==================== fc_window_buf
**src/rtl/fc_window_buf_pkg.sv**
```systemverilog
// fc_window_buf_pkg
//   Shared definitions for the FC source-window buffer: command mode
//   encodings, FSM state encodings and a small clog2 helper.
package fc_window_buf_pkg;

    typedef enum logic {
        MODE_LOAD  = 1'b0,
        MODE_SHIFT = 1'b1
    } mode_e;

    typedef enum logic [1:0] {
        ST_IDLE   = 2'd0,   // window empty, fill == 0
        ST_PRIME  = 2'd1,   // partially filled by SHIFTs, never valid
        ST_STREAM = 2'd2    // window full
    } state_e;

    function automatic int fc_clog2(input int value);
        int res;
        res = 0;
        while ((1 << res) < value) res++;
        return res;
    endfunction

endpackage

```
**src/rtl/fc_window_buf_bank_mux.sv**
```systemverilog
// fc_bank_mux
//   Combinational group/bank selector for the window buffer.
//   sram_rdata : all bank words, group g bank b at [(g*BANK_NUM+b)*WORD_W +: WORD_W]
//   sel        : group index; out of range -> group_vec and word are zero, sel_bad=1
//   bank       : bank index inside the group; out of range -> word zero, bank_bad=1
//   group_vec  : the selected group's BANK_NUM words, bank 0 in LSBs
//   word       : the selected single bank word
module fc_bank_mux
    import fc_window_buf_pkg::*;
#(
    parameter int DATA_WIDTH             = 8,
    parameter int DATA_NUM_PER_SRAM_ADDR = 4,
    parameter int BANK_NUM               = 5,
    parameter int GROUP_NUM              = 3,
    parameter int SEL_W                  = 2,
    parameter int BANK_W                 = 3
) (
    input  logic [GROUP_NUM*BANK_NUM*DATA_NUM_PER_SRAM_ADDR*DATA_WIDTH-1:0] sram_rdata,
    input  logic [SEL_W-1:0]                                               sel,
    input  logic [BANK_W-1:0]                                              bank,
    output logic [BANK_NUM*DATA_NUM_PER_SRAM_ADDR*DATA_WIDTH-1:0]          group_vec,
    output logic [DATA_NUM_PER_SRAM_ADDR*DATA_WIDTH-1:0]                   word,
    output logic                                                           sel_bad,
    output logic                                                           bank_bad
);
    localparam int WORD_W = DATA_NUM_PER_SRAM_ADDR * DATA_WIDTH;
    localparam int WIN_W  = BANK_NUM * WORD_W;

    // Match-and-select loops keep every part-select in range, so an illegal
    // index simply falls through to the zero default.
    always_comb begin
        group_vec = '0;
        sel_bad   = 1'b1;
        for (int g = 0; g < GROUP_NUM; g++) begin
            if (sel == SEL_W'(g)) begin
                group_vec = sram_rdata[g*WIN_W +: WIN_W];
                sel_bad   = 1'b0;
            end
        end
    end

    // Word is picked from group_vec, so an illegal group also zeroes it.
    always_comb begin
        word     = '0;
        bank_bad = 1'b1;
        for (int b = 0; b < BANK_NUM; b++) begin
            if (bank == BANK_W'(b)) begin
                word     = group_vec[b*WORD_W +: WORD_W];
                bank_bad = 1'b0;
            end
        end
    end

endmodule

```
**src/rtl/fc_window_buf.sv**
```systemverilog
// fc_window_buf
//   Gathers SRAM read words from one bank group into a BANK_NUM-word window
//   for the FC MAC array. LOAD replaces the whole window, SHIFT slides in one
//   bank word at the top (priming from empty after a flush).
//   clk/rst     : clock, asynchronous active-high reset
//   sram_rdata  : all bank read words of all groups
//   in_valid/in_ready, in_mode, in_sel, in_bank : command handshake
//   flush       : synchronous clear of window, fill and err_sel
//   out_valid/out_ready, src_window : window handshake, bank word 0 in LSBs
//   fill        : valid words in window (0..BANK_NUM)
//   err_sel     : sticky flag, an accepted command used an illegal index
module fc_window_buf
    import fc_window_buf_pkg::*;
#(
    parameter int DATA_WIDTH             = 8,
    parameter int DATA_NUM_PER_SRAM_ADDR = 4,
    parameter int BANK_NUM               = 5,
    parameter int GROUP_NUM              = 3,
    parameter int SEL_W                  = 2,
    parameter int BANK_W                 = 3
) (
    input  logic                                                           clk,
    input  logic                                                           rst,
    input  logic [GROUP_NUM*BANK_NUM*DATA_NUM_PER_SRAM_ADDR*DATA_WIDTH-1:0] sram_rdata,
    input  logic                                                           in_valid,
    output logic                                                           in_ready,
    input  logic                                                           in_mode,
    input  logic [SEL_W-1:0]                                               in_sel,
    input  logic [BANK_W-1:0]                                              in_bank,
    input  logic                                                           flush,
    output logic                                                           out_valid,
    input  logic                                                           out_ready,
    output logic [BANK_NUM*DATA_NUM_PER_SRAM_ADDR*DATA_WIDTH-1:0]          src_window,
    output logic [BANK_W-1:0]                                              fill,
    output logic                                                           err_sel
);
    localparam int WORD_W = DATA_NUM_PER_SRAM_ADDR * DATA_WIDTH;
    localparam int WIN_W  = BANK_NUM * WORD_W;
    localparam logic [BANK_W-1:0] FULL = BANK_W'(BANK_NUM);

    state_e              state;
    logic [WIN_W-1:0]    group_vec;
    logic [WORD_W-1:0]   new_word;
    logic                sel_bad;
    logic                bank_bad;
    logic                accept;
    logic                is_shift;
    logic [BANK_W-1:0]   shift_fill;
    logic                shift_full;

    fc_bank_mux #(
        .DATA_WIDTH             (DATA_WIDTH),
        .DATA_NUM_PER_SRAM_ADDR (DATA_NUM_PER_SRAM_ADDR),
        .BANK_NUM               (BANK_NUM),
        .GROUP_NUM              (GROUP_NUM),
        .SEL_W                  (SEL_W),
        .BANK_W                 (BANK_W)
    ) u_mux (
        .sram_rdata (sram_rdata),
        .sel        (in_sel),
        .bank       (in_bank),
        .group_vec  (group_vec),
        .word       (new_word),
        .sel_bad    (sel_bad),
        .bank_bad   (bank_bad)
    );

    // flush blocks acceptance so a same-cycle command is never half-applied.
    assign in_ready = ~flush & (~out_valid | out_ready);
    assign accept   = in_valid & in_ready;
    assign is_shift = (in_mode == MODE_SHIFT);

    // Saturating fill for SHIFT; the window is full once we are streaming or
    // this shift lands the last missing word.
    assign shift_full = (state == ST_STREAM) || (fill >= FULL - 1'b1);
    assign shift_fill = shift_full ? FULL : fill + 1'b1;

    always_ff @(posedge clk or posedge rst) begin
        if (rst) begin
            state      <= ST_IDLE;
            src_window <= '0;
            out_valid  <= 1'b0;
            fill       <= '0;
            err_sel    <= 1'b0;
        end else if (flush) begin
            state      <= ST_IDLE;
            src_window <= '0;
            out_valid  <= 1'b0;
            fill       <= '0;
            err_sel    <= 1'b0;
        end else if (accept) begin
            if (is_shift) begin
                src_window <= {new_word, src_window[WIN_W-1:WORD_W]};
                fill       <= shift_fill;
                out_valid  <= shift_full;
                state      <= shift_full ? ST_STREAM : ST_PRIME;
                if (sel_bad || bank_bad) err_sel <= 1'b1;
            end else begin
                // in_bank is irrelevant for LOAD, so only the group is checked.
                src_window <= group_vec;
                fill       <= FULL;
                out_valid  <= 1'b1;
                state      <= ST_STREAM;
                if (sel_bad) err_sel <= 1'b1;
            end
        end else if (out_valid && out_ready) begin
            out_valid <= 1'b0;
        end
    end

endmodule

```
**config.mk**
```make
export PLATFORM = sky130hd
export DESIGN_NAME = fc_window_buf
export DESIGN_NICKNAME = d
export VERILOG_FILES = /design/src/rtl/fc_window_buf_pkg.sv /design/src/rtl/fc_window_buf_bank_mux.sv /design/src/rtl/fc_window_buf.sv
export SDC_FILE = /design/constraint.sdc
export NUM_CORES = 1
export LEC_CHECK = 0
export CAP_MARGIN = 20
export CORE_AREA = 2 2 257 259
export CTS_CLUSTER_SIZE = 28
export DETAILED_ROUTE_END_ITERATION = 10
export DIE_AREA = 0 0 259 261
export HOLD_SLACK_MARGIN = 0.08
export PLACE_DENSITY = 0.5
export SKIP_CTS_REPAIR_TIMING = 1
export SLEW_MARGIN = 30
export SYNTH_ARGS = -nofsm -noshare
export SYNTH_HDL_FRONTEND = slang
export SYNTH_SLANG_ARGS = --single-unit
```
**constraint.sdc**
```tcl
create_clock -name clk -period 11.05 [get_ports clk]
set_input_delay 1.6575 -clock clk [delete_from_list [all_inputs] [get_ports clk]]
set_output_delay 1.6575 -clock clk [all_outputs]
set_load 0.1 [all_outputs]
```
==> run notes <==
This memo summarizes the results of the implementation run.

Status
The flow ran to the end, and the final reports show no timing, DRC or antenna violations.

Routing
The total DRC errors in the routed layout is 0. The detailed router's first-iteration violation count is 670. The final wirelength is 63.9 mm. The count of nets left with antenna violations once routing finished came out at 0. The wire length the detailed router placed on met1 is 26.8 mm.

Finish
Leaving out fill and tap cells, the most frequent cells in the layout are sky130_fd_sc_hd__clkdlybuf4s50_1, sky130_fd_sc_hd__dfrtp_1, sky130_fd_sc_hd__mux2i_1. The cell kind with the greatest summed area is multi-input combinational cells. The share of the core filled with cells in the final layout is 30.3%.

The count of flip-flops and latches is 167. Among logic cells in the layout, the one with the most instances is sky130_fd_sc_hd__clkdlybuf4s50_1. The multi-input combinational cell area is 0.00723 sq mm.

Synth
By instance count, the leading cell after synthesis is sky130_fd_sc_hd__dfrtp_1. The yosys stat chip area is 0.0121 sq mm. The XOR/XNOR share of the synthesized area is 0%. After synthesis, the mean cell area works out to 8.99 sq um. The number of synthesized register bits is 167. The predominant post-synthesis flop cell is sky130_fd_sc_hd__dfrtp_1.

Setup path
In this run the critical register-to-register path is captured at src_window[69]$_DFFE_PP0P_. The critical path in this run is classified as in2out. STA classifies the critical path startpoint as an input port. The slowest stage of the critical path belongs to the cell sky130_fd_sc_hd__clkdlybuf4s50_1. The launch point of the worst register-to-register path is recorded as out_valid$_DFFE_PP0P_. The critical path endpoint is in_ready.

Power and ir drop
The share of total power dissipated in combinational logic is 38.8%. The peak ir drop on the vdd network is 0.118 mV. The total power density per cell area is 109 mW/mm^2.

Timing
The post-route minimum period is 5.36 ns. The maximum frequency from static timing analysis is 187 MHz.

Global route
The global routing met2 resource utilization is 31.9%. The total overflow left after global routing is 0. The global routing usage on met1 is 22.3%. The first global-routing pass estimated 91.6 mm of wire.

Clock network
The H-tree was split into 4 levels.
-- stage by stage --
stage / cell area, sq um / power (W) / hold slack (ns)
CTS: 19700 / 0.00219 / 0.487
floorplan: 12100 / 0.00117 / 0.447
global placement: 19300 / 0.00153 / 0.463
global route: 19700 / 0.00224 / 0.511
finish: 19700 / 0.00215 / 0.482
detailed placement: 19100 / 0.00153 / 0.470
-- flip-flops by register name, indices dropped and copies added (netlist names) --
signal      count
src_window    160
fill            3
state           2
err_sel         1
out_valid       1
-- worst register-to-register path, cell delays in order (launching register included) --
cell	delay, ns
sky130_fd_sc_hd__dfrtp_1	0.56
sky130_fd_sc_hd__and2b_1	0.37
sky130_fd_sc_hd__nor2_4	0.13
sky130_fd_sc_hd__buf_4	0.59
sky130_fd_sc_hd__buf_4	0.84
sky130_fd_sc_hd__o221ai_1	0.33
sky130_fd_sc_hd__a21oi_1	0.23
-- power groups by stage --
stage	registers (W)	logic (W)	clock network, W
floorplan	0.000923	0.000243	0
global placement	0.000685	0.000843	0
detailed placement	0.000686	0.000843	0
CTS	0.000674	0.000845	0.000669
global route	0.000679	0.000877	0.000680
finish	0.000675	0.000835	0.000642
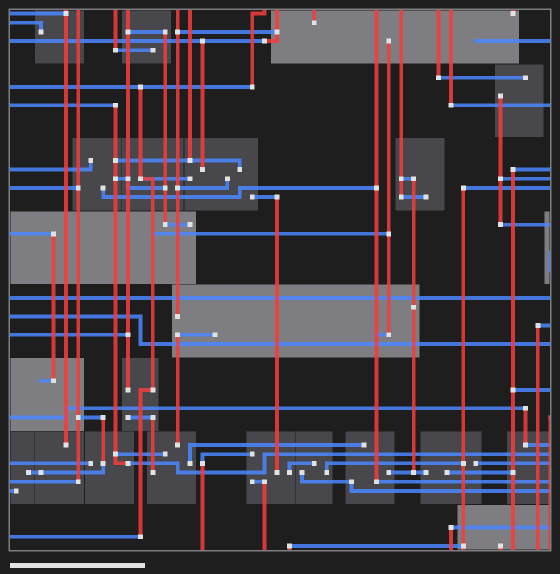
(fc_window_buf/detail.png)
Bar = 5 um. Region (184, 186) to (204, 206) um. Cells in grey, sequential cells in the stronger grey; small squares are vias.
[blue] metal 1
[red] metal 2
cells with their middle in the window: 20
netlist names of flops here include: src_window (3)
sequential cells in the window: 3
most frequent: buf_2 (5), dfrtp_1 (3)


==================== soc_test_monitor
==> soc_test_monitor/detail.png <==
Bar = 5 um. Region (131, 132) to (151, 152) um. Cells in grey, sequential cells in the stronger grey; small squares are vias.
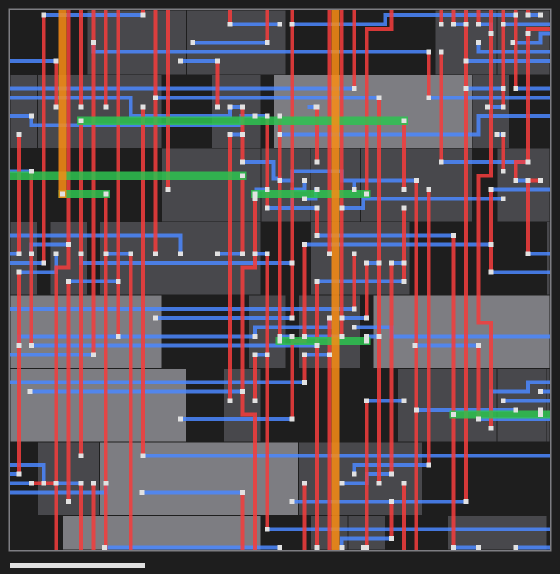
==> soc_test_monitor/wires.png <==
Bar = 50 um. Two of the layers only.
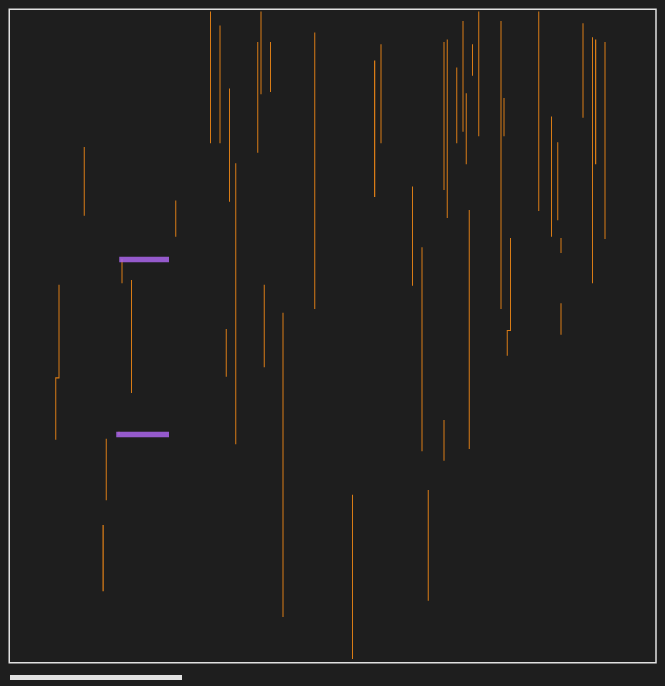
## src/rtl/soc_test_monitor_pkg.sv

```systemverilog
// Shared types and helpers for the end-of-test monitor.
//   mon_state_e : monitor FSM state encoding
//   ch_lsb()    : bit offset of channel c inside a packed per-channel bus
package soc_test_monitor_pkg;

   typedef enum logic [1:0] {
      MON_IDLE  = 2'd0,
      MON_RUN   = 2'd1,
      MON_DRAIN = 2'd2,
      MON_DONE  = 2'd3
   } mon_state_e;

   // Channel c occupies [ch_lsb(c, w) +: w] of a packed bus of w-bit words.
   function automatic int unsigned ch_lsb(input int unsigned c, input int unsigned w);
      return c * w;
   endfunction

endpackage

```

## src/rtl/soc_test_monitor_ch.sv

```systemverilog
// One mailbox channel: first-flag result capture plus stall (hang) detection.
// Ports:
//   clk_i, rst_i     clock, synchronous active-high reset
//   init_i           clears capture/hang/stall state and samples the current address
//   run_i            monitor is in RUN; state is frozen otherwise
//   en_i             channel is part of the latched mask
//   flag_i/result_i  mailbox flag and result words
//   addr_i           instruction address used for stall detection
//   stall_limit_i    stall cycles flagged as hang, 0 disables
//   captured_o       result has been captured
//   hang_o           sticky hang flag
//   result_o         captured result word
//   reported_c_o     captured-or-hung including this cycle's events (combinational)
module soc_test_monitor_ch
   import soc_test_monitor_pkg::*;
#(
   parameter int unsigned DATA_W  = 32,
   parameter int unsigned STALL_W = 8
) (
   input  logic               clk_i,
   input  logic               rst_i,
   input  logic               init_i,
   input  logic               run_i,
   input  logic               en_i,
   input  logic [DATA_W-1:0]  flag_i,
   input  logic [DATA_W-1:0]  result_i,
   input  logic [DATA_W-1:0]  addr_i,
   input  logic [STALL_W-1:0] stall_limit_i,
   output logic               captured_o,
   output logic               hang_o,
   output logic [DATA_W-1:0]  result_o,
   output logic               reported_c_o
);

   logic               captured_q, captured_d;
   logic               hang_q, hang_d;
   logic [DATA_W-1:0]  result_q, result_d;
   logic [DATA_W-1:0]  prev_addr_q, prev_addr_d;
   logic [STALL_W-1:0] stall_q, stall_d;
   logic               pending_c;

   // Capture on first non-zero flag; otherwise count cycles of a frozen address.
   always_comb begin
      captured_d  = captured_q;
      hang_d      = hang_q;
      result_d    = result_q;
      prev_addr_d = prev_addr_q;
      stall_d     = stall_q;
      pending_c   = en_i && !captured_q && !hang_q;

      if (init_i) begin
         captured_d  = 1'b0;
         hang_d      = 1'b0;
         result_d    = '0;
         stall_d     = '0;
         prev_addr_d = addr_i;
      end else if (run_i) begin
         prev_addr_d = addr_i;
         if (pending_c && (flag_i != '0)) begin
            captured_d = 1'b1;
            result_d   = result_i;
         end else if (pending_c) begin
            if (addr_i != prev_addr_q) begin
               stall_d = '0;
            end else if (stall_q != '1) begin
               stall_d = stall_q + STALL_W'(1);
            end
            if ((stall_limit_i != '0) && (stall_d == stall_limit_i)) begin
               hang_d = 1'b1;
            end
         end
      end
   end

   always_ff @(posedge clk_i) begin
      if (rst_i) begin
         captured_q  <= 1'b0;
         hang_q      <= 1'b0;
         result_q    <= '0;
         prev_addr_q <= '0;
         stall_q     <= '0;
      end else begin
         captured_q  <= captured_d;
         hang_q      <= hang_d;
         result_q    <= result_d;
         prev_addr_q <= prev_addr_d;
         stall_q     <= stall_d;
      end
   end

   assign captured_o   = captured_q;
   assign hang_o       = hang_q;
   assign result_o     = result_q;
   assign reported_c_o = captured_d || hang_d;

endmodule

```

## src/rtl/soc_test_monitor.sv

```systemverilog
// End-of-test monitor: waits for every masked channel to report (capture or hang),
// enforces a global cycle timeout, drains, then holds done/pass until cleared.
// Ports:
//   clk_i, rst_i      clock, synchronous active-high reset
//   start_i           level, leaves IDLE
//   clear_i           pulse, returns DONE to IDLE
//   ch_mask_i         channels that must report, sampled when leaving IDLE
//   timeout_i         RUN cycle limit, 0 = none
//   stall_limit_i     frozen-address cycles counted as hang, 0 = none
//   flag_i/result_i/addr_i  packed per-channel mailbox words
//   expected_i        golden result
//   done_o, pass_o    completion and verdict
//   timeout_o, hang_o sticky failure indicators
//   captured_o, result_o  per-channel capture flags and values
//   cycles_o          RUN cycle count
module soc_test_monitor
   import soc_test_monitor_pkg::*;
#(
   parameter int unsigned NUM_CH       = 3,
   parameter int unsigned DATA_W       = 32,
   parameter int unsigned CNT_W        = 20,
   parameter int unsigned STALL_W      = 8,
   parameter int unsigned DRAIN_CYCLES = 1
) (
   input  logic                     clk_i,
   input  logic                     rst_i,
   input  logic                     start_i,
   input  logic                     clear_i,
   input  logic [NUM_CH-1:0]        ch_mask_i,
   input  logic [CNT_W-1:0]         timeout_i,
   input  logic [STALL_W-1:0]       stall_limit_i,
   input  logic [NUM_CH*DATA_W-1:0] flag_i,
   input  logic [NUM_CH*DATA_W-1:0] result_i,
   input  logic [NUM_CH*DATA_W-1:0] addr_i,
   input  logic [DATA_W-1:0]        expected_i,
   output logic                     done_o,
   output logic                     pass_o,
   output logic                     timeout_o,
   output logic [NUM_CH-1:0]        hang_o,
   output logic [NUM_CH-1:0]        captured_o,
   output logic [NUM_CH*DATA_W-1:0] result_o,
   output logic [CNT_W-1:0]         cycles_o
);

   // DRAIN lasts max(DRAIN_CYCLES, 1) cycles.
   localparam int unsigned DRN_W    = (DRAIN_CYCLES < 2) ? 1 : $clog2(DRAIN_CYCLES);
   localparam int unsigned DRN_LAST = (DRAIN_CYCLES == 0) ? 0 : DRAIN_CYCLES - 1;

   mon_state_e        state_q, state_d;
   logic [NUM_CH-1:0] mask_q, mask_d;
   logic [CNT_W-1:0]  cycles_q, cycles_d;
   logic [DRN_W-1:0]  drain_q, drain_d;
   logic              timeout_q, timeout_d;
   logic              init_c, run_c, all_rpt_c, res_ok_c;
   logic [NUM_CH-1:0] rpt_c;

   for (genvar c = 0; c < NUM_CH; c++) begin : g_ch
      soc_test_monitor_ch #(
         .DATA_W  (DATA_W),
         .STALL_W (STALL_W)
      ) u_ch (
         .clk_i         (clk_i),
         .rst_i         (rst_i),
         .init_i        (init_c),
         .run_i         (run_c),
         .en_i          (mask_q[c]),
         .flag_i        (flag_i[ch_lsb(c, DATA_W) +: DATA_W]),
         .result_i      (result_i[ch_lsb(c, DATA_W) +: DATA_W]),
         .addr_i        (addr_i[ch_lsb(c, DATA_W) +: DATA_W]),
         .stall_limit_i (stall_limit_i),
         .captured_o    (captured_o[c]),
         .hang_o        (hang_o[c]),
         .result_o      (result_o[ch_lsb(c, DATA_W) +: DATA_W]),
         .reported_c_o  (rpt_c[c])
      );
   end

   // Completion counts reports landing on this same edge.
   assign all_rpt_c = &(rpt_c | ~mask_q);

   // Next-state and counter control.
   always_comb begin
      state_d   = state_q;
      mask_d    = mask_q;
      cycles_d  = cycles_q;
      drain_d   = drain_q;
      timeout_d = timeout_q;
      init_c    = 1'b0;
      run_c     = 1'b0;

      unique case (state_q)
         MON_IDLE: begin
            if (start_i) begin
               init_c    = 1'b1;
               mask_d    = ch_mask_i;
               cycles_d  = '0;
               drain_d   = '0;
               timeout_d = 1'b0;
               state_d   = (ch_mask_i == '0) ? MON_DRAIN : MON_RUN;
            end
         end
         MON_RUN: begin
            run_c = 1'b1;
            if (cycles_q != '1) begin
               cycles_d = cycles_q + CNT_W'(1);
            end
            // Timeout wins over a simultaneous completion.
            if ((timeout_i != '0) && (cycles_q == timeout_i - CNT_W'(1))) begin
               timeout_d = 1'b1;
               state_d   = MON_DONE;
            end else if (all_rpt_c) begin
               state_d = MON_DRAIN;
            end
         end
         MON_DRAIN: begin
            if (drain_q == DRN_W'(DRN_LAST)) begin
               state_d = MON_DONE;
            end else begin
               drain_d = drain_q + DRN_W'(1);
            end
         end
         MON_DONE: begin
            if (clear_i) begin
               init_c    = 1'b1;
               mask_d    = '0;
               cycles_d  = '0;
               drain_d   = '0;
               timeout_d = 1'b0;
               state_d   = MON_IDLE;
            end
         end
         default: state_d = MON_IDLE;
      endcase
   end

   always_ff @(posedge clk_i) begin
      if (rst_i) begin
         state_q   <= MON_IDLE;
         mask_q    <= '0;
         cycles_q  <= '0;
         drain_q   <= '0;
         timeout_q <= 1'b0;
      end else begin
         state_q   <= state_d;
         mask_q    <= mask_d;
         cycles_q  <= cycles_d;
         drain_q   <= drain_d;
         timeout_q <= timeout_d;
      end
   end

   // Every masked channel captured the golden value (hence all mutually equal).
   always_comb begin
      res_ok_c = 1'b1;
      for (int unsigned c = 0; c < NUM_CH; c++) begin
         if (mask_q[c] && (!captured_o[c] ||
             (result_o[ch_lsb(c, DATA_W) +: DATA_W] != expected_i))) begin
            res_ok_c = 1'b0;
         end
      end
   end

   assign done_o    = (state_q == MON_DONE);
   assign pass_o    = done_o && !timeout_q && (hang_o == '0) && res_ok_c;
   assign timeout_o = timeout_q;
   assign cycles_o  = cycles_q;

endmodule

```

## config.mk

```make
export PLATFORM = sky130hd
export DESIGN_NAME = soc_test_monitor
export DESIGN_NICKNAME = d
export VERILOG_FILES = /design/src/rtl/soc_test_monitor_pkg.sv /design/src/rtl/soc_test_monitor_ch.sv /design/src/rtl/soc_test_monitor.sv
export SDC_FILE = /design/constraint.sdc
export NUM_CORES = 1
export LEC_CHECK = 0
export ABC_AREA = 1
export CORE_AREA = 2 2 186 188
export CTS_BUF_LIST = sky130_fd_sc_hd__clkbuf_8
export DETAILED_ROUTE_END_ITERATION = 10
export DIE_AREA = 0 0 188 190
export PLACE_DENSITY = 0.74
export SYNTH_ARGS = -nofsm -noshare
export SYNTH_HDL_FRONTEND = slang
export SYNTH_SLANG_ARGS = --single-unit
```

## constraint.sdc

```tcl
create_clock -name clk_i -period 3.3 [get_ports clk_i]
set_clock_uncertainty 0.2 [all_clocks]
set_input_delay 0.33 -clock clk_i [delete_from_list [all_inputs] [get_ports clk_i]]
set_output_delay 0.33 -clock clk_i [all_outputs]
set_load 0.05 [all_outputs]
```

==> run notes <==
This memo summarizes the results of the implementation run.

Place
The global placement routability congestion is 0.961.

Global route
The number of global-route vias before repair is 14700. The global routing's busiest layer is met2.

Synth
The synthesized netlist occupies a cell area of 0.0140 sq mm. Of all flip-flops after synthesis, the portion carrying an async set or reset was 0%. The most frequently used library cell after synthesis is sky130_fd_sc_hd__nor2_1.

According to the Yosys statistics, the synthesized design has a chip area of 0.0140 sq mm. Counting the warning lines in the Yosys log gives 0. Yosys mapped a number of flops with a built-in enable equal to 0. The XOR/XNOR share of the synthesized area is 8.28%.

Setup path
The reg-to-reg critical path endpoint is state_q[0]$_SDFFE_PP0P_. The critical path runs through a total of 8 cells. For reference, the critical path cell chain is xor2_1, nor4_1, nand4_1, o41ai_2, nand4_1, nor2_4, buf_4, buf_12.

The number of cells on the worst reg-to-reg path is 19. The number of buffers and inverters on the critical path is 2.

Routing
The routed length on met2 is 24.7 mm. The detailed router's first-iteration violation count is 974. Wire segments on met3 add up to 4.14 mm in the final route.

Finish
The clock network contribution to total cell area is 4.36%. Counting the inverters off the clock network in the layout gives 229. The filler-free cell count of the finished design is 3104. The total area of sequential cells is 0.00497 sq mm. The final net count is 2981. The layout summary lists the proportion of cells stronger than drive strength 1 as 6.01%.

From synthesis to final layout, the design area changed by 45.0%. The repair_antennas step left the layout with diodes totalling 2.

Timing
After layout, the worst path uses 100% of the clock period. The routed design could run at a clock period as short as 3.31 ns. The smallest setup slack after layout is -0.00861 ns. The setup TNS is -0.00861 ns. The count of final setup violators is 1. The number of hold violations in the final report is 0.

Power and ir drop
IR analysis of the VDD net gives a maximum drop of 0.470 mV. The static leakage is 8.18 nW. The completed layout was analyzed and its total power is 0.0121 W.

Status
The flow ran to the end, but the final reports show violations. The final reports fail on negative setup slack.

Clock network
The number of setup buffers added after CTS is 0. The number of buffers on the longest clock path is 3. TritonCTS reports the number of clock sinks as 248.

Floorplan
The total I/O pin count is 480. The floorplan die area is 0.0357 sq mm.

Run
The reported max-cap violation count is 0.
About soc_test_monitor/detail.png:
[green] metal 3
[blue] metal 1
[orange] metal 4
[red] metal 2
most frequent: dfxtp_1 (5)
cells with their middle in the window: 29
sequential cells in the window: 5
netlist names of flops here include: g_ch.u_ch.result_o (5)

About soc_test_monitor/wires.png:
[purple] metal 5 | wire length: 26.7 um
[orange] metal 4 | wire length: 1590 um

[cells in the final DEF, fill, tap and decap left out, types with 11 or more instances in the layout]
cell type	netlist	layout
sky130_fd_sc_hd__a21oi_1	101	101
sky130_fd_sc_hd__buf_4	7	26
sky130_fd_sc_hd__clkbuf_8	0	57
sky130_fd_sc_hd__clkdlybuf4s50_1	0	478
sky130_fd_sc_hd__dfxtp_1	248	245
sky130_fd_sc_hd__inv_1	213	225
sky130_fd_sc_hd__inv_2	10	11
sky130_fd_sc_hd__nand2_1	405	405
sky130_fd_sc_hd__nand3_1	68	68
sky130_fd_sc_hd__nand4_1	42	42
sky130_fd_sc_hd__nor2_1	422	419
sky130_fd_sc_hd__nor2_2	14	14
sky130_fd_sc_hd__nor3_1	22	20
sky130_fd_sc_hd__nor4_1	33	31
sky130_fd_sc_hd__o21ai_0	246	246
sky130_fd_sc_hd__xnor2_1	80	80
sky130_fd_sc_hd__xor2_1	52	52
[where the power goes]
group / internal (W) / total [W] / switching, W / leakage (nW)
logic: 0.00191 / 0.00500 / 0.00309 / 5.64
clock network: 0.00155 / 0.00290 / 0.00135 / 0.513
registers: 0.00366 / 0.00417 / 0.000514 / 2.03
total: 0.00712 / 0.0121 / 0.00496 / 8.18

==================== sram_mem_stage_ctrl
==> sram_mem_stage_ctrl/detail.png <==
Bar = 5 um. Region (82, 61) to (102, 81) um. Cells in grey, sequential cells in the stronger grey; small squares are vias.
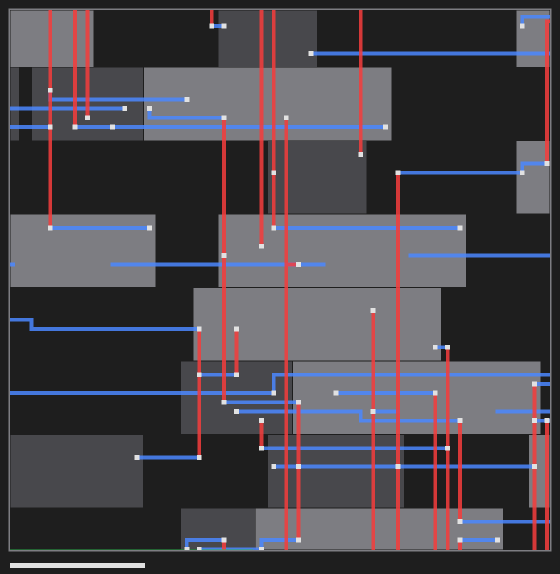
==> sram_mem_stage_ctrl/layer_met1.png <==
Bar = 20 um. Cells faint in the background.
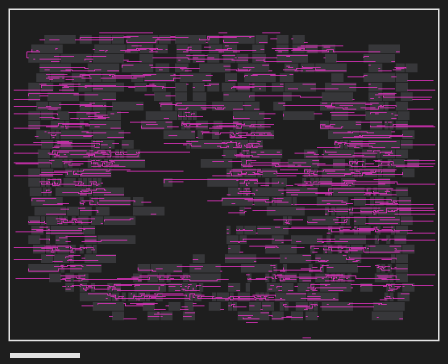
==> sram_mem_stage_ctrl/wires.png <==
Bar = 20 um. Two of the layers only.
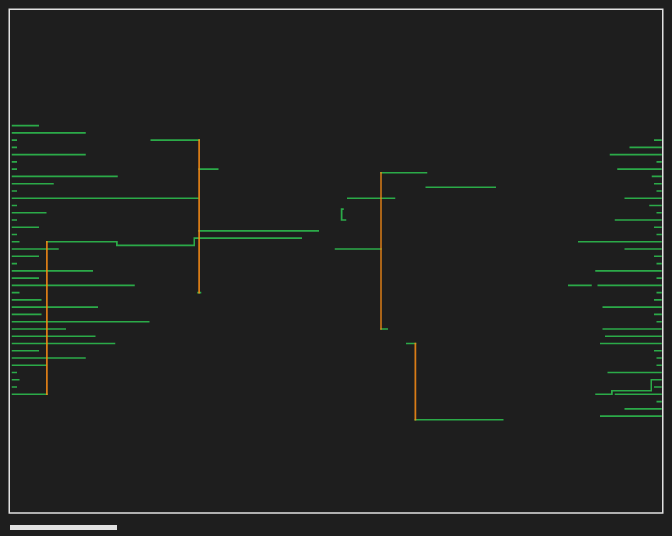
$ cat src/rtl/sram_mem_stage_pkg.sv
// Shared types and widths for the SRAM-backed memory-stage controller.
package sram_mem_stage_pkg;

    localparam int HALF_W = 16;
    localparam int WCNT_W = 4;

    typedef enum logic [1:0] {
        IDLE,
        LO,
        HI,
        DONE
    } state_t;

endpackage

$ cat src/rtl/sram_wait_counter.sv
// Loadable down-counter timing one SRAM half access; tc marks the last cycle.
import sram_mem_stage_pkg::*;

module sram_wait_counter (
    input  logic              clk,
    input  logic              rst,
    input  logic              load,
    input  logic [WCNT_W-1:0] load_value,
    output logic              tc
);

    logic [WCNT_W-1:0] count;

    // Counts down to zero and rests there until the next state entry reloads it.
    always_ff @(posedge clk or negedge rst) begin
        if (!rst) begin
            count <= '0;
        end else if (load) begin
            count <= load_value;
        end else if (count != '0) begin
            count <= count - 1'b1;
        end
    end

    assign tc = (count == '0);

endmodule

$ cat src/rtl/sram_mem_stage_ctrl.sv
// Memory-stage controller: one 32-bit load/store becomes two 16-bit SRAM accesses.
// Optional feature: define SRAM_MEM_STAGE_POSTED_WRITE_EN for posted (non-freezing) stores.
import sram_mem_stage_pkg::*;

module sram_mem_stage_ctrl #(
    parameter int SRAM_AW     = 18,
    parameter int WAIT_CYCLES = 2,
    parameter int BASE_ADDR   = 1024
) (
    input  logic               clk,
    input  logic               rst,
    input  logic               mem_r_en,
    input  logic               mem_w_en,
    input  logic [31:0]        addr,
    input  logic [31:0]        wdata,
    output logic [31:0]        rdata,
    output logic               ready,
    output logic [SRAM_AW-1:0] sram_addr,
    output logic [HALF_W-1:0]  sram_dq_o,
    input  logic [HALF_W-1:0]  sram_dq_i,
    output logic               sram_dq_oe,
    output logic               sram_we_n,
    output logic               sram_oe_n
);

    localparam logic [WCNT_W-1:0] RELOAD = WCNT_W'(WAIT_CYCLES - 1);

    state_t             state;
    state_t             state_next;
    logic               req;
    logic               can_accept;
    logic               stall_on_req;
    logic               accept;
    logic               cnt_load;
    logic               tc;
    logic               busy;
    logic               write_q;
    logic [SRAM_AW-2:0] word_q;
    logic [SRAM_AW-2:0] word_next;
    logic [31:0]        wdata_q;

    assign req       = mem_r_en | mem_w_en;
    assign word_next = (SRAM_AW-1)'((addr - 32'(BASE_ADDR)) >> 2);

`ifdef SRAM_MEM_STAGE_POSTED_WRITE_EN
    // The DONE cycle closing a posted store acts like IDLE so the waiting instruction is taken there.
    assign can_accept   = (state == IDLE) || (state == DONE && write_q);
    assign stall_on_req = req && !mem_w_en;
`else
    assign can_accept   = (state == IDLE);
    assign stall_on_req = req;
`endif

    assign accept = can_accept && req;
    assign busy   = (state == LO) || (state == HI);
    assign ready  = can_accept ? !stall_on_req : (state == DONE);

    sram_wait_counter u_wait_counter (
        .clk        (clk),
        .rst        (rst),
        .load       (cnt_load),
        .load_value (RELOAD),
        .tc         (tc)
    );

    always_ff @(posedge clk or negedge rst) begin
        if (!rst) begin
            state <= IDLE;
        end else begin
            state <= state_next;
        end
    end

    always_comb begin
        state_next = state;
        cnt_load   = 1'b0;
        unique case (state)
            IDLE, DONE: begin
                state_next = IDLE;
                if (accept) begin
                    state_next = LO;
                    cnt_load   = 1'b1;
                end
            end
            LO: begin
                if (tc) begin
                    state_next = HI;
                    cnt_load   = 1'b1;
                end
            end
            HI: begin
                if (tc) begin
                    state_next = DONE;
                end
            end
        endcase
    end

    // Simultaneous enables are latched as a write, so rdata is left alone.
    always_ff @(posedge clk or negedge rst) begin
        if (!rst) begin
            word_q  <= '0;
            wdata_q <= '0;
            write_q <= 1'b0;
        end else if (accept) begin
            word_q  <= word_next;
            wdata_q <= wdata;
            write_q <= mem_w_en;
        end
    end

    always_ff @(posedge clk or negedge rst) begin
        if (!rst) begin
            rdata <= '0;
        end else if (!write_q && tc) begin
            if (state == LO) begin
                rdata[15:0] <= sram_dq_i;
            end else if (state == HI) begin
                rdata[31:16] <= sram_dq_i;
            end
        end
    end

    // Strobes derive from reset-cleared state, so an async reset releases the bus with no clock.
    assign sram_addr  = {word_q, state == HI};
    assign sram_dq_o  = (state == HI) ? wdata_q[31:16] : wdata_q[15:0];
    assign sram_dq_oe = busy && write_q;
    assign sram_we_n  = !(busy && write_q && !tc);
    assign sram_oe_n  = !(busy && !write_q);

endmodule
$ cat config.mk
export PLATFORM = sky130hd
export DESIGN_NAME = sram_mem_stage_ctrl
export DESIGN_NICKNAME = d
export VERILOG_FILES = /design/src/rtl/sram_mem_stage_pkg.sv /design/src/rtl/sram_wait_counter.sv /design/src/rtl/sram_mem_stage_ctrl.sv
export SDC_FILE = /design/constraint.sdc
export NUM_CORES = 1
export LEC_CHECK = 0
export ABC_AREA = 0
export CAP_MARGIN = 10
export CORE_ASPECT_RATIO = 0.75
export CORE_MARGIN = 5
export CORE_UTILIZATION = 40
export DETAILED_ROUTE_END_ITERATION = 16
export PLACE_DENSITY = 0.81
export SLEW_MARGIN = 20
export SYNTH_ARGS = -nofsm -noshare
export SYNTH_HDL_FRONTEND = slang
export SYNTH_SLANG_ARGS = --single-unit
$ cat constraint.sdc
create_clock -name clk -period 4.9 [get_ports clk]
set_input_delay 0.98 -clock clk [delete_from_list [all_inputs] [get_ports clk]]
set_output_delay 0.98 -clock clk [all_outputs]
set_load 0.05 [all_outputs]
==> run notes <==
This memo summarizes the results of the implementation run.

Status
The flow ran to the end, and the final reports show no timing, DRC or antenna violations.

Finish
The number of diodes added for antenna fixing is 0. The top cell types in the final layout, fill and taps aside, are sky130_fd_sc_hd__clkdlybuf4s50_1, sky130_fd_sc_hd__nand2_1, sky130_fd_sc_hd__dfrtp_1. In the final layout, the registers with the most flip-flops are rdata: 32 flops, wdata_q: 32 flops, word_q: 17 flops. The final net count is 578. The most instantiated logic cell after routing is sky130_fd_sc_hd__clkdlybuf4s50_1.

Synth
The synthesized netlist devotes 4.02% of its cell area to compound gates. The most frequent cell after synthesis is sky130_fd_sc_hd__nand2_1. For reference, the top cells by count after synthesis are sky130_fd_sc_hd__nand2_1, sky130_fd_sc_hd__dfrtp_1, sky130_fd_sc_hd__mux2_2. Summing the areas of all and, or, nand and nor instances in the mapped netlist gives 17.2% of the synthesized area. The XOR/XNOR share of the synthesized area is 0.697%. The cell total in the yosys stat output is 351. The top-area cell type share of the netlist area is 58.4%.

Clock network
The later pin in the worst-skew pair is clocked with a latency of 0.33 ns. The number of clock buffers added by TritonCTS is 9. The H-tree generated during clock tree synthesis spans 3 levels. Post-CTS timing repair inserted 0 buffers for setup. The tree is rooted in a sky130_fd_sc_hd__clkbuf_16. The clock passes through at most 2 buffers.

Global route
The maximum number of pins on one net before global-route repair is 53. The number of global-route vias before repair is 3026. The global routing met2 resource utilization is 27.8%.

Routing
Wire segments on met3 add up to 648 um in the final route. The number of vias per cell is 4.78. The highest metal layer with signal wires is met4. Per the post-route antenna check, the number of violating nets is 0. The wire length recorded after detailed routing is 9.68 mm. In the log, the iteration count for the first detailed-route pass is 4.

Timing
For the final database, setup skew stands at 0.00299 ns. The final layout reports a setup TNS of 0 ns. The ratio of final minimum period to clock period is 76.6%. Counting I/O delays and the setup requirement, the final critical path takes 3.75 ns. The maximum frequency from static timing analysis is 267 MHz. For reference, the final report shows the max-slew violation count at 0. The slew of the pin with the lowest slew margin is 0.809 ns.

Setup path
The setup slack of the most critical reg-to-reg path is 2.73 ns. OpenSTA lists the critical path endpoint as sram_dq_o[10]. The worst register-to-register path begins at state[0]$_DFFE_PN0P_. Along the worst path, the maximum fanout reaches 14.

For reference, the critical path cell chain is inv_1, ha_1, buf_4, mux2_2, clkdlybuf4s50_1. STA classifies the critical path startpoint as a flip-flop. The launching element of the worst setup path is state[0]$_DFFE_PN0P_.

Floorplan
The initial core utilization is 41.3%. The core region is 0.00912 sq mm.

Place
Per the gpl log, the routability congestion estimate is 0.754. The placed cell count is 605. Port buffering added 138 buffers. The half-perimeter wire length of the detailed placement result is 6.99 mm.

Hold path
STA shows the worst min-delay path finishing at wdata_q[22]$_DFFE_PN0P_. The class of the worst hold path is reg2reg.

Run
The number of logged tool warnings is 44. The report counts max-capacitance violations totalling 0.

Power and ir drop
About sram_mem_stage_ctrl/detail.png:
[green] metal 3
[blue] metal 1
[red] metal 2
most frequent: dfrtp_1 (6), mux2_2 (2), clkdlybuf4s50_1 (2)
netlist names of flops here include: rdata (5), wdata_q (1)
cells with their middle in the window: 13
sequential cells in the window: 6

About sram_mem_stage_ctrl/layer_met1.png:
nets with wire on the layer: 507
main direction: horizontal
longest straight run: 28.5 um

About sram_mem_stage_ctrl/wires.png:
[orange] metal 4 | wire length: 101 um
[green] metal 3 | wire length: 648 um
routed vias: 2966
post-detailed-route wirelength per cell: 15.6 um

final cells by class:
class                      count  area [sq um]
multi-input combinational    241          1490
tap                          128           160
inverter                       6          22.5
clock inverter                 4          76.3
clock buffer                  12           256
fill                         746          3500
timing repair buffer         142          1410
sequential                    88          2200
critical path: cells and delay by family, from the launching register on:
family                     cells  cell delay, ns
adders and majority gates      1            0.51
buffers and inverters          3            1.13
muxes                          1            0.37
DFF                            1            0.42
per-stage QoR:
stage | util (%) | worst slack (ns) | instance area, sq um
3_5_place_dp | 58.0 | 1.27 | 5290
5_1_grt | 61.6 | 0.982 | 5620
4_1_cts | 61.6 | 1.10 | 5620
6_report | 61.6 | 1.15 | 5620
2_1_floorplan | - | 1.74 | 3770
3_3_place_gp | 58.0 | 1.31 | 5290
Power figures are unreliable (inflated default activity).

==================== wb_dsp_copy_engine_flat
===== src/rtl/wb_dsp_copy_engine_if.sv =====
// Command/status and master-request bundle for wb_dsp_copy_engine.
// The checksum signal exists only when COPY_CHECKSUM_EN is defined.
interface wb_dsp_copy_engine_if #(
  parameter int aw = 32,
  parameter int dw = 32,
  parameter int LW = 16
);
  logic          go;
  logic          abort;
  logic [aw-1:0] src_addr;
  logic [aw-1:0] dst_addr;
  logic [LW-1:0] len;
  logic          busy;
  logic          done;
  logic          error;
  logic [LW-1:0] count;
  logic          m_start;
  logic [aw-1:0] m_address;
  logic [3:0]    m_selection;
  logic          m_write;
  logic [dw-1:0] m_data_wr;
  logic [dw-1:0] m_data_rd;
  logic          m_done;
  logic          m_err;
`ifdef COPY_CHECKSUM_EN
  logic [dw-1:0] checksum;

  modport master (
    input  go, abort, src_addr, dst_addr, len, m_data_rd, m_done, m_err,
    output busy, done, error, count, m_start, m_address, m_selection,
           m_write, m_data_wr, checksum
  );
  modport slave (
    output go, abort, src_addr, dst_addr, len, m_data_rd, m_done, m_err,
    input  busy, done, error, count, m_start, m_address, m_selection,
           m_write, m_data_wr, checksum
  );
`else
  modport master (
    input  go, abort, src_addr, dst_addr, len, m_data_rd, m_done, m_err,
    output busy, done, error, count, m_start, m_address, m_selection,
           m_write, m_data_wr
  );
  modport slave (
    output go, abort, src_addr, dst_addr, len, m_data_rd, m_done, m_err,
    input  busy, done, error, count, m_start, m_address, m_selection,
           m_write, m_data_wr
  );
`endif
endinterface


===== src/rtl/wb_dsp_copy_engine.sv =====
// Word-copy sequencer: alternates single read/write requests to the Wishbone master stage.
// Optional running checksum of written words is enabled with COPY_CHECKSUM_EN.
module wb_dsp_copy_engine #(
  parameter int aw = 32,
  parameter int dw = 32,
  parameter int LW = 16
) (
  input  logic                  wb_clk,
  input  logic                  wb_rst_n,
  wb_dsp_copy_engine_if.master  bus
);

  typedef enum logic [2:0] {
    S_IDLE, S_RD_REQ, S_RD_WAIT, S_WR_REQ, S_WR_WAIT, S_FINISH, S_FAIL
  } state_t;

  state_t        r_state;
  state_t        w_state_next;
  logic [aw-1:0] r_src;
  logic [aw-1:0] r_dst;
  logic [LW-1:0] r_len;
  logic [LW-1:0] r_count;
  logic [dw-1:0] r_buf;
  logic          r_error;
`ifdef COPY_CHECKSUM_EN
  logic [dw-1:0] r_checksum;
`endif

  logic          w_accept;
  logic          w_rd_ok;
  logic          w_wr_ok;
  logic          w_wr_phase;
  logic          w_rd_phase;
  logic [LW-1:0] w_count_inc;

  assign w_accept    = (r_state == S_IDLE) && bus.go;
  // m_err takes priority over a coincident m_done
  assign w_rd_ok     = (r_state == S_RD_WAIT) && bus.m_done && !bus.m_err;
  assign w_wr_ok     = (r_state == S_WR_WAIT) && bus.m_done && !bus.m_err;
  assign w_rd_phase  = (r_state == S_RD_REQ) || (r_state == S_RD_WAIT);
  assign w_wr_phase  = (r_state == S_WR_REQ) || (r_state == S_WR_WAIT);
  assign w_count_inc = r_count + LW'(1);

  always_ff @(posedge wb_clk or negedge wb_rst_n) begin
    if (!wb_rst_n) r_state <= S_IDLE;
    else           r_state <= w_state_next;
  end

  always_comb begin
    w_state_next = r_state;
    case (r_state)
      S_IDLE:    if (bus.go) w_state_next = (bus.len == '0) ? S_FINISH : S_RD_REQ;
      S_RD_REQ:  w_state_next = S_RD_WAIT;
      S_RD_WAIT: begin
        if (bus.m_err)       w_state_next = S_FAIL;
        else if (bus.m_done) w_state_next = S_WR_REQ;
      end
      S_WR_REQ:  w_state_next = S_WR_WAIT;
      S_WR_WAIT: begin
        if (bus.m_err)       w_state_next = S_FAIL;
        else if (bus.m_done) w_state_next = ((w_count_inc == r_len) || bus.abort) ? S_FINISH : S_RD_REQ;
      end
      S_FINISH:  w_state_next = S_IDLE;
      S_FAIL:    w_state_next = S_IDLE;
      default:   w_state_next = S_IDLE;
    endcase
  end

  always_ff @(posedge wb_clk or negedge wb_rst_n) begin
    if (!wb_rst_n) begin
      r_src      <= '0;
      r_dst      <= '0;
      r_len      <= '0;
      r_count    <= '0;
      r_buf      <= '0;
      r_error    <= 1'b0;
`ifdef COPY_CHECKSUM_EN
      r_checksum <= '0;
`endif
    end else begin
      if (w_accept) begin
        r_src      <= bus.src_addr;
        r_dst      <= bus.dst_addr;
        r_len      <= bus.len;
        r_count    <= '0;
        r_error    <= 1'b0;
`ifdef COPY_CHECKSUM_EN
        r_checksum <= '0;
`endif
      end
      if (w_rd_ok) r_buf <= bus.m_data_rd;
      // pointers wrap silently at the top of the address space
      if (w_wr_ok) begin
        r_count    <= w_count_inc;
        r_src      <= r_src + aw'(4);
        r_dst      <= r_dst + aw'(4);
`ifdef COPY_CHECKSUM_EN
        r_checksum <= r_checksum + r_buf;
`endif
      end
      if (r_state == S_FAIL) r_error <= 1'b1;
    end
  end

  always_comb begin
    bus.busy      = (r_state != S_IDLE);
    bus.done      = (r_state == S_FINISH);
    bus.m_start   = (r_state == S_RD_REQ) || (r_state == S_WR_REQ);
    bus.m_write   = w_wr_phase;
    bus.m_address = '0;
    bus.m_data_wr = '0;
    if (w_rd_phase) bus.m_address = r_src;
    if (w_wr_phase) begin
      bus.m_address = r_dst;
      bus.m_data_wr = r_buf;
    end
  end

  assign bus.error       = r_error;
  assign bus.count       = r_count;
  assign bus.m_selection = 4'hF;
`ifdef COPY_CHECKSUM_EN
  assign bus.checksum    = r_checksum;
`endif

endmodule


===== src/flat_wrapper.sv =====
// flat-port wrapper written by rule: the top's interface ports become plain ports
module wb_dsp_copy_engine_flat 
#(
  parameter int aw = 32,
  parameter int dw = 32,
  parameter int LW = 16
)
  (wb_clk, wb_rst_n, bus_go, bus_abort, bus_src_addr, bus_dst_addr, bus_len, bus_m_data_rd, bus_m_done, bus_m_err, bus_busy, bus_done, bus_error, bus_count, bus_m_start, bus_m_address, bus_m_selection, bus_m_write, bus_m_data_wr);
  wb_dsp_copy_engine_if #(.aw(aw), .dw(dw), .LW(LW)) bus_i ();
  input  logic wb_clk;
  input  logic wb_rst_n;
  input wire logic [$bits(bus_i.go)-1:0] bus_go;
  input wire logic [$bits(bus_i.abort)-1:0] bus_abort;
  input wire logic [$bits(bus_i.src_addr)-1:0] bus_src_addr;
  input wire logic [$bits(bus_i.dst_addr)-1:0] bus_dst_addr;
  input wire logic [$bits(bus_i.len)-1:0] bus_len;
  input wire logic [$bits(bus_i.m_data_rd)-1:0] bus_m_data_rd;
  input wire logic [$bits(bus_i.m_done)-1:0] bus_m_done;
  input wire logic [$bits(bus_i.m_err)-1:0] bus_m_err;
  output wire logic [$bits(bus_i.busy)-1:0] bus_busy;
  output wire logic [$bits(bus_i.done)-1:0] bus_done;
  output wire logic [$bits(bus_i.error)-1:0] bus_error;
  output wire logic [$bits(bus_i.count)-1:0] bus_count;
  output wire logic [$bits(bus_i.m_start)-1:0] bus_m_start;
  output wire logic [$bits(bus_i.m_address)-1:0] bus_m_address;
  output wire logic [$bits(bus_i.m_selection)-1:0] bus_m_selection;
  output wire logic [$bits(bus_i.m_write)-1:0] bus_m_write;
  output wire logic [$bits(bus_i.m_data_wr)-1:0] bus_m_data_wr;
  assign bus_i.go = bus_go;
  assign bus_i.abort = bus_abort;
  assign bus_i.src_addr = bus_src_addr;
  assign bus_i.dst_addr = bus_dst_addr;
  assign bus_i.len = bus_len;
  assign bus_i.m_data_rd = bus_m_data_rd;
  assign bus_i.m_done = bus_m_done;
  assign bus_i.m_err = bus_m_err;
  assign bus_busy = bus_i.busy;
  assign bus_done = bus_i.done;
  assign bus_error = bus_i.error;
  assign bus_count = bus_i.count;
  assign bus_m_start = bus_i.m_start;
  assign bus_m_address = bus_i.m_address;
  assign bus_m_selection = bus_i.m_selection;
  assign bus_m_write = bus_i.m_write;
  assign bus_m_data_wr = bus_i.m_data_wr;
  wb_dsp_copy_engine #(.aw(aw), .dw(dw), .LW(LW)) u_core (.wb_clk(wb_clk), .wb_rst_n(wb_rst_n), .bus(bus_i));
endmodule

===== config.mk =====
export PLATFORM = sky130hd
export DESIGN_NAME = wb_dsp_copy_engine_flat
export DESIGN_NICKNAME = d
export VERILOG_FILES = /design/src/rtl/wb_dsp_copy_engine_if.sv /design/src/rtl/wb_dsp_copy_engine.sv /design/src/flat_wrapper.sv
export SDC_FILE = /design/constraint.sdc
export NUM_CORES = 1
export LEC_CHECK = 0
export CAP_MARGIN = 10
export CORE_AREA = 2 2 124 126
export CTS_BUF_LIST = sky130_fd_sc_hd__clkbuf_4 sky130_fd_sc_hd__clkbuf_8 sky130_fd_sc_hd__clkbuf_16
export DETAILED_ROUTE_END_ITERATION = 10
export DIE_AREA = 0 0 126 128
export MAX_ROUTING_LAYER = met4
export PLACE_DENSITY = 0.85
export SYNTH_ARGS = -nofsm -noshare
export SYNTH_HDL_FRONTEND = slang
export SYNTH_SLANG_ARGS = --single-unit

===== constraint.sdc =====
create_clock -name wb_clk -period 5.52 [get_ports wb_clk]
set_input_delay 1.104 -clock wb_clk [delete_from_list [all_inputs] [get_ports wb_clk]]
set_output_delay 1.104 -clock wb_clk [all_outputs]
set_load 0.02 [all_outputs]

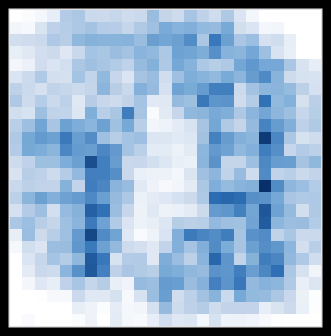
(wb_dsp_copy_engine_flat/metal_density.png)
The die is cut into 25 by 26 equal tiles; white is low, dark blue is high, scaled to the fullest tile. Values are wire area over tile area, all layers added.
nearly empty tiles: 5.5%
fullest tile: 0.68
tiles over half the peak: 21%
mean over tiles: 0.23
routed vias: 7363
total global routing track utilization: 28.7%
post-detailed-route wirelength per cell: 18.3 um
routed wire length: 22.4 mm

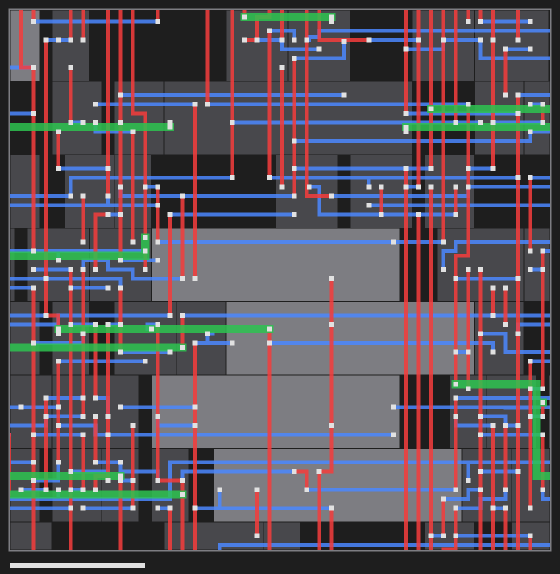
(wb_dsp_copy_engine_flat/detail.png)
Bar = 5 um. Region (84, 86) to (104, 106) um. Cells in grey, sequential cells in the stronger grey; small squares are vias.
[blue] metal 1
[green] metal 3
[red] metal 2
netlist names of flops here include: u_core.r_dst (3), u_core.r_src (1)
cells with their middle in the window: 37
most frequent: nand2_1 (5)
sequential cells in the window: 4

sequential cells by signal, summed over array words and instances, names as in the netlist:
signal            flops
u_core.bus.count     16
u_core.bus.error      1
u_core.r_buf         32
u_core.r_dst         32
u_core.r_len         16
u_core.r_src         32
u_core.r_state        3
cells in the final DEF (no fill, tap or decap), types with 10 or more instances in the layout:
cell	instances
sky130_fd_sc_hd__o21ai_0	73
sky130_fd_sc_hd__and2_1	41
sky130_fd_sc_hd__xnor2_1	17
sky130_fd_sc_hd__a31oi_1	21
sky130_fd_sc_hd__o311ai_0	24
sky130_fd_sc_hd__clkbuf_16	17
sky130_fd_sc_hd__a21oi_1	18
sky130_fd_sc_hd__dfrtp_1	132
sky130_fd_sc_hd__clkdlybuf4s50_1	201
sky130_fd_sc_hd__nor2_1	42
sky130_fd_sc_hd__nand2_1	148
sky130_fd_sc_hd__buf_4	10
sky130_fd_sc_hd__inv_1	11
sky130_fd_sc_hd__a22o_1	34
sky130_fd_sc_hd__mux2_2	32
sky130_fd_sc_hd__nand3_1	44
sky130_fd_sc_hd__a221o_1	17
sky130_fd_sc_hd__and3_1	13
sky130_fd_sc_hd__nand4_1	17
sky130_fd_sc_hd__nor3_1	10
==> run notes <==
This memo summarizes the results of the implementation run.

Clock network
The clock passes through at most 2 buffers.

Synth
The synthesized netlist contains 66 unique library cells. The synthesis report gives the async set-or-reset register share as 100%.

Floorplan
Once the floorplan was initialized, standard cells occupied 51.8% of the core.

Setup path
The critical path is of the reg2out type. The number of buffers and inverters on the critical path is 1. Walking the critical path from launch to capture passes 4 cell instances.

Routing
The routed length on met3 is 1.53 mm. After detailed routing, no signal wire sits above met4. The detailed router's first-iteration violation count is 685.

Status
The run finished with clean final reports.

Place
The standard cell area after detailed placement is 0.00969 sq mm.

Global route
The met3 layer usage reported by global route is 5.93%.

Power and ir drop
The total power density per cell area is 514 mW/mm^2. The overall power consumption is 0.00528 W.

==================== branch_pi_sched
### src/rtl/branch_pi_pkg.sv
// Shared types and default sizing for the branch_pi request scheduler.
package branch_pi_pkg;

  localparam int unsigned DEF_WIDTH   = 32;
  localparam int unsigned DEF_NUM_REQ = 4;
  localparam int unsigned DEF_LATENCY = 2;

  // Tag ids are stored at the widest supported size (NUM_REQ up to 16).
  localparam int unsigned MAX_ID_W = 4;

  typedef enum logic [1:0] {
    RUN,
    DRAIN,
    DONE
  } sched_state_e;

  typedef struct packed {
    logic                valid;
    logic [MAX_ID_W-1:0] id;
  } tag_t;

endpackage

### src/rtl/rr_arbiter.sv
// Round-robin arbiter: first requester at or after the pointer wins.
module rr_arbiter #(
  parameter int unsigned NUM_REQ = 4,
  parameter int unsigned ID_W    = $clog2(NUM_REQ)
) (
  input  logic [NUM_REQ-1:0] i_req,
  input  logic               i_enable,
  input  logic [ID_W-1:0]    i_ptr,
  output logic [NUM_REQ-1:0] o_grant,
  output logic [ID_W-1:0]    o_grant_id
);

  logic [ID_W-1:0] w_idx;
  logic            w_found;

  // Scan ptr, ptr+1, ... (mod NUM_REQ) and take the first asserted request.
  always_comb begin
    o_grant    = '0;
    o_grant_id = '0;
    w_found    = 1'b0;
    w_idx      = '0;
    for (int unsigned k = 0; k < NUM_REQ; k++) begin
      w_idx = ID_W'((32'(i_ptr) + k) % NUM_REQ);
      if (i_enable && !w_found && i_req[w_idx]) begin
        w_found        = 1'b1;
        o_grant[w_idx] = 1'b1;
        o_grant_id     = w_idx;
      end
    end
  end

endmodule

### src/rtl/branch_pi_sched.sv
// Shares one branch_pi datapath between NUM_REQ requesters; ids ride a tag line
// matched to the datapath latency, and a flush FSM drains in-flight work.
module branch_pi_sched
  import branch_pi_pkg::*;
#(
  parameter int unsigned WIDTH   = DEF_WIDTH,
  parameter int unsigned NUM_REQ = DEF_NUM_REQ,
  parameter int unsigned LATENCY = DEF_LATENCY,
  parameter int unsigned ID_W    = $clog2(NUM_REQ)
) (
  input  logic                     i_clk,
  input  logic                     i_rst_n,
  input  logic [NUM_REQ-1:0]       i_req_valid,
  input  logic [NUM_REQ*WIDTH-1:0] i_req_data,
  output logic [NUM_REQ-1:0]       o_req_ready,
  input  logic                     i_flush_req,
  output logic                     o_flush_done,
  output logic [WIDTH-1:0]         o_dp_in,
  input  logic [WIDTH-1:0]         i_dp_out_a,
  input  logic [WIDTH-1:0]         i_dp_out_b,
  output logic                     o_rsp_valid,
  output logic [ID_W-1:0]          o_rsp_id,
  output logic [WIDTH-1:0]         o_rsp_data_a,
  output logic [WIDTH-1:0]         o_rsp_data_b,
  output logic                     o_busy
);

  localparam int unsigned CNT_W = $clog2(LATENCY + 1);

  sched_state_e     r_state, w_state_nxt;
  logic [ID_W-1:0]  r_ptr, w_ptr_nxt;
  logic [CNT_W-1:0] r_cnt, w_cnt_nxt;
  tag_t             r_tag [LATENCY];
  tag_t             w_tag_in;

  logic               w_arb_en;
  logic [NUM_REQ-1:0] w_grant;
  logic [ID_W-1:0]    w_grant_id;
  logic               w_issue;
  logic               w_retire;
  logic               w_unused_id;

  // Reset gates the grant so req_ready/dp_in drop asynchronously with rst_n.
  assign w_arb_en = i_rst_n && (r_state == RUN) && !i_flush_req;

  rr_arbiter #(
    .NUM_REQ(NUM_REQ),
    .ID_W   (ID_W)
  ) u_arb (
    .i_req     (i_req_valid),
    .i_enable  (w_arb_en),
    .i_ptr     (r_ptr),
    .o_grant   (w_grant),
    .o_grant_id(w_grant_id)
  );

  assign w_issue     = |w_grant;
  assign w_retire    = r_tag[LATENCY-1].valid;
  assign o_req_ready = w_grant;

  // Steer the granted lane onto the datapath input; zero when idle.
  always_comb begin
    o_dp_in = '0;
    for (int unsigned i = 0; i < NUM_REQ; i++) begin
      if (w_grant[i]) o_dp_in = i_req_data[i*WIDTH +: WIDTH];
    end
  end

  // Next pointer follows the winner; holds when nothing is granted.
  always_comb begin
    w_ptr_nxt = r_ptr;
    if (w_issue) begin
      w_ptr_nxt = (32'(w_grant_id) == NUM_REQ - 1) ? '0 : w_grant_id + ID_W'(1);
    end
  end

  // Tag entering stage 0 this cycle.
  always_comb begin
    w_tag_in       = '0;
    w_tag_in.valid = w_issue;
    w_tag_in.id    = MAX_ID_W'(w_grant_id);
  end

  // In-flight count: issue and retire in the same cycle cancel out.
  always_comb begin
    w_cnt_nxt = r_cnt;
    unique case ({w_issue, w_retire})
      2'b10:   w_cnt_nxt = r_cnt + CNT_W'(1);
      2'b01:   w_cnt_nxt = r_cnt - CNT_W'(1);
      default: w_cnt_nxt = r_cnt;
    endcase
  end

  // Flush FSM next state; DRAIN exits once the last tag retires.
  always_comb begin
    w_state_nxt = r_state;
    unique case (r_state)
      RUN:   if (i_flush_req) w_state_nxt = DRAIN;
      DRAIN: if (r_cnt == '0 || (r_cnt == CNT_W'(1) && w_retire)) w_state_nxt = DONE;
      DONE:  if (!i_flush_req) w_state_nxt = RUN;
      default: w_state_nxt = RUN;
    endcase
  end

  // Control state: FSM, grant pointer and in-flight count.
  always_ff @(posedge i_clk or negedge i_rst_n) begin
    if (!i_rst_n) begin
      r_state <= RUN;
      r_ptr   <= '0;
      r_cnt   <= '0;
    end else begin
      r_state <= w_state_nxt;
      r_ptr   <= w_ptr_nxt;
      r_cnt   <= w_cnt_nxt;
    end
  end

  // Tag line shifts every cycle, matching the free-running datapath.
  always_ff @(posedge i_clk or negedge i_rst_n) begin
    if (!i_rst_n) begin
      for (int unsigned i = 0; i < LATENCY; i++) r_tag[i] <= '0;
    end else begin
      r_tag[0] <= w_tag_in;
      for (int unsigned i = 1; i < LATENCY; i++) r_tag[i] <= r_tag[i-1];
    end
  end

  assign o_rsp_valid  = r_tag[LATENCY-1].valid;
  assign o_rsp_id     = o_rsp_valid ? r_tag[LATENCY-1].id[ID_W-1:0] : '0;
  assign o_rsp_data_a = o_rsp_valid ? i_dp_out_a : '0;
  assign o_rsp_data_b = o_rsp_valid ? i_dp_out_b : '0;
  assign o_busy       = (r_cnt != '0);
  assign o_flush_done = (r_state == DONE);

  // Upper id bits exist only for wide configurations.
  assign w_unused_id = ^r_tag[LATENCY-1].id;

endmodule

### config.mk
export PLATFORM = sky130hd
export DESIGN_NAME = branch_pi_sched
export DESIGN_NICKNAME = d
export VERILOG_FILES = /design/src/rtl/branch_pi_pkg.sv /design/src/rtl/rr_arbiter.sv /design/src/rtl/branch_pi_sched.sv
export SDC_FILE = /design/constraint.sdc
export NUM_CORES = 1
export LEC_CHECK = 0
export CORE_AREA = 2 2 120 122
export DETAILED_ROUTE_END_ITERATION = 8
export DIE_AREA = 0 0 122 124
export GPL_TIMING_DRIVEN = 0
export PLACE_DENSITY = 0.68
export SLEW_MARGIN = 20
export SYNTH_ARGS = -nofsm -noshare
export SYNTH_HDL_FRONTEND = slang
export SYNTH_SLANG_ARGS = --single-unit
### constraint.sdc
create_clock -name i_clk -period 5.9 [get_ports i_clk]
set_input_delay 1.18 -clock i_clk [delete_from_list [all_inputs] [get_ports i_clk]]
set_output_delay 1.18 -clock i_clk [all_outputs]
set_load 0.03 [all_outputs]
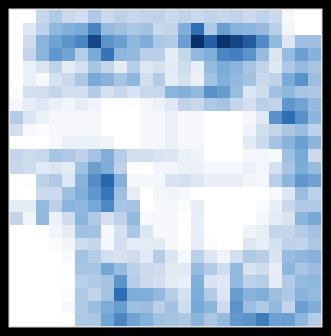
(branch_pi_sched/metal_density.png)
The die is cut into 24 by 25 equal tiles; white is low, dark blue is high, scaled to the fullest tile. Values are wire area over tile area, all layers added.
densest ninth of the die: top right
nearly empty tiles: 17%
mean over tiles: 0.14
fullest tile: 0.58
emptiest ninth of the die: middle
tiles over half the peak: 10%

==> run notes <==
This memo summarizes the results of the implementation run.

Status
The run finished with clean final reports.

Setup path
The setup slack of the most critical reg-to-reg path is 2.05 ns. The most critical setup path has its endpoint at o_dp_in[13]. OpenSTA lists the critical path startpoint as i_flush_req.

Power and ir drop
Of the total power, the clock network draws 11.3%. The power of the sequential group is 0.000129 W. In the power breakdown, the internal column shows 0.000652 W.

Synth
Yosys attributes the largest share of cell area to sky130_fd_sc_hd__a221oi_2, sky130_fd_sc_hd__and2_1, sky130_fd_sc_hd__dfrtp_1. The post-synthesis instance area is 0.00243 sq mm. At floorplan, the net count of the design was reported as 513.

Yosys mapped the design onto 40 distinct sky130hd cell types. Sequential elements use 12.3% of the synthesized area.

Floorplan
According to the floorplan report, the die width is 122 um. At the floorplan stage, the core utilization is reported as 17.7%. The floorplan die area is 0.0151 sq mm.

Place
In this run, placement finished with an instance count of 788. The post-placement setup slack is -0.547 ns.

Finish
Ranking logic cells in the layout by count gives the top entries sky130_fd_sc_hd__clkdlybuf4s50_1, sky130_fd_sc_hd__and2_1, sky130_fd_sc_hd__nand2_1. The final layout report lists a filler cell count of 1390. The register name with the most flops is r_tag.

Global route
Entering global routing, the biggest net connects 15 pins. The global-route wire length before repair is 19.0 mm.

Run
The reported max-cap violation count is 0.

Clock network
For reference, the clock transition at the flip-flops on the worst setup and hold paths is 0.04 ns. The deepest level of the CTS H-tree is 1. After clock tree synthesis, the flow added hold-fix buffers numbering 0.

Timing
The final tally of max-slew violations is 0.

Hold path
The hold path startpoint is r_tag[9]$_DFF_PN0_.

Routing
In the routed design, unresolved DRC markers number 0.
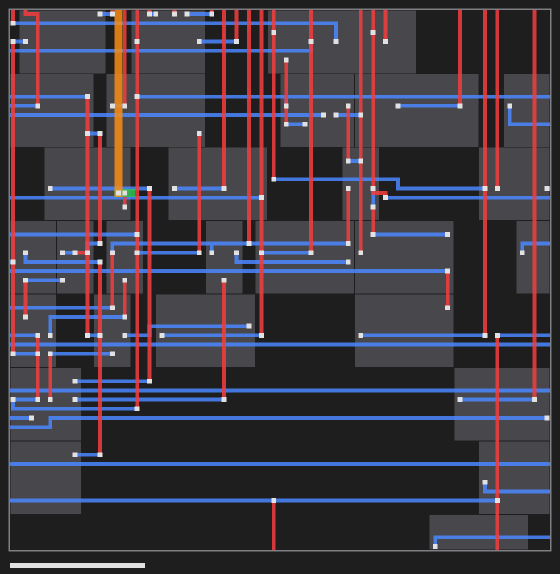
(branch_pi_sched/detail.png)
Bar = 5 um. Region (82, 83) to (102, 103) um. Cells in grey, sequential cells in the stronger grey; small squares are vias.
[orange] metal 4
[blue] metal 1
[red] metal 2
[green] metal 3
most frequent: clkdlybuf4s50_1 (10), o31ai_1 (4), nand2_1 (3)
sequential cells in the window: 0
cells with their middle in the window: 23

-- metrics by stage --
| step | power [W] | TNS (ns) | util, % | instance area, sq um |
|---|---|---|---|---|
| global placement | 0.00106 | -11.72 | 41.5 | 5690 |
| global route | 0.00128 | 0 | 42.8 | 5870 |
| finish | 0.00120 | 0 | 42.8 | 5870 |
| detailed placement | 0.00108 | -13.01 | 41.5 | 5690 |
| CTS | 0.00121 | 0 | 42.2 | 5790 |
| floorplan | 0.000654 | 0 | - | 2430 |
-- timing repair --
| action | in CTS | in global routing |
|---|---|---|
| gates resized | 16 | 25 |
| pin swaps | 1 | 1 |
| buffers inserted | 0 | 2 |
| endpoints found under the setup margin | 33 | 26 |
-- layer usage --
metal	wire length [um]	up-vias	part of all wire, %	track usage, %
met1	5360	1653	40	19.8
met5	0	-	0	0
met4	218	0	1.6	3.23
met3	843	18	6.3	1.97
li1	-	1732	-	-
met2	6950	152	52	28.9
-- layout make-up --
type | instances | share of cell area (%)
timing repair buffer | 305 | 52.7
multi-input combinational | 257 | 33.7
sequential | 12 | 5.12
tap | 180 | 3.84
buffer | 28 | 2.66
clock buffer | 4 | 1.51
inverter | 8 | 0.512

==================== frame_reader
--- src/rtl/frame_reader.sv ---
// Raster-order frame reader: streams a stored 12-bit RGB frame from a synchronous
// memory with programmable horizontal/vertical blanking and frame markers.
module frame_reader #(
  parameter int unsigned IMG_W      = 640,
  parameter int unsigned IMG_H      = 480,
  parameter int unsigned H_BLANK    = 0,
  parameter int unsigned V_BLANK    = 16,
  parameter int unsigned CONTINUOUS = 0
) (
  input  logic                             i_clk,
  input  logic                             i_rst_n,
  input  logic                             i_start,
  input  logic                             i_stop,
  output logic [$clog2(IMG_W*IMG_H)-1:0]   o_mem_addr,
  output logic                             o_mem_rd_en,
  input  logic [11:0]                      i_mem_rd_data,
  output logic [11:0]                      o_pixel_out,
  output logic                             o_out_ready,
  output logic                             o_sof,
  output logic                             o_eol,
  output logic                             o_frame_done,
  output logic                             o_busy
);

  localparam int unsigned AW        = $clog2(IMG_W*IMG_H);
  localparam int unsigned CW        = (IMG_W > 1) ? $clog2(IMG_W) : 1;
  localparam int unsigned RW        = (IMG_H > 1) ? $clog2(IMG_H) : 1;
  localparam int unsigned BLANK_MAX = (H_BLANK > V_BLANK) ? H_BLANK : V_BLANK;
  localparam int unsigned BW        = (BLANK_MAX > 1) ? $clog2(BLANK_MAX) : 1;

  typedef enum logic [1:0] {S_IDLE, S_ACTIVE, S_HBLANK, S_VBLANK} state_t;

  state_t          r_state, w_state_nxt;
  logic [CW-1:0]   r_col, w_col_nxt;
  logic [RW-1:0]   r_row, w_row_nxt;
  logic [BW-1:0]   r_blank_cnt, w_blank_cnt_nxt;
  logic [AW-1:0]   r_mem_addr, w_mem_addr_nxt;
  logic            r_mem_rd_en, w_mem_rd_en_nxt;

  logic            r_s1_valid, r_s1_sof, r_s1_eol, r_s1_last;
  logic [11:0]     r_pixel_out;
  logic            r_out_ready, r_sof, r_eol, r_frame_done, r_busy;

  logic            w_col_last, w_row_last, w_restart;
  logic            w_rd_sof, w_rd_eol, w_rd_last;
  logic            w_s1_valid_nxt, w_out_ready_nxt, w_busy_nxt;

  assign w_col_last = (r_col == CW'(IMG_W - 1));
  assign w_row_last = (r_row == RW'(IMG_H - 1));
  assign w_restart  = (CONTINUOUS != 0) || i_start;

  // Position flags of the read currently on the memory port
  assign w_rd_sof  = (r_col == '0) && (r_row == '0);
  assign w_rd_eol  = w_col_last;
  assign w_rd_last = w_col_last && w_row_last;

  assign w_s1_valid_nxt  = r_mem_rd_en & ~i_stop;
  assign w_out_ready_nxt = r_s1_valid & ~i_stop;

  // Next-state, read address and read strobe
  always_comb begin
    w_state_nxt     = r_state;
    w_col_nxt       = r_col;
    w_row_nxt       = r_row;
    w_blank_cnt_nxt = r_blank_cnt;
    w_mem_addr_nxt  = r_mem_addr;
    w_mem_rd_en_nxt = 1'b0;

    case (r_state)
      S_IDLE: begin
        if (i_start) begin
          w_state_nxt     = S_ACTIVE;
          w_col_nxt       = '0;
          w_row_nxt       = '0;
          w_mem_addr_nxt  = '0;
          w_mem_rd_en_nxt = 1'b1;
        end
      end
      S_ACTIVE: begin
        if (!w_col_last) begin
          w_col_nxt       = r_col + CW'(1);
          w_mem_addr_nxt  = r_mem_addr + AW'(1);
          w_mem_rd_en_nxt = 1'b1;
        end else if (!w_row_last) begin
          w_col_nxt = '0;
          w_row_nxt = r_row + RW'(1);
          if (H_BLANK > 0) begin
            w_state_nxt     = S_HBLANK;
            w_blank_cnt_nxt = BW'(H_BLANK - 1);
          end else begin
            w_mem_addr_nxt  = r_mem_addr + AW'(1);
            w_mem_rd_en_nxt = 1'b1;
          end
        end else if (V_BLANK > 0) begin
          w_state_nxt     = S_VBLANK;
          w_blank_cnt_nxt = BW'(V_BLANK - 1);
        end else if (w_restart) begin
          w_col_nxt       = '0;
          w_row_nxt       = '0;
          w_mem_addr_nxt  = '0;
          w_mem_rd_en_nxt = 1'b1;
        end else begin
          w_state_nxt = S_IDLE;
        end
      end
      S_HBLANK: begin
        if (r_blank_cnt == '0) begin
          w_state_nxt     = S_ACTIVE;
          w_mem_addr_nxt  = r_mem_addr + AW'(1);
          w_mem_rd_en_nxt = 1'b1;
        end else begin
          w_blank_cnt_nxt = r_blank_cnt - BW'(1);
        end
      end
      S_VBLANK: begin
        if (r_blank_cnt != '0) begin
          w_blank_cnt_nxt = r_blank_cnt - BW'(1);
        end else if (w_restart) begin
          w_state_nxt     = S_ACTIVE;
          w_col_nxt       = '0;
          w_row_nxt       = '0;
          w_mem_addr_nxt  = '0;
          w_mem_rd_en_nxt = 1'b1;
        end else begin
          w_state_nxt = S_IDLE;
        end
      end
      default: w_state_nxt = S_IDLE;
    endcase

    // Abort wins over everything, including a simultaneous start
    if (i_stop) begin
      w_state_nxt     = S_IDLE;
      w_col_nxt       = '0;
      w_row_nxt       = '0;
      w_blank_cnt_nxt = '0;
      w_mem_rd_en_nxt = 1'b0;
    end
  end

  assign w_busy_nxt = (w_state_nxt != S_IDLE) | w_mem_rd_en_nxt |
                      w_s1_valid_nxt | w_out_ready_nxt;

  always_ff @(posedge i_clk or negedge i_rst_n) begin
    if (!i_rst_n) begin
      r_state     <= S_IDLE;
      r_col       <= '0;
      r_row       <= '0;
      r_blank_cnt <= '0;
      r_mem_addr  <= '0;
      r_mem_rd_en <= 1'b0;
    end else begin
      r_state     <= w_state_nxt;
      r_col       <= w_col_nxt;
      r_row       <= w_row_nxt;
      r_blank_cnt <= w_blank_cnt_nxt;
      r_mem_addr  <= w_mem_addr_nxt;
      r_mem_rd_en <= w_mem_rd_en_nxt;
    end
  end

  // Two-stage output pipeline: flags travel with the read, data joins at stage 2
  always_ff @(posedge i_clk or negedge i_rst_n) begin
    if (!i_rst_n) begin
      r_s1_valid   <= 1'b0;
      r_s1_sof     <= 1'b0;
      r_s1_eol     <= 1'b0;
      r_s1_last    <= 1'b0;
      r_pixel_out  <= '0;
      r_out_ready  <= 1'b0;
      r_sof        <= 1'b0;
      r_eol        <= 1'b0;
      r_frame_done <= 1'b0;
      r_busy       <= 1'b0;
    end else begin
      r_s1_valid   <= w_s1_valid_nxt;
      r_s1_sof     <= w_rd_sof;
      r_s1_eol     <= w_rd_eol;
      r_s1_last    <= w_rd_last;
      if (w_out_ready_nxt) begin
        r_pixel_out <= i_mem_rd_data;
      end
      r_out_ready  <= w_out_ready_nxt;
      r_sof        <= w_out_ready_nxt & r_s1_sof;
      r_eol        <= w_out_ready_nxt & r_s1_eol;
      r_frame_done <= w_out_ready_nxt & r_s1_last;
      r_busy       <= w_busy_nxt;
    end
  end

  assign o_mem_addr   = r_mem_addr;
  assign o_mem_rd_en  = r_mem_rd_en;
  assign o_pixel_out  = r_pixel_out;
  assign o_out_ready  = r_out_ready;
  assign o_sof        = r_sof;
  assign o_eol        = r_eol;
  assign o_frame_done = r_frame_done;
  assign o_busy       = r_busy;

endmodule

--- config.mk ---
export PLATFORM = sky130hd
export DESIGN_NAME = frame_reader
export DESIGN_NICKNAME = d
export VERILOG_FILES = /design/src/rtl/frame_reader.sv
export SDC_FILE = /design/constraint.sdc
export NUM_CORES = 1
export LEC_CHECK = 0
export CAP_MARGIN = 20
export CORE_ASPECT_RATIO = 1.75
export CORE_UTILIZATION = 35
export DETAILED_ROUTE_END_ITERATION = 10
export HOLD_SLACK_MARGIN = 0.06
export PLACE_DENSITY = 0.53
export SLEW_MARGIN = 0
export SYNTH_ARGS = -nofsm -noshare
export SYNTH_HDL_FRONTEND = slang
export SYNTH_SLANG_ARGS = --single-unit
--- constraint.sdc ---
create_clock -name i_clk -period 2.75 [get_ports i_clk]
set_input_delay 0.825 -clock i_clk [delete_from_list [all_inputs] [get_ports i_clk]]
set_output_delay 0.825 -clock i_clk [all_outputs]
set_load 0.01 [all_outputs]
==> run notes <==
This memo summarizes the results of the implementation run.

Status
The flow ran to the end, and the final reports show no timing, DRC or antenna violations.

Global route
The maximum number of pins on one net before global-route repair is 67. The number of antenna violations at the first check in global routing came to 0. Global routing consumed, over all layers together, 18.1% of the routing resources. The global routing report lists met1 layer usage as 19.2%.

Clock network
Post-CTS repair ended up resizing 0 cells. The deepest level of the CTS H-tree is 3. The number of clock sinks is 66. On the reported timing paths, the clock transition at the registers reads 0.06 ns.

Floorplan
In this run the count of I/O pins placed on the die edge is 53.

Synth
The post-synthesis instance area is 0.00348 sq mm. The sequential fraction of the synthesis area is 47.5%. The floorplan net count is 382. In this run, the synthesized area fraction spent on adder and majority cells is recorded as 3.60%. In this run, synthesis inferred 0 flip-flops with an integrated enable. Counting distinct cell types in the post-synthesis netlist gives 57.

The most frequent cell after synthesis is sky130_fd_sc_hd__dfrtp_1. Sorting the synthesized cells by how often they occur yields sky130_fd_sc_hd__dfrtp_1, sky130_fd_sc_hd__nand2_1, sky130_fd_sc_hd__o21ai_0. The yosys stat chip area is 0.00348 sq mm.

Place
Buffers placed on the I/O ports in this run total 52.

Power and ir drop
In this run the power density over the cells is 571 mW/mm^2. The peak ir drop on the vdd network is 0.301 mV. The leakage component of the power was reported as 1.89 nW.

Hold path
Counting instances, the worst hold path has a depth of 1. Hold analysis lists the worst path endpoint as o_eol$_DFF_PN0_.

Routing
The routed length on met2 is 4.74 mm. The routed layout reports a DRC error count of 0. For this block, the via count after detailed routing is 2986.

The count of nets left with antenna violations after detail routing is 0.

Timing
The final tally of max-slew violations is 0. OpenROAD reports that the post-layout worst path occupies 83.2% of the period. The post-route minimum period is 2.29 ns.

The count of final setup violators is 0. The flow reports an fmax of 437 MHz. The setup TNS is 0 ns.

The worst slew slack as a fraction of its limit is 62.0%. The number of hold violations in the final report is 0.

Run
OpenROAD emitted warnings numbering 31. The reported max-cap violation count is 0.

Setup path
The STA report counts the stages on the worst setup path as 8. The critical path is of the reg2reg type. In this design, the critical path's most frequently occurring cell is sky130_fd_sc_hd__inv_1. The reg-to-reg critical path startpoint is r_state[1]$_DFF_PN0_. The slowest cell on the critical path is sky130_fd_sc_hd__or4_1. The top cell family by delay on the critical path is simple AND/OR/NAND/NOR gates. The required time at the endpoint of the critical path is 3.02 ns.

The sort of element at the end of the critical path is a flip-flop. For the worst flop-to-flop path, the logic depth is 8. OpenSTA lists the critical path endpoint as o_mem_addr[18]$_DFFE_PN0P_.

Finish
The register with the most flip-flops in the layout has 19 of them. Between the synthesized netlist and the finished layout, the area growth was recorded as 29.6%.
==> through the flow <==
step                      cell area [sq um]  power (W)  setup slack [ns]  utilization (%)  instances
after detailed placement               4230    0.00152             0.134             44.1        535
final                                  4510    0.00258             0.463             47.0        551
after CTS                              4510    0.00262             0.459             47.0        551
after global routing                   4510    0.00270             0.281             47.0        551
after floorplan                        3480    0.00129             0.624                -        356
after global placement                 4230    0.00152             0.133             44.1        535
==> power breakdown <==
group | total, W | internal (W) | switching, W
combinational | 0.000413 | 0.000222 | 0.000191
sequential | 0.00109 | 0.00104 | 0.0000431
clock | 0.00108 | 0.000639 | 0.000439
total | 0.00258 | 0.00190 | 0.000672
==> placed cells by master (no fill, tap or decap), drive strengths merged, types with 7 or more instances in the layout <==
cell type      instances
dfrtp                 66
clkdlybuf4s50         51
o21ai                 34
nand2                 32
nor2                  30
nand3                 29
buf                   18
inv                   14
mux2                  13
clkbuf                11
a21oi                 10
ha                    10
and3                   9
o31ai                  8
or4                    8
and2                   7
nand4                  7
==> layout make-up <==
type	count	area (sq um)
clock buffers	11	243
clock inverters	5	38.8
fillers	918	5080
inverters	13	48.8
multi-input cells	265	1720
flip-flops and latches	66	1650
well taps	122	153
repair buffers	69	656
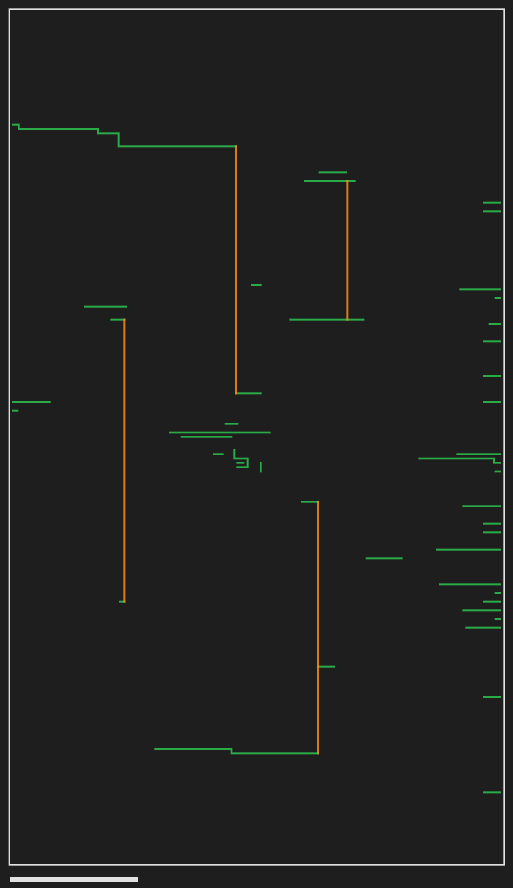
(frame_reader/wires.png)
Bar = 20 um. Two of the layers only.
[orange] metal 4 | wire length: 144 um
[green] metal 3 | wire length: 247 um

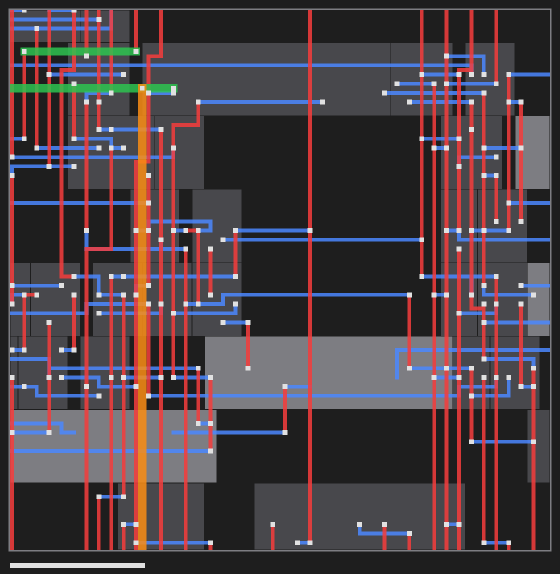
(frame_reader/detail.png)
Bar = 5 um. Region (48, 90) to (68, 110) um. Cells in grey, sequential cells in the stronger grey; small squares are vias.
[orange] metal 4
[green] metal 3
[red] metal 2
[blue] metal 1
sequential cells in the window: 2
cells with their middle in the window: 26
netlist names of flops here include: o_mem_addr (2)
most frequent: o21ai_0 (6), nand3_1 (5), nand2_1 (3)


==================== audio_sample_feeder_flat
### src/rtl/audio_sample_feeder_if.sv
// Producer-to-feeder stereo sample stream: one {left,right} pair transfers per valid&ready beat.
interface audio_sample_feeder_if #(
  parameter int signalwidth = 16
);
  logic                   s_valid;
  logic                   s_ready;
  logic [signalwidth-1:0] s_left;
  logic [signalwidth-1:0] s_right;

  modport master (output s_valid, s_left, s_right, input s_ready);
  modport slave  (input s_valid, s_left, s_right, output s_ready);
endinterface

### src/rtl/audio_sample_feeder.sv
// Stereo sample FIFO feeding the DAC at a clk-derived rate; samples leave registered on the tick edge.
// s_ready drops only while the FIFO is full; an empty FIFO at a tick holds q and flags underrun.
module audio_sample_feeder #(
  parameter int signalwidth = 16,
  parameter int depthbits   = 4,
  parameter int divwidth    = 16
) (
  input  logic                   clk,
  input  logic                   reset_n,
  input  logic                   enable,
  input  logic [divwidth-1:0]    divisor,
  input  logic                   signed_in,
  input  logic                   flush,
  audio_sample_feeder_if.slave   s,
  output logic [signalwidth-1:0] q_l,
  output logic [signalwidth-1:0] q_r,
  output logic                   tick,
  output logic [depthbits:0]     level,
  output logic                   underrun,
  input  logic                   underrun_clr
);
  localparam int depth = 1 << depthbits;
  localparam logic [depthbits:0]     full_level = (depthbits + 1)'(depth);
  localparam logic [signalwidth-1:0] midscale   = {1'b1, {(signalwidth - 1){1'b0}}};

  typedef logic [2*signalwidth-1:0] word_t;

  word_t                  mem [depth];
  logic [depthbits-1:0]   wptr;
  logic [depthbits-1:0]   rptr;
  logic [divwidth-1:0]    count;
  logic                   full;
  logic                   empty;
  logic                   tick_evt;
  logic                   push;
  logic                   pop;
  logic [signalwidth-1:0] sign_flip;
  word_t                  wr_word;
  word_t                  head;

  assign full      = (level == full_level);
  assign empty     = (level == '0);
  assign s.s_ready = !full;

  assign tick_evt  = enable && (count == '0);
  // flush wins over both queue operations in the same cycle
  assign push      = s.s_valid && !full && !flush;
  assign pop       = tick_evt && !empty && !flush;

  // Two's complement to offset binary is just an MSB flip
  assign sign_flip = signed_in ? midscale : '0;
  assign wr_word   = {s.s_left ^ sign_flip, s.s_right ^ sign_flip};
  assign head      = mem[rptr];

  always_ff @(posedge clk or negedge reset_n) begin
    if (!reset_n) begin
      count <= '0;
      tick  <= 1'b0;
    end else if (!enable) begin
      count <= divisor;
      tick  <= 1'b0;
    end else if (count == '0) begin
      count <= divisor;
      tick  <= 1'b1;
    end else begin
      count <= count - 1'b1;
      tick  <= 1'b0;
    end
  end

  always_ff @(posedge clk) begin
    if (push) begin
      mem[wptr] <= wr_word;
    end
  end

  always_ff @(posedge clk or negedge reset_n) begin
    if (!reset_n) begin
      wptr  <= '0;
      rptr  <= '0;
      level <= '0;
    end else if (flush) begin
      wptr  <= '0;
      rptr  <= '0;
      level <= '0;
    end else begin
      if (push) begin
        wptr <= wptr + 1'b1;
      end
      if (pop) begin
        rptr <= rptr + 1'b1;
      end
      case ({push, pop})
        2'b10:   level <= level + 1'b1;
        2'b01:   level <= level - 1'b1;
        default: level <= level;
      endcase
    end
  end

  always_ff @(posedge clk or negedge reset_n) begin
    if (!reset_n) begin
      q_l      <= midscale;
      q_r      <= midscale;
      underrun <= 1'b0;
    end else begin
      if (pop) begin
        q_l <= head[2*signalwidth-1:signalwidth];
        q_r <= head[signalwidth-1:0];
      end
      // a fresh underrun beats a simultaneous clear
      if (tick_evt && empty && !flush) begin
        underrun <= 1'b1;
      end else if (underrun_clr) begin
        underrun <= 1'b0;
      end
    end
  end
endmodule

### src/flat_wrapper.sv
// flat-port wrapper written by rule: the top's interface ports become plain ports
module audio_sample_feeder_flat 
#(
  parameter int signalwidth = 16,
  parameter int depthbits   = 4,
  parameter int divwidth    = 16
)
  (clk, reset_n, enable, divisor, signed_in, flush, q_l, q_r, tick, level, underrun, underrun_clr, s_s_valid, s_s_left, s_s_right, s_s_ready);
  audio_sample_feeder_if #(.signalwidth(signalwidth)) s_i ();
  input  logic clk;
  input  logic reset_n;
  input  logic enable;
  input  logic [divwidth-1:0] divisor;
  input  logic signed_in;
  input  logic flush;
  output logic [signalwidth-1:0] q_l;
  output logic [signalwidth-1:0] q_r;
  output logic tick;
  output logic [depthbits:0] level;
  output logic underrun;
  input  logic underrun_clr;
  input wire logic [$bits(s_i.s_valid)-1:0] s_s_valid;
  input wire logic [$bits(s_i.s_left)-1:0] s_s_left;
  input wire logic [$bits(s_i.s_right)-1:0] s_s_right;
  output wire logic [$bits(s_i.s_ready)-1:0] s_s_ready;
  assign s_i.s_valid = s_s_valid;
  assign s_i.s_left = s_s_left;
  assign s_i.s_right = s_s_right;
  assign s_s_ready = s_i.s_ready;
  audio_sample_feeder #(.signalwidth(signalwidth), .depthbits(depthbits), .divwidth(divwidth)) u_core (.clk(clk), .reset_n(reset_n), .enable(enable), .divisor(divisor), .signed_in(signed_in), .flush(flush), .s(s_i), .q_l(q_l), .q_r(q_r), .tick(tick), .level(level), .underrun(underrun), .underrun_clr(underrun_clr));
endmodule
### config.mk
export PLATFORM = sky130hd
export DESIGN_NAME = audio_sample_feeder_flat
export DESIGN_NICKNAME = d
export VERILOG_FILES = /design/src/rtl/audio_sample_feeder_if.sv /design/src/rtl/audio_sample_feeder.sv /design/src/flat_wrapper.sv
export SDC_FILE = /design/constraint.sdc
export NUM_CORES = 1
export LEC_CHECK = 0
export ABC_AREA = 1
export CORE_MARGIN = 1.5
export CORE_UTILIZATION = 60
export DETAILED_ROUTE_END_ITERATION = 6
export DONT_BUFFER_PORTS = 1
export PLACE_DENSITY = 0.76
export SETUP_SLACK_MARGIN = 0.3
export SYNTH_ARGS = -nofsm -noshare
export SYNTH_HDL_FRONTEND = slang
export SYNTH_SLANG_ARGS = --single-unit
export TNS_END_PERCENT = 5
### constraint.sdc
create_clock -name clk -period 9.4 [get_ports clk]
set_input_delay 1.88 -clock clk [delete_from_list [all_inputs] [get_ports clk]]
set_output_delay 1.88 -clock clk [all_outputs]
set_load 0.01 [all_outputs]
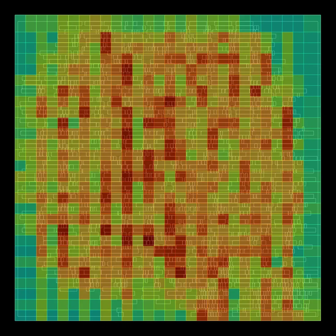
(audio_sample_feeder_flat/congestion.png)
final core utilization: 67.6%
met3 track demand over resource: 5.98%
total global routing track utilization: 26.3%
M2 GR Usage: 42.9%
fraction of met1 tracks used by global routing: 35.5%

==> run notes <==
This memo summarizes the results of the implementation run.

Routing
The final wirelength is 50.3 mm. For this run, design rule violations remaining after detail routing come to 0. Per the post-route antenna check, the number of violating nets is 0.

The detailed router finished its first iteration with 1448 violations.

Hold path
The class of the worst hold path is reg2reg.

Synth
The share of flip-flops with an asynchronous set or reset after synthesis is 11.0%. The gate count after technology mapping is 1685. Ranked by total cell area, the synthesized netlist is headed by sky130_fd_sc_hd__edfxtp_1, sky130_fd_sc_hd__dfrtp_1, sky130_fd_sc_hd__o21ai_0. The average footprint of a synthesized cell is 13.4 sq um. Synthesis produced a netlist with a net count of 1749. After synthesis, the largest area contributor takes up 67.9% of total cell area. Sorting the Yosys area breakdown by cell type puts at the top sky130_fd_sc_hd__edfxtp_1. Once synthesis finished, the tally of register bits stood at 575. Summing the sequential cell areas from Yosys gives 74.9% of the chip area.

Finish
The number of flip-flops under the largest register name is 512. In the final layout, the multi-input gates occupy 0.00513 sq mm. After the last flow step, the layout net total stands at 1718. The filler-free cell count of the finished design is 2205. The register name with the most flops is u_core.mem. Ranking logic cells in the layout by count gives the top entries sky130_fd_sc_hd__edfxtp_1, sky130_fd_sc_hd__nor2_1, sky130_fd_sc_hd__o21ai_0.

Setup path
Setup slack on the worst reg-to-reg path comes out at 5.64 ns. STA puts the critical path data required time at 9.91 ns. The instance count on the critical path is 6.

The top cell family by delay on the critical path is buffers and inverters. The sort of element at the end of the critical path is a flip-flop. The arrival time of data at the worst endpoint is listed as 4.27 ns. The critical path endpoint is u_core.q_l[13]$_DFFE_PN0P_. Per the timing report, the most critical flop-to-flop path originates at u_core.rptr[0]$_DFFE_PN0P_. The number of buffers and inverters on the critical path is 2. Of all nets on the critical path, the largest fanout is 94.

The slowest cell on the critical path is sky130_fd_sc_hd__dfrtp_4. The most numerous cell type found on the critical path is sky130_fd_sc_hd__buf_4.

Place
In this run, placement finished with an instance count of 2101. The global placement routability congestion is 0.840. For this run the detailed placement stage logged an HPWL of 25.8 mm.

The standard cell area after detailed placement is 0.0231 sq mm. Setup slack on the worst path after placement came out at 5.14 ns.

Clock network
The number of setup buffers added after CTS is 0. The number of clock buffers added by TritonCTS is 55.

Timing
The final report lists the setup-violating endpoint count as 0. The post-route minimum period is 3.76 ns. The final max-slew violation count recorded for this run is 0. Across all setup checks in the final design, the least slack found is 5.64 ns.

Floorplan
According to the floorplan log, the row count is 70. The floorplan die area is 0.0389 sq mm. The floorplan core area is 0.0369 sq mm.

Run
The number of logged tool warnings is 32. Per the run summary, max-cap violations total 0.

Power and ir drop
The total power density per cell area is 211 mW/mm^2.

Global route
The sum of overflow across all layers after global routing is 0. The maximum number of pins on one net before global-route repair is 101.

Status
The flow ran to the end, and the final reports show no timing, DRC or antenna violations.
-- cell families after synthesis --
| kind of cell | count (synthesis) | synth area share, % |
|---|---|---|
| buffers and inverters | 155 | 2.88 |
| adders and majority gates | 9 | 0.497 |
| DFF | 575 | 74.9 |
| xor gates and xnor gates | 15 | 0.580 |
| and+or+nand+nor | 417 | 7.32 |
| AOI/OAI and AO/OA | 513 | 13.8 |
| muxes | 1 | 0.0442 |
-- cell type report --
| class | count | area share, % |
|---|---|---|
| sequential | 575 | 68.1 |
| multi-input combinational | 955 | 20.6 |
| clock buffer | 76 | 5.96 |
| tap | 504 | 2.53 |
| clock inverter | 28 | 1.35 |
| timing repair buffer | 27 | 0.814 |
| inverter | 40 | 0.648 |
-- report_power, final --
group | switching, W | leakage, nW | internal [W]
combinational | 0.000104 | 1.94 | 0.0000445
clock | 0.000928 | 0.879 | 0.00130
sequential | 0.0000309 | 5.44 | 0.00285
total | 0.00106 | 8.26 | 0.00420
-- routing by layer --
layer  wire length (um)  part of all wire, %  track usage (%)  vias up
met5                  0                    0                0        -
met3               4160                  8.3             5.98       67
met4                997                  2.0             8.28        0
met1              20500                   41             35.5     6876
met2              24600                   49             42.9      606
li1                   -                    -                -     6285

==================== led_rate_counter
==> led_rate_counter/metal_density.png <==
The die is cut into 18 by 18 equal tiles; white is low, dark blue is high, scaled to the fullest tile. Values are wire area over tile area, all layers added.
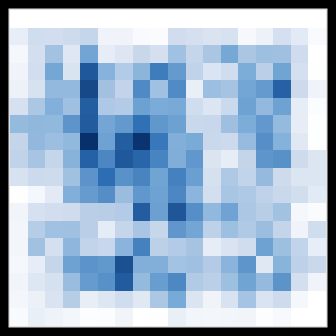
==> led_rate_counter/layer_met1.png <==
Bar = 20 um. Cells faint in the background.
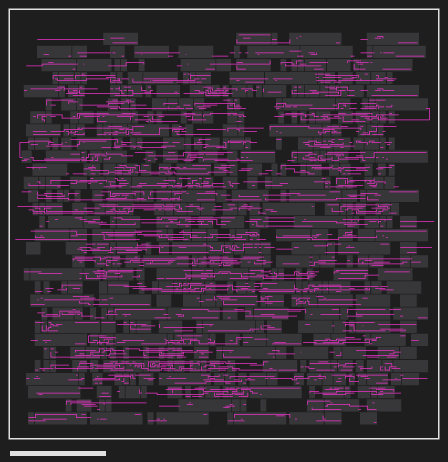
==> led_rate_counter/detail.png <==
Bar = 5 um. Region (57, 57) to (77, 77) um. Cells in grey, sequential cells in the stronger grey; small squares are vias.
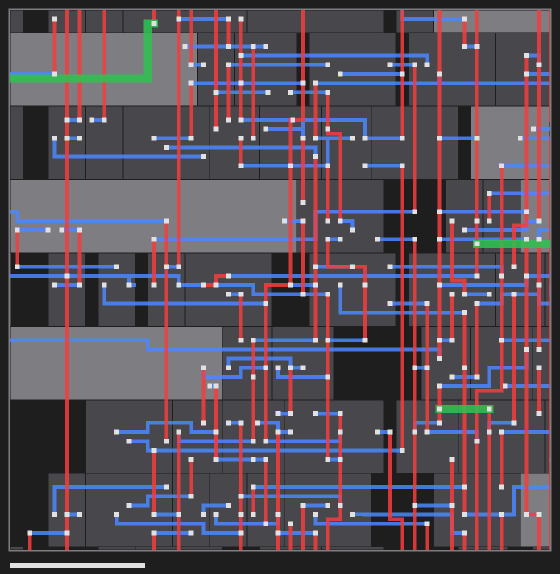
===== config.mk =====
export PLATFORM = sky130hd
export DESIGN_NAME = led_rate_counter
export DESIGN_NICKNAME = d
export VERILOG_FILES = /design/src/rtl/led_rate_counter.sv
export SDC_FILE = /design/constraint.sdc
export NUM_CORES = 1
export LEC_CHECK = 0
export CAP_MARGIN = 20
export CORE_MARGIN = 2
export CORE_UTILIZATION = 65
export DETAILED_ROUTE_END_ITERATION = 7
export PLACE_DENSITY = 0.84
export SETUP_SLACK_MARGIN = 0.2
export SYNTH_ARGS = -nofsm -noshare
export SYNTH_HDL_FRONTEND = slang
export SYNTH_SLANG_ARGS = --single-unit

===== constraint.sdc =====
create_clock -name clk -period 11.4 [get_ports clk]
set_input_delay 2.28 -clock clk [delete_from_list [all_inputs] [get_ports clk]]
set_output_delay 2.28 -clock clk [all_outputs]
set_load 0.005 [all_outputs]

===== src/rtl/led_rate_counter.sv =====
// led_rate_counter: free-running LED binary counter whose step period is
// WAIT_TIME >> rate_shift clock cycles. Two active-low push-buttons are
// synchronised and debounced on chip; btn1 speeds up, btn2 slows down, and a
// two-button chord reverses the count direction.
//
// Ports
//   clk         system clock
//   rst_n       synchronous reset, active low
//   btn1        async, active low: speed up (rate_shift + 1, saturating)
//   btn2        async, active low: slow down (rate_shift - 1, saturating)
//   led         counter value, inverted when LED_ACTIVE_LOW = 1
//   tick        one-cycle pulse on each counter step
//   rate_shift  current speed exponent
//   dir_down    0: count up, 1: count down
module led_rate_counter #(
    parameter int unsigned WAIT_TIME       = 13500000,
    parameter int unsigned CNT_WIDTH       = 6,
    parameter int unsigned MAX_SHIFT       = 6,
    parameter int unsigned DEBOUNCE_CYCLES = 270000,
    parameter bit          LED_ACTIVE_LOW  = 1'b1
) (
    input  logic                           clk,
    input  logic                           rst_n,
    input  logic                           btn1,
    input  logic                           btn2,
    output logic [CNT_WIDTH-1:0]           led,
    output logic                           tick,
    output logic [$clog2(MAX_SHIFT+1)-1:0] rate_shift,
    output logic                           dir_down
);

    localparam int unsigned SHIFT_W = $clog2(MAX_SHIFT + 1);
    localparam int unsigned TCNT_W  = $clog2(WAIT_TIME + 1);
    localparam int unsigned DB_W    = $clog2(DEBOUNCE_CYCLES + 1);
    localparam int unsigned NUM_BTN = 2;

    // XOR mask that maps the count onto the LED pin polarity
    localparam logic [CNT_WIDTH-1:0] LED_MASK = {CNT_WIDTH{LED_ACTIVE_LOW}};

    // bit 0 = btn1 (speed up), bit 1 = btn2 (slow down)
    logic [NUM_BTN-1:0] pins;
    logic [NUM_BTN-1:0] sync1;
    logic [NUM_BTN-1:0] sync2;
    logic [NUM_BTN-1:0] db;      // debounced level, 1 = released
    logic [NUM_BTN-1:0] press;   // one-cycle debounced 1->0 event
    logic [DB_W-1:0]    db_cnt [NUM_BTN];

    logic [TCNT_W-1:0]    tcnt;
    logic [CNT_WIDTH-1:0] count;

    logic                 chord;
    logic                 rate_chg;
    logic [SHIFT_W-1:0]   shift_nxt;
    logic                 dir_nxt;
    logic [TCNT_W-1:0]    period_m1;
    logic                 tick_nxt;
    logic [TCNT_W-1:0]    tcnt_nxt;
    logic [CNT_WIDTH-1:0] count_nxt;

    assign pins = {btn2, btn1};

    // Command decode, tick generation and next LED count
    always_comb begin
        chord     = 1'b0;
        rate_chg  = 1'b0;
        shift_nxt = rate_shift;
        dir_nxt   = dir_down;
        period_m1 = '0;
        tick_nxt  = 1'b0;
        tcnt_nxt  = '0;
        count_nxt = count;

        // An event while the other button is held down (including a
        // same-cycle double event) is a chord: reverse, keep the rate.
        chord = (press[0] && !db[1]) || (press[1] && !db[0]);

        if (chord) begin
            dir_nxt = ~dir_down;
        end else if (press[0] && (rate_shift < SHIFT_W'(MAX_SHIFT))) begin
            shift_nxt = rate_shift + SHIFT_W'(1);
            rate_chg  = 1'b1;
        end else if (press[1] && (rate_shift != '0)) begin
            shift_nxt = rate_shift - SHIFT_W'(1);
            rate_chg  = 1'b1;
        end

        period_m1 = TCNT_W'(WAIT_TIME >> rate_shift) - TCNT_W'(1);

        // A rate change restarts the period and swallows a coincident tick
        tick_nxt = !rate_chg && (tcnt == period_m1);
        tcnt_nxt = (rate_chg || tick_nxt) ? '0 : tcnt + TCNT_W'(1);

        // Step uses the current direction; a coincident toggle applies next time
        if (tick_nxt) begin
            count_nxt = dir_down ? count - CNT_WIDTH'(1) : count + CNT_WIDTH'(1);
        end
    end

    // Synchronisers, debouncers and all output registers
    always_ff @(posedge clk) begin
        if (!rst_n) begin
            sync1      <= '1;
            sync2      <= '1;
            db         <= '1;
            press      <= '0;
            for (int i = 0; i < int'(NUM_BTN); i++) begin
                db_cnt[i] <= '0;
            end
            tcnt       <= '0;
            count      <= '0;
            tick       <= 1'b0;
            rate_shift <= '0;
            dir_down   <= 1'b0;
            led        <= LED_MASK;
        end else begin
            sync1 <= pins;
            sync2 <= sync1;
            for (int i = 0; i < int'(NUM_BTN); i++) begin
                press[i] <= 1'b0;
                if (sync2[i] != db[i]) begin
                    if (db_cnt[i] == DB_W'(DEBOUNCE_CYCLES - 1)) begin
                        db[i]     <= sync2[i];
                        db_cnt[i] <= '0;
                        // only the released->pressed transition is an event
                        press[i]  <= db[i];
                    end else begin
                        db_cnt[i] <= db_cnt[i] + DB_W'(1);
                    end
                end else begin
                    db_cnt[i] <= '0;
                end
            end
            tcnt       <= tcnt_nxt;
            count      <= count_nxt;
            tick       <= tick_nxt;
            rate_shift <= shift_nxt;
            dir_down   <= dir_nxt;
            led        <= count_nxt ^ LED_MASK;
        end
    end

endmodule


==> run notes <==
This memo summarizes the results of the implementation run.

Timing
The slew of the pin with the lowest slew margin is 0.813 ns. Per the timing report, the achievable frequency comes out to 219 MHz. Per the final timing report, the hold violations number 0. In the final run the clock tree shows a worst skew of 0.00979 ns.

The worst slack on hold paths is 0.425 ns. Of the available clock period, the critical path in the final layout requires 40.1%. Setup repair after global routing left no endpoint under its margin. The final tally of max-slew violations is 0.

Summed over all failing endpoints, the final setup total negative slack is 0 ns.

Power and ir drop
The overall power consumption is 0.000546 W. The power of the clock network is 0.000189 W. The total power density per cell area is 105 mW/mm^2. The net switching component of the power is 0.000127 W.

The static leakage is 1.82 nW. VDD sags by at most 0.0687 mV.

Finish
The design has 87 sequential cells. For this run, the post-layout net count is 560. The multi-input combinational cell area is 0.00258 sq mm. The number of clock buffers in the layout is 11. The clock network contribution to total cell area is 3.20%. 0 antenna diodes ended up in the layout.

Per the layout area report, the sequential fraction of cell area is 40.8%. For this run, combinational gates with multiple inputs come to 410. The combinational share of cell area is 49.6%. The buffering overhead is 2.70%. The layout has 540 filler cells. The finished layout reports a core utilization of 75.2%. The plain and repair buffers instantiated in the layout total 14. The cell kind with the greatest summed area is multi-input combinational cells.

Status
The run finished with clean final reports.

Synth
Summing the sequential cell areas from Yosys gives 45.2% of the chip area. The share of flip-flops with an asynchronous set or reset after synthesis is 0%. The post-synthesis instance area is 0.00469 sq mm.

Sorting the synthesized cells by area gives the leading types as sky130_fd_sc_hd__edfxtp_1, sky130_fd_sc_hd__dfxtp_1, sky130_fd_sc_hd__xnor2_1. The gate count after technology mapping is 491. The predominant post-synthesis flop cell is sky130_fd_sc_hd__dfxtp_1. In this run, synthesis inferred 38 flip-flops with an integrated enable. Counting flops and latches in the post-synthesis netlist gives 87.

Hold path
The class of the worst hold path is reg2reg. The number of cells on the worst hold path is listed as 1.

Setup path
STA classifies the critical path endpoint as a flip-flop. The script reports the combined buffer and inverter count of the critical path as 2. The worst register-to-register path has a depth of 12.

The setup slack of the most critical reg-to-reg path is 6.83 ns. The category of the critical setup timing path is reg2reg. Per STA, the startpoint of the critical path is rate_shift[1]$_SDFFE_PN0P_. The cell family contributing the most delay on the critical path is simple AND/OR/NAND/NOR gates. The instance count on the critical path is 12.

Run
The reported max-cap violation count is 0.

Floorplan
The floorplan die area is 0.00791 sq mm. According to the floorplan report, the placeable core area is 0.00691 sq mm. The number of rows created at floorplan is 30. The vertical die dimension is 89.0 um. Before placement the cells fill 67.9% of the core. The floorplan step set the die width to 89.0 um. The floorplan report gives the top-level pin count as 15.

Global route
The first global-routing pass estimated 15.2 mm of wire. The number of antenna violations at the first check in global routing is 0. The number of global-route vias before repair is 3385.

Place
Counting tap cells, the placed design contains a total of 625 instances. In the placement report, post-DP HPWL is listed as 6.25 mm. The global placement routability congestion is 0.896.

Routing
The number of vias per cell is 5.51. The total DRC errors in the routed layout is 0.

Clock network
The tree is rooted in a sky130_fd_sc_hd__clkbuf_8. The clock latency on the worst-skew pair is 0.36 ns. The post-cts resize count is 0. The deepest level of the CTS H-tree is 3.

In this run the deepest clock path goes through 2 buffers. Per the repair_timing log after CTS, setup buffers inserted total 0.
About led_rate_counter/metal_density.png:
nearly empty tiles: 9.9%
fullest tile: 0.55
mean over tiles: 0.17
densest ninth of the die: middle
tiles over half the peak: 22%
post-detailed-route wirelength per cell: 13.5 um
routed vias: 3531
total global routing track utilization: 24.7%
routed wire length: 8.67 mm

About led_rate_counter/layer_met1.png:
nets with wire on the layer: 524
wire length on this layer: 3960 um
longest straight run: 28.5 um
share of all routed wire: 46%
main direction: horizontal

About led_rate_counter/detail.png:
[blue] metal 1
[red] metal 2
[green] metal 3
sequential cells in the window: 3
cells with their middle in the window: 42
netlist names of flops here include: db_cnt (3)
most frequent: nand3_1 (6), xor2_1 (6), nor2_1 (6)

per-stage QoR:
| stage | area, sq um | setup WS, ns |
|---|---|---|
| after floorplan | 4830 | 7.71 |
| after global placement | 5030 | 7.06 |
| after detailed placement | 5030 | 6.88 |
| after CTS | 5190 | 6.84 |
| after global routing | 5190 | 6.40 |
| final | 5190 | 6.83 |
kinds of logic after synthesis:
logic type               after synthesis  share of synthesized area, %
adder cells (fa/ha/maj)               16                          4.59
flip-flops                            87                          45.2
AND/OR/NAND/NOR                      225                          24.6
AND-OR/OR-AND                         52                          7.73
XOR/XNOR                              70                          13.1
buffers and inverters                 31                          2.77
other                                  1                        0.0799
multiplexers                           9                          1.92
routing by layer:
metal	global-route usage, %	vias up	wire [um]
met3	6.65	14	316
met1	30.9	1697	3960
met2	42.0	65	4260
met4	7.87	0	143
li1	-	1755	-
met5	0	-	0
registers in the layout, summed over array words and instances (netlist names), 2 cells and up, named ones only:
| register | flops |
|---|---|
| db | 2 |
| db_cnt | 38 |
| led | 6 |
| press | 2 |
| rate_shift | 3 |
| sync1 | 2 |
| sync2 | 2 |
| tcnt | 24 |

==================== mem_port_arbiter
==> mem_port_arbiter/layer_met1.png <==
Bar = 50 um. Cells faint in the background.
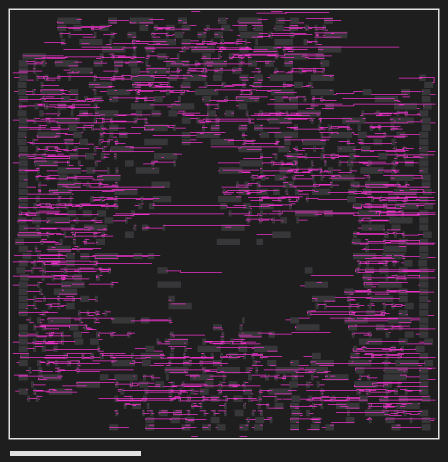
==> mem_port_arbiter/detail.png <==
Bar = 5 um. Region (112, 112) to (132, 132) um. Cells in grey, sequential cells in the stronger grey; small squares are vias.
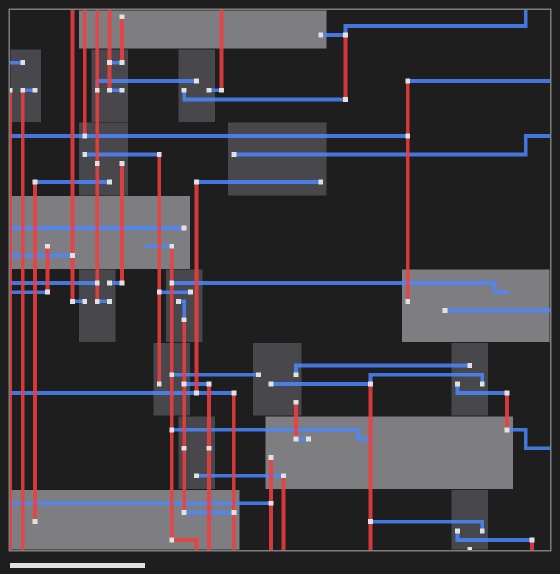
`src/rtl/mem_port_arbiter_pkg.sv`:
```
// Shared types and constants for the instruction/data memory port arbiter.
package mem_port_arbiter_pkg;

  typedef enum logic [1:0] {
    IDLE  = 2'd0,
    ISSUE = 2'd1,
    WAIT  = 2'd2,
    RESP  = 2'd3
  } arb_state_t;

  typedef enum logic {
    SRC_I = 1'b0,
    SRC_D = 1'b1
  } arb_src_t;

  localparam logic [2:0] MEM_SIZE_WORD = 3'd2;

  // Width of a counter that must hold values 0..max_streak (at least 1 bit).
  function automatic int streak_width(input int max_streak);
    return (max_streak < 1) ? 1 : $clog2(max_streak + 1);
  endfunction

endpackage

```
`src/rtl/mem_port_arbiter_arb_pick.sv`:
```
// Grant decision between instruction and data requesters. Data side wins
// unless the instruction side has watched MAX_D_STREAK data grants in a row.
module arb_pick
  import mem_port_arbiter_pkg::*;
#(
  parameter int MAX_D_STREAK = 4,
  parameter int STREAK_W     = 3
) (
  input  logic                ireq_valid_i,
  input  logic                dreq_valid_i,
  input  logic [STREAK_W-1:0] streak_i,
  output logic                grant_any_o,
  output arb_src_t            grant_src_o
);

  logic force_i;

  assign force_i = (MAX_D_STREAK != 0) && (streak_i == STREAK_W'(MAX_D_STREAK));

  // Data side by default; ibus only when alone or when the guard trips.
  always_comb begin
    grant_any_o = ireq_valid_i | dreq_valid_i;
    grant_src_o = SRC_D;
    if (ireq_valid_i && !dreq_valid_i) begin
      grant_src_o = SRC_I;
    end else if (ireq_valid_i && dreq_valid_i && force_i) begin
      grant_src_o = SRC_I;
    end
  end

endmodule

```
`src/rtl/mem_port_arbiter.sv`:
```
// Shares one single-beat memory port between the CPU instruction and data
// buses. One transaction in flight; request fields are latched at grant.
//
// state | meaning
// IDLE  | sample ireq/dreq, grant one and latch its fields
// ISSUE | creq_valid high, waiting for creq_ready
// WAIT  | request accepted, waiting for cresp_valid
// RESP  | one-cycle data_ok pulse to the granted requester
module mem_port_arbiter
  import mem_port_arbiter_pkg::*;
#(
  parameter int ADDR_W       = 32,
  parameter int DATA_W       = 32,
  parameter int MAX_D_STREAK = 4
) (
  input  logic                clk,
  input  logic                resetn,
  input  logic                ireq_valid,
  input  logic [ADDR_W-1:0]   ireq_addr,
  output logic                iresp_data_ok,
  output logic [DATA_W-1:0]   iresp_data,
  input  logic                dreq_valid,
  input  logic [ADDR_W-1:0]   dreq_addr,
  input  logic [2:0]          dreq_size,
  input  logic [DATA_W/8-1:0] dreq_strobe,
  input  logic [DATA_W-1:0]   dreq_data,
  output logic                dresp_data_ok,
  output logic [DATA_W-1:0]   dresp_data,
  output logic                creq_valid,
  output logic [ADDR_W-1:0]   creq_addr,
  output logic [2:0]          creq_size,
  output logic [DATA_W/8-1:0] creq_strobe,
  output logic [DATA_W-1:0]   creq_data,
  input  logic                creq_ready,
  input  logic                cresp_valid,
  input  logic [DATA_W-1:0]   cresp_data
);

  localparam int STREAK_W = streak_width(MAX_D_STREAK);

  arb_state_t            state_q;
  arb_src_t              src_q;
  logic [STREAK_W-1:0]   streak_q, streak_d;
  logic                  creq_valid_q;
  logic [ADDR_W-1:0]     creq_addr_q;
  logic [2:0]            creq_size_q;
  logic [DATA_W/8-1:0]   creq_strobe_q;
  logic [DATA_W-1:0]     creq_data_q;
  logic [DATA_W-1:0]     resp_q;
  logic                  iresp_ok_q;
  logic                  dresp_ok_q;

  logic                  grant_any;
  arb_src_t              grant_src;

  arb_pick #(
    .MAX_D_STREAK (MAX_D_STREAK),
    .STREAK_W     (STREAK_W)
  ) u_pick (
    .ireq_valid_i (ireq_valid),
    .dreq_valid_i (dreq_valid),
    .streak_i     (streak_q),
    .grant_any_o  (grant_any),
    .grant_src_o  (grant_src)
  );

  // Streak counts data grants made while a fetch was left waiting.
  always_comb begin
    streak_d = streak_q;
    if (grant_src == SRC_I || !ireq_valid) begin
      streak_d = '0;
    end else if (streak_q != STREAK_W'(MAX_D_STREAK)) begin
      streak_d = streak_q + STREAK_W'(1);
    end
  end

  // Transaction FSM with registered downstream and response outputs.
  always_ff @(posedge clk or negedge resetn) begin
    if (!resetn) begin
      state_q       <= IDLE;
      src_q         <= SRC_I;
      streak_q      <= '0;
      creq_valid_q  <= 1'b0;
      creq_addr_q   <= '0;
      creq_size_q   <= '0;
      creq_strobe_q <= '0;
      creq_data_q   <= '0;
      resp_q        <= '0;
      iresp_ok_q    <= 1'b0;
      dresp_ok_q    <= 1'b0;
    end else begin
      case (state_q)
        IDLE: begin
          if (grant_any) begin
            state_q      <= ISSUE;
            src_q        <= grant_src;
            streak_q     <= streak_d;
            creq_valid_q <= 1'b1;
            if (grant_src == SRC_I) begin
              creq_addr_q   <= ireq_addr;
              creq_size_q   <= MEM_SIZE_WORD;
              creq_strobe_q <= '0;
              creq_data_q   <= '0;
            end else begin
              creq_addr_q   <= dreq_addr;
              creq_size_q   <= dreq_size;
              creq_strobe_q <= dreq_strobe;
              creq_data_q   <= dreq_data;
            end
          end
        end
        ISSUE: begin
          if (creq_ready) begin
            creq_valid_q <= 1'b0;
            if (cresp_valid) begin
              state_q    <= RESP;
              resp_q     <= cresp_data;
              iresp_ok_q <= (src_q == SRC_I);
              dresp_ok_q <= (src_q == SRC_D);
            end else begin
              state_q <= WAIT;
            end
          end
        end
        WAIT: begin
          if (cresp_valid) begin
            state_q    <= RESP;
            resp_q     <= cresp_data;
            iresp_ok_q <= (src_q == SRC_I);
            dresp_ok_q <= (src_q == SRC_D);
          end
        end
        RESP: begin
          state_q    <= IDLE;
          iresp_ok_q <= 1'b0;
          dresp_ok_q <= 1'b0;
        end
        default: state_q <= IDLE;
      endcase
    end
  end

  assign creq_valid    = creq_valid_q;
  assign creq_addr     = creq_addr_q;
  assign creq_size     = creq_size_q;
  assign creq_strobe   = creq_strobe_q;
  assign creq_data     = creq_data_q;
  assign iresp_data_ok = iresp_ok_q;
  assign dresp_data_ok = dresp_ok_q;
  assign iresp_data    = resp_q;
  assign dresp_data    = resp_q;

`ifndef SYNTHESIS
  // Flag responses arriving when no accepted request is outstanding.
  always_ff @(posedge clk) begin
    if (resetn && cresp_valid &&
        (state_q == IDLE || state_q == RESP || (state_q == ISSUE && !creq_ready))) begin
      $error("mem_port_arbiter: cresp_valid with no accepted request (state %0d)", state_q);
    end
  end
`endif

endmodule

```
`config.mk`:
```
export PLATFORM = sky130hd
export DESIGN_NAME = mem_port_arbiter
export DESIGN_NICKNAME = d
export VERILOG_FILES = /design/src/rtl/mem_port_arbiter_pkg.sv /design/src/rtl/mem_port_arbiter_arb_pick.sv /design/src/rtl/mem_port_arbiter.sv
export SDC_FILE = /design/constraint.sdc
export NUM_CORES = 1
export LEC_CHECK = 0
export ABC_AREA = 1
export CELL_PAD_IN_SITES_DETAIL_PLACEMENT = 2
export CELL_PAD_IN_SITES_GLOBAL_PLACEMENT = 2
export CORE_MARGIN = 1.5
export CORE_UTILIZATION = 21
export DETAILED_ROUTE_END_ITERATION = 7
export PLACE_DENSITY = 0.81
export SLEW_MARGIN = 25
export SYNTH_ARGS = -nofsm -noshare
export SYNTH_HDL_FRONTEND = slang
export SYNTH_SLANG_ARGS = --single-unit
```
`constraint.sdc`:
```
create_clock -name clk -period 2.3 [get_ports clk]
set_clock_uncertainty 0.15 [all_clocks]
set_input_delay 0.345 -clock clk [delete_from_list [all_inputs] [get_ports clk]]
set_output_delay 0.345 -clock clk [all_outputs]
set_load 0.03 [all_outputs]
```
==> run notes <==
This memo summarizes the results of the implementation run.

Floorplan
In this run the full chip footprint comes out at 0.0266 sq mm. The horizontal die dimension is 163 um. The number of rows created at floorplan is 58.

Finish
The most instantiated logic cell after routing is sky130_fd_sc_hd__clkdlybuf4s50_1. The number of diodes added for antenna fixing is 0. The share of the core filled with cells in the final layout is 34.3%.

Synth
The post-synthesis instance area is 0.00539 sq mm. For this run, the leading register cell type out of synthesis is sky130_fd_sc_hd__dfrtp_1. The number of synthesized register bits is 112.

The count of yosys warnings during synthesis is 0. After synthesis, the design contains 688 cells according to Yosys. Per the post-synthesis report, the number of cells in the design is 688. The largest total area in the synthesized netlist belongs to sky130_fd_sc_hd__dfrtp_1.

Power and ir drop
Combinational power for this build is 0.00721 W. The switching part of the total power is 47.3%. Internal power comes to 0.00645 W.

Ranked by power, first place goes to combinational logic. The sequential share of power is 28.7%.

Global route
Entering global routing, the biggest net connects 69 pins. The number of global-route vias before repair is 5688. Global routing finished with a remaining overflow of 0.

Setup path
In this run the register-to-register setup slack is 0.36 ns. Counting both buffers and inverters, the worst setup path holds a total of 1. The element type at the critical path start is a flip-flop.

The critical path endpoint is creq_addr[25]. The reg-to-reg critical path startpoint is state_q[0]$_DFFE_PN0P_. The launching element of the worst setup path is creq_addr[25]$_DFFE_PN0P_.

Place
The placed cell count is 1242. The global placement routability congestion is 0.725.

Timing
Setup repair after global routing left no endpoint under its margin. Once routing completed, OpenROAD measured the worst setup slack at 0.343 ns. In this run the tightest slew margin relative to its limit is 70.0%. Static timing analysis puts the maximum clock frequency at 511 MHz. Hold is met by 0.330 ns.

Clock network
The number of clock sinks is 112. Looking at the worst setup and hold paths, the clock pins of their registers show a slew of 0.08 ns. The clock latency on the worst-skew pair is 0.35 ns.

Status
The run finished with clean final reports.

Routing
The routed length on met2 is 10.1 mm. In the log, the iteration count for the first detailed-route pass is 4. After detailed routing, the average wire length per cell comes to 16.1 um.

Run
Max-cap violations in this run came to 0.
## Picture notes: mem_port_arbiter/layer_met1.png
longest straight run: 46.5 um
share of all routed wire: 41%
fraction of met1 tracks used by global routing: 18.0%
routed vias: 5382
routed wire length: 20.2 mm

## Picture notes: mem_port_arbiter/detail.png
[blue] metal 1
[red] metal 2
netlist names of flops here include: creq_data (2)
sequential cells in the window: 5
most frequent: nand2_1 (8), dfrtp_1 (5), o21ai_0 (2)
cells with their middle in the window: 17

[cells by family after synthesis]
family	synth area share [%]
and+or+nand+nor	32.0
buffers and inverters	13.3
DFF	52.0
AOI/OAI and AO/OA	0.905
adders and majority gates	1.62
xor gates and xnor gates	0.163
[worst reg2reg max path: stages (launching register included)]
cell                      delay [ns]
sky130_fd_sc_hd__dfrtp_1        0.45
sky130_fd_sc_hd__inv_1          0.13
sky130_fd_sc_hd__ha_1           0.23
sky130_fd_sc_hd__inv_1          0.10
sky130_fd_sc_hd__a21oi_4        0.18
sky130_fd_sc_hd__buf_4          0.36
sky130_fd_sc_hd__nand3_1        0.17
sky130_fd_sc_hd__nand2_1        0.10
[registers in the layout, summed over array words and instances, names as in the netlist]
name	flops
dresp_data_ok	1
state_q	2
creq_valid	1
streak_q	3
src_q	1
creq_size	3
dresp_data	32
creq_data	32
creq_strobe	4
iresp_data_ok	1
creq_addr	32
[layout make-up]
type                    instances  area [sq um]
repair buffers                295          2990
multi-input cells             426          1870
flip-flops and latches        112          2800
well taps                     330           413
inverters                      80           300
fillers                      2866         16500
clock buffers                   9           225
clock inverters                 5          42.5

==================== regfile_wb_arbiter
==> regfile_wb_arbiter/layer_met1.png <==
Bar = 20 um. Cells faint in the background.
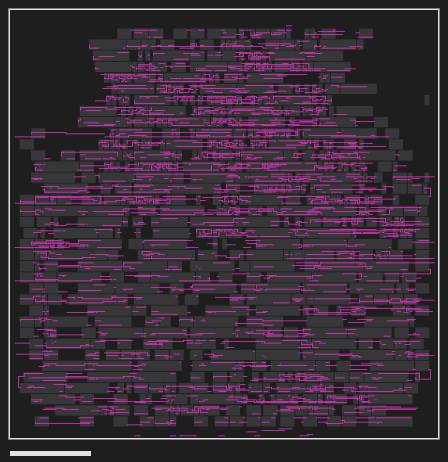
==> regfile_wb_arbiter/detail.png <==
Bar = 5 um. Region (69, 69) to (89, 89) um. Cells in grey, sequential cells in the stronger grey; small squares are vias.
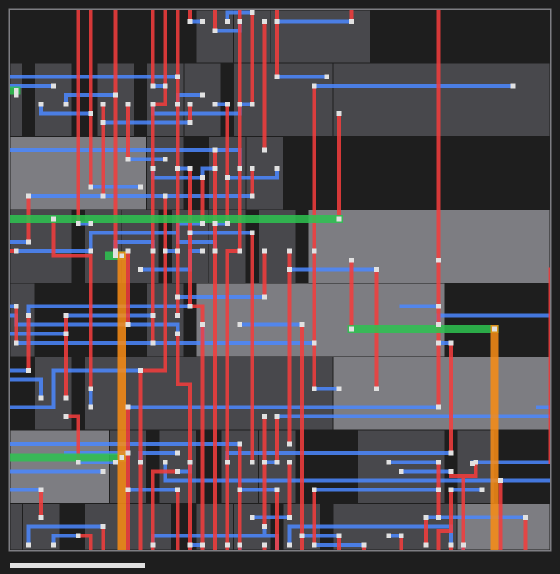
`src/rtl/regfile_wb_arbiter.sv`:
```
// Register-file write-port arbiter: pipeline writeback vs. long-latency results, with busy scoreboard.
// Optional REGFILE_INIT_SWEEP_EN: zero x1..x31 after reset before normal operation.
module regfile_wb_arbiter #(
    parameter int unsigned LU_FIFO_DEPTH = 2,
    parameter int unsigned STARVE_LIMIT  = 4,
    parameter int unsigned DATA_WIDTH    = 32
) (
    input  logic                  i_clk,
    input  logic                  i_rst_n,
    input  logic                  i_stall,
    input  logic                  i_pipe_we,
    input  logic [4:0]            i_pipe_rd,
    input  logic [DATA_WIDTH-1:0] i_pipe_data,
    input  logic                  i_lu_valid,
    output logic                  o_lu_ready,
    input  logic [4:0]            i_lu_rd,
    input  logic [DATA_WIDTH-1:0] i_lu_data,
    input  logic                  i_lu_issue,
    input  logic [4:0]            i_lu_issue_rd,
    output logic [31:0]           o_busy,
    output logic                  o_rf_we,
    output logic [4:0]            o_rf_waddr,
    output logic [DATA_WIDTH-1:0] o_rf_wdata,
    output logic                  o_stall_req,
    output logic                  o_init_done
);

    localparam int unsigned PTR_W    = (LU_FIFO_DEPTH > 1) ? $clog2(LU_FIFO_DEPTH) : 1;
    localparam int unsigned CNT_W    = $clog2(LU_FIFO_DEPTH + 1);
    localparam int unsigned STARVE_W = $clog2(STARVE_LIMIT + 1);

    typedef struct packed {
        logic [4:0]            rd;
        logic [DATA_WIDTH-1:0] data;
    } lu_entry_t;

    lu_entry_t               fifo_mem [LU_FIFO_DEPTH];
    lu_entry_t               head;
    logic [PTR_W-1:0]        wr_ptr;
    logic [PTR_W-1:0]        rd_ptr;
    logic [CNT_W-1:0]        count;
    logic                    fifo_empty;
    logic                    fifo_full;
    logic                    push;
    logic                    pop;
    logic                    pipe_win;
    logic                    issue_set;
    logic [31:0]             busy_next;
    logic [STARVE_W-1:0]     starve_cnt;
    logic [STARVE_W-1:0]     starve_next;
    logic                    stall_q;
    logic                    sweeping;
    logic                    sweep_we;
    logic [4:0]              sweep_addr;

`ifdef REGFILE_INIT_SWEEP_EN
    typedef enum logic [1:0] {S_IDLE, S_SWEEP, S_DONE} sweep_state_t;

    sweep_state_t state;
    sweep_state_t state_next;
    logic [4:0]   addr_next;

    always_ff @(posedge i_clk or negedge i_rst_n) begin
        if (!i_rst_n) begin
            state      <= S_IDLE;
            sweep_addr <= 5'd1;
        end else begin
            state      <= state_next;
            sweep_addr <= addr_next;
        end
    end

    // Walk x1..x31 once, one zero write per cycle.
    always_comb begin
        state_next = state;
        addr_next  = sweep_addr;
        sweep_we   = 1'b0;
        case (state)
            S_IDLE: begin
                state_next = S_SWEEP;
                addr_next  = 5'd1;
            end
            S_SWEEP: begin
                sweep_we = 1'b1;
                if (sweep_addr == 5'd31) state_next = S_DONE;
                else                     addr_next  = sweep_addr + 5'd1;
            end
            default: ;
        endcase
    end

    assign sweeping    = (state != S_DONE);
    assign o_init_done = (state == S_DONE);
`else
    assign sweeping    = 1'b0;
    assign sweep_we    = 1'b0;
    assign sweep_addr  = 5'd0;
    assign o_init_done = 1'b1;
`endif

    assign fifo_empty = (count == '0);
    assign fifo_full  = (count == CNT_W'(LU_FIFO_DEPTH));
    assign o_lu_ready = !fifo_full && !sweeping;
    assign push       = i_lu_valid && o_lu_ready;
    assign head       = fifo_mem[rd_ptr];
    assign pipe_win   = i_pipe_we && !i_stall && (i_pipe_rd != 5'd0) && !sweeping;
    assign issue_set  = i_lu_issue && (i_lu_issue_rd != 5'd0) && !sweeping;

    // Port mux: sweep, then pipeline, then FIFO head; rd=0 heads are dropped.
    always_comb begin
        o_rf_we    = 1'b0;
        o_rf_waddr = 5'd0;
        o_rf_wdata = '0;
        pop        = 1'b0;
        if (sweep_we) begin
            o_rf_we    = 1'b1;
            o_rf_waddr = sweep_addr;
        end else if (pipe_win) begin
            o_rf_we    = 1'b1;
            o_rf_waddr = i_pipe_rd;
            o_rf_wdata = i_pipe_data;
        end else if (!fifo_empty && !sweeping) begin
            pop        = 1'b1;
            o_rf_we    = (head.rd != 5'd0);
            o_rf_waddr = head.rd;
            o_rf_wdata = head.data;
        end
    end

    always_ff @(posedge i_clk) begin
        if (push) fifo_mem[wr_ptr] <= '{rd: i_lu_rd, data: i_lu_data};
    end

    always_ff @(posedge i_clk or negedge i_rst_n) begin
        if (!i_rst_n) begin
            wr_ptr <= '0;
            rd_ptr <= '0;
            count  <= '0;
        end else begin
            if (push) wr_ptr <= wr_ptr + PTR_W'(1);
            if (pop)  rd_ptr <= rd_ptr + PTR_W'(1);
            count <= count + CNT_W'(push) - CNT_W'(pop);
        end
    end

    // Issue set takes priority over a same-cycle pop clear.
    always_comb begin
        busy_next = o_busy;
        if (pop)       busy_next[head.rd]       = 1'b0;
        if (issue_set) busy_next[i_lu_issue_rd] = 1'b1;
        busy_next[0] = 1'b0;
    end

    always_comb begin
        starve_next = starve_cnt;
        if (fifo_empty || pop)                          starve_next = '0;
        else if (starve_cnt < STARVE_W'(STARVE_LIMIT))  starve_next = starve_cnt + STARVE_W'(1);
    end

    always_ff @(posedge i_clk or negedge i_rst_n) begin
        if (!i_rst_n) begin
            o_busy     <= '0;
            starve_cnt <= '0;
            stall_q    <= 1'b0;
        end else begin
            o_busy     <= busy_next;
            starve_cnt <= starve_next;
            stall_q    <= (starve_next == STARVE_W'(STARVE_LIMIT));
        end
    end

    assign o_stall_req = stall_q || sweeping;

endmodule

```
`config.mk`:
```
export PLATFORM = sky130hd
export DESIGN_NAME = regfile_wb_arbiter
export DESIGN_NICKNAME = d
export VERILOG_FILES = /design/src/rtl/regfile_wb_arbiter.sv
export SDC_FILE = /design/constraint.sdc
export NUM_CORES = 1
export LEC_CHECK = 0
export ABC_AREA = 1
export CORE_MARGIN = 2
export CORE_UTILIZATION = 51
export CTS_CLUSTER_SIZE = 28
export DETAILED_ROUTE_END_ITERATION = 10
export HOLD_SLACK_MARGIN = 0.12
export PLACE_DENSITY = 0.86
export SLEW_MARGIN = 10
export SYNTH_ARGS = -nofsm -noshare
export SYNTH_HDL_FRONTEND = slang
export SYNTH_SLANG_ARGS = --single-unit
```
`constraint.sdc`:
```
create_clock -name i_clk -period 4.9 [get_ports i_clk]
set_clock_uncertainty 0.05 [all_clocks]
set_input_delay 0.49 -clock i_clk [delete_from_list [all_inputs] [get_ports i_clk]]
set_output_delay 0.49 -clock i_clk [all_outputs]
set_load 0.05 [all_outputs]
```
==> run notes <==
This memo summarizes the results of the implementation run.

Clock network
The clock tree from TritonCTS is done.

Setup path
Among all stages on the critical path, the largest delay is contributed by sky130_fd_sc_hd__clkdlybuf4s50_1. The most frequent cell on the critical path is sky130_fd_sc_hd__nand2_1. The data arrival time at the worst-slack endpoint is 3.16 ns. The element type at the critical path start is a flip-flop.

Finish
The total non-filler cell area in the finished layout is 0.00740 sq mm. The register name with the most flops is fifo_mem. The number of diodes added for antenna fixing is 0.

Synth
The share of synthesized area in the top cell type comes to 42.7%. In the post-synthesis netlist, the cell with the most instances is sky130_fd_sc_hd__nand2_1. After synthesis, flip-flops and latches occupy 61.4% of the total area. The yosys stat chip area is 0.00521 sq mm.

Timing
In the final timing run, aggregate negative setup slack is 0 ns. The maximum frequency from static timing analysis is 271 MHz. Endpoints failing hold in the final report were tallied at 0. The smallest setup slack after layout is 1.20 ns.

Power and ir drop
The static leakage is 3.01 nW. The combinational power is 0.00257 W. Combinational logic burns 49.1% of the power. Per the breakdown, switching nets consume 45.4% of all power. For this design the total switching power over the nets is 0.00238 W.

Floorplan
The floorplan has 36 rows. According to the floorplan report, the die width is 105 um. The die is 105 um tall. According to the I/O placement log, the pin count is 158.

Global route
met2 track demand over resource after global routing is 41.7%. The combined global-route utilization of all metal layers is 24.0%.

Hold path
The tightest min-delay check is of the reg2reg type.

Place
The port buffer count is 155. The standard cell area after detailed placement is 0.00682 sq mm.

Routing
The total DRC errors in the routed layout is 0. The detail route stage leaves a number of antenna-violating nets equal to 0.

Status
The run finished with clean final reports.
Notes on regfile_wb_arbiter/layer_met1.png above:
main direction: horizontal
nets with wire on the layer: 677

Notes on regfile_wb_arbiter/detail.png above:
[blue] metal 1
[red] metal 2
[orange] metal 4
[green] metal 3
cells with their middle in the window: 38
most frequent: nand2_1 (17), nor2_1 (8), dfrtp_1 (4)
sequential cells in the window: 4
netlist names of flops here include: o_busy (3), starve_cnt (1)

[final timing paths]
kind,end,slack (ns),startpoint,cells past startpoint
setup / recovery,o_rf_we,1.20,rd_ptr$_DFFE_PN0P_,8
hold / removal,o_busy[18]$_DFF_PN0_,0.43,o_busy[18]$_DFF_PN0_,2
setup reg to reg,o_busy[14]$_DFF_PN0_,2.66,rd_ptr$_DFFE_PN0P_,8
hold reg to reg,o_busy[18]$_DFF_PN0_,0.43,o_busy[18]$_DFF_PN0_,2
max in group asynchronous,rd_ptr$_DFFE_PN0P_,3.59,i_rst_n,2
min in group asynchronous,o_busy[7]$_DFF_PN0_,0.60,i_rst_n,2
[kinds of logic after synthesis]
group | after synthesis | synth area share (%)
and+or+nand+nor | 265 | 21.3
DFF | 113 | 61.4
AOI/OAI and AO/OA | 44 | 5.33
buffers and inverters | 44 | 4.71
muxes | 32 | 6.15
xor gates and xnor gates | 3 | 0.504
adders and majority gates | 2 | 0.480
other | 2 | 0.144
[layout make-up]
type | count | area, sq um
sequential | 113 | 3200
tap | 133 | 166
clock buffer | 17 | 414
clock inverter | 15 | 161
timing repair buffer | 159 | 1580
inverter | 26 | 100
fill | 627 | 2460
multi-input combinational | 348 | 1780

==================== fp16_dot_sequencer_flat
==> fp16_dot_sequencer_flat/detail.png <==
Bar = 5 um. Region (87, 87) to (107, 107) um. Cells in grey, sequential cells in the stronger grey; small squares are vias.
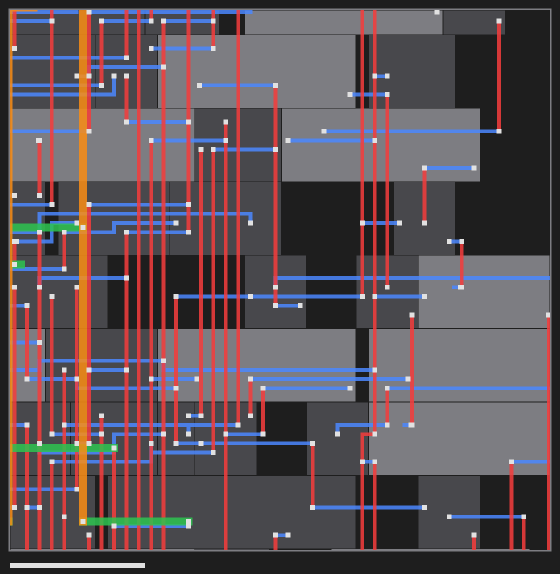
==> fp16_dot_sequencer_flat/layer_met1.png <==
Bar = 50 um. Cells faint in the background.
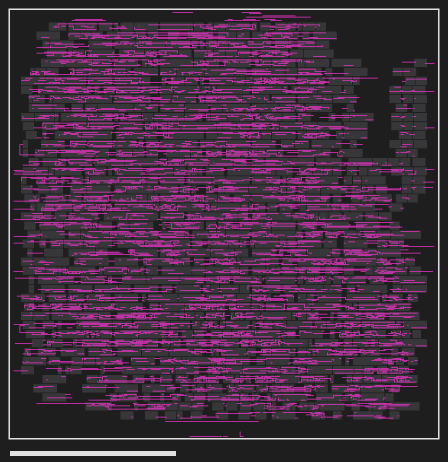
==> fp16_dot_sequencer_flat/wires.png <==
Bar = 50 um. Two of the layers only.
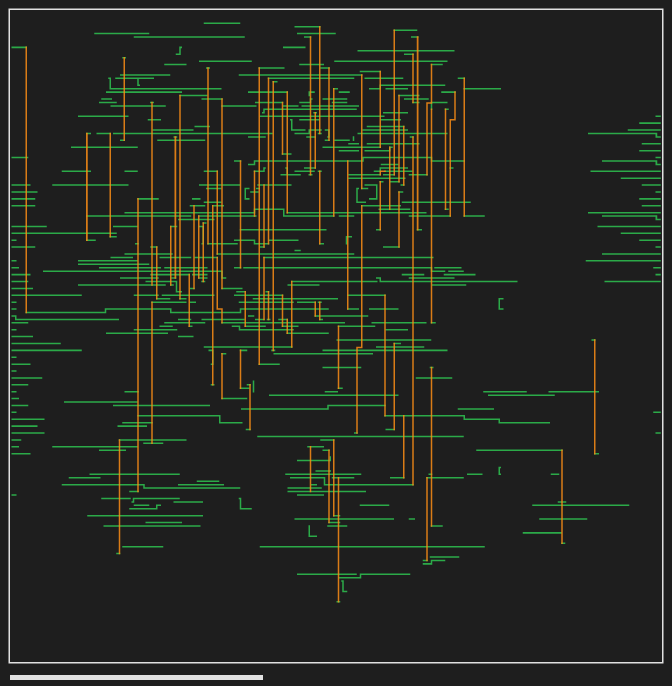
[src/rtl/fp16_dot_sequencer_if.sv]
// fp16_dot_sequencer_if: operand stream, FMA issue/return and result signals of the dot-product sequencer.
interface fp16_dot_sequencer_if #(parameter int LEN_W = 16);
    logic             start;
    logic [LEN_W-1:0] len;
    logic             busy;
    logic             in_valid;
    logic             in_ready;
    logic [15:0]      in_a;
    logic [15:0]      in_b;
    logic             fma_in_valid;
    logic [15:0]      fma_a;
    logic [15:0]      fma_b;
    logic [15:0]      fma_c;
    logic             fma_out_valid;
    logic [15:0]      fma_out;
    logic             res_valid;
    logic [15:0]      res_data;

    modport master (
        output start, len, in_valid, in_a, in_b, fma_out_valid, fma_out,
        input  busy, in_ready, fma_in_valid, fma_a, fma_b, fma_c, res_valid, res_data
    );

    modport slave (
        input  start, len, in_valid, in_a, in_b, fma_out_valid, fma_out,
        output busy, in_ready, fma_in_valid, fma_a, fma_b, fma_c, res_valid, res_data
    );
endinterface

[src/rtl/fp16_dot_sequencer.sv]
// fp16_dot_sequencer: FP16 dot product over one shared FMA, interleaving FMA_LAT lane partial sums then reducing them.
module fp16_dot_sequencer #(
    parameter int FMA_LAT = 4,
    parameter int LEN_W   = 16
) (
    input logic                  clk,
    input logic                  rst,
    fp16_dot_sequencer_if.slave  s
);
    localparam int LW = FMA_LAT > 1 ? $clog2(FMA_LAT) : 1;
    localparam logic [2:0] IDLE = 3'd0, ACCUM = 3'd1, DRAIN = 3'd2, REDUCE = 3'd3, DONE = 3'd4;

    logic [2:0]                   state;
    logic [LEN_W-1:0]             len_q, issued, rk, used;
    logic [LW-1:0]                lp, rl, iss_lane;
    logic [15:0]                  psum [FMA_LAT];
    logic [15:0]                  res_q;
    logic [FMA_LAT-1:0]           pend, pend_nxt, tag_v;
    logic [FMA_LAT-1:0][LW-1:0]   tag_l;
    logic                         ret, hit, fire, red;

    assign ret      = s.fma_out_valid & tag_v[FMA_LAT-1];
    assign rl       = tag_l[FMA_LAT-1];
    assign hit      = ret && rl == lp;
    assign s.in_ready = state == ACCUM && issued < len_q && (!pend[lp] || hit);
    assign fire     = s.in_valid & s.in_ready;
    // Reduction ops accumulate into psum[0], so they travel the pipe tagged as lane 0.
    assign red      = state == REDUCE && !pend[0];
    assign iss_lane = fire ? lp : '0;
    assign used     = len_q < LEN_W'(FMA_LAT) ? len_q : LEN_W'(FMA_LAT);

    assign s.fma_in_valid = fire | red;
    assign s.fma_a    = fire ? s.in_a : red ? psum[rk[LW-1:0]] : 16'h0000;
    assign s.fma_b    = fire ? s.in_b : red ? 16'h3C00 : 16'h0000;
    assign s.fma_c    = fire ? (hit ? s.fma_out : psum[lp]) : red ? psum[0] : 16'h0000;
    assign s.busy     = state != IDLE;
    assign s.res_valid = state == DONE;
    assign s.res_data = s.res_valid ? psum[0] : res_q;

    always_comb begin
        pend_nxt = pend;
        if (ret) pend_nxt[rl] = 1'b0;
        if (fire | red) pend_nxt[iss_lane] = 1'b1;
    end

    always_ff @(posedge clk) begin
        if (!rst) begin
            state  <= IDLE;
            len_q  <= '0;
            issued <= '0;
            rk     <= '0;
            lp     <= '0;
            pend   <= '0;
            tag_v  <= '0;
            tag_l  <= '0;
            psum   <= '{default: '0};
            res_q  <= '0;
        end else begin
            pend  <= pend_nxt;
            tag_v <= {tag_v[FMA_LAT-2:0], fire | red};
            tag_l <= {tag_l[FMA_LAT-2:0], iss_lane};
            if (ret && !(fire && hit)) psum[rl] <= s.fma_out;
            if (fire) begin
                issued <= issued + 1'b1;
                lp     <= lp == LW'(FMA_LAT - 1) ? '0 : lp + 1'b1;
            end
            if (red) rk <= rk + 1'b1;
            case (state)
                IDLE: if (s.start) begin
                    len_q  <= s.len;
                    issued <= '0;
                    lp     <= '0;
                    rk     <= LEN_W'(1);
                    psum   <= '{default: '0};
                    state  <= s.len == '0 ? DONE : ACCUM;
                end
                ACCUM:  if (issued == len_q) state <= DRAIN;
                DRAIN:  if (pend_nxt == '0) state <= used > LEN_W'(1) ? REDUCE : DONE;
                REDUCE: if (ret && rk == used) state <= DONE;
                DONE: begin
                    res_q <= psum[0];
                    state <= IDLE;
                end
                default: state <= IDLE;
            endcase
        end
    end
endmodule

[src/flat_wrapper.sv]
// flat-port wrapper written by rule: the top's interface ports become plain ports
module fp16_dot_sequencer_flat 
#(
    parameter int FMA_LAT = 4,
    parameter int LEN_W   = 16
)
  (clk, rst, s_start, s_len, s_in_valid, s_in_a, s_in_b, s_fma_out_valid, s_fma_out, s_busy, s_in_ready, s_fma_in_valid, s_fma_a, s_fma_b, s_fma_c, s_res_valid, s_res_data);
  fp16_dot_sequencer_if #(.LEN_W(LEN_W)) s_i ();
  input logic clk;
  input logic rst;
  input wire logic [$bits(s_i.start)-1:0] s_start;
  input wire logic [$bits(s_i.len)-1:0] s_len;
  input wire logic [$bits(s_i.in_valid)-1:0] s_in_valid;
  input wire logic [$bits(s_i.in_a)-1:0] s_in_a;
  input wire logic [$bits(s_i.in_b)-1:0] s_in_b;
  input wire logic [$bits(s_i.fma_out_valid)-1:0] s_fma_out_valid;
  input wire logic [$bits(s_i.fma_out)-1:0] s_fma_out;
  output wire logic [$bits(s_i.busy)-1:0] s_busy;
  output wire logic [$bits(s_i.in_ready)-1:0] s_in_ready;
  output wire logic [$bits(s_i.fma_in_valid)-1:0] s_fma_in_valid;
  output wire logic [$bits(s_i.fma_a)-1:0] s_fma_a;
  output wire logic [$bits(s_i.fma_b)-1:0] s_fma_b;
  output wire logic [$bits(s_i.fma_c)-1:0] s_fma_c;
  output wire logic [$bits(s_i.res_valid)-1:0] s_res_valid;
  output wire logic [$bits(s_i.res_data)-1:0] s_res_data;
  assign s_i.start = s_start;
  assign s_i.len = s_len;
  assign s_i.in_valid = s_in_valid;
  assign s_i.in_a = s_in_a;
  assign s_i.in_b = s_in_b;
  assign s_i.fma_out_valid = s_fma_out_valid;
  assign s_i.fma_out = s_fma_out;
  assign s_busy = s_i.busy;
  assign s_in_ready = s_i.in_ready;
  assign s_fma_in_valid = s_i.fma_in_valid;
  assign s_fma_a = s_i.fma_a;
  assign s_fma_b = s_i.fma_b;
  assign s_fma_c = s_i.fma_c;
  assign s_res_valid = s_i.res_valid;
  assign s_res_data = s_i.res_data;
  fp16_dot_sequencer #(.FMA_LAT(FMA_LAT), .LEN_W(LEN_W)) u_core (.clk(clk), .rst(rst), .s(s_i));
endmodule
[config.mk]
export PLATFORM = sky130hd
export DESIGN_NAME = fp16_dot_sequencer_flat
export DESIGN_NICKNAME = d
export VERILOG_FILES = /design/src/rtl/fp16_dot_sequencer_if.sv /design/src/rtl/fp16_dot_sequencer.sv /design/src/flat_wrapper.sv
export SDC_FILE = /design/constraint.sdc
export NUM_CORES = 1
export LEC_CHECK = 0
export CAP_MARGIN = 15
export CORE_MARGIN = 3
export CORE_UTILIZATION = 52
export DETAILED_ROUTE_END_ITERATION = 10
export PLACE_DENSITY = 0.79
export SETUP_SLACK_MARGIN = 0.5
export SLEW_MARGIN = 10
export SYNTH_ARGS = -nofsm -noshare
export SYNTH_HDL_FRONTEND = slang
export SYNTH_SLANG_ARGS = --single-unit
[constraint.sdc]
create_clock -name clk -period 2.8 [get_ports clk]
set_input_delay 0.56 -clock clk [delete_from_list [all_inputs] [get_ports clk]]
set_output_delay 0.56 -clock clk [all_outputs]
set_load 0.01 [all_outputs]
==> run notes <==
This memo summarizes the results of the implementation run.

Status
The flow ran to the end, but the final reports show violations. The checks that failed: negative setup slack.

Synth
Synthesis produced 834 cells. Ranked by instance count, the synthesized netlist is headed by sky130_fd_sc_hd__nand2_1, sky130_fd_sc_hd__dfxtp_1, sky130_fd_sc_hd__mux2i_1. The synthesized design contains 0 enable-type register cells.

The average footprint of a synthesized cell is 9.40 sq um. The share of cell area taken by muxes after synthesis is 22.3%. The count of yosys warnings during synthesis is 0.

The yosys stat chip area is 0.00784 sq mm. The number of synthesized register bits is 149. The synthesized netlist occupies a cell area of 0.00784 sq mm. The floorplan net count is 922.

Setup path
STA classifies the critical path endpoint as a primary output. The category of the critical setup timing path is reg2out. The critical path maximum fanout is 5. The stage delay of the slowest cell on the critical path is 0.48 ns. The required time at the endpoint of the critical path is 2.24 ns.

Listed in order, past its start point the critical path passes or3b_1, nor2_2, o2111a_2, buf_6, nand4_4, buf_6, buf_12, o21ai_2, buf_2. The worst setup path is launched from a flip-flop. The setup slack of the most critical reg-to-reg path is 0 ns.

The top cell family by delay on the critical path is simple AND/OR/NAND/NOR gates. The script reports the combined buffer and inverter count of the critical path as 4.

Timing
The final tally of max-slew violations is 0. From the final report, the count of setup violators was given as 50. The smallest setup slack after layout is -0.301 ns. Setup repair after global routing could not meet its margin everywhere. The flow reports an fmax of 323 MHz. Endpoints failing hold in the final report were tallied at 0. The worst-case clock skew is 0.0155 ns. The post-route minimum period is 3.10 ns.

Finish
The fraction of layout cells with a size suffix above 1 is 38.1%. The register name with the most flops is u_core.psum. The filler-free cell count of the finished design is 1263. The final layout contains 1154 nets. The number of diodes added for antenna fixing is 0.

Routing
The detailed router's first-iteration violation count is 730. In the routed layout, each cell is associated on average with a via count of 6.45. The total iterations of the first detailed-routing run is 5. The mean routed wirelength per cell is 23.7 um. The total DRC errors in the routed layout is 0.

Global route
The number of global-route vias before repair is 7758. The number of antenna violations at the first check in global routing is 0.

Clock network
The tree is rooted in a sky130_fd_sc_hd__clkbuf_16. The H-tree generated during clock tree synthesis spans 4 levels. The clock-pin slew reported for the worst setup and hold paths after clock tree synthesis is 0.07 ns.

In this run, post-CTS repair resized a total of 412 instances. The clock latency on the worst-skew pair is 0.44 ns. Counting every sink on the clock net gives 149.

Power and ir drop
Per report_power, the top consumer among the power groups is clock. The proportion of power drawn by combinational gates is 19.5%. Combinational cells consume a total of 0.00112 W. The switching part of the total power is 27.5%. The power report lists the clock group at 0.00243 W.

The part of the total power dissipated in the clock network is 42.4%. The static leakage is 4.98 nW.

Hold path
Looking at hold timing, the worst path starts from u_core.tag_v[0]$_SDFF_PN0_. Hold analysis shows the worst path with a depth of 1.
Notes on fp16_dot_sequencer_flat/detail.png above:
[red] metal 2
[green] metal 3
[orange] metal 4
[blue] metal 1
cells with their middle in the window: 27
netlist names of flops here include: u_core.tag_l (4), u_core.tag_v (2)
most frequent: and2_1 (7), dfxtp_1 (7)
sequential cells in the window: 7

Notes on fp16_dot_sequencer_flat/layer_met1.png above:
main direction: horizontal
wire length on this layer: 10700 um
share of all routed wire: 36%
longest straight run: 33.1 um
nets with wire on the layer: 1085
routed vias: 8141
fraction of met1 tracks used by global routing: 39.0%

Notes on fp16_dot_sequencer_flat/wires.png above:
[orange] metal 4 | wire length: 1620 um
[green] metal 3 | wire length: 2790 um
total global routing track utilization: 31.9%
routed wire length: 30.0 mm

## final cells by class
type | instances | area, sq um | share of cell area [%]
Clock inverter | 13 | 170 | 1.41
Tap cell | 184 | 230 | 1.91
Clock buffer | 19 | 443 | 3.68
Sequential cell | 149 | 3000 | 24.9
Inverter | 24 | 92.6 | 0.769
Multi-Input combinational cell | 603 | 5200 | 43.2
Timing Repair Buffer | 271 | 2900 | 24.1
## stage by stage
stage | setup slack (ns) | total power [W] | TNS [ns]
6_report | -0.301 | 0.00573 | -11.70
5_1_grt | -0.360 | 0.00586 | -14.94
4_1_cts | -0.237 | 0.00552 | -6.98
2_1_floorplan | 0.302 | 0.00267 | 0
3_5_place_dp | -0.606 | 0.00303 | -25.43
3_3_place_gp | -0.557 | 0.00302 | -22.63
## cells in the final DEF (no fill, tap or decap), drive strengths merged, types with 9 or more instances in the layout
cell / instances
nand2b: 9
ha: 19
nand2: 151
nand3: 10
o31ai: 12
nor4: 9
nand4: 14
nor3: 10
mux2: 16
a21boi: 19
buf: 199
mux4: 33
o21ai: 29
clkbuf: 22
inv: 28
or4: 10
xor2: 12
dfxtp: 149
mux2i: 82
clkdlybuf4s50: 68
a22o: 16
and2: 41
a21oi: 26
nor2: 24

==================== divmod_flat
==> divmod_flat/congestion.png <==
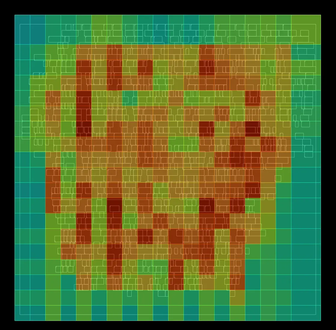
==> divmod_flat/layer_met1.png <==
Bar = 50 um. Cells faint in the background.
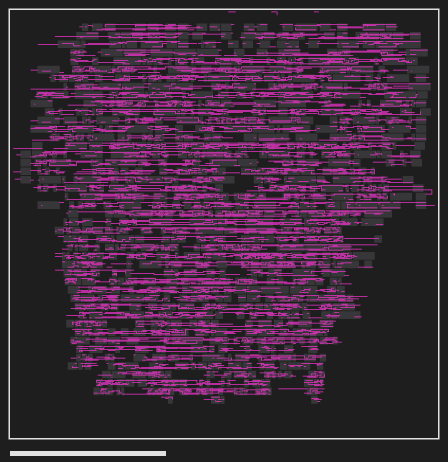
### src/rtl/divmod_pkg.sv
// =============================================================================
// divmod_pkg : shared types and constants for the multi-cycle divider
// Rev 1.0
// =============================================================================
`default_nettype none

package divmod_pkg;

    localparam int DIVMOD_WIDTH     = 16;
    localparam int DIVMOD_STEP_BITS = 4;

    typedef enum logic [1:0] {
        IDLE = 2'd0,
        BUSY = 2'd1,
        DONE = 2'd2
    } state_t;

    function automatic int iter_count(input int width, input int step_bits);
        return width / step_bits;
    endfunction

endpackage

`default_nettype wire

### src/rtl/divmod_if.sv
// =============================================================================
// divmod_if : request/result bundle between a client and the divider
// Rev 1.0
// =============================================================================
`default_nettype none

interface divmod_if
    import divmod_pkg::*;
#(
    parameter int WIDTH = DIVMOD_WIDTH
);
    logic             go;
    logic [WIDTH-1:0] num;
    logic [WIDTH-1:0] den;
    logic             ready;
    logic             error;
    logic [WIDTH-1:0] quot;
    logic [WIDTH-1:0] rem;

    modport master (
        output go, num, den,
        input  ready, error, quot, rem
    );

    modport slave (
        input  go, num, den,
        output ready, error, quot, rem
    );
endinterface

`default_nettype wire

### src/rtl/divmod_step.sv
// =============================================================================
// divmod_step : one combinational restoring-division step (one quotient bit)
// Rev 1.0
// =============================================================================
`default_nettype none

module divmod_step
    import divmod_pkg::*;
#(
    parameter int WIDTH = DIVMOD_WIDTH
) (
    input  logic [WIDTH:0]   r_in,
    input  logic [WIDTH-1:0] q_in,
    input  logic [WIDTH-1:0] den,
    output logic [WIDTH:0]   r_out,
    output logic [WIDTH-1:0] q_out
);

    logic [WIDTH+1:0] w_shift;
    logic [WIDTH+1:0] w_diff;
    logic             w_ge;

    // The borrow out of the extra top bit doubles as the R >= den compare.
    assign w_shift = {r_in, q_in[WIDTH-1]};
    assign w_diff  = w_shift - {2'b00, den};
    assign w_ge    = ~w_diff[WIDTH+1];

    assign r_out = w_ge ? w_diff[WIDTH:0] : w_shift[WIDTH:0];
    assign q_out = {q_in[WIDTH-2:0], w_ge};

endmodule

`default_nettype wire

### src/rtl/divmod.sv
// =============================================================================
// divmod : multi-cycle unsigned divider, STEP_BITS quotient bits per cycle
// Rev 1.0
// =============================================================================
`default_nettype none

module divmod
    import divmod_pkg::*;
#(
    parameter int WIDTH     = DIVMOD_WIDTH,
    parameter int STEP_BITS = DIVMOD_STEP_BITS
) (
    input  logic     clk,
    input  logic     rst,
    divmod_if.slave  bus
);

    localparam int ITER  = iter_count(WIDTH, STEP_BITS);
    localparam int CNT_W = $clog2(ITER + 1);

    state_t           r_state;
    state_t           w_next_state;
    logic [CNT_W-1:0] r_cnt;
    logic [WIDTH-1:0] r_den;
    logic [WIDTH-1:0] r_q;
    logic [WIDTH:0]   r_r;
    logic [WIDTH-1:0] r_quot;
    logic [WIDTH-1:0] r_rem;
    logic             r_error;

    logic             w_accept;
    logic             w_iter_done;
    logic [WIDTH:0]   w_r [STEP_BITS+1];
    logic [WIDTH-1:0] w_q [STEP_BITS+1];

    assign w_accept    = bus.go && (r_state != BUSY);
    assign w_iter_done = (r_cnt == '0);

    assign w_r[0] = r_r;
    assign w_q[0] = r_q;

    generate
        for (genvar gi = 0; gi < STEP_BITS; gi++) begin : g_step
            divmod_step #(.WIDTH(WIDTH)) u_step (
                .r_in  (w_r[gi]),
                .q_in  (w_q[gi]),
                .den   (r_den),
                .r_out (w_r[gi+1]),
                .q_out (w_q[gi+1])
            );
        end
    endgenerate

    always_ff @(posedge clk) begin
        if (!rst) begin
            r_state <= IDLE;
        end else begin
            r_state <= w_next_state;
        end
    end

    always_comb begin
        w_next_state = r_state;
        case (r_state)
            IDLE, DONE: begin
                if (bus.go) begin
                    w_next_state = (bus.den == '0) ? DONE : BUSY;
                end
            end
            BUSY: begin
                if (w_iter_done) begin
                    w_next_state = DONE;
                end
            end
            default: w_next_state = IDLE;
        endcase
    end

    always_comb begin
        bus.ready = (r_state == DONE);
        bus.error = r_error;
        bus.quot  = r_quot;
        bus.rem   = r_rem;
    end

    // Zero divisor bypasses iteration and lands results directly.
    always_ff @(posedge clk) begin
        if (!rst) begin
            r_cnt   <= '0;
            r_den   <= '0;
            r_q     <= '0;
            r_r     <= '0;
            r_quot  <= '0;
            r_rem   <= '0;
            r_error <= 1'b0;
        end else if (w_accept) begin
            r_den <= bus.den;
            r_q   <= bus.num;
            r_r   <= '0;
            r_cnt <= CNT_W'(ITER);
            if (bus.den == '0) begin
                r_error <= 1'b1;
                r_quot  <= '1;
                r_rem   <= bus.num;
            end else begin
                r_error <= 1'b0;
            end
        end else if (r_state == BUSY) begin
            if (w_iter_done) begin
                r_quot <= r_q;
                r_rem  <= r_r[WIDTH-1:0];
            end else begin
                r_q   <= w_q[STEP_BITS];
                r_r   <= w_r[STEP_BITS];
                r_cnt <= r_cnt - 1'b1;
            end
        end
    end

endmodule

`default_nettype wire

### src/flat_wrapper.sv
// flat-port wrapper written by rule: the top's interface ports become plain ports
module divmod_flat import divmod_pkg::*;
#(
    parameter int WIDTH     = DIVMOD_WIDTH,
    parameter int STEP_BITS = DIVMOD_STEP_BITS
)
  (clk, rst, bus_go, bus_num, bus_den, bus_ready, bus_error, bus_quot, bus_rem);
  divmod_if #(.WIDTH(WIDTH)) bus_i ();
  input  logic clk;
  input  logic rst;
  input wire logic [$bits(bus_i.go)-1:0] bus_go;
  input wire logic [$bits(bus_i.num)-1:0] bus_num;
  input wire logic [$bits(bus_i.den)-1:0] bus_den;
  output wire logic [$bits(bus_i.ready)-1:0] bus_ready;
  output wire logic [$bits(bus_i.error)-1:0] bus_error;
  output wire logic [$bits(bus_i.quot)-1:0] bus_quot;
  output wire logic [$bits(bus_i.rem)-1:0] bus_rem;
  assign bus_i.go = bus_go;
  assign bus_i.num = bus_num;
  assign bus_i.den = bus_den;
  assign bus_ready = bus_i.ready;
  assign bus_error = bus_i.error;
  assign bus_quot = bus_i.quot;
  assign bus_rem = bus_i.rem;
  divmod #(.WIDTH(WIDTH), .STEP_BITS(STEP_BITS)) u_core (.clk(clk), .rst(rst), .bus(bus_i));
endmodule
### config.mk
export PLATFORM = sky130hd
export DESIGN_NAME = divmod_flat
export DESIGN_NICKNAME = d
export VERILOG_FILES = /design/src/rtl/divmod_pkg.sv /design/src/rtl/divmod_if.sv /design/src/rtl/divmod_step.sv /design/src/rtl/divmod.sv /design/src/flat_wrapper.sv
export SDC_FILE = /design/constraint.sdc
export NUM_CORES = 1
export LEC_CHECK = 0
export CAP_MARGIN = 20
export CELL_PAD_IN_SITES_DETAIL_PLACEMENT = 0
export CELL_PAD_IN_SITES_GLOBAL_PLACEMENT = 1
export CORE_MARGIN = 2
export CORE_UTILIZATION = 40
export DETAILED_ROUTE_END_ITERATION = 8
export PLACE_DENSITY = 0.88
export SETUP_SLACK_MARGIN = 0.15
export SKIP_LAST_GASP = 1
export SYNTH_ARGS = -nofsm -noshare
export SYNTH_HDL_FRONTEND = slang
export SYNTH_SLANG_ARGS = --single-unit
### constraint.sdc
create_clock -name clk -period 11.3 [get_ports clk]
set_clock_uncertainty 0.15 [all_clocks]
set_input_delay 2.26 -clock clk [delete_from_list [all_inputs] [get_ports clk]]
set_output_delay 2.26 -clock clk [all_outputs]
set_load 0.02 [all_outputs]
==> run notes <==
This memo summarizes the results of the implementation run.

Setup path
The critical path endpoint is u_core.r_r[0]$_SDFFE_PP0P_. STA reports a reg2reg setup slack of 0.50 ns. The required time at the endpoint of the critical path is 11.44 ns. The data arrival time at the worst-slack endpoint is 10.93 ns. The reg-to-reg critical path endpoint is u_core.r_r[0]$_SDFFE_PP0P_. The worst setup path is launched from a flip-flop.

Routing
The count of nets left with antenna violations after detail routing is 0. The highest metal layer with signal wires is met4. The detailed router finished its first iteration with 541 violations. TritonRoute output was used to compute an average wire per cell of 18.5 um.

Per the detail_route log, met3 wirelength is 1.03 mm.

Finish
The tally of filler cells in the layout is 1663. The layout summary lists the proportion of cells stronger than drive strength 1 as 19.0%.

Synth
In the post-synthesis netlist, the biggest area contributors are sky130_fd_sc_hd__dfxtp_1, sky130_fd_sc_hd__ha_1, sky130_fd_sc_hd__nand2_1. For this run, the chip area from Yosys synthesis comes to 0.00713 sq mm. The synthesized-area fraction occupied by and/or/nand/nor cells is 18.8%. The compound-gate portion of the synthesized area is 27.4%. For this design, Yosys synthesis ends with a cell count of 893. Looking at area per cell type in the netlist, the leader is sky130_fd_sc_hd__dfxtp_1.

Clock network
After clock tree synthesis, the clock-pin slew on the worst setup and hold paths is 0.07 ns. The later pin in the worst-skew pair is clocked with a latency of 0.36 ns. Clock tree synthesis found a total of 87 sinks. The number of buffers inserted by hold repair at cts is 0.

Global route
The combined global-route utilization of all metal layers is 23.8%. The number of antenna violations at the first check in global routing is 0. The sum of overflow across all layers after global routing is 0.

The met3 layer usage reported by global route is 3.75%.

Timing
Timing would allow up to 92.6 MHz. The final tally of max-slew violations is 0.

Place
At the placement stage, the worst setup path has a slack of -0.00863 ns. The final weighted congestion recorded by global placement is 0.956. The port buffer count is 68.

Hold path
The sink of the worst hold path is u_core.r_den[8]$_SDFFE_PN0P_.

Status
The run finished with clean final reports.
Notes on divmod_flat/congestion.png above:
final core utilization: 53.2%
fraction of met1 tracks used by global routing: 31.8%
M2 GR Usage: 39.7%

Notes on divmod_flat/layer_met1.png above:
main direction: horizontal
wire length on this layer: 10500 um
nets with wire on the layer: 1078
longest straight run: 43.2 um
routed wire length: 23.1 mm
routed vias: 7227

## flip-flops by register name, indices dropped and copies added, names as in the netlist
register	cells
u_core.bus.error	1
u_core.bus.quot	16
u_core.r_r	17
u_core.r_den	16
u_core.r_cnt	3
u_core.r_q	16
u_core.r_state	2
u_core.bus.rem	16
## layout make-up
type                            count  area (sq um)  area share [%]
Clock buffer                        9           225            2.44
Clock inverter                      7          71.3           0.773
Inverter                           40           150            1.63
Multi-Input combinational cell    732          5390            58.4
Sequential cell                    87          1740            18.9
Tap cell                          225           282            3.05
Timing Repair Buffer              151          1370            14.9
## repair_timing
action                     in CTS  in global routing
cloned                          0                  4
gates resized                   6                 47
pin swaps                       4                 26
setup buffers                   1                 13
setup endpoints to repair      18                 18

==================== dpdm_seq_ctrl
==> dpdm_seq_ctrl/congestion.png <==
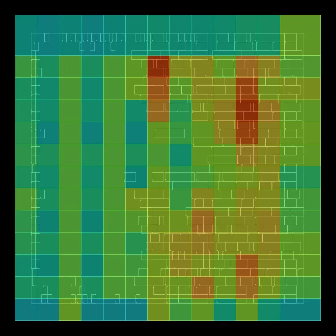
==> dpdm_seq_ctrl/wires.png <==
Bar = 20 um. Two of the layers only.
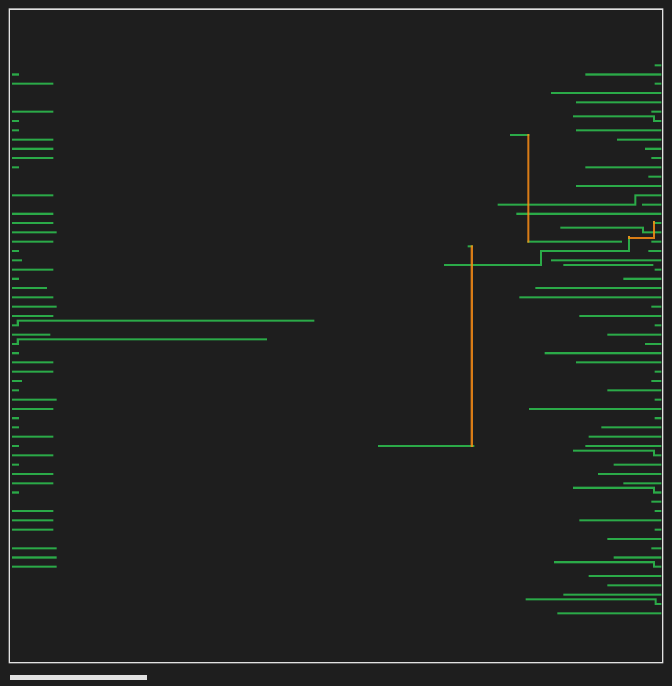
==> src/rtl/dpdm_seq_ctrl.sv <==
// rtl/dpdm_seq_ctrl.sv - Fixed 8-step control-word sequencer for DP_DM computing C = 2 - N + A - N.
module dpdm_seq_ctrl #(
    parameter logic [31:0] N_ADDR = 32'd0,
    parameter logic [31:0] A_ADDR = 32'd1,
    parameter logic [4:0]  REG_C  = 5'd1,
    parameter logic [4:0]  REG_N  = 5'd2,
    parameter logic [4:0]  REG_A  = 5'd3
) (
    input  logic        clk,
    input  logic        reset,
    input  logic        start,
    input  logic        V,
    input  logic        C,
    input  logic        N,
    input  logic        Z,
    input  logic        L,
    input  logic [31:0] RS1_out,
    output logic [4:0]  RD,
    output logic [4:0]  RS1,
    output logic [4:0]  RS2,
    output logic [3:0]  FS,
    output logic [3:0]  STRB,
    output logic [31:0] IMM,
    output logic [31:0] PC,
    output logic        MD,
    output logic        MB,
    output logic        RW,
    output logic        MP,
    output logic        MW,
    output logic        busy,
    output logic        done,
    output logic        res_neg,
    output logic        res_zero,
    output logic        res_pos,
    output logic [31:0] result
);

    typedef enum logic [3:0] {
        IDLE, SET1, DBL, LDN, SUBN1, LDA, ADDA, SUBN2, RDC, DONE
    } state_t;

    typedef struct packed {
        logic [4:0]  rd;
        logic [4:0]  rs1;
        logic [4:0]  rs2;
        logic [3:0]  fs;
        logic [31:0] imm;
        logic        md;
        logic        mb;
        logic        rw;
    } word_t;

    localparam logic [3:0] FS_ADD = 4'b0000;
    localparam logic [3:0] FS_SUB = 4'b1000;

    // Overflow, carry and less-than play no part in classifying the result.
    logic unused_flags;
    assign unused_flags = V ^ C ^ L;

    assign STRB = 4'b1111;
    assign PC   = 32'd0;
    assign MP   = 1'b0;
    assign MW   = 1'b0;

    function automatic word_t word_of(input state_t s);
        word_t w;
        w = '0;
        case (s)
            SET1:  begin w.rd = REG_C; w.mb = 1'b1; w.imm = 32'd1; w.rw = 1'b1; w.fs = FS_ADD; end
            DBL:   begin w.rd = REG_C; w.rs1 = REG_C; w.rs2 = REG_C; w.rw = 1'b1; w.fs = FS_ADD; end
            LDN:   begin w.rd = REG_N; w.mb = 1'b1; w.md = 1'b1; w.imm = N_ADDR; w.rw = 1'b1; end
            SUBN1: begin w.rd = REG_C; w.rs1 = REG_C; w.rs2 = REG_N; w.rw = 1'b1; w.fs = FS_SUB; end
            LDA:   begin w.rd = REG_A; w.mb = 1'b1; w.md = 1'b1; w.imm = A_ADDR; w.rw = 1'b1; end
            ADDA:  begin w.rd = REG_C; w.rs1 = REG_C; w.rs2 = REG_A; w.rw = 1'b1; w.fs = FS_ADD; end
            SUBN2: begin w.rd = REG_C; w.rs1 = REG_C; w.rs2 = REG_N; w.rw = 1'b1; w.fs = FS_SUB; end
            RDC:   begin w.rs1 = REG_C; end
            default: w = '0;
        endcase
        return w;
    endfunction

    function automatic state_t next_of(input state_t s, input logic go);
        state_t n;
        case (s)
            IDLE:    n = go ? SET1 : IDLE;
            SET1:    n = DBL;
            DBL:     n = LDN;
            LDN:     n = SUBN1;
            SUBN1:   n = LDA;
            LDA:     n = ADDA;
            ADDA:    n = SUBN2;
            SUBN2:   n = RDC;
            RDC:     n = DONE;
            default: n = IDLE;
        endcase
        return n;
    endfunction

    state_t state;
    state_t state_nxt;
    word_t  word_nxt;

    always_comb begin
        state_nxt = next_of(state, start);
        word_nxt  = word_of(state_nxt);
    end

    // Outputs are registered from the next state's word so they line up with the state register.
    always_ff @(posedge clk or negedge reset) begin
        if (!reset) begin
            state    <= IDLE;
            RD       <= '0;
            RS1      <= '0;
            RS2      <= '0;
            FS       <= '0;
            IMM      <= '0;
            MD       <= 1'b0;
            MB       <= 1'b0;
            RW       <= 1'b0;
            busy     <= 1'b0;
            done     <= 1'b0;
            res_neg  <= 1'b0;
            res_zero <= 1'b0;
            res_pos  <= 1'b0;
            result   <= '0;
        end else begin
            state <= state_nxt;
            RD    <= word_nxt.rd;
            RS1   <= word_nxt.rs1;
            RS2   <= word_nxt.rs2;
            FS    <= word_nxt.fs;
            IMM   <= word_nxt.imm;
            MD    <= word_nxt.md;
            MB    <= word_nxt.mb;
            RW    <= word_nxt.rw;
            busy  <= (state_nxt != IDLE) && (state_nxt != DONE);
            done  <= (state_nxt == DONE);
            if (state == SUBN2) begin
                res_neg  <= N;
                res_zero <= Z;
                res_pos  <= ~N & ~Z;
            end
            if (state == RDC) begin
                result <= RS1_out;
            end
        end
    end

endmodule
==> config.mk <==
export PLATFORM = sky130hd
export DESIGN_NAME = dpdm_seq_ctrl
export DESIGN_NICKNAME = d
export VERILOG_FILES = /design/src/rtl/dpdm_seq_ctrl.sv
export SDC_FILE = /design/constraint.sdc
export NUM_CORES = 1
export LEC_CHECK = 0
export ABC_AREA = 0
export CAP_MARGIN = 20
export CORE_MARGIN = 5
export CORE_UTILIZATION = 37
export DETAILED_ROUTE_END_ITERATION = 16
export PLACE_DENSITY = 0.88
export SLEW_MARGIN = 20
export SYNTH_ARGS = -nofsm -noshare
export SYNTH_HDL_FRONTEND = slang
export SYNTH_SLANG_ARGS = --single-unit
==> constraint.sdc <==
create_clock -name clk -period 1.8 [get_ports clk]
set_input_delay 0.36 -clock clk [delete_from_list [all_inputs] [get_ports clk]]
set_output_delay 0.36 -clock clk [all_outputs]
set_load 0.03 [all_outputs]
==> run notes <==
This memo summarizes the results of the implementation run.

Timing
The setup TNS is 0 ns. Setup repair after global routing left no endpoint under its margin. The worst-case clock skew is 0.00461 ns.

The ratio of final minimum period to clock period is 96.2%. Setup violations remaining at the end of the flow were counted as 0.

Routing
The total DRC errors in the routed layout is 0. The detailed router's first-iteration violation count is 70. The number of vias per cell is 3.92.

Finish
The post-route netlist has 17.4% of its cells at a drive strength greater than 1. The number of sequential cells reported for the layout is 51. The total non-filler cell area in the finished layout is 0.00344 sq mm. Looking at the area split, the leading class of cells is registers.

The number of logic inverters in the finished layout is 0. The number of clock buffers in the layout is 5. At the end of the flow, the number of nets in the layout was 339.

Clock tree buffers and inverters occupy 3.09% of the routed design's cell area. Non-clock buffering takes up 26.0% of total cell area after layout. The combinational share of cell area is 30.2%. The number of buffers outside the clock class in the layout is 89.

Synth
For this run, the chip area from Yosys synthesis comes to 0.00270 sq mm. The biggest area contributor in the post-synthesis netlist is sky130_fd_sc_hd__dfrtp_1. The gate count after technology mapping is 214. Yosys mapped a number of flops with a built-in enable equal to 0. In this run the cell area of the synthesized design comes to 0.00270 sq mm. Among the non-sequential cells, buffers and inverters take the most area. The compound-gate portion of the synthesized area is 2.08%.

After synthesis, the design contains 214 cells according to Yosys. Counting the warning lines in the Yosys log gives 0.

Setup path
Per the timing report, the most critical flop-to-flop path originates at state[2]$_DFF_PN0_. The critical path's slowest stage uses the library cell sky130_fd_sc_hd__clkdlybuf4s50_1. The setup slack of the most critical reg-to-reg path is 0.24 ns.

The endpoint identified for the worst register-to-register timing path is result[1]$_DFFE_PN0P_. Per the timing report, the biggest fanout along the worst path comes to 2. The element type at the critical path start is a flip-flop. STA shows the worst reg2reg path with a cell count of 3. Among cell families on the critical path, the largest total delay comes from buffers and inverters. The script reports the combined buffer and inverter count of the critical path as 1. STA classifies the critical path endpoint as a primary output.

The stage delay of the slowest cell on the critical path is 0.71 ns. The required time at the worst endpoint is listed as 1.44 ns.

Floorplan
The floorplan die area is 0.00911 sq mm. The initial core utilization is 37.7%. According to the floorplan report, the die width is 95.5 um.

The tap cell instance count is 99. The total I/O pin count is 169. The vertical die dimension is 95.5 um.

Clock network
The number of buffers inserted by hold repair at cts is 0. In this run, CTS created clock tree buffers numbering 5. The clock root buffer is sky130_fd_sc_hd__clkbuf_8. The number of buffers on the longest clock path is 2.

The clock-pin slew reported for the worst setup and hold paths after clock tree synthesis is 0.09 ns. Clock latency on the worst-skew pair, taken at its later pin, is 0.30 ns.

Power and ir drop
The peak ir drop on the vdd network is 0.436 mV. The static leakage is 1.59 nW. The overall power consumption is 0.00586 W.

The flow reported a cell area power density of 1700 mW/mm^2.

Place
After its last routability iteration, the placer logged a weighted congestion of 0.704.

Global route
Entering global routing, the biggest net connects 52 pins. The met3 layer usage reported by global route is 4.03%. The global routing met2 resource utilization is 18.7%.

Run
Warnings raised by the tools during the run amount to 29.

Status
The run finished with clean final reports.
## Picture notes: dpdm_seq_ctrl/congestion.png
final core utilization: 48.0%
Most Crowded Layer GR: met2
total global routing track utilization: 11.1%
fraction of met1 tracks used by global routing: 13.4%

## Picture notes: dpdm_seq_ctrl/wires.png
[green] metal 3 | wire length: 843 um
[orange] metal 4 | wire length: 51.0 um
routed wire length: 5.56 mm
routed vias: 1562
post-detailed-route wirelength per cell: 14.0 um

worst max path at each step:
stage | from | slack (ns) | to | cells past startpoint
floorplan | state[2]$_DFF_PN0_ | 0.19 | result[10]$_DFFE_PN0P_ | 4
global placement | state[2]$_DFF_PN0_ | 0.29 | result[2]$_DFFE_PN0P_ | 3
detailed placement | state[2]$_DFF_PN0_ | 0.24 | result[2]$_DFFE_PN0P_ | 3
CTS | result[24]$_DFFE_PN0P_ | 0.05 | result[24] | 1
global route | result[5]$_DFFE_PN0P_ | 0.03 | result[5] | 1
finish | result[5]$_DFFE_PN0P_ | 0.07 | result[5] | 1
metal layers:
metal	wire length, um	share of wire (%)
met3	842	15
met4	51	0.92
met5	0	0
met2	2580	46
met1	2080	37
per-stage QoR:
step                std cells  worst slack [ns]
floorplan                 294             0.194
global placement          391             0.293
detailed placement        391             0.240
CTS                       398            0.0470
global route              398            0.0338
finish                    398            0.0681
where the power goes:
part	total, W	internal, W	switching (W)
Combinational	0.00323	0.00144	0.00179
Sequential	0.00186	0.00161	0.000244
Clock	0.000771	0.000407	0.000365
registers in the layout, summed over array words and instances (netlist names), 2 cells and up:
name	cells
RD	2
RS2	2
result	32
state	4

==================== conv_psum_accumulator
--- src/rtl/cnn_pkg.sv ---
// Shared definitions for the convolution datapath: saturation bounds,
// accumulator state encoding and the signed-add overflow helper.
package cnn_pkg;

  localparam int PSUM_WIDTH = 32;
  localparam logic [PSUM_WIDTH-1:0] SAT_MAX = {1'b0, {(PSUM_WIDTH-1){1'b1}}};
  localparam logic [PSUM_WIDTH-1:0] SAT_MIN = {1'b1, {(PSUM_WIDTH-1){1'b0}}};

  typedef enum logic {
    ACC  = 1'b0,
    HOLD = 1'b1
  } state_t;

  // Two's complement overflow: operands agree in sign, result does not.
  function automatic logic sat_add_ovf(input logic a, input logic b, input logic s);
    return (a == b) && (s != a);
  endfunction

endpackage

--- src/rtl/adder.sv ---
// Plain ripple-carry adder; the carry chain is walked bit by bit.
module adder #(
  parameter int WIDTH = 32
) (
  input  logic [WIDTH-1:0] a,
  input  logic [WIDTH-1:0] b,
  input  logic             cin,
  output logic [WIDTH-1:0] s,
  output logic             co
);

  logic carry;

  always_comb begin
    s     = {WIDTH{1'b0}};
    carry = cin;
    for (int i = 0; i < WIDTH; i++) begin
      s[i]  = a[i] ^ b[i] ^ carry;
      carry = (a[i] & b[i]) | (carry & (a[i] ^ b[i]));
    end
    co = carry;
  end

endmodule

--- src/rtl/conv_psum_accumulator.sv ---
// Sums KERNEL_LEN signed products onto a per-window bias with saturation,
// then holds the window result until the downstream stage accepts it.
import cnn_pkg::*;

module conv_psum_accumulator #(
  parameter int DATA_WIDTH = PSUM_WIDTH,
  parameter int KERNEL_LEN = 9
) (
  input  logic                  clk,
  input  logic                  rst_n,
  input  logic                  clear,
  input  logic [DATA_WIDTH-1:0] bias,
  input  logic                  in_valid,
  output logic                  in_ready,
  input  logic [DATA_WIDTH-1:0] in_data,
  output logic                  out_valid,
  input  logic                  out_ready,
  output logic [DATA_WIDTH-1:0] out_data,
  output logic                  out_ovf
);

  localparam int CW = (KERNEL_LEN > 1) ? $clog2(KERNEL_LEN) : 1;
  localparam logic [CW-1:0] LAST = CW'(KERNEL_LEN - 1);
  localparam logic [DATA_WIDTH-1:0] SAT_HI = {1'b0, {(DATA_WIDTH-1){1'b1}}};
  localparam logic [DATA_WIDTH-1:0] SAT_LO = {1'b1, {(DATA_WIDTH-1){1'b0}}};
  localparam int MSB = DATA_WIDTH - 1;

  state_t                state;
  logic [CW-1:0]         count;
  logic [DATA_WIDTH-1:0] acc;
  logic                  ovf;

  logic [DATA_WIDTH-1:0] base;
  logic [DATA_WIDTH-1:0] sum_raw;
  logic [DATA_WIDTH-1:0] sum_sat;
  logic                  add_ovf;
  logic                  win_ovf;
  logic                  adder_co_unused;

  // The first product of a window starts from the bias instead of the accumulator.
  always_comb begin
    base = acc;
    if (count == {CW{1'b0}}) begin
      base = bias;
    end else begin
      base = acc;
    end
  end

  adder #(.WIDTH(DATA_WIDTH)) u_adder (
    .a   (base),
    .b   (in_data),
    .cin (1'b0),
    .s   (sum_raw),
    .co  (adder_co_unused)
  );

  // Clamp on overflow; the product sign tells which rail was crossed.
  always_comb begin
    add_ovf = sat_add_ovf(base[MSB], in_data[MSB], sum_raw[MSB]);
    sum_sat = sum_raw;
    if (add_ovf) begin
      sum_sat = in_data[MSB] ? SAT_LO : SAT_HI;
    end else begin
      sum_sat = sum_raw;
    end
    win_ovf = add_ovf | ((count != {CW{1'b0}}) & ovf);
  end

  // Window sequencing, accumulation and the registered output handshake.
  always_ff @(posedge clk or negedge rst_n) begin
    if (!rst_n) begin
      state     <= ACC;
      count     <= {CW{1'b0}};
      acc       <= {DATA_WIDTH{1'b0}};
      ovf       <= 1'b0;
      out_valid <= 1'b0;
      out_data  <= {DATA_WIDTH{1'b0}};
      out_ovf   <= 1'b0;
      in_ready  <= 1'b1;
    end else if (clear) begin
      state     <= ACC;
      count     <= {CW{1'b0}};
      ovf       <= 1'b0;
      out_valid <= 1'b0;
      in_ready  <= 1'b1;
    end else begin
      case (state)
        ACC: begin
          if (in_valid) begin
            if (count == LAST) begin
              out_data  <= sum_sat;
              out_ovf   <= win_ovf;
              count     <= {CW{1'b0}};
              state     <= HOLD;
              out_valid <= 1'b1;
              in_ready  <= 1'b0;
            end else begin
              acc   <= sum_sat;
              ovf   <= win_ovf;
              count <= count + {{(CW-1){1'b0}}, 1'b1};
            end
          end
        end
        HOLD: begin
          if (out_ready) begin
            state     <= ACC;
            out_valid <= 1'b0;
            in_ready  <= 1'b1;
          end
        end
        default: begin
          state     <= ACC;
          count     <= {CW{1'b0}};
          out_valid <= 1'b0;
          in_ready  <= 1'b1;
        end
      endcase
    end
  end

endmodule

--- config.mk ---
export PLATFORM = sky130hd
export DESIGN_NAME = conv_psum_accumulator
export DESIGN_NICKNAME = d
export VERILOG_FILES = /design/src/rtl/cnn_pkg.sv /design/src/rtl/adder.sv /design/src/rtl/conv_psum_accumulator.sv
export SDC_FILE = /design/constraint.sdc
export NUM_CORES = 1
export LEC_CHECK = 0
export CORE_MARGIN = 2
export CORE_UTILIZATION = 50
export CTS_CLUSTER_DIAMETER = 200
export DETAILED_ROUTE_END_ITERATION = 10
export GPL_TIMING_DRIVEN = 0
export PLACE_DENSITY = 0.88
export SYNTH_ARGS = -nofsm -noshare
export SYNTH_HDL_FRONTEND = slang
export SYNTH_SLANG_ARGS = --single-unit
export TNS_END_PERCENT = 100
--- constraint.sdc ---
create_clock -name clk -period 21.5 [get_ports clk]
set_clock_uncertainty 0.2 [all_clocks]
set_input_delay 2.15 -clock clk [delete_from_list [all_inputs] [get_ports clk]]
set_output_delay 2.15 -clock clk [all_outputs]
set_load 0.02 [all_outputs]
==> run notes <==
This memo summarizes the results of the implementation run.

Place
The global placement routability congestion is 0.829. The detailed placer reported the number of placed instances as 555. The post-placement setup slack is 3.73 ns.

Setup path
The critical path endpoint has a required time of 21.53 ns. The stage delay of the slowest cell on the critical path is 0.46 ns. Counting buffers and inverters, the worst setup path is 43 cells deep. Together, buffers and inverters on the worst path number 6. STA shows the worst reg2reg path with a cell count of 47. The data arrival time at the worst-slack endpoint is 17.46 ns. The timing report attributes the biggest portion of critical-path delay to adder cells.

Status
The run finished with clean final reports.

Timing
Per the slew report, the remaining headroom to the max-slew limit stands at 40.0%. The clock period could shrink to 17.43 ns. The most critical hold endpoint after final layout shows a slack of 0.296 ns. Setup slack on the critical path of the routed design comes to 4.07 ns. The maximum frequency from static timing analysis is 57.4 MHz. The pin closest to its max-slew limit shows a slew of 0.900 ns.

Finish
The most instantiated logic cell after routing is sky130_fd_sc_hd__clkdlybuf4s50_1. Cells fill 70.3% of the core in the end.

Routing
After detailed routing, no signal wire sits above met4. The first detailed-routing pass took 4 iterations. The routed length on met2 is 5.57 mm. The post-route report lists met1 wire length as 4.37 mm.

Power and ir drop
The net switching component of the power is 0.000158 W. The power report lists the sequential group at 0.000185 W. The power of the clock network is 0.000133 W. The proportion of power drawn by combinational gates is 34.9%. The switching part of the total power is 32.3%. The heaviest power group is registers. The part of the total power dissipated in the clock network is 27.2%.

Synth
The portion of synthesized area spent on multiplexers is 7.90%. Looking at the cell usage after synthesis, the top flip-flop cell is sky130_fd_sc_hd__dfrtp_1. The count of yosys warnings during synthesis is 0. The dominant combinational cell family by area after synthesis is adder cells. The main area contributors are sky130_fd_sc_hd__dfrtp_1, sky130_fd_sc_hd__fa_1, sky130_fd_sc_hd__mux2i_1. The compound-gate portion of the synthesized area is 15.7%. The floorplan net count is 453. The commonest cells after synthesis are sky130_fd_sc_hd__dfrtp_1, sky130_fd_sc_hd__inv_1, sky130_fd_sc_hd__o22a_1. In this run, the synthesized area fraction spent on and/or/nand/nor cells is recorded as 9.06%.

Run
The reported max-cap violation count is 0. The tool warning count for the run is 27.

Global route
Per the GRT congestion report, total overflow comes to 0. The number of global-route vias before repair is 3402. The global routing's busiest layer is met2.

Clock network
For reference, the clock transition at the flip-flops on the worst setup and hold paths is 0.08 ns. The post-cts resize count is 0. The root buffer cell chosen for the clock tree is sky130_fd_sc_hd__clkbuf_8. The number of buffers inserted by hold repair at cts is 0.
layout make-up:
type / count / area [sq um] / share of cell area, %
multi-input cells: 219 / 1990 / 36.3
flip-flops and latches: 73 / 1830 / 33.3
repair buffers: 103 / 1030 / 18.7
inverters: 38 / 143 / 2.60
clock buffers: 11 / 141 / 2.58
well taps: 102 / 128 / 2.33
plain buffers: 20 / 121 / 2.21
clock inverters: 5 / 104 / 1.89
worst min-delay path: stages, from the launching register on:
cell	delay [ns]
sky130_fd_sc_hd__dfrtp_1	0.35
sky130_fd_sc_hd__nand2_1	0.05
sky130_fd_sc_hd__o21ai_1	0.06
state kept, by name (all words and copies together) (netlist names):
register	flops
out_data	32
acc	32
count	4
out_valid	1
ovf	1
out_ovf	1
in_ready	1
state	1
worst paths after layout:
check / endpoint / slack (ns)
max in group asynchronous: acc[17]$_DFFE_PN0P_ / 18.79
min reg2reg: acc[29]$_DFFE_PN0P_ / 0.30
max reg2reg: out_data[7]$_DFFE_PN0P_ / 4.77
max: out_data[7]$_DFFE_PN0P_ / 4.07
min in group asynchronous: out_data[10]$_DFFE_PN0P_ / 1.72
min: acc[29]$_DFFE_PN0P_ / 0.30
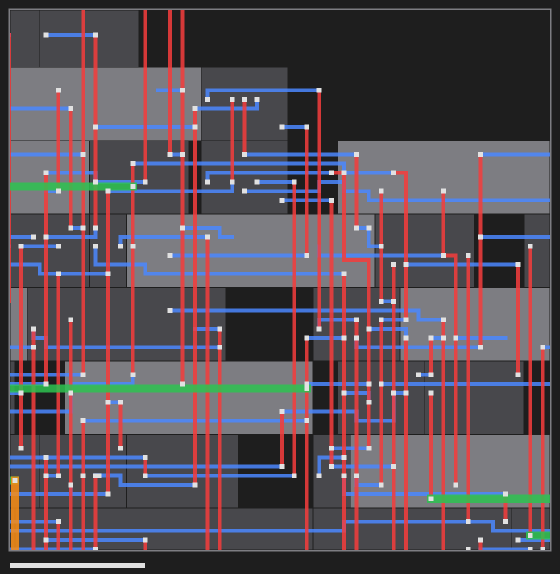
(conv_psum_accumulator/detail.png)
Bar = 5 um. Region (61, 61) to (81, 81) um. Cells in grey, sequential cells in the stronger grey; small squares are vias.
[green] metal 3
[red] metal 2
[blue] metal 1
[orange] metal 4
netlist names of flops here include: acc (3), out_data (3)
sequential cells in the window: 6
cells with their middle in the window: 23
most frequent: a22o_1 (6), dfrtp_1 (6), clkdlybuf4s50_1 (3)

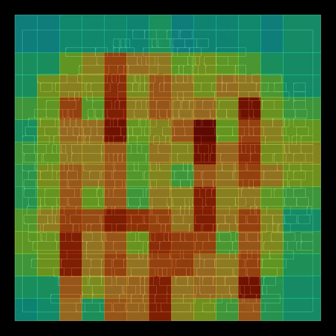
(conv_psum_accumulator/congestion.png)
met3 track demand over resource: 4.47%
fraction of met1 tracks used by global routing: 33.9%
total global routing track utilization: 25.6%


==================== sdram_frame_reader
### src/rtl/sdram_frame_pkg.sv
// sdram_frame_pkg: shared types and constants for the SDRAM frame reader.
//   pixel_t       - {B,G,R} pixel, 8 bits per channel
//   sdram_word_t  - one 16-bit SDRAM data word
//   sdram_laddr_t - linear word address split as {bank, row, col}
//   rd_state_e    - frame reader FSM states
package sdram_frame_pkg;

   localparam int BANK_W  = 2;
   localparam int ROW_W   = 13;
   localparam int COL_W   = 9;
   localparam int LADDR_W = BANK_W + ROW_W + COL_W;

   typedef logic [2:0][7:0] pixel_t;
   typedef logic [15:0]     sdram_word_t;

   typedef struct packed {
      logic [BANK_W-1:0] bank;
      logic [ROW_W-1:0]  row;
      logic [COL_W-1:0]  col;
   } sdram_laddr_t;

   typedef enum logic [1:0] {ST_IDLE, ST_FETCH, ST_DRAIN, ST_DONE} rd_state_e;

   // Word 0 = {G, R}, word 1 = {8'h00, B}; the upper byte of word 1 is unused.
   function automatic pixel_t make_pixel(input sdram_word_t w0, input sdram_word_t w1);
      return {w1[7:0], w0[15:8], w0[7:0]};
   endfunction

endpackage

### src/rtl/sdram_rd_fifo.sv
// sdram_rd_fifo: show-ahead pixel FIFO.
//   clk, rst_n      - clock, asynchronous active-low reset (empties the FIFO)
//   wr_en, wr_data  - push (ignored when full)
//   rd_en           - pop the head entry (ignored when empty)
//   rd_data         - head entry, valid whenever !empty; zero when empty
//   empty, full     - status
//   count           - number of stored entries
module sdram_rd_fifo
   import sdram_frame_pkg::*;
#(
   parameter int DEPTH = 32,
   parameter int CW    = $clog2(DEPTH + 1)
) (
   input  logic          clk,
   input  logic          rst_n,
   input  logic          wr_en,
   input  pixel_t        wr_data,
   input  logic          rd_en,
   output pixel_t        rd_data,
   output logic          empty,
   output logic          full,
   output logic [CW-1:0] count
);

   localparam int AW = (DEPTH > 1) ? $clog2(DEPTH) : 1;

   pixel_t        mem_q [DEPTH];
   logic [AW-1:0] wr_ptr_q, wr_ptr_d, rd_ptr_q, rd_ptr_d;
   logic [CW-1:0] count_q, count_d;
   logic          wr_go, rd_go;

   assign empty = (count_q == '0);
   assign full  = (count_q == CW'(DEPTH));
   assign count = count_q;
   // Gate the head to zero so an empty FIFO never shows stale or unwritten data.
   assign rd_data = empty ? '0 : mem_q[rd_ptr_q];

   always_comb begin
      wr_go    = wr_en && !full;
      rd_go    = rd_en && !empty;
      wr_ptr_d = wr_go ? wr_ptr_q + AW'(1) : wr_ptr_q;
      rd_ptr_d = rd_go ? rd_ptr_q + AW'(1) : rd_ptr_q;
      count_d  = count_q;
      if (wr_go && !rd_go)      count_d = count_q + CW'(1);
      else if (rd_go && !wr_go) count_d = count_q - CW'(1);
   end

   always_ff @(posedge clk or negedge rst_n) begin
      if (!rst_n) begin
         wr_ptr_q <= '0;
         rd_ptr_q <= '0;
         count_q  <= '0;
      end else begin
         wr_ptr_q <= wr_ptr_d;
         rd_ptr_q <= rd_ptr_d;
         count_q  <= count_d;
      end
   end

   always_ff @(posedge clk) begin
      if (wr_go) mem_q[wr_ptr_q] <= wr_data;
   end

endmodule

### src/rtl/sdram_frame_reader.sv
// sdram_frame_reader: fetches one frame from SDRAM with burst reads, rebuilds
// 24-bit pixels from 16-bit word pairs and streams them with valid/ready.
//   SDRAM_CLK, reset_n           - clock, asynchronous active-low reset
//   start, frame_base            - frame request and base word address
//   rd_req, rd_ack, SDRAM_*      - burst read request channel
//   rd_data_valid, rd_data       - returned words, one per cycle
//   pix_rgb/valid/ready/last     - pixel stream
//   busy, frame_done, overflow   - status
module sdram_frame_reader
   import sdram_frame_pkg::*;
#(
   parameter int FRAME_PIXELS = 16384,
   parameter int BURST_LEN    = 8,
   parameter int FIFO_DEPTH   = 32
) (
   input  logic               SDRAM_CLK,
   input  logic               reset_n,
   input  logic               start,
   input  logic [LADDR_W-1:0] frame_base,
   output logic               rd_req,
   input  logic               rd_ack,
   output logic [BANK_W-1:0]  SDRAM_bank,
   output logic [ROW_W-1:0]   SDRAM_addr,
   output logic [COL_W-1:0]   SDRAM_col,
   input  logic               rd_data_valid,
   input  logic [15:0]        rd_data,
   output logic [2:0][7:0]    pix_rgb,
   output logic               pix_valid,
   input  logic               pix_ready,
   output logic               pix_last,
   output logic               busy,
   output logic               frame_done,
   output logic               overflow
);

   localparam int HALF     = BURST_LEN / 2;
   localparam int NUM_REQS = 2 * FRAME_PIXELS / BURST_LEN;
   localparam int RW       = $clog2(NUM_REQS + 1);
   localparam int OW       = $clog2(FIFO_DEPTH + 1);
   localparam int PW       = $clog2(FRAME_PIXELS + 1);
   localparam int CRW      = OW + 2;
   localparam logic [RW-1:0] NUM_REQS_C = RW'(NUM_REQS);
   localparam logic [PW-1:0] LAST_PIX_C = PW'(FRAME_PIXELS - 1);
   localparam logic [OW-1:0] HALF_C     = OW'(HALF);

   rd_state_e          state_q, state_d;
   logic [LADDR_W-1:0] addr_q, addr_d;
   logic [RW-1:0]      acked_q, acked_d;
   logic [OW-1:0]      out_q, out_d;       // pixels requested but not yet written to the FIFO
   logic [PW-1:0]      pcnt_q, pcnt_d;     // pixels handed off this frame
   logic               rd_req_q, rd_req_d;
   logic               tog_q, tog_d;
   sdram_word_t        w0_q, w0_d;
   logic               stg_q, stg_d;       // completed pixel waiting for its FIFO write
   pixel_t             stg_pix_q, stg_pix_d;
   logic               ovf_q, ovf_d;

   logic               start_go, ack, word_go, pix_hs, last_hs, credit_ok;
   logic               fifo_empty, fifo_full;
   logic [OW-1:0]      fifo_count;
   sdram_laddr_t       laddr;

   sdram_rd_fifo #(.DEPTH(FIFO_DEPTH), .CW(OW)) u_fifo (
      .clk     (SDRAM_CLK),
      .rst_n   (reset_n),
      .wr_en   (stg_q),
      .wr_data (stg_pix_q),
      .rd_en   (pix_ready),
      .rd_data (pix_rgb),
      .empty   (fifo_empty),
      .full    (fifo_full),
      .count   (fifo_count)
   );

   assign pix_valid  = !fifo_empty;
   assign pix_last   = pix_valid && (pcnt_q == LAST_PIX_C);
   assign rd_req     = rd_req_q;
   assign overflow   = ovf_q;
   assign laddr      = sdram_laddr_t'(addr_q);
   assign SDRAM_bank = laddr.bank;
   assign SDRAM_addr = laddr.row;
   assign SDRAM_col  = laddr.col;

   // FSM: state register
   always_ff @(posedge SDRAM_CLK or negedge reset_n) begin
      if (!reset_n) state_q <= ST_IDLE;
      else          state_q <= state_d;
   end

   // FSM: next state
   always_comb begin
      last_hs = pix_valid && pix_ready && pix_last;
      state_d = state_q;
      unique case (state_q)
         ST_IDLE:  if (start) state_d = ST_FETCH;
         ST_FETCH: if (last_hs) state_d = ST_DONE;
                   else if (acked_q == NUM_REQS_C) state_d = ST_DRAIN;
         ST_DRAIN: if (last_hs) state_d = ST_DONE;
         ST_DONE:  state_d = ST_IDLE;
         default:  state_d = ST_IDLE;
      endcase
   end

   // FSM: outputs
   always_comb begin
      busy       = (state_q == ST_FETCH) || (state_q == ST_DRAIN);
      frame_done = (state_q == ST_DONE);
   end

   // Request engine, pixel assembler and counters
   always_comb begin
      start_go  = (state_q == ST_IDLE) && start;
      ack       = rd_req_q && rd_ack;
      word_go   = rd_data_valid && ((state_q == ST_FETCH) || (state_q == ST_DRAIN));
      pix_hs    = pix_valid && pix_ready;
      addr_d    = addr_q;
      acked_d   = acked_q;
      out_d     = out_q;
      pcnt_d    = pcnt_q;
      tog_d     = tog_q;
      w0_d      = w0_q;
      stg_d     = 1'b0;
      stg_pix_d = stg_pix_q;
      ovf_d     = ovf_q;
      if (start_go) begin
         addr_d  = frame_base;
         acked_d = '0;
         out_d   = '0;
         pcnt_d  = '0;
         tog_d   = 1'b0;
         ovf_d   = 1'b0;
      end else begin
         if (ack) begin
            addr_d  = addr_q + LADDR_W'(BURST_LEN);
            acked_d = acked_q + RW'(1);
         end
         // Guard against underflow when unsolicited data completes a pixel.
         out_d = out_q + (ack ? HALF_C : '0) - ((stg_q && (out_q != '0)) ? OW'(1) : '0);
         if (stg_q && fifo_full) ovf_d = 1'b1;
         if (pix_hs) pcnt_d = pcnt_q + PW'(1);
         if (word_go) begin
            if (!tog_q) begin
               w0_d  = rd_data;
               tog_d = 1'b1;
            end else begin
               tog_d     = 1'b0;
               stg_d     = 1'b1;
               stg_pix_d = make_pixel(w0_q, rd_data);
            end
         end
      end
      // Credit uses next-cycle occupancy: out_d already holds this ack and the
      // staged pixel's decrement; stg_q accounts for that pixel entering the FIFO.
      credit_ok = (CRW'(out_d) + CRW'(fifo_count) + CRW'(stg_q) + CRW'(HALF))
                  <= CRW'(FIFO_DEPTH);
      if (rd_req_q && !rd_ack) rd_req_d = 1'b1;
      else rd_req_d = (state_q == ST_FETCH) && (acked_d < NUM_REQS_C) && credit_ok;
   end

   always_ff @(posedge SDRAM_CLK or negedge reset_n) begin
      if (!reset_n) begin
         addr_q    <= '0;
         acked_q   <= '0;
         out_q     <= '0;
         pcnt_q    <= '0;
         rd_req_q  <= 1'b0;
         tog_q     <= 1'b0;
         w0_q      <= '0;
         stg_q     <= 1'b0;
         stg_pix_q <= '0;
         ovf_q     <= 1'b0;
      end else begin
         addr_q    <= addr_d;
         acked_q   <= acked_d;
         out_q     <= out_d;
         pcnt_q    <= pcnt_d;
         rd_req_q  <= rd_req_d;
         tog_q     <= tog_d;
         w0_q      <= w0_d;
         stg_q     <= stg_d;
         stg_pix_q <= stg_pix_d;
         ovf_q     <= ovf_d;
      end
   end

endmodule

### config.mk
export PLATFORM = sky130hd
export DESIGN_NAME = sdram_frame_reader
export DESIGN_NICKNAME = d
export VERILOG_FILES = /design/src/rtl/sdram_frame_pkg.sv /design/src/rtl/sdram_rd_fifo.sv /design/src/rtl/sdram_frame_reader.sv
export SDC_FILE = /design/constraint.sdc
export NUM_CORES = 1
export LEC_CHECK = 0
export CAP_MARGIN = 25
export CORE_MARGIN = 8
export CORE_UTILIZATION = 55
export DETAILED_ROUTE_END_ITERATION = 6
export GPL_TIMING_DRIVEN = 0
export PLACE_DENSITY = 0.72
export RECOVER_POWER = 25
export SLEW_MARGIN = 20
export SYNTH_ARGS = -nofsm -noshare
export SYNTH_HDL_FRONTEND = slang
export SYNTH_SLANG_ARGS = --single-unit
### constraint.sdc
create_clock -name SDRAM_CLK -period 6.8 [get_ports SDRAM_CLK]
set_clock_uncertainty 0.2 [all_clocks]
set_input_delay 1.02 -clock SDRAM_CLK [delete_from_list [all_inputs] [get_ports SDRAM_CLK]]
set_output_delay 1.02 -clock SDRAM_CLK [all_outputs]
set_load 0.02 [all_outputs]
==> run notes <==
This memo summarizes the results of the implementation run.

Power and ir drop
The flow reported a cell area power density of 447 mW/mm^2. The part of the total power dissipated in the clock network is 26.1%. Per report_power, the Clock row totals 0.00483 W.

Finish
The finished design was reported to have a net count of 2292. The signed area change from the synthesized netlist to the final layout is 16.8%. The largest registers in the layout are u_fifo.mem_q: 768 flops, addr_q: 24 flops, stg_pix_q: 24 flops.

The share of the core filled with cells in the final layout is 64.6%. The library cell used most frequently in the layout, excluding fill and tap cells, is sky130_fd_sc_hd__edfxtp_1.

Timing
The final hold violation count recorded for this run is 0. The final tally of max-slew violations is 47. Static timing analysis puts the maximum clock frequency at 182 MHz. The end-of-flow timing check tallies setup violations at 0.

Synth
The floorplan net count is 2060. Summing the sequential cell areas from Yosys gives 73.5% of the chip area. The predominant post-synthesis flop cell is sky130_fd_sc_hd__edfxtp_1.

For reference, the top cells by area after synthesis are sky130_fd_sc_hd__edfxtp_1, sky130_fd_sc_hd__mux4_2, sky130_fd_sc_hd__dfrtp_1.

Setup path
In this run the worst path has a maximum fanout of 10. Per the STA report, the cell with the highest stage delay on the worst path is sky130_fd_sc_hd__clkbuf_1. The worst-case reg-to-reg setup slack stands at 2.67 ns. On the critical path the largest part of the delay comes from buffers and inverters.

The number of cells on the worst reg-to-reg path is 13. The data arrival time at the worst-slack endpoint is 4.28 ns. The launching element of the worst setup path is u_fifo.rd_ptr_q[1]$_DFFE_PN0P_.

Status
The flow ran to the end, but the final reports show violations. The checks that failed: max-capacitance violations, max-slew violations.

Clock network
The post-cts resize count is 0. The number of clock sinks is 888. The number of setup buffers added after CTS is 0.

The clock tree from TritonCTS is done. The clock-pin slew reported for the worst setup and hold paths after clock tree synthesis is 0.06 ns.

Hold path
STA shows the worst min-delay path finishing at stg_pix_q[10]$_DFFE_PN0P_.

Routing
The number of vias per cell is 6.18. Once detail routing completed, the nets flagged for antenna violations numbered 0.

Run
The reported max-cap violation count is 1. The stage logs contain a warning count of 34.

Floorplan
The initial core utilization is 55.3%. In this run the vertical extent of the chip is 270 um.

Global route
After global routing the overflow that remains totals 0.
[stage by stage]
step	cells	worst slack (ns)	hold WS [ns]	instance area (sq um)	power, W
final	3133	1.30	0.271	41400	0.0185
after global routing	3133	0.997	0.303	41400	0.0193
after CTS	3128	1.27	0.116	41400	0.0186
after detailed placement	2965	1.49	0.258	38600	0.0138
after global placement	2928	-0.140	0.249	37500	0.0135
after floorplan	1974	2.48	0.232	35400	0.0113
[cells by family (layout without fill, tap and decap cells)]
family          Yosys count  count (layout)  share of synthesized area (%)
simple gates            368             368                           4.73
mux                     265             265                           12.6
compound gates          222             222                           4.32
xor+xnor                 56              56                           1.38
fa+ha+maj                40              40                           1.50
buf+inv                 135             439                           1.89
flops                   888             888                           73.5
[metal layers]
layer / GRT usage, % / up-vias / wire length (um)
met2: 38.6 / 858 / 42300
met5: 0 / - / 0
li1: - / 8291 / -
met4: 7.51 / 0 / 2590
met1: 30.5 / 10100 / 33800
met3: 4.67 / 137 / 6490
[final cells by class]
type                    instances  area [sq um]
plain buffers                 100           538
flip-flops and latches        888         26100
multi-input cells             951          8950
inverters                      35           131
clock buffers                 117          2410
clock inverters                46           465
repair buffers                141          1780
well taps                     855          1070
fillers                      4249         22700
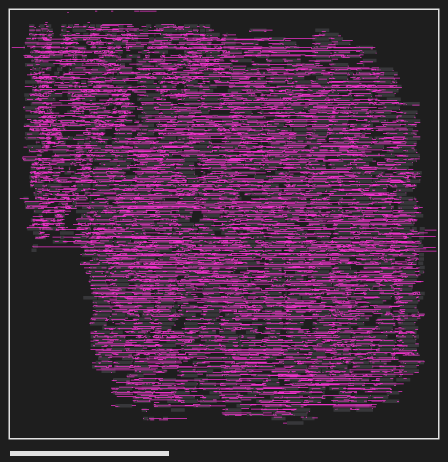
(sdram_frame_reader/layer_met1.png)
Bar = 100 um. Cells faint in the background.
main direction: horizontal
wire length on this layer: 33.8 mm
nets with wire on the layer: 2182
share of all routed wire: 40%
routed wire length: 85.1 mm
routed vias: 19400
fraction of met1 tracks used by global routing: 30.5%

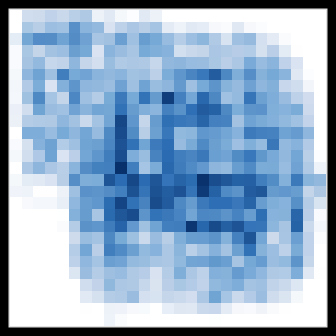
(sdram_frame_reader/metal_density.png)
The die is cut into 27 by 27 equal tiles; white is low, dark blue is high, scaled to the fullest tile. Values are wire area over tile area, all layers added.
mean over tiles: 0.19
densest ninth of the die: middle
emptiest ninth of the die: bottom left
fullest tile: 0.52


==================== gshare_predictor
File: src/rtl/gpred_pkg.sv
// -----------------------------------------------------------------------------
// gpred_pkg
//
// Purpose:
//    Shared definitions for the global branch predictor:
//    - index-mode encodings (GAg = history only, gshare = PC XOR history)
//    - helper functions that give the reset and saturation values of an
//      n-bit saturating direction counter
//
// Ports: none (package).
// -----------------------------------------------------------------------------
package gpred_pkg;

   // Index-mode selection for the MODE parameter of gshare_predictor.
   typedef enum logic [0:0] {
      GPRED_MODE_GAG    = 1'b0,
      GPRED_MODE_GSHARE = 1'b1
   } gpred_mode_e;

   // Reset value of a w-bit counter: weakly not-taken, i.e. 0111..1 with the
   // MSB clear (01 for w=2, 0 for w=1).
   function automatic int unsigned gpred_ctr_init(input int unsigned w);
      return (32'd1 << (w - 32'd1)) - 32'd1;
   endfunction

   // Saturation ceiling of a w-bit counter (all ones).
   function automatic int unsigned gpred_ctr_max(input int unsigned w);
      if (w >= 32'd32) begin
         return 32'hFFFF_FFFF;
      end
      return (32'd1 << w) - 32'd1;
   endfunction

endpackage : gpred_pkg

File: src/rtl/gpred_ctr_table.sv
// -----------------------------------------------------------------------------
// gpred_ctr_table
//
// Purpose:
//    Pattern history table of 2**IDX_W saturating direction counters.
//    One combinational read port and one write (update) port. The read port
//    always returns the value held before the current clock edge, so a read
//    and an update of the same entry in one cycle is read-before-write.
//    All entries are initialised to weakly not-taken by the async reset.
//
// Ports:
//    clk          in   clock
//    reset        in   async active-high reset
//    rd_idx_i     in   [IDX_W]  read index
//    rd_ctr_o     out  [CTR_W]  counter value at rd_idx_i
//    wr_en_i      in   1        apply an outcome to wr_idx_i this cycle
//    wr_idx_i     in   [IDX_W]  entry to update
//    wr_taken_i   in   1        outcome: 1 counts up, 0 counts down
// -----------------------------------------------------------------------------
module gpred_ctr_table
   import gpred_pkg::*;
#(
   parameter int IDX_W = 4,
   parameter int CTR_W = 2
) (
   input  logic             clk,
   input  logic             reset,
   input  logic [IDX_W-1:0] rd_idx_i,
   output logic [CTR_W-1:0] rd_ctr_o,
   input  logic             wr_en_i,
   input  logic [IDX_W-1:0] wr_idx_i,
   input  logic             wr_taken_i
);

   localparam int DEPTH = 1 << IDX_W;
   localparam logic [CTR_W-1:0] CTR_INIT = CTR_W'(gpred_ctr_init(CTR_W));
   localparam logic [CTR_W-1:0] CTR_MAX  = CTR_W'(gpred_ctr_max(CTR_W));

   // Read view of every entry; each entry is owned by its own generate block.
   logic [CTR_W-1:0] ctr_all [DEPTH];

   genvar gi;
   generate
      for (gi = 0; gi < DEPTH; gi++) begin : g_entry
         logic [CTR_W-1:0] ctr_q;
         logic [CTR_W-1:0] ctr_d;
         logic             hit;

         assign hit = wr_en_i && (wr_idx_i == IDX_W'(gi));

         // Saturating step toward the outcome; holds at the rails.
         always_comb begin
            ctr_d = ctr_q;
            if (hit) begin
               if (wr_taken_i) begin
                  if (ctr_q != CTR_MAX) begin
                     ctr_d = ctr_q + CTR_W'(1);
                  end
               end else begin
                  if (ctr_q != '0) begin
                     ctr_d = ctr_q - CTR_W'(1);
                  end
               end
            end
         end

         always_ff @(posedge clk or posedge reset) begin
            if (reset) begin
               ctr_q <= CTR_INIT;
            end else begin
               ctr_q <= ctr_d;
            end
         end

         assign ctr_all[gi] = ctr_q;
      end
   endgenerate

   // Read of the current (pre-edge) state gives read-before-write naturally.
   assign rd_ctr_o = ctr_all[rd_idx_i];

endmodule : gpred_ctr_table

File: src/rtl/gshare_predictor.sv
// -----------------------------------------------------------------------------
// gshare_predictor
//
// Purpose:
//    Parametrised global-history branch direction predictor. Fetch issues a
//    predict request with the branch PC; one cycle later a registered
//    response gives the predicted direction, the table index used and the
//    history checkpoint (GHR before the speculative shift). Execute returns
//    the index/checkpoint with the real outcome on the resolve port; the
//    counter is trained and, on a mispredict, the GHR is rebuilt from the
//    checkpoint plus the real outcome.
//
//    MODE selects the index hash: GAg (history only) or gshare (PC XOR
//    history). The history is zero-extended to IDX_W bits; a PC narrower
//    than IDX_W is zero-extended as well.
//
// Ports:
//    clk             in   clock
//    reset           in   async active-high reset
//    pred_valid      in   1        predict request this cycle
//    pred_pc         in   [PC_W]   PC of the branch being predicted
//    resp_valid      out  1        response valid (one cycle after request)
//    resp_taken      out  1        predicted direction
//    resp_idx        out  [IDX_W]  table index used
//    resp_ghr        out  [GHR_W]  GHR before the speculative shift
//    upd_valid       in   1        branch resolved this cycle
//    upd_idx         in   [IDX_W]  index carried from resp_idx
//    upd_ghr         in   [GHR_W]  checkpoint carried from resp_ghr
//    upd_taken       in   1        actual outcome
//    upd_mispredict  in   1        resolved direction differs from prediction
//    ghr_out         out  [GHR_W]  current speculative GHR
//    mispredict_cnt  out  [CNT_W]  saturating mispredict count
// -----------------------------------------------------------------------------
module gshare_predictor
   import gpred_pkg::*;
#(
   parameter int PC_W  = 8,
   parameter int GHR_W = 4,
   parameter int IDX_W = 4,
   parameter int CTR_W = 2,
   parameter int MODE  = 1,
   parameter int CNT_W = 16
) (
   input  logic             clk,
   input  logic             reset,
   input  logic             pred_valid,
   input  logic [PC_W-1:0]  pred_pc,
   output logic             resp_valid,
   output logic             resp_taken,
   output logic [IDX_W-1:0] resp_idx,
   output logic [GHR_W-1:0] resp_ghr,
   input  logic             upd_valid,
   input  logic [IDX_W-1:0] upd_idx,
   input  logic [GHR_W-1:0] upd_ghr,
   input  logic             upd_taken,
   input  logic             upd_mispredict,
   output logic [GHR_W-1:0] ghr_out,
   output logic [CNT_W-1:0] mispredict_cnt
);

   // ---------------------------------------------------------------------
   // State
   // ---------------------------------------------------------------------
   logic [GHR_W-1:0] ghr_q,          ghr_d;
   logic             resp_valid_q;
   logic             resp_taken_q;
   logic [IDX_W-1:0] resp_idx_q;
   logic [GHR_W-1:0] resp_ghr_q;
   logic [CNT_W-1:0] mis_cnt_q,      mis_cnt_d;

   // ---------------------------------------------------------------------
   // Index hash
   // ---------------------------------------------------------------------
   logic [IDX_W-1:0] pc_idx;
   logic [IDX_W-1:0] ghr_ext;
   logic [IDX_W-1:0] hash_idx;

   generate
      if (PC_W >= IDX_W) begin : g_pc_trunc
         assign pc_idx = pred_pc[IDX_W-1:0];
      end else begin : g_pc_zext
         assign pc_idx = {{(IDX_W - PC_W){1'b0}}, pred_pc};
      end

      if (GHR_W == IDX_W) begin : g_ghr_full
         assign ghr_ext = ghr_q;
      end else begin : g_ghr_zext
         assign ghr_ext = {{(IDX_W - GHR_W){1'b0}}, ghr_q};
      end

      if (MODE == int'(GPRED_MODE_GSHARE)) begin : g_gshare
         assign hash_idx = pc_idx ^ ghr_ext;
      end else begin : g_gag
         assign hash_idx = ghr_ext;
      end
   endgenerate

   // ---------------------------------------------------------------------
   // Counter table
   // ---------------------------------------------------------------------
   logic [CTR_W-1:0] rd_ctr;
   logic             pred_taken;

   gpred_ctr_table #(
      .IDX_W (IDX_W),
      .CTR_W (CTR_W)
   ) u_table (
      .clk        (clk),
      .reset      (reset),
      .rd_idx_i   (hash_idx),
      .rd_ctr_o   (rd_ctr),
      .wr_en_i    (upd_valid),
      .wr_idx_i   (upd_idx),
      .wr_taken_i (upd_taken)
   );

   assign pred_taken = rd_ctr[CTR_W-1];

   // ---------------------------------------------------------------------
   // History: speculative shift and checkpoint repair
   // ---------------------------------------------------------------------
   logic [GHR_W-1:0] spec_ghr;
   logic [GHR_W-1:0] repair_ghr;
   logic             repair;

   generate
      if (GHR_W == 1) begin : g_ghr_one
         assign spec_ghr   = pred_taken;
         assign repair_ghr = upd_taken;
      end else begin : g_ghr_shift
         assign spec_ghr   = {ghr_q[GHR_W-2:0], pred_taken};
         assign repair_ghr = {upd_ghr[GHR_W-2:0], upd_taken};
      end
   endgenerate

   assign repair = upd_valid && upd_mispredict;

   // A repair overrides the same-cycle speculative shift: the branch being
   // predicted now is on the wrong path and its history bit must not survive.
   always_comb begin
      ghr_d = ghr_q;
      if (repair) begin
         ghr_d = repair_ghr;
      end else if (pred_valid) begin
         ghr_d = spec_ghr;
      end
   end

   always_comb begin
      mis_cnt_d = mis_cnt_q;
      if (repair && (mis_cnt_q != '1)) begin
         mis_cnt_d = mis_cnt_q + CNT_W'(1);
      end
   end

   // ---------------------------------------------------------------------
   // Registers
   // ---------------------------------------------------------------------
   always_ff @(posedge clk or posedge reset) begin
      if (reset) begin
         ghr_q        <= '0;
         mis_cnt_q    <= '0;
         resp_valid_q <= 1'b0;
         resp_taken_q <= 1'b0;
         resp_idx_q   <= '0;
         resp_ghr_q   <= '0;
      end else begin
         ghr_q        <= ghr_d;
         mis_cnt_q    <= mis_cnt_d;
         resp_valid_q <= pred_valid;
         // Response payload holds while no request is accepted.
         if (pred_valid) begin
            resp_taken_q <= pred_taken;
            resp_idx_q   <= hash_idx;
            resp_ghr_q   <= ghr_q;
         end
      end
   end

   assign resp_valid     = resp_valid_q;
   assign resp_taken     = resp_taken_q;
   assign resp_idx       = resp_idx_q;
   assign resp_ghr       = resp_ghr_q;
   assign ghr_out        = ghr_q;
   assign mispredict_cnt = mis_cnt_q;

   // Bits that legitimately go unused in some configurations: upper PC
   // bits, the whole PC in GAg mode, the oldest checkpoint bit (shifted
   // out on repair) and the counter bits below the direction MSB.
   logic unused_ok;
   assign unused_ok = ^{pred_pc, pc_idx, upd_ghr, rd_ctr};

endmodule : gshare_predictor

File: config.mk
export PLATFORM = sky130hd
export DESIGN_NAME = gshare_predictor
export DESIGN_NICKNAME = d
export VERILOG_FILES = /design/src/rtl/gpred_pkg.sv /design/src/rtl/gpred_ctr_table.sv /design/src/rtl/gshare_predictor.sv
export SDC_FILE = /design/constraint.sdc
export NUM_CORES = 1
export LEC_CHECK = 0
export CAP_MARGIN = 20
export CORE_MARGIN = 3
export CORE_UTILIZATION = 55
export CTS_CLUSTER_DIAMETER = 40
export DETAILED_ROUTE_END_ITERATION = 8
export PLACE_DENSITY = 0.82
export SLEW_MARGIN = 20
export SYNTH_ARGS = -nofsm -noshare
export SYNTH_HDL_FRONTEND = slang
export SYNTH_SLANG_ARGS = --single-unit
File: constraint.sdc
create_clock -name clk -period 4.9 [get_ports clk]
set_input_delay 0.98 -clock clk [delete_from_list [all_inputs] [get_ports clk]]
set_output_delay 0.98 -clock clk [all_outputs]
set_load 0.01 [all_outputs]
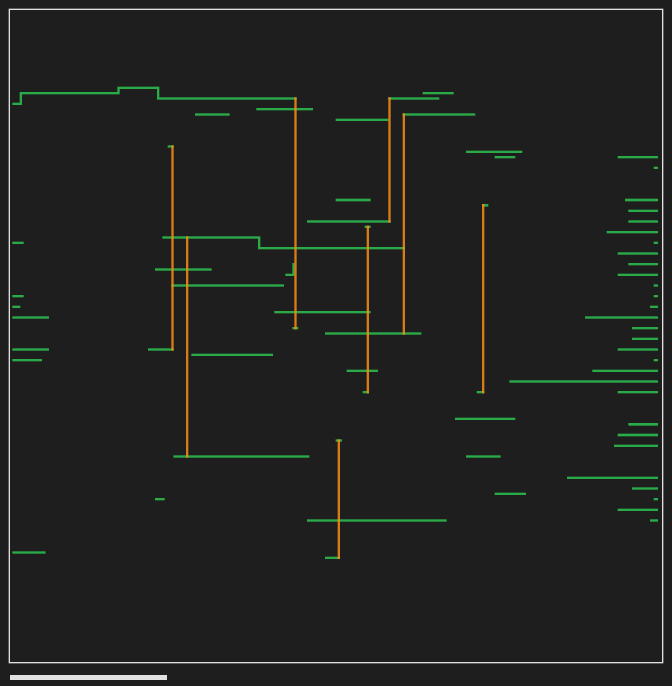
(gshare_predictor/wires.png)
Bar = 20 um. Two of the layers only.
[orange] metal 4 | wire length: 186 um
[green] metal 3 | wire length: 390 um
routed wire length: 7.54 mm
total global routing track utilization: 23.2%

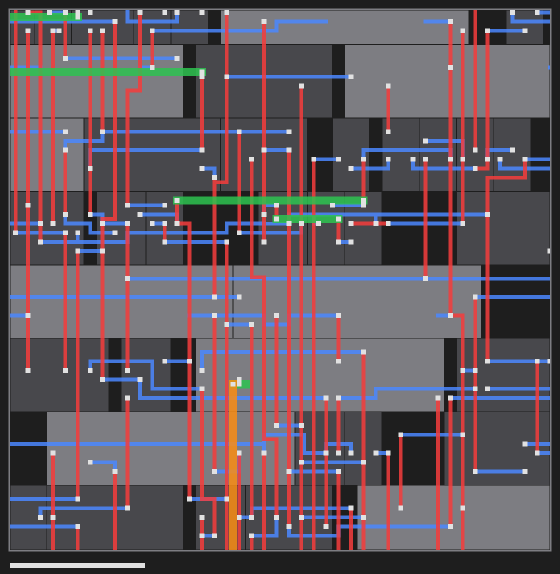
(gshare_predictor/detail.png)
Bar = 5 um. Region (52, 52) to (72, 72) um. Cells in grey, sequential cells in the stronger grey; small squares are vias.
[red] metal 2
[orange] metal 4
[green] metal 3
[blue] metal 1
most frequent: nor2_1 (8), dfrtp_1 (7)
netlist names of flops here include: ghr_out (3)
cells with their middle in the window: 31
sequential cells in the window: 7

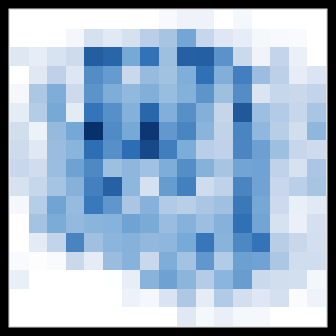
(gshare_predictor/metal_density.png)
The die is cut into 17 by 17 equal tiles; white is low, dark blue is high, scaled to the fullest tile. Values are wire area over tile area, all layers added.
nearly empty tiles: 16%
densest ninth of the die: middle
emptiest ninth of the die: bottom left
tiles over half the peak: 22%
mean over tiles: 0.18
post-detailed-route wirelength per cell: 16.4 um
routed vias: 2776

==> run notes <==
This memo summarizes the results of the implementation run.

Routing
Detailed-route iteration 0 reported a violation count of 188.

Synth
The count of unique library cells instantiated by Yosys is 47. The main area contributors are sky130_fd_sc_hd__dfrtp_1, sky130_fd_sc_hd__dfstp_2, sky130_fd_sc_hd__a21oi_1. The gate count after technology mapping is 336. The synth_stat.txt file lists the number of cells as 336.

The floorplan net count is 359. In this run, synthesis produced a sequential element count of 62. The post-synthesis cell type with the largest combined area is sky130_fd_sc_hd__dfrtp_1. In this run, synthesis inferred 0 flip-flops with an integrated enable.

Setup path
The number of cells on the worst reg-to-reg path is 6. The cell family contributing the most delay on the critical path is multiplexers. The slowest cell on the critical path is sky130_fd_sc_hd__mux4_1.

For flop-to-flop paths, the worst setup slack is 2.72 ns. The number of buffers and inverters on the critical path is 1. STA lists the startpoint of the worst register-to-register path as mispredict_cnt[0]$_DFFE_PP0P_. Per STA, the highest per-stage delay on the worst path measures 0.63 ns.

The sort of element at the end of the critical path is a flip-flop.

Global route
The global routing met2 resource utilization is 37.1%. The number of antenna violations at the first check in global routing is 0. Global routing used 30.2% of the available met1 tracks.

Global route summary, busiest routing layer listed as met2.

Power and ir drop
The script extracted a total leakage power of 1.64 nW. IR analysis of the VDD net gives a maximum drop of 0.227 mV. The biggest slice of the total power is consumed by registers.

Finish
The sequential cells in the finished layout cover a total of 0.00157 sq mm. The final report lists a non-filler cell total of 459. Cells fill 71.3% of the core in the end. The multi-input combinational cells in the finished layout cover a total of 0.00157 sq mm.

Status
The run finished with clean final reports.

Timing
The max-slew check reports its worst relative slack as 40.7%. The post-route minimum period is 2.64 ns. Setup violations remaining at the end of the flow were counted as 0. The setup TNS is 0 ns.

Floorplan
The floorplan die area is 0.00689 sq mm. The initial core utilization is 58.2%. The floorplan core area is 0.00561 sq mm.

Clock network
The clock passes through at most 2 buffers. The clock tree from TritonCTS is done.

Place
Summed over all nets, the half-perimeter wirelength after detailed placement is 5.02 mm. Per the placement report, the placed cell count is 443.
[layer usage]
layer | routed length (um) | vias up
li1 | - | 1317
met1 | 3260 | 1350
met2 | 3710 | 91
met3 | 390 | 18
met4 | 186 | 0
met5 | 0 | -
[state kept, by name (all words and copies together) (netlist names)]
name,cells
resp_taken,1
mispredict_cnt,16
u_table.g_entry.ctr_q,32
resp_valid,1
resp_idx,4
resp_ghr,4
ghr_out,4
[layout make-up]
type | count | share of cell area (%)
tap | 72 | 2.25
sequential | 62 | 39.3
clock inverter | 4 | 1.75
multi-input combinational | 244 | 39.3
timing repair buffer | 49 | 12.1
clock buffer | 12 | 3.88
inverter | 16 | 1.50
[stage by stage]
stage	setup slack, ns	total power, W
3_3_place_gp	1.90	0.00105
6_report	2.26	0.00157
2_1_floorplan	2.41	0.000880
3_5_place_dp	1.92	0.00106
5_1_grt	2.17	0.00165
4_1_cts	2.27	0.00158
[cell families after synthesis]
family | after synthesis | synth area share, %
and+or+nand+nor | 120 | 18.9
AOI/OAI and AO/OA | 87 | 16.0
buffers and inverters | 30 | 3.68
muxes | 16 | 7.10
DFF | 62 | 48.2
xor gates and xnor gates | 20 | 5.83
adders and majority gates | 1 | 0.384

==================== manchester_tx_stream_flat
==> manchester_tx_stream_flat/congestion.png <==
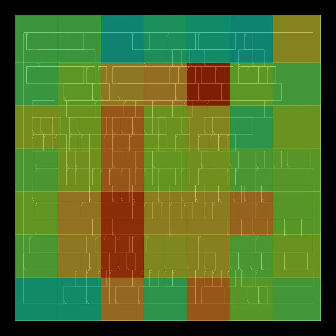
==> manchester_tx_stream_flat/detail.png <==
Bar = 5 um. Region (27, 27) to (47, 47) um. Cells in grey, sequential cells in the stronger grey; small squares are vias.
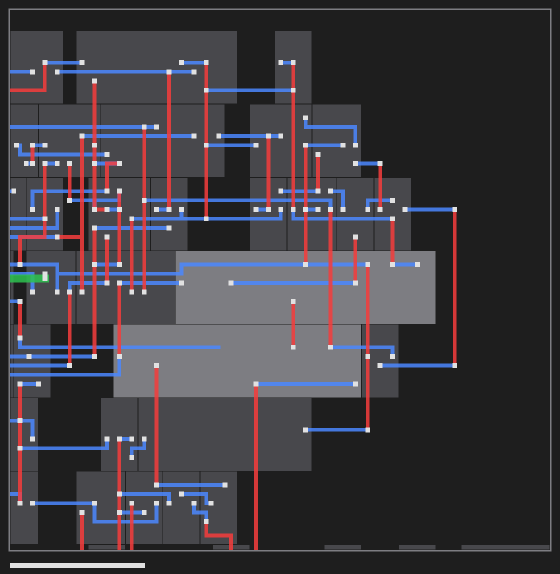
File: config.mk
export PLATFORM = sky130hd
export DESIGN_NAME = manchester_tx_stream_flat
export DESIGN_NICKNAME = d
export VERILOG_FILES = /design/src/rtl/manchester_tx_stream_pkg.sv /design/src/rtl/manchester_tx_stream_if.sv /design/src/rtl/manchester_tx_stream_half_tick.sv /design/src/rtl/manchester_tx_stream.sv /design/src/flat_wrapper.sv
export SDC_FILE = /design/constraint.sdc
export NUM_CORES = 1
export LEC_CHECK = 0
export ABC_AREA = 1
export CORE_UTILIZATION = 54
export CTS_CLUSTER_DIAMETER = 100
export DETAILED_ROUTE_END_ITERATION = 8
export PLACE_DENSITY = 0.78
export SLEW_MARGIN = 10
export SYNTH_ARGS = -nofsm -noshare
export SYNTH_HDL_FRONTEND = slang
export SYNTH_HIERARCHICAL = 1
export SYNTH_SLANG_ARGS = --single-unit
File: constraint.sdc
create_clock -name clk -period 3.91 [get_ports clk]
set_input_delay 0.782 -clock clk [delete_from_list [all_inputs] [get_ports clk]]
set_output_delay 0.782 -clock clk [all_outputs]
set_load 0.02 [all_outputs]
File: src/rtl/manchester_tx_stream_pkg.sv
// Shared types and helpers for the Manchester line encoder.
// Latency: n/a (types and a pure function only).
// Backpressure: n/a.
package manch_pkg;

    typedef enum logic [1:0] {ST_IDLE, ST_PRE, ST_H1, ST_H2} manch_st_t;

    // Line level for one half of a symbol. With pol=0 a 0 bit is high->low
    // and a 1 bit is low->high; pol=1 inverts both halves.
    function automatic bit manch_level(bit b, bit half, bit pol);
        return ~(b ^ half) ^ pol;
    endfunction

endpackage

File: src/rtl/manchester_tx_stream_if.sv
// Word handshake plus serial line outputs of the Manchester encoder.
// Latency: n/a (wiring only).
// Backpressure: in_ready from the encoder gates in_valid from the source.
interface manchester_tx_stream_if #(
    parameter int DATA_W = 8
);
    logic [DATA_W-1:0] in_data;
    logic              in_valid;
    logic              in_ready;
    logic              tx_out;
    logic              tx_active;
    logic              frame_done;

    // Word source side
    modport master (
        output in_data, in_valid,
        input  in_ready, tx_out, tx_active, frame_done
    );

    // Encoder side
    modport slave (
        input  in_data, in_valid,
        output in_ready, tx_out, tx_active, frame_done
    );
endinterface

File: src/rtl/manchester_tx_stream_half_tick.sv
// Half-bit timer: loadable down-counter flagging the last clock of each half-bit.
// Latency: o_tc is high in the HALF_CYC-th clock after a load.
// Backpressure: none; it holds at its terminal value until reloaded, never wraps.
module manch_half_tick #(
    parameter int HALF_CYC = 4
) (
    input  logic clk,
    input  logic rst_n,
    input  logic i_load,
    input  logic i_en,
    output logic o_tc
);
    localparam int CW = $clog2(HALF_CYC + 1);

    logic [CW-1:0] r_cnt;

    // Count clocks remaining in the current half-bit, reloading at each half start
    always_ff @(posedge clk or negedge rst_n) begin
        if (!rst_n) begin
            r_cnt <= CW'(HALF_CYC);
        end else if (i_load) begin
            r_cnt <= CW'(HALF_CYC);
        end else if (i_en && (r_cnt > CW'(1))) begin
            r_cnt <= r_cnt - 1'b1;
        end
    end

    assign o_tc = (r_cnt == CW'(1));
endmodule

File: src/rtl/manchester_tx_stream.sv
// Manchester encoder: serialises DATA_W-bit words, optional preamble under MANCH_PREAMBLE_EN.
// Latency: first half-bit on tx_out 1 clock after accept; frame = 2*HALF_CYC*(DATA_W[+PRE_LEN]) clk.
// Backpressure: in_ready only in IDLE and the last clock of the last data half-bit (gapless streaming).
module manchester_tx_stream
    import manch_pkg::*;
#(
    parameter int DATA_W    = 8,
    parameter int HALF_CYC  = 4,
    parameter bit POLARITY  = 1'b0,
    parameter bit MSB_FIRST = 1'b1,
    parameter bit IDLE_LVL  = 1'b0,
    parameter int PRE_LEN   = 8
) (
    input logic                   clk,
    input logic                   rst_n,
    manchester_tx_stream_if.slave s_if
);
    localparam int BW = $clog2(DATA_W + 1);

    manch_st_t         r_state, w_state_nxt;
    logic [DATA_W-1:0] r_shift, w_shift_nxt;
    logic [BW-1:0]     r_bit_cnt, w_bit_cnt_nxt;
    logic              r_tx_out, r_tx_active;
    logic              w_tx_nxt, w_cur_bit_nxt;
    logic              w_load, w_tc, w_ready, w_start, w_frame_done, w_last_bit;

`ifdef MANCH_PREAMBLE_EN
    localparam int PW = $clog2(PRE_LEN + 1);

    logic [PW-1:0] r_pre_cnt, w_pre_cnt_nxt;
    logic          r_pre_half, w_pre_half_nxt;
    logic          r_pre_bit, w_pre_bit_nxt;
`endif

    manch_half_tick #(
        .HALF_CYC (HALF_CYC)
    ) u_half_tick (
        .clk    (clk),
        .rst_n  (rst_n),
        .i_load (w_load),
        .i_en   (r_state != ST_IDLE),
        .o_tc   (w_tc)
    );

    assign w_last_bit = (r_bit_cnt == BW'(1));

    // Next-state, handshake and datapath updates; w_start loads a fresh word
    always_comb begin
        w_state_nxt   = r_state;
        w_shift_nxt   = r_shift;
        w_bit_cnt_nxt = r_bit_cnt;
        w_load        = 1'b0;
        w_ready       = 1'b0;
        w_start       = 1'b0;
        w_frame_done  = 1'b0;
`ifdef MANCH_PREAMBLE_EN
        w_pre_cnt_nxt  = r_pre_cnt;
        w_pre_half_nxt = r_pre_half;
        w_pre_bit_nxt  = r_pre_bit;
`endif
        case (r_state)
            ST_IDLE: begin
                w_ready = 1'b1;
                w_start = s_if.in_valid;
            end
`ifdef MANCH_PREAMBLE_EN
            ST_PRE: begin
                if (w_tc) begin
                    w_load = 1'b1;
                    if (!r_pre_half) begin
                        w_pre_half_nxt = 1'b1;
                    end else begin
                        w_pre_half_nxt = 1'b0;
                        w_pre_bit_nxt  = ~r_pre_bit;
                        if (r_pre_cnt == PW'(1)) begin
                            w_state_nxt = ST_H1;
                        end else begin
                            w_pre_cnt_nxt = r_pre_cnt - 1'b1;
                        end
                    end
                end
            end
`endif
            ST_H1: begin
                if (w_tc) begin
                    w_state_nxt = ST_H2;
                    w_load      = 1'b1;
                end
            end
            ST_H2: begin
                if (w_tc) begin
                    if (!w_last_bit) begin
                        w_state_nxt   = ST_H1;
                        w_shift_nxt   = MSB_FIRST ? (r_shift << 1) : (r_shift >> 1);
                        w_bit_cnt_nxt = r_bit_cnt - 1'b1;
                        w_load        = 1'b1;
                    end else begin
                        // Stream slot: a word accepted here follows with no gap
                        w_ready       = 1'b1;
                        w_frame_done  = 1'b1;
                        w_start       = s_if.in_valid;
                        w_state_nxt   = ST_IDLE;
                        w_bit_cnt_nxt = '0;
                    end
                end
            end
            default: begin
                w_state_nxt = ST_IDLE;
            end
        endcase

        if (w_start) begin
            w_shift_nxt   = s_if.in_data;
            w_bit_cnt_nxt = BW'(DATA_W);
            w_load        = 1'b1;
`ifdef MANCH_PREAMBLE_EN
            w_state_nxt    = ST_PRE;
            w_pre_cnt_nxt  = PW'(PRE_LEN);
            w_pre_half_nxt = 1'b0;
            w_pre_bit_nxt  = 1'b1;
`else
            w_state_nxt    = ST_H1;
`endif
        end
    end

    assign w_cur_bit_nxt = MSB_FIRST ? w_shift_nxt[DATA_W-1] : w_shift_nxt[0];

    // Line level for the coming clock, so tx_out is a flop aligned with the state
    always_comb begin
        w_tx_nxt = IDLE_LVL;
        case (w_state_nxt)
`ifdef MANCH_PREAMBLE_EN
            ST_PRE:  w_tx_nxt = manch_level(w_pre_bit_nxt, w_pre_half_nxt, POLARITY);
`endif
            ST_H1:   w_tx_nxt = manch_level(w_cur_bit_nxt, 1'b0, POLARITY);
            ST_H2:   w_tx_nxt = manch_level(w_cur_bit_nxt, 1'b1, POLARITY);
            default: w_tx_nxt = IDLE_LVL;
        endcase
    end

    // State, word shift register, bit counter and registered line outputs
    always_ff @(posedge clk or negedge rst_n) begin
        if (!rst_n) begin
            r_state     <= ST_IDLE;
            r_shift     <= '0;
            r_bit_cnt   <= '0;
            r_tx_out    <= IDLE_LVL;
            r_tx_active <= 1'b0;
        end else begin
            r_state     <= w_state_nxt;
            r_shift     <= w_shift_nxt;
            r_bit_cnt   <= w_bit_cnt_nxt;
            r_tx_out    <= w_tx_nxt;
            r_tx_active <= (w_state_nxt != ST_IDLE);
        end
    end

`ifdef MANCH_PREAMBLE_EN
    // Preamble bit counter, half flag and alternating bit value
    always_ff @(posedge clk or negedge rst_n) begin
        if (!rst_n) begin
            r_pre_cnt  <= '0;
            r_pre_half <= 1'b0;
            r_pre_bit  <= 1'b1;
        end else begin
            r_pre_cnt  <= w_pre_cnt_nxt;
            r_pre_half <= w_pre_half_nxt;
            r_pre_bit  <= w_pre_bit_nxt;
        end
    end
`endif

    // Ready is forced low while reset is held, high in the first clock after release
    assign s_if.in_ready   = w_ready & rst_n;
    assign s_if.tx_out     = r_tx_out;
    assign s_if.tx_active  = r_tx_active;
    assign s_if.frame_done = w_frame_done;
endmodule
File: src/flat_wrapper.sv
// flat-port wrapper written by rule: the top's interface ports become plain ports
module manchester_tx_stream_flat import manch_pkg::*;
#(
    parameter int DATA_W    = 8,
    parameter int HALF_CYC  = 4,
    parameter bit POLARITY  = 1'b0,
    parameter bit MSB_FIRST = 1'b1,
    parameter bit IDLE_LVL  = 1'b0,
    parameter int PRE_LEN   = 8
)
  (clk, rst_n, s_if_in_data, s_if_in_valid, s_if_in_ready, s_if_tx_out, s_if_tx_active, s_if_frame_done);
  manchester_tx_stream_if #(.DATA_W(DATA_W)) s_if_i ();
  input logic clk;
  input logic rst_n;
  input wire logic [$bits(s_if_i.in_data)-1:0] s_if_in_data;
  input wire logic [$bits(s_if_i.in_valid)-1:0] s_if_in_valid;
  output wire logic [$bits(s_if_i.in_ready)-1:0] s_if_in_ready;
  output wire logic [$bits(s_if_i.tx_out)-1:0] s_if_tx_out;
  output wire logic [$bits(s_if_i.tx_active)-1:0] s_if_tx_active;
  output wire logic [$bits(s_if_i.frame_done)-1:0] s_if_frame_done;
  assign s_if_i.in_data = s_if_in_data;
  assign s_if_i.in_valid = s_if_in_valid;
  assign s_if_in_ready = s_if_i.in_ready;
  assign s_if_tx_out = s_if_i.tx_out;
  assign s_if_tx_active = s_if_i.tx_active;
  assign s_if_frame_done = s_if_i.frame_done;
  manchester_tx_stream #(.DATA_W(DATA_W), .HALF_CYC(HALF_CYC), .POLARITY(POLARITY), .MSB_FIRST(MSB_FIRST), .IDLE_LVL(IDLE_LVL), .PRE_LEN(PRE_LEN)) u_core (.clk(clk), .rst_n(rst_n), .s_if(s_if_i));
endmodule
==> run notes <==
This memo summarizes the results of the implementation run.

Setup path
The worst-case reg-to-reg setup slack stands at 1.69 ns. STA puts the critical path data required time at 3.13 ns.

Power and ir drop
The clock network is responsible for 31.9% of the overall power. The proportion of power drawn by combinational gates is 4.9%. For the combinational group, total power comes out at 0.0000154 W.

The static leakage is 0.767 nW.

Clock network
The deepest level of the CTS H-tree is 1. The number of clock sinks is 19. The post-cts resize count is 0.

Timing
Setup repair after global routing left no endpoint under its margin. Derived from the worst setup path, the maximum achievable clock frequency is 314 MHz. The final layout reports a setup TNS of 0 ns.

At the pin with the least slew margin, the transition time is 0.236 ns.

Global route
For this run the aggregate overflow at the end of global routing stands at 0. The number of antenna violations at the first check in global routing is 0. The first global-routing pass estimated 3.80 mm of wire.

Synth
The post-synth register bit count is 19. The number of enable-type register cells in the synthesized netlist is 0. The average footprint of a synthesized cell is 8.03 sq um. The post-synthesis instance area is 0.00120 sq mm.

For this run, asynchronously set or reset flops after synthesis account for 100%. The sequential fraction of the synthesis area is 39.9%.

Finish
The buffering overhead is 10.6%. The sequential cells in the finished layout cover a total of 477 sq um. There are 19 flip-flops and latches.

In the layout the commonest cells are sky130_fd_sc_hd__nand2_1, sky130_fd_sc_hd__nand3_1, sky130_fd_sc_hd__dfrtp_1. The largest registers in the layout are u_core/r_shift: 8 flops, u_core/r_bit_cnt: 4 flops, u_core/u_half_tick/r_cnt: 3 flops.

Run
The number of logged tool warnings is 32.

Hold path
The class of the worst hold path is reg2reg. The hold path startpoint is u_core/r_shift[0]$_DFFE_PN0P_.

Floorplan
The horizontal die dimension reported for this design is 49.1 um. Before placement the cells fill 59.2% of the core.

Place
Including well taps, the total number of placed cells is 190. The post-placement setup slack is 1.06 ns.

Status
The flow ran to the end, and the final reports show no timing, DRC or antenna violations.

Routing
Per the post-route antenna check, the number of violating nets is 0.
About manchester_tx_stream_flat/congestion.png:
fraction of met1 tracks used by global routing: 29.0%
M2 GR Usage: 30.6%
final core utilization: 69.1%
total global routing track utilization: 20.1%
met3 track demand over resource: 3.12%

About manchester_tx_stream_flat/detail.png:
[red] metal 2
[blue] metal 1
[green] metal 3
cells with their middle in the window: 27
sequential cells in the window: 2
netlist names of flops here include: u_core/r_bit_cnt (1), u_core/u_half_tick/r_cnt (1)
most frequent: nand2_1 (10), inv_1 (3), nand3_1 (3)

per-layer routing:
metal / GRT usage, % / vias to the layer above / wire length, um
li1: - / 516 / -
met1: 29.0 / 449 / 1030
met2: 30.6 / 21 / 928
met3: 3.12 / 2 / 102
met4: 6.37 / 0 / 6
met5: 0 / - / 0
synthesized netlist by cell type, types with 2 or more instances:
library cell,number
sky130_fd_sc_hd__a21oi_1,3
sky130_fd_sc_hd__dfrtp_1,18
sky130_fd_sc_hd__ha_1,9
sky130_fd_sc_hd__inv_1,17
sky130_fd_sc_hd__inv_2,5
sky130_fd_sc_hd__nand2_1,49
sky130_fd_sc_hd__nand2_2,2
sky130_fd_sc_hd__nand3_1,20
sky130_fd_sc_hd__nand3_4,2
sky130_fd_sc_hd__nand3b_1,2
sky130_fd_sc_hd__nand4_1,4
sky130_fd_sc_hd__nor2_1,2
sky130_fd_sc_hd__o21ai_0,3
cells by family after synthesis:
| family | count (synthesis) | share of synthesized area, % |
|---|---|---|
| AOI/OAI and AO/OA | 9 | 5.13 |
| adders and majority gates | 9 | 9.41 |
| and+or+nand+nor | 86 | 35.0 |
| buffers and inverters | 25 | 9.83 |
| DFF | 19 | 39.9 |
| xor gates and xnor gates | 1 | 0.732 |

==================== icache_refill_ctrl
[config.mk]
export PLATFORM = sky130hd
export DESIGN_NAME = icache_refill_ctrl
export DESIGN_NICKNAME = d
export VERILOG_FILES = /design/src/rtl/icache_refill_ctrl.sv
export SDC_FILE = /design/constraint.sdc
export NUM_CORES = 1
export LEC_CHECK = 0
export ABC_AREA = 1
export CAP_MARGIN = 10
export CORE_AREA = 4 4 280 282
export CTS_CLUSTER_SIZE = 20
export DETAILED_ROUTE_END_ITERATION = 6
export DIE_AREA = 0 0 284 286
export DONT_BUFFER_PORTS = 1
export GPL_TIMING_DRIVEN = 0
export REMOVE_ABC_BUFFERS = 1
export SYNTH_ARGS = -nofsm -noshare
export SYNTH_HDL_FRONTEND = slang
export SYNTH_SLANG_ARGS = --single-unit
[constraint.sdc]
create_clock -name clk -period 6.5 [get_ports clk]
set_input_delay 1.95 -clock clk [delete_from_list [all_inputs] [get_ports clk]]
set_output_delay 1.95 -clock clk [all_outputs]
set_load 0.05 [all_outputs]
[src/rtl/icache_refill_ctrl.sv]
// Icache miss responder: queues line misses, issues one memory line read per miss, assembles beats into a refill line.
// Latency push->refill valid = 3 + BEAT_NUM cycles at zero wait; misses stall on a full FIFO, the refill holds until accepted.

module fifo #(
    parameter int WIDTH = 64,
    parameter int DEPTH = 2
) (
    input  logic             clk,
    input  logic             rst_n,
    input  logic             push_vld,
    output logic             push_rdy,
    input  logic [WIDTH-1:0] push_dat,
    output logic             pop_vld,
    input  logic             pop_rdy,
    output logic [WIDTH-1:0] pop_dat
);
    localparam int PTR_W = (DEPTH > 1) ? $clog2(DEPTH) : 1;

    logic [WIDTH-1:0] mem [DEPTH];
    logic [PTR_W-1:0] wptr;
    logic [PTR_W-1:0] rptr;
    logic [PTR_W:0]   count;
    logic             do_push;
    logic             do_pop;

    // Full-ness alone gates the push: a same-cycle pop does not free a slot early.
    assign push_rdy = (count != (PTR_W+1)'(DEPTH));
    assign pop_vld  = (count != '0);
    assign pop_dat  = mem[rptr];
    assign do_push  = push_vld && push_rdy;
    assign do_pop   = pop_rdy && pop_vld;

    always_ff @(posedge clk or negedge rst_n) begin
        if (!rst_n) begin
            wptr  <= '0;
            rptr  <= '0;
            count <= '0;
        end else begin
            if (do_push) wptr <= wptr + PTR_W'(1);
            if (do_pop)  rptr <= rptr + PTR_W'(1);
            case ({do_push, do_pop})
                2'b10:   count <= count + (PTR_W+1)'(1);
                2'b01:   count <= count - (PTR_W+1)'(1);
                default: count <= count;
            endcase
        end
    end

    always_ff @(posedge clk) begin
        if (do_push) mem[wptr] <= push_dat;
    end
endmodule

module icache_refill_ctrl #(
    parameter int REQ_DEPTH    = 2,
    parameter int LINE_SIZE    = 512,
    parameter int BEAT_WIDTH   = 64,
    parameter int BEAT_NUM     = 8,
    parameter int OFFSET_WIDTH = 6
) (
    input  logic                  clk,
    input  logic                  rst_n,
    input  logic                  icache_miss_valid_i,
    output logic                  icache_miss_ready_o,
    input  logic [63:0]           icache_miss_addr_i,
    output logic                  refill_icache_valid_o,
    input  logic                  refill_icache_ready_i,
    output logic [LINE_SIZE-1:0]  refill_icache_data_o,
    output logic                  mem_req_valid_o,
    input  logic                  mem_req_ready_i,
    output logic [63:0]           mem_req_addr_o,
    input  logic                  mem_resp_valid_i,
    input  logic [BEAT_WIDTH-1:0] mem_resp_data_i,
    output logic                  busy_o
);
    localparam int ADDR_W = 64;
    localparam int CNT_W  = $clog2(BEAT_NUM);
    localparam logic [CNT_W-1:0]  LAST_BEAT   = CNT_W'(BEAT_NUM - 1);
    localparam logic [ADDR_W-1:0] OFFSET_MASK = ~((ADDR_W'(1) << OFFSET_WIDTH) - ADDR_W'(1));

    localparam logic [1:0] S_IDLE   = 2'd0;
    localparam logic [1:0] S_REQ    = 2'd1;
    localparam logic [1:0] S_RESP   = 2'd2;
    localparam logic [1:0] S_REFILL = 2'd3;

    logic [1:0]           state;
    logic [CNT_W-1:0]     beat_cnt;
    logic [LINE_SIZE-1:0] line;
    logic                 fifo_vld;
    logic [ADDR_W-1:0]    fifo_head;
    logic [ADDR_W-1:0]    push_addr;
    logic                 req_hs;

    assign push_addr = icache_miss_addr_i & OFFSET_MASK;
    assign req_hs    = (state == S_REQ) && mem_req_ready_i;

    fifo #(
        .WIDTH (ADDR_W),
        .DEPTH (REQ_DEPTH)
    ) u_req_fifo (
        .clk      (clk),
        .rst_n    (rst_n),
        .push_vld (icache_miss_valid_i),
        .push_rdy (icache_miss_ready_o),
        .push_dat (push_addr),
        .pop_vld  (fifo_vld),
        .pop_rdy  (req_hs),
        .pop_dat  (fifo_head)
    );

    // The head only moves on the request handshake, so the address stays stable while waiting.
    assign mem_req_valid_o       = (state == S_REQ);
    assign mem_req_addr_o        = fifo_head;
    assign refill_icache_valid_o = (state == S_REFILL);
    assign refill_icache_data_o  = line;
    assign busy_o                = (state != S_IDLE) || fifo_vld;

    always_ff @(posedge clk or negedge rst_n) begin
        if (!rst_n) begin
            state    <= S_IDLE;
            beat_cnt <= '0;
            line     <= '0;
        end else begin
            case (state)
                S_IDLE: begin
                    if (fifo_vld) state <= S_REQ;
                end
                S_REQ: begin
                    if (mem_req_ready_i) begin
                        beat_cnt <= '0;
                        state    <= S_RESP;
                    end
                end
                S_RESP: begin
                    if (mem_resp_valid_i) begin
                        line[BEAT_WIDTH*beat_cnt +: BEAT_WIDTH] <= mem_resp_data_i;
                        if (beat_cnt == LAST_BEAT) begin
                            beat_cnt <= '0;
                            state    <= S_REFILL;
                        end else begin
                            beat_cnt <= beat_cnt + CNT_W'(1);
                        end
                    end
                end
                S_REFILL: begin
                    // Go straight back to REQ when more misses are queued, avoiding an idle bubble.
                    if (refill_icache_ready_i) state <= fifo_vld ? S_REQ : S_IDLE;
                end
                default: state <= S_IDLE;
            endcase
        end
    end
endmodule

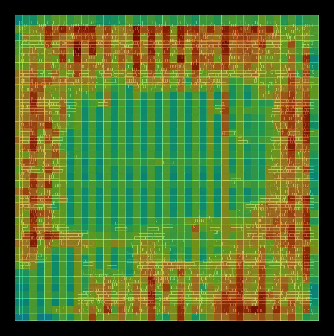
(icache_refill_ctrl/congestion.png)
final core utilization: 37.3%
total global routing track utilization: 19.7%
Most Crowded Layer GR: met2
fraction of met1 tracks used by global routing: 24.1%
M2 GR Usage: 31.7%

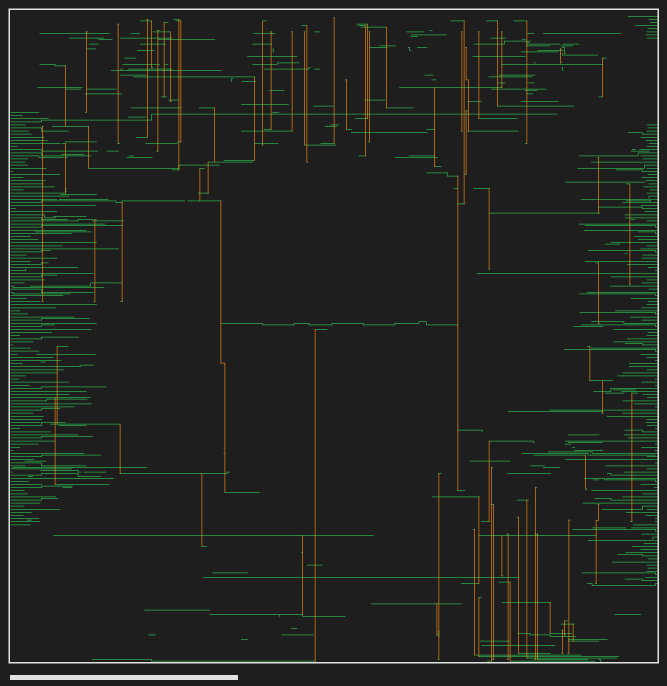
(icache_refill_ctrl/wires.png)
Bar = 100 um. Two of the layers only.
[green] metal 3 | wire length: 8450 um
[orange] metal 4 | wire length: 3320 um

==> run notes <==
This memo summarizes the results of the implementation run.

Status
The run finished with clean final reports.

Finish
The filler-free cell count of the finished design is 3409. The fraction of cell area in sequential cells is reported as 58.5%. The count of flip-flops and latches is 637.

The tally of filler cells in the layout is 7370. Relative to the synthesized area, the layout overhead comes to 14.0%.

Routing
The pre-antenna-repair detailed-routing pass consisted of 6 iterations. Summed over all layers, the routed wires come to 82.4 mm. The mean routed wirelength per cell is 24.2 um.

Clock network
The clock latency on the worst-skew pair is 0.60 ns. The number of buffers on the longest clock path is 3. Hold repair after CTS inserted 0 buffers.

Place
After its last routability iteration, the placer logged a weighted congestion of 0.816. Summing all placed instances gives a cell area of 0.0259 sq mm.

Synth
Counting every instance in the synthesized netlist gives 2460. The sequential fraction of the synthesis area is 66.7%. The count of yosys warnings during synthesis is 0. The post-synthesis cell type with the largest combined area is sky130_fd_sc_hd__dfrtp_1.

Timing
The post-route minimum period is 4.51 ns. Across the routed clock network, the largest skew measured is 0.0138 ns.

Setup path
Per the OpenROAD timing report, the critical path contains 3 cells. The worst setup path is launched from a flip-flop. In this run the critical path is formed by inv_2, nand2_1, nand2_1.

Global route
The number of antenna violations at the first check in global routing was 0.

Floorplan
The tap cell instance count is 978. The initialized floorplan defines 101 standard-cell rows. The horizontal die dimension reported for this design is 284 um.

Power and ir drop
The net switching component of the power is 0.00658 W.
-- worst min-delay path by stage --
stage / start / end / depth (start not counted)
3_5_place_dp: u_req_fifo.count[0]$_DFFE_PN0P_ / u_req_fifo.count[0]$_DFFE_PN0P_ / 1
2_1_floorplan: u_req_fifo.wptr$_DFFE_PN0P_ / u_req_fifo.wptr$_DFFE_PN0P_ / 2
3_3_place_gp: u_req_fifo.wptr$_DFFE_PN0P_ / u_req_fifo.wptr$_DFFE_PN0P_ / 2
5_1_grt: u_req_fifo.count[0]$_DFFE_PN0P_ / u_req_fifo.count[0]$_DFFE_PN0P_ / 1
4_1_cts: u_req_fifo.count[0]$_DFFE_PN0P_ / u_req_fifo.count[0]$_DFFE_PN0P_ / 1
6_report: u_req_fifo.count[0]$_DFFE_PN0P_ / u_req_fifo.count[0]$_DFFE_PN0P_ / 1
-- registers in the layout, summed over array words and instances (netlist names) --
register and count:
u_req_fifo.count 2, refill_icache_data_o 512, u_req_fifo.wptr 1, u_req_fifo.mem 116, state 2, beat_cnt 3, u_req_fifo.rptr 1
-- per-layer routing --
layer  routed length [um]  vias to the layer above
met5                    0                        -
met4                 3320                        0
met3                 8450                      171
met2                39200                      792
met1                31500                     8623
li1                     -                     8074

==================== serial_byte_receiver
==> serial_byte_receiver/detail.png <==
Bar = 5 um. Region (27, 27) to (47, 47) um. Cells in grey, sequential cells in the stronger grey; small squares are vias.
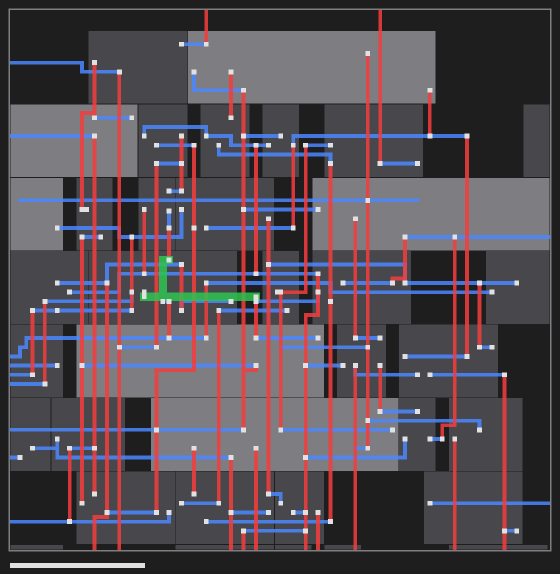
==> serial_byte_receiver/metal_density.png <==
The die is cut into 10 by 10 equal tiles; white is low, dark blue is high, scaled to the fullest tile. Values are wire area over tile area, all layers added.
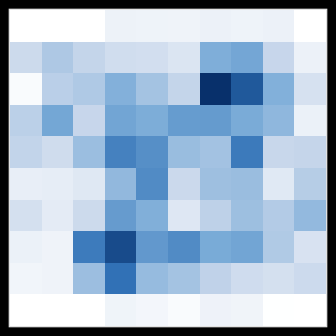
==> serial_byte_receiver/congestion.png <==
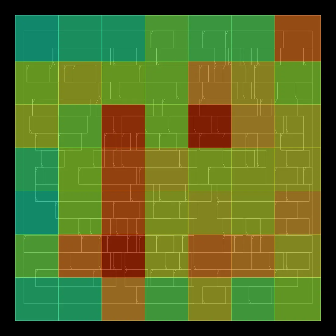
[src/rtl/serial_byte_receiver_pkg.sv]
// ---------------------------------------------------------------------------
// serial_byte_receiver_pkg
// Shared types and constants for the serial byte receiver.
//   rx_state_e : receiver FSM states (IDLE, SHIFT, PARITY)
//   MSB_FIRST / LSB_FIRST : values of Shift_Direction_In. They match the
//   universal shift register's shift-left / shift-right operation codes, so
//   the same control bit can drive both ends of a loopback path.
// ---------------------------------------------------------------------------
package serial_byte_receiver_pkg;

    typedef enum logic [1:0] {
        IDLE   = 2'd0,
        SHIFT  = 2'd1,
        PARITY = 2'd2
    } rx_state_e;

    localparam logic MSB_FIRST = 1'b0;
    localparam logic LSB_FIRST = 1'b1;

endpackage

[src/rtl/serial_byte_receiver_out_buf.sv]
// ---------------------------------------------------------------------------
// serial_byte_receiver_out_buf
// Single-entry valid/ready holding register for assembled words, with
// sticky overrun detection.
//
// Ports:
//   Clk_In           : clock, rising edge
//   Reset_In         : asynchronous active-high reset
//   push_vld         : a completed word is offered this edge
//   push_data        : the completed word
//   push_perr        : parity result belonging to push_data
//   Byte_Ready_In    : consumer accepts the held word
//   Overrun_Clear_In : clears the sticky overrun flag
//   Byte_Data_Out    : held word
//   Byte_Valid_Out   : held word not yet consumed
//   Parity_Error_Out : parity result held with Byte_Data_Out
//   Overrun_Out      : sticky, a completed word was dropped
// ---------------------------------------------------------------------------
module serial_byte_receiver_out_buf #(
    parameter int DATA_WIDTH = 8
) (
    input  logic                  Clk_In,
    input  logic                  Reset_In,
    input  logic                  push_vld,
    input  logic [DATA_WIDTH-1:0] push_data,
    input  logic                  push_perr,
    input  logic                  Byte_Ready_In,
    input  logic                  Overrun_Clear_In,
    output logic [DATA_WIDTH-1:0] Byte_Data_Out,
    output logic                  Byte_Valid_Out,
    output logic                  Parity_Error_Out,
    output logic                  Overrun_Out
);

    logic xfer;
    logic can_load;
    logic drop;

    always_comb begin
        xfer     = Byte_Valid_Out & Byte_Ready_In;
        // The slot is free if it is empty or being emptied on this same edge.
        can_load = ~Byte_Valid_Out | Byte_Ready_In;
        drop     = push_vld & ~can_load;
    end

    always_ff @(posedge Clk_In or posedge Reset_In) begin
        if (Reset_In) begin
            Byte_Data_Out    <= '0;
            Byte_Valid_Out   <= 1'b0;
            Parity_Error_Out <= 1'b0;
            Overrun_Out      <= 1'b0;
        end else begin
            if (push_vld && can_load) begin
                Byte_Data_Out    <= push_data;
                Parity_Error_Out <= push_perr;
                Byte_Valid_Out   <= 1'b1;
            end else if (xfer) begin
                Byte_Valid_Out   <= 1'b0;
            end

            // A new overrun beats a simultaneous clear.
            if (drop) begin
                Overrun_Out <= 1'b1;
            end else if (Overrun_Clear_In) begin
                Overrun_Out <= 1'b0;
            end
        end
    end

endmodule

[src/rtl/serial_byte_receiver.sv]
// ---------------------------------------------------------------------------
// serial_byte_receiver
// Deserializes the universal shift register's serial output back into
// parallel words. MSB-first streams come from the USR's left-side output
// (shift-left), LSB-first streams from its right-side output (shift-right).
//
// Optional feature: define SERIAL_BYTE_RECEIVER_PARITY_CHECK_EN to append an
// even-parity bit to every frame and report its check on Parity_Error_Out.
// Without it, frames are DATA_WIDTH bits and Parity_Error_Out is always 0.
//
// Ports:
//   Clk_In             : clock, all state on the rising edge
//   Reset_In           : asynchronous active-high reset
//   Enable_In          : qualifies every serial bit
//   Frame_Start_In     : marks the first bit of a frame (honoured in IDLE)
//   Shift_Direction_In : 0 = MSB-first, 1 = LSB-first, latched at frame start
//   Serial_Data_In     : serial bit stream
//   Byte_Data_Out      : assembled word
//   Byte_Valid_Out     : Byte_Data_Out holds an unconsumed word
//   Byte_Ready_In      : consumer accepts the word
//   Busy_Out           : frame in progress
//   Overrun_Out        : sticky, a completed word was dropped
//   Overrun_Clear_In   : clears Overrun_Out
//   Parity_Error_Out   : parity result for the word on Byte_Data_Out
// ---------------------------------------------------------------------------
module serial_byte_receiver
    import serial_byte_receiver_pkg::*;
#(
    parameter int DATA_WIDTH = 8,
    parameter int CNT_WIDTH  = $clog2(DATA_WIDTH + 1)
) (
    input  logic                  Clk_In,
    input  logic                  Reset_In,
    input  logic                  Enable_In,
    input  logic                  Frame_Start_In,
    input  logic                  Shift_Direction_In,
    input  logic                  Serial_Data_In,
    output logic [DATA_WIDTH-1:0] Byte_Data_Out,
    output logic                  Byte_Valid_Out,
    input  logic                  Byte_Ready_In,
    output logic                  Busy_Out,
    output logic                  Overrun_Out,
    input  logic                  Overrun_Clear_In,
    output logic                  Parity_Error_Out
);

    localparam logic [CNT_WIDTH-1:0] LAST_DATA_CNT = CNT_WIDTH'(DATA_WIDTH - 1);
    localparam logic [CNT_WIDTH-1:0] CNT_ONE       = CNT_WIDTH'(1);

    rx_state_e             state_q;
    logic [CNT_WIDTH-1:0]  cnt_q;
    logic [DATA_WIDTH-1:0] sr_q;
    logic                  dir_q;

    logic                  start;
    logic                  accept;
    logic                  dir_now;
    logic                  last_data_bit;
    logic [DATA_WIDTH-1:0] sr_next;
    logic                  complete;
    logic [DATA_WIDTH-1:0] word;
    logic                  perr;

    always_comb begin
        start   = Enable_In & Frame_Start_In & (state_q == IDLE);
        accept  = start | (Enable_In & (state_q != IDLE));
        // The first bit of a frame must use the live direction input, since
        // the latched copy is only written on that same edge.
        dir_now = (state_q == IDLE) ? Shift_Direction_In : dir_q;
        if (dir_now == MSB_FIRST) begin
            sr_next = {sr_q[DATA_WIDTH-2:0], Serial_Data_In};
        end else begin
            sr_next = {Serial_Data_In, sr_q[DATA_WIDTH-1:1]};
        end
        // cnt_q counts bits already taken, so DATA_WIDTH-1 means the incoming
        // bit is the final data bit.
        last_data_bit = (state_q == SHIFT) & (cnt_q == LAST_DATA_CNT);
    end

`ifdef SERIAL_BYTE_RECEIVER_PARITY_CHECK_EN
    // The parity bit is not shifted in: the data word is already complete in
    // sr_q, and the check folds the incoming parity bit into its XOR.
    always_comb begin
        complete = Enable_In & (state_q == PARITY);
        word     = sr_q;
        perr     = (^sr_q) ^ Serial_Data_In;
    end
`else
    always_comb begin
        complete = Enable_In & last_data_bit;
        word     = sr_next;
        perr     = 1'b0;
    end
`endif

    always_ff @(posedge Clk_In or posedge Reset_In) begin
        if (Reset_In) begin
            state_q <= IDLE;
            cnt_q   <= '0;
            sr_q    <= '0;
            dir_q   <= MSB_FIRST;
        end else if (accept) begin
            case (state_q)
                IDLE: begin
                    state_q <= SHIFT;
                    cnt_q   <= CNT_ONE;
                    dir_q   <= Shift_Direction_In;
                    sr_q    <= sr_next;
                end
                SHIFT: begin
                    sr_q <= sr_next;
                    if (last_data_bit) begin
`ifdef SERIAL_BYTE_RECEIVER_PARITY_CHECK_EN
                        state_q <= PARITY;
                        cnt_q   <= cnt_q + CNT_ONE;
`else
                        state_q <= IDLE;
                        cnt_q   <= '0;
`endif
                    end else begin
                        cnt_q <= cnt_q + CNT_ONE;
                    end
                end
                PARITY: begin
                    state_q <= IDLE;
                    cnt_q   <= '0;
                end
                default: begin
                    state_q <= IDLE;
                    cnt_q   <= '0;
                end
            endcase
        end
    end

    assign Busy_Out = (state_q != IDLE);

    serial_byte_receiver_out_buf #(
        .DATA_WIDTH (DATA_WIDTH)
    ) u_out_buf (
        .Clk_In           (Clk_In),
        .Reset_In         (Reset_In),
        .push_vld         (complete),
        .push_data        (word),
        .push_perr        (perr),
        .Byte_Ready_In    (Byte_Ready_In),
        .Overrun_Clear_In (Overrun_Clear_In),
        .Byte_Data_Out    (Byte_Data_Out),
        .Byte_Valid_Out   (Byte_Valid_Out),
        .Parity_Error_Out (Parity_Error_Out),
        .Overrun_Out      (Overrun_Out)
    );

endmodule

[config.mk]
export PLATFORM = sky130hd
export DESIGN_NAME = serial_byte_receiver
export DESIGN_NICKNAME = d
export VERILOG_FILES = /design/src/rtl/serial_byte_receiver_pkg.sv /design/src/rtl/serial_byte_receiver_out_buf.sv /design/src/rtl/serial_byte_receiver.sv
export SDC_FILE = /design/constraint.sdc
export NUM_CORES = 1
export LEC_CHECK = 0
export CORE_UTILIZATION = 50
export CTS_CLUSTER_DIAMETER = 40
export CTS_CLUSTER_SIZE = 14
export DETAILED_ROUTE_END_ITERATION = 6
export PLACE_DENSITY = 0.77
export SLEW_MARGIN = 30
export SYNTH_ARGS = -nofsm -noshare
export SYNTH_HDL_FRONTEND = slang
export SYNTH_SLANG_ARGS = --single-unit
[constraint.sdc]
create_clock -name Clk_In -period 2.15 [get_ports Clk_In]
set_clock_uncertainty 0.05 [all_clocks]
set_input_delay 0.43 -clock Clk_In [delete_from_list [all_inputs] [get_ports Clk_In]]
set_output_delay 0.43 -clock Clk_In [all_outputs]
set_load 0.01 [all_outputs]
==> run notes <==
This memo summarizes the results of the implementation run.

Finish
Leaving out the clock tree, the finished layout contains a buffer count of 25. The number of clock buffers in the layout is 3. Of the cells placed in the final design, the portion with a size suffix greater than 1 is 15.5%.

Setup path
The arrival time of data at the worst endpoint is listed as 1.52 ns. Among all stages on the critical path, the largest delay is contributed by sky130_fd_sc_hd__dfrtp_1. The data required time reported for the critical path is 1.67 ns. Grouping stages by cell kind, the critical path spends the most delay in flip-flops. The instance count on the critical path is 1. The element type at the critical path start is a flip-flop. The sort of element at the end of the critical path is a primary output.

The critical path endpoint is Busy_Out. STA shows the worst reg2reg path with a cell count of 3. The number of buffers and inverters on the critical path is 1. On the worst path, the slowest cell contributes a delay of 0.61 ns.

Clock network
The root buffer cell chosen for the clock tree is sky130_fd_sc_hd__clkbuf_4. The report puts the hold buffer count at CTS at 0. TritonCTS built the clock tree. The deepest level of the CTS H-tree is 1. Per the TritonCTS log, the buffer count is 3. The post-cts resize count is 0.

Timing
For this run, the top clock speed supported by timing is 501 MHz. The final timing report derives a shortest allowable period of 2.00 ns. Setup total negative slack on the finished layout was measured at 0 ns.

Floorplan
Row generation in the floorplan step produced 16 rows. The floorplan core area is 0.00200 sq mm. The horizontal die dimension is 48.7 um.

The total I/O pin count is 20.

Synth
The synthesized netlist devotes 8.13% of its cell area to simple gates. The share of cell area taken by muxes after synthesis is 21.9%. The area fraction of the largest cell type after synthesis is 55.0%. After Yosys synthesis, XOR and XNOR cells account for 0% of the synthesized area. The yosys stat chip area is 0.00109 sq mm. The average footprint of a synthesized cell is 11.7 sq um. After synthesis, flip-flops and latches occupy 55.0% of the total area. The most frequent cell after synthesis is sky130_fd_sc_hd__dfrtp_1.

Power and ir drop
Combinational cells account for 42.0% of the total power. For this design the ratio of total power to cell area is 1230 mW/mm^2. The switching portion of total power comes to 33.7%.

Routing
For this block, the via count after detailed routing is 769. The detailed router's first-iteration violation count is 13. The total DRC errors in the routed layout is 0.

Status
The run finished with clean final reports.

Global route
The number of global-route vias before repair came to 840. Entering global routing, the biggest net connects 25 pins.

Run
The logs give a warning total of 26.
About serial_byte_receiver/detail.png:
[blue] metal 1
[green] metal 3
[red] metal 2
netlist names of flops here include: sr_q (3), u_out_buf.Byte_Data_Out (2)
sequential cells in the window: 5
cells with their middle in the window: 28
most frequent: mux2i_1 (5), dfrtp_1 (5), o21ai_0 (4)

About serial_byte_receiver/metal_density.png:
tiles over half the peak: 18%
nearly empty tiles: 9.0%
fullest tile: 0.45
mean over tiles: 0.13
densest ninth of the die: middle

About serial_byte_receiver/congestion.png:
met3 track demand over resource: 2.20%
post-detailed-route wirelength per cell: 14.1 um
total global routing track utilization: 21.0%
fraction of met1 tracks used by global routing: 26.6%

==> power groups by stage <==
stage,clock network (W),registers [W],logic [W]
after floorplan,0,0.000785,0.000404
after global placement,0,0.000784,0.000676
after detailed placement,0,0.000793,0.000703
after CTS,0.000193,0.000781,0.000710
after global routing,0.000209,0.000812,0.000781
final,0.000185,0.000783,0.000701
==> through the flow <==
step                      power, W  hold slack, ns  util (%)  cell area (sq um)  cells
after CTS                  0.00169           0.425      67.6               1350    143
after global routing       0.00180           0.441      67.6               1350    143
after floorplan            0.00119           0.395         -               1090     93
after detailed placement   0.00150           0.426      66.4               1330    140
after global placement     0.00146           0.420      66.4               1330    140
final                      0.00167           0.414      67.6               1350    143
==> sequential cells by signal (all words and copies together) (netlist names) <==
signal / cells
u_out_buf.Overrun_Out: 1
u_out_buf.Byte_Data_Out: 8
u_out_buf.Byte_Valid_Out: 1
cnt_q: 4
state_q: 1
dir_q: 1
sr_q: 8
==> per-layer routing <==
metal / vias to the layer above / wire, um / global-route usage, %
met5: - / 0 / 0
met3: 4 / 79 / 2.20
met1: 377 / 886 / 26.6
met4: 0 / 42 / 10.8
li1: 363 / - / -
met2: 25 / 1010 / 35.6


==> gallery <==
Signal wires by layer.
picture 1
Bar = 100 um. Two of the layers only.
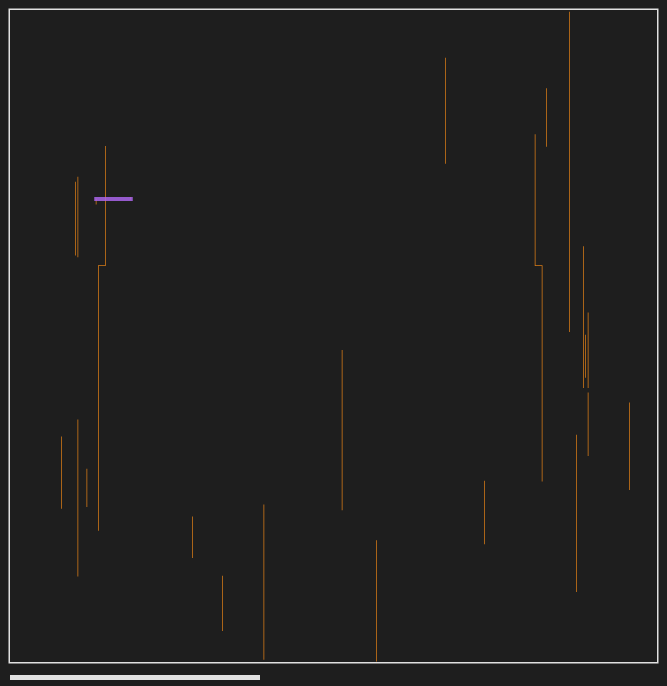
picture 2
Bar = 50 um. Two of the layers only.
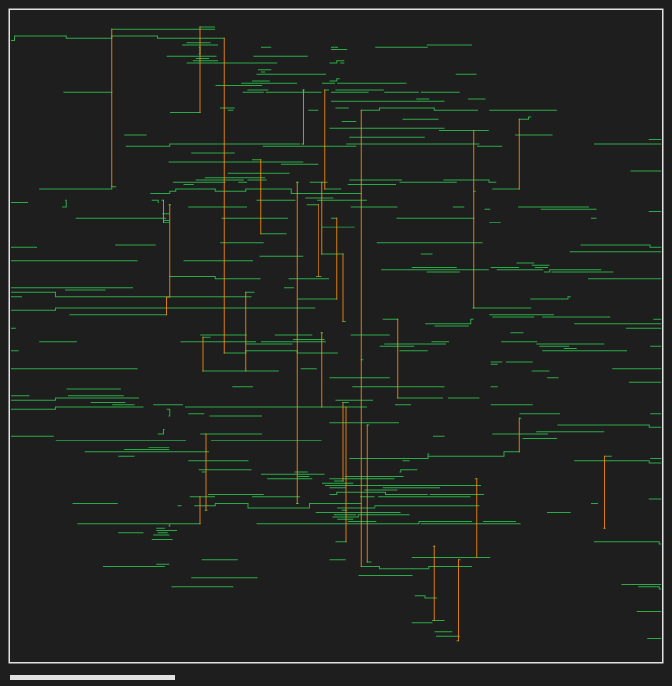
picture 3
Bar = 10 um. Two of the layers only.
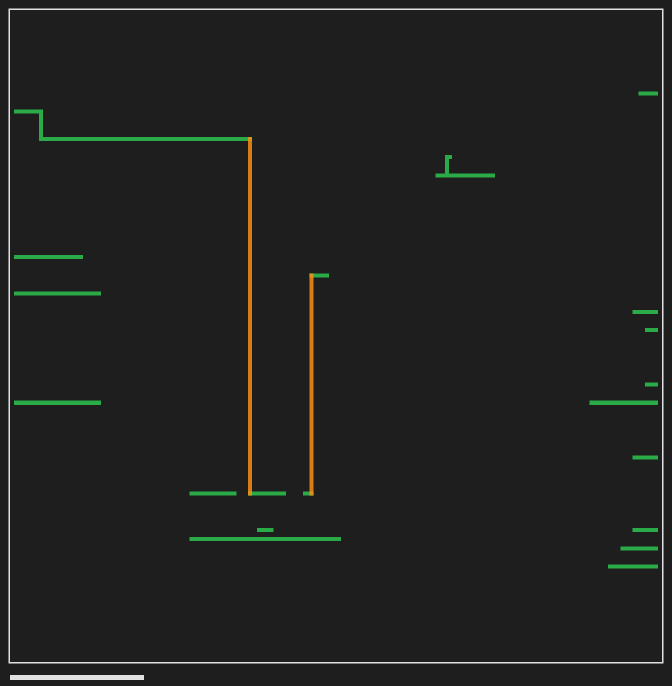
picture 4
Bar = 20 um. Two of the layers only.
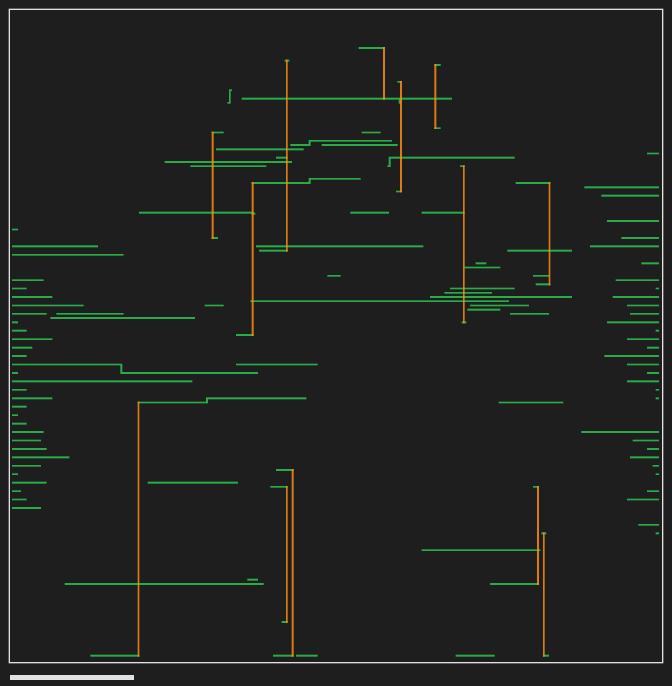
picture 5
Bar = 50 um. Two of the layers only.
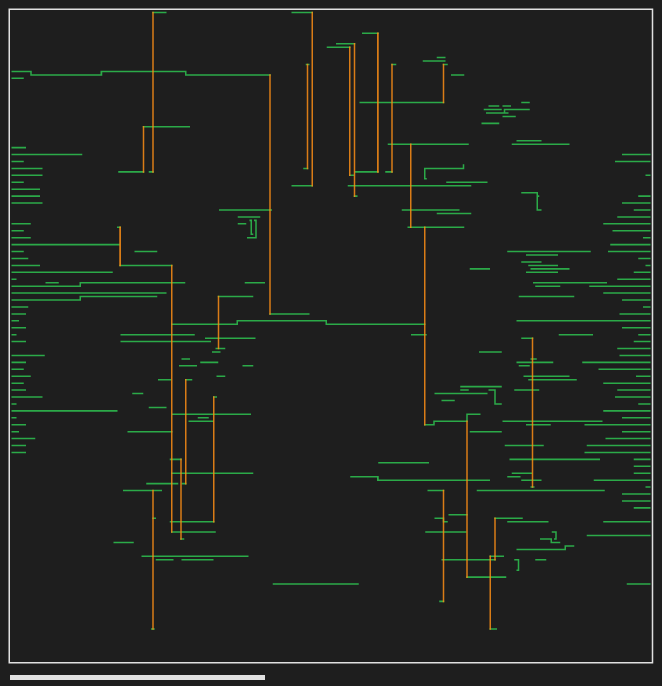
picture 6
Bar = 20 um. Two of the layers only.
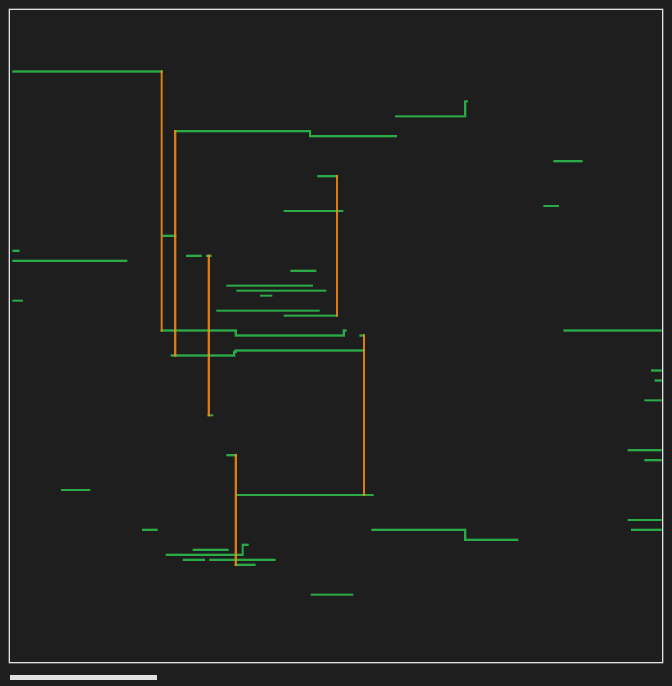
Picture 2 is audio_sample_feeder_flat.
Picture 1 is fc_window_buf.
Picture 3 is serial_byte_receiver.
Picture 5 is wb_dsp_copy_engine_flat.
Picture 4 is regfile_wb_arbiter.
Picture 6 is led_rate_counter.
Of these, smallest die: picture 3
Of these, most wire: picture 1


==> gallery <==
Metal 1.
shot_01.png
Bar = 50 um. Cells faint in the background.
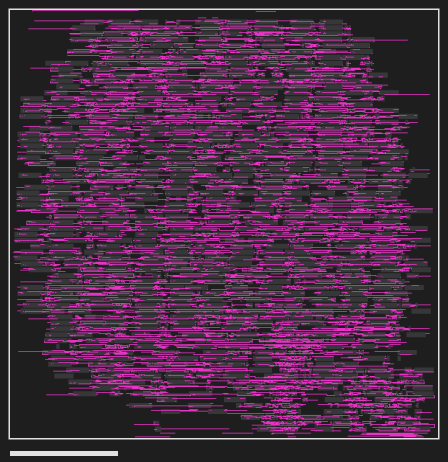
shot_02.png
Bar = 20 um. Cells faint in the background.
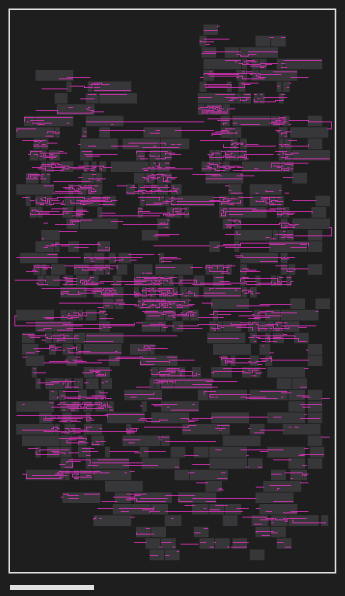
shot_03.png
Bar = 50 um. Cells faint in the background.
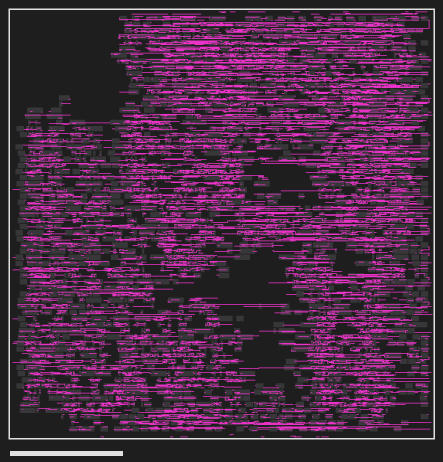
shot_04.png
Bar = 10 um. Cells faint in the background.
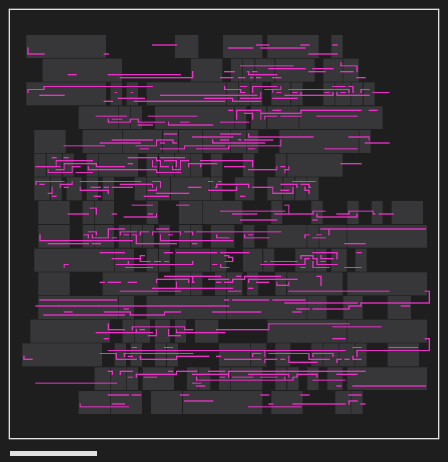
shot_05.png
Bar = 20 um. Cells faint in the background.
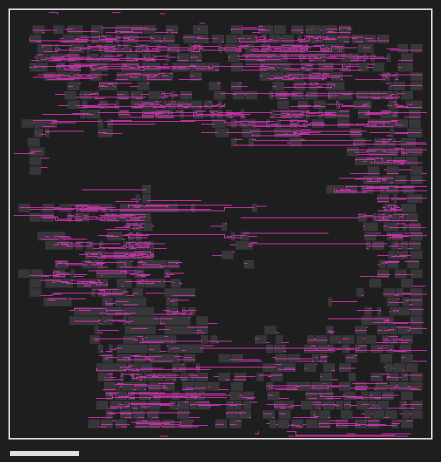
shot_06.png
Bar = 20 um. Cells faint in the background.
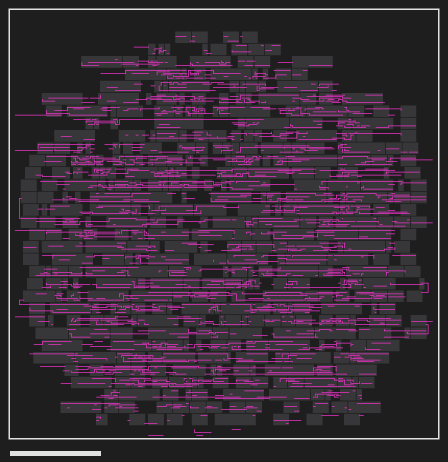
shot_06.png comes from conv_psum_accumulator.
shot_03.png comes from soc_test_monitor.
shot_01.png comes from audio_sample_feeder_flat.
shot_05.png comes from branch_pi_sched.
shot_02.png comes from frame_reader.
shot_04.png comes from manchester_tx_stream_flat.
The one with the smallest die is shot_04.png.

Power and IR drop assume default switching activity.
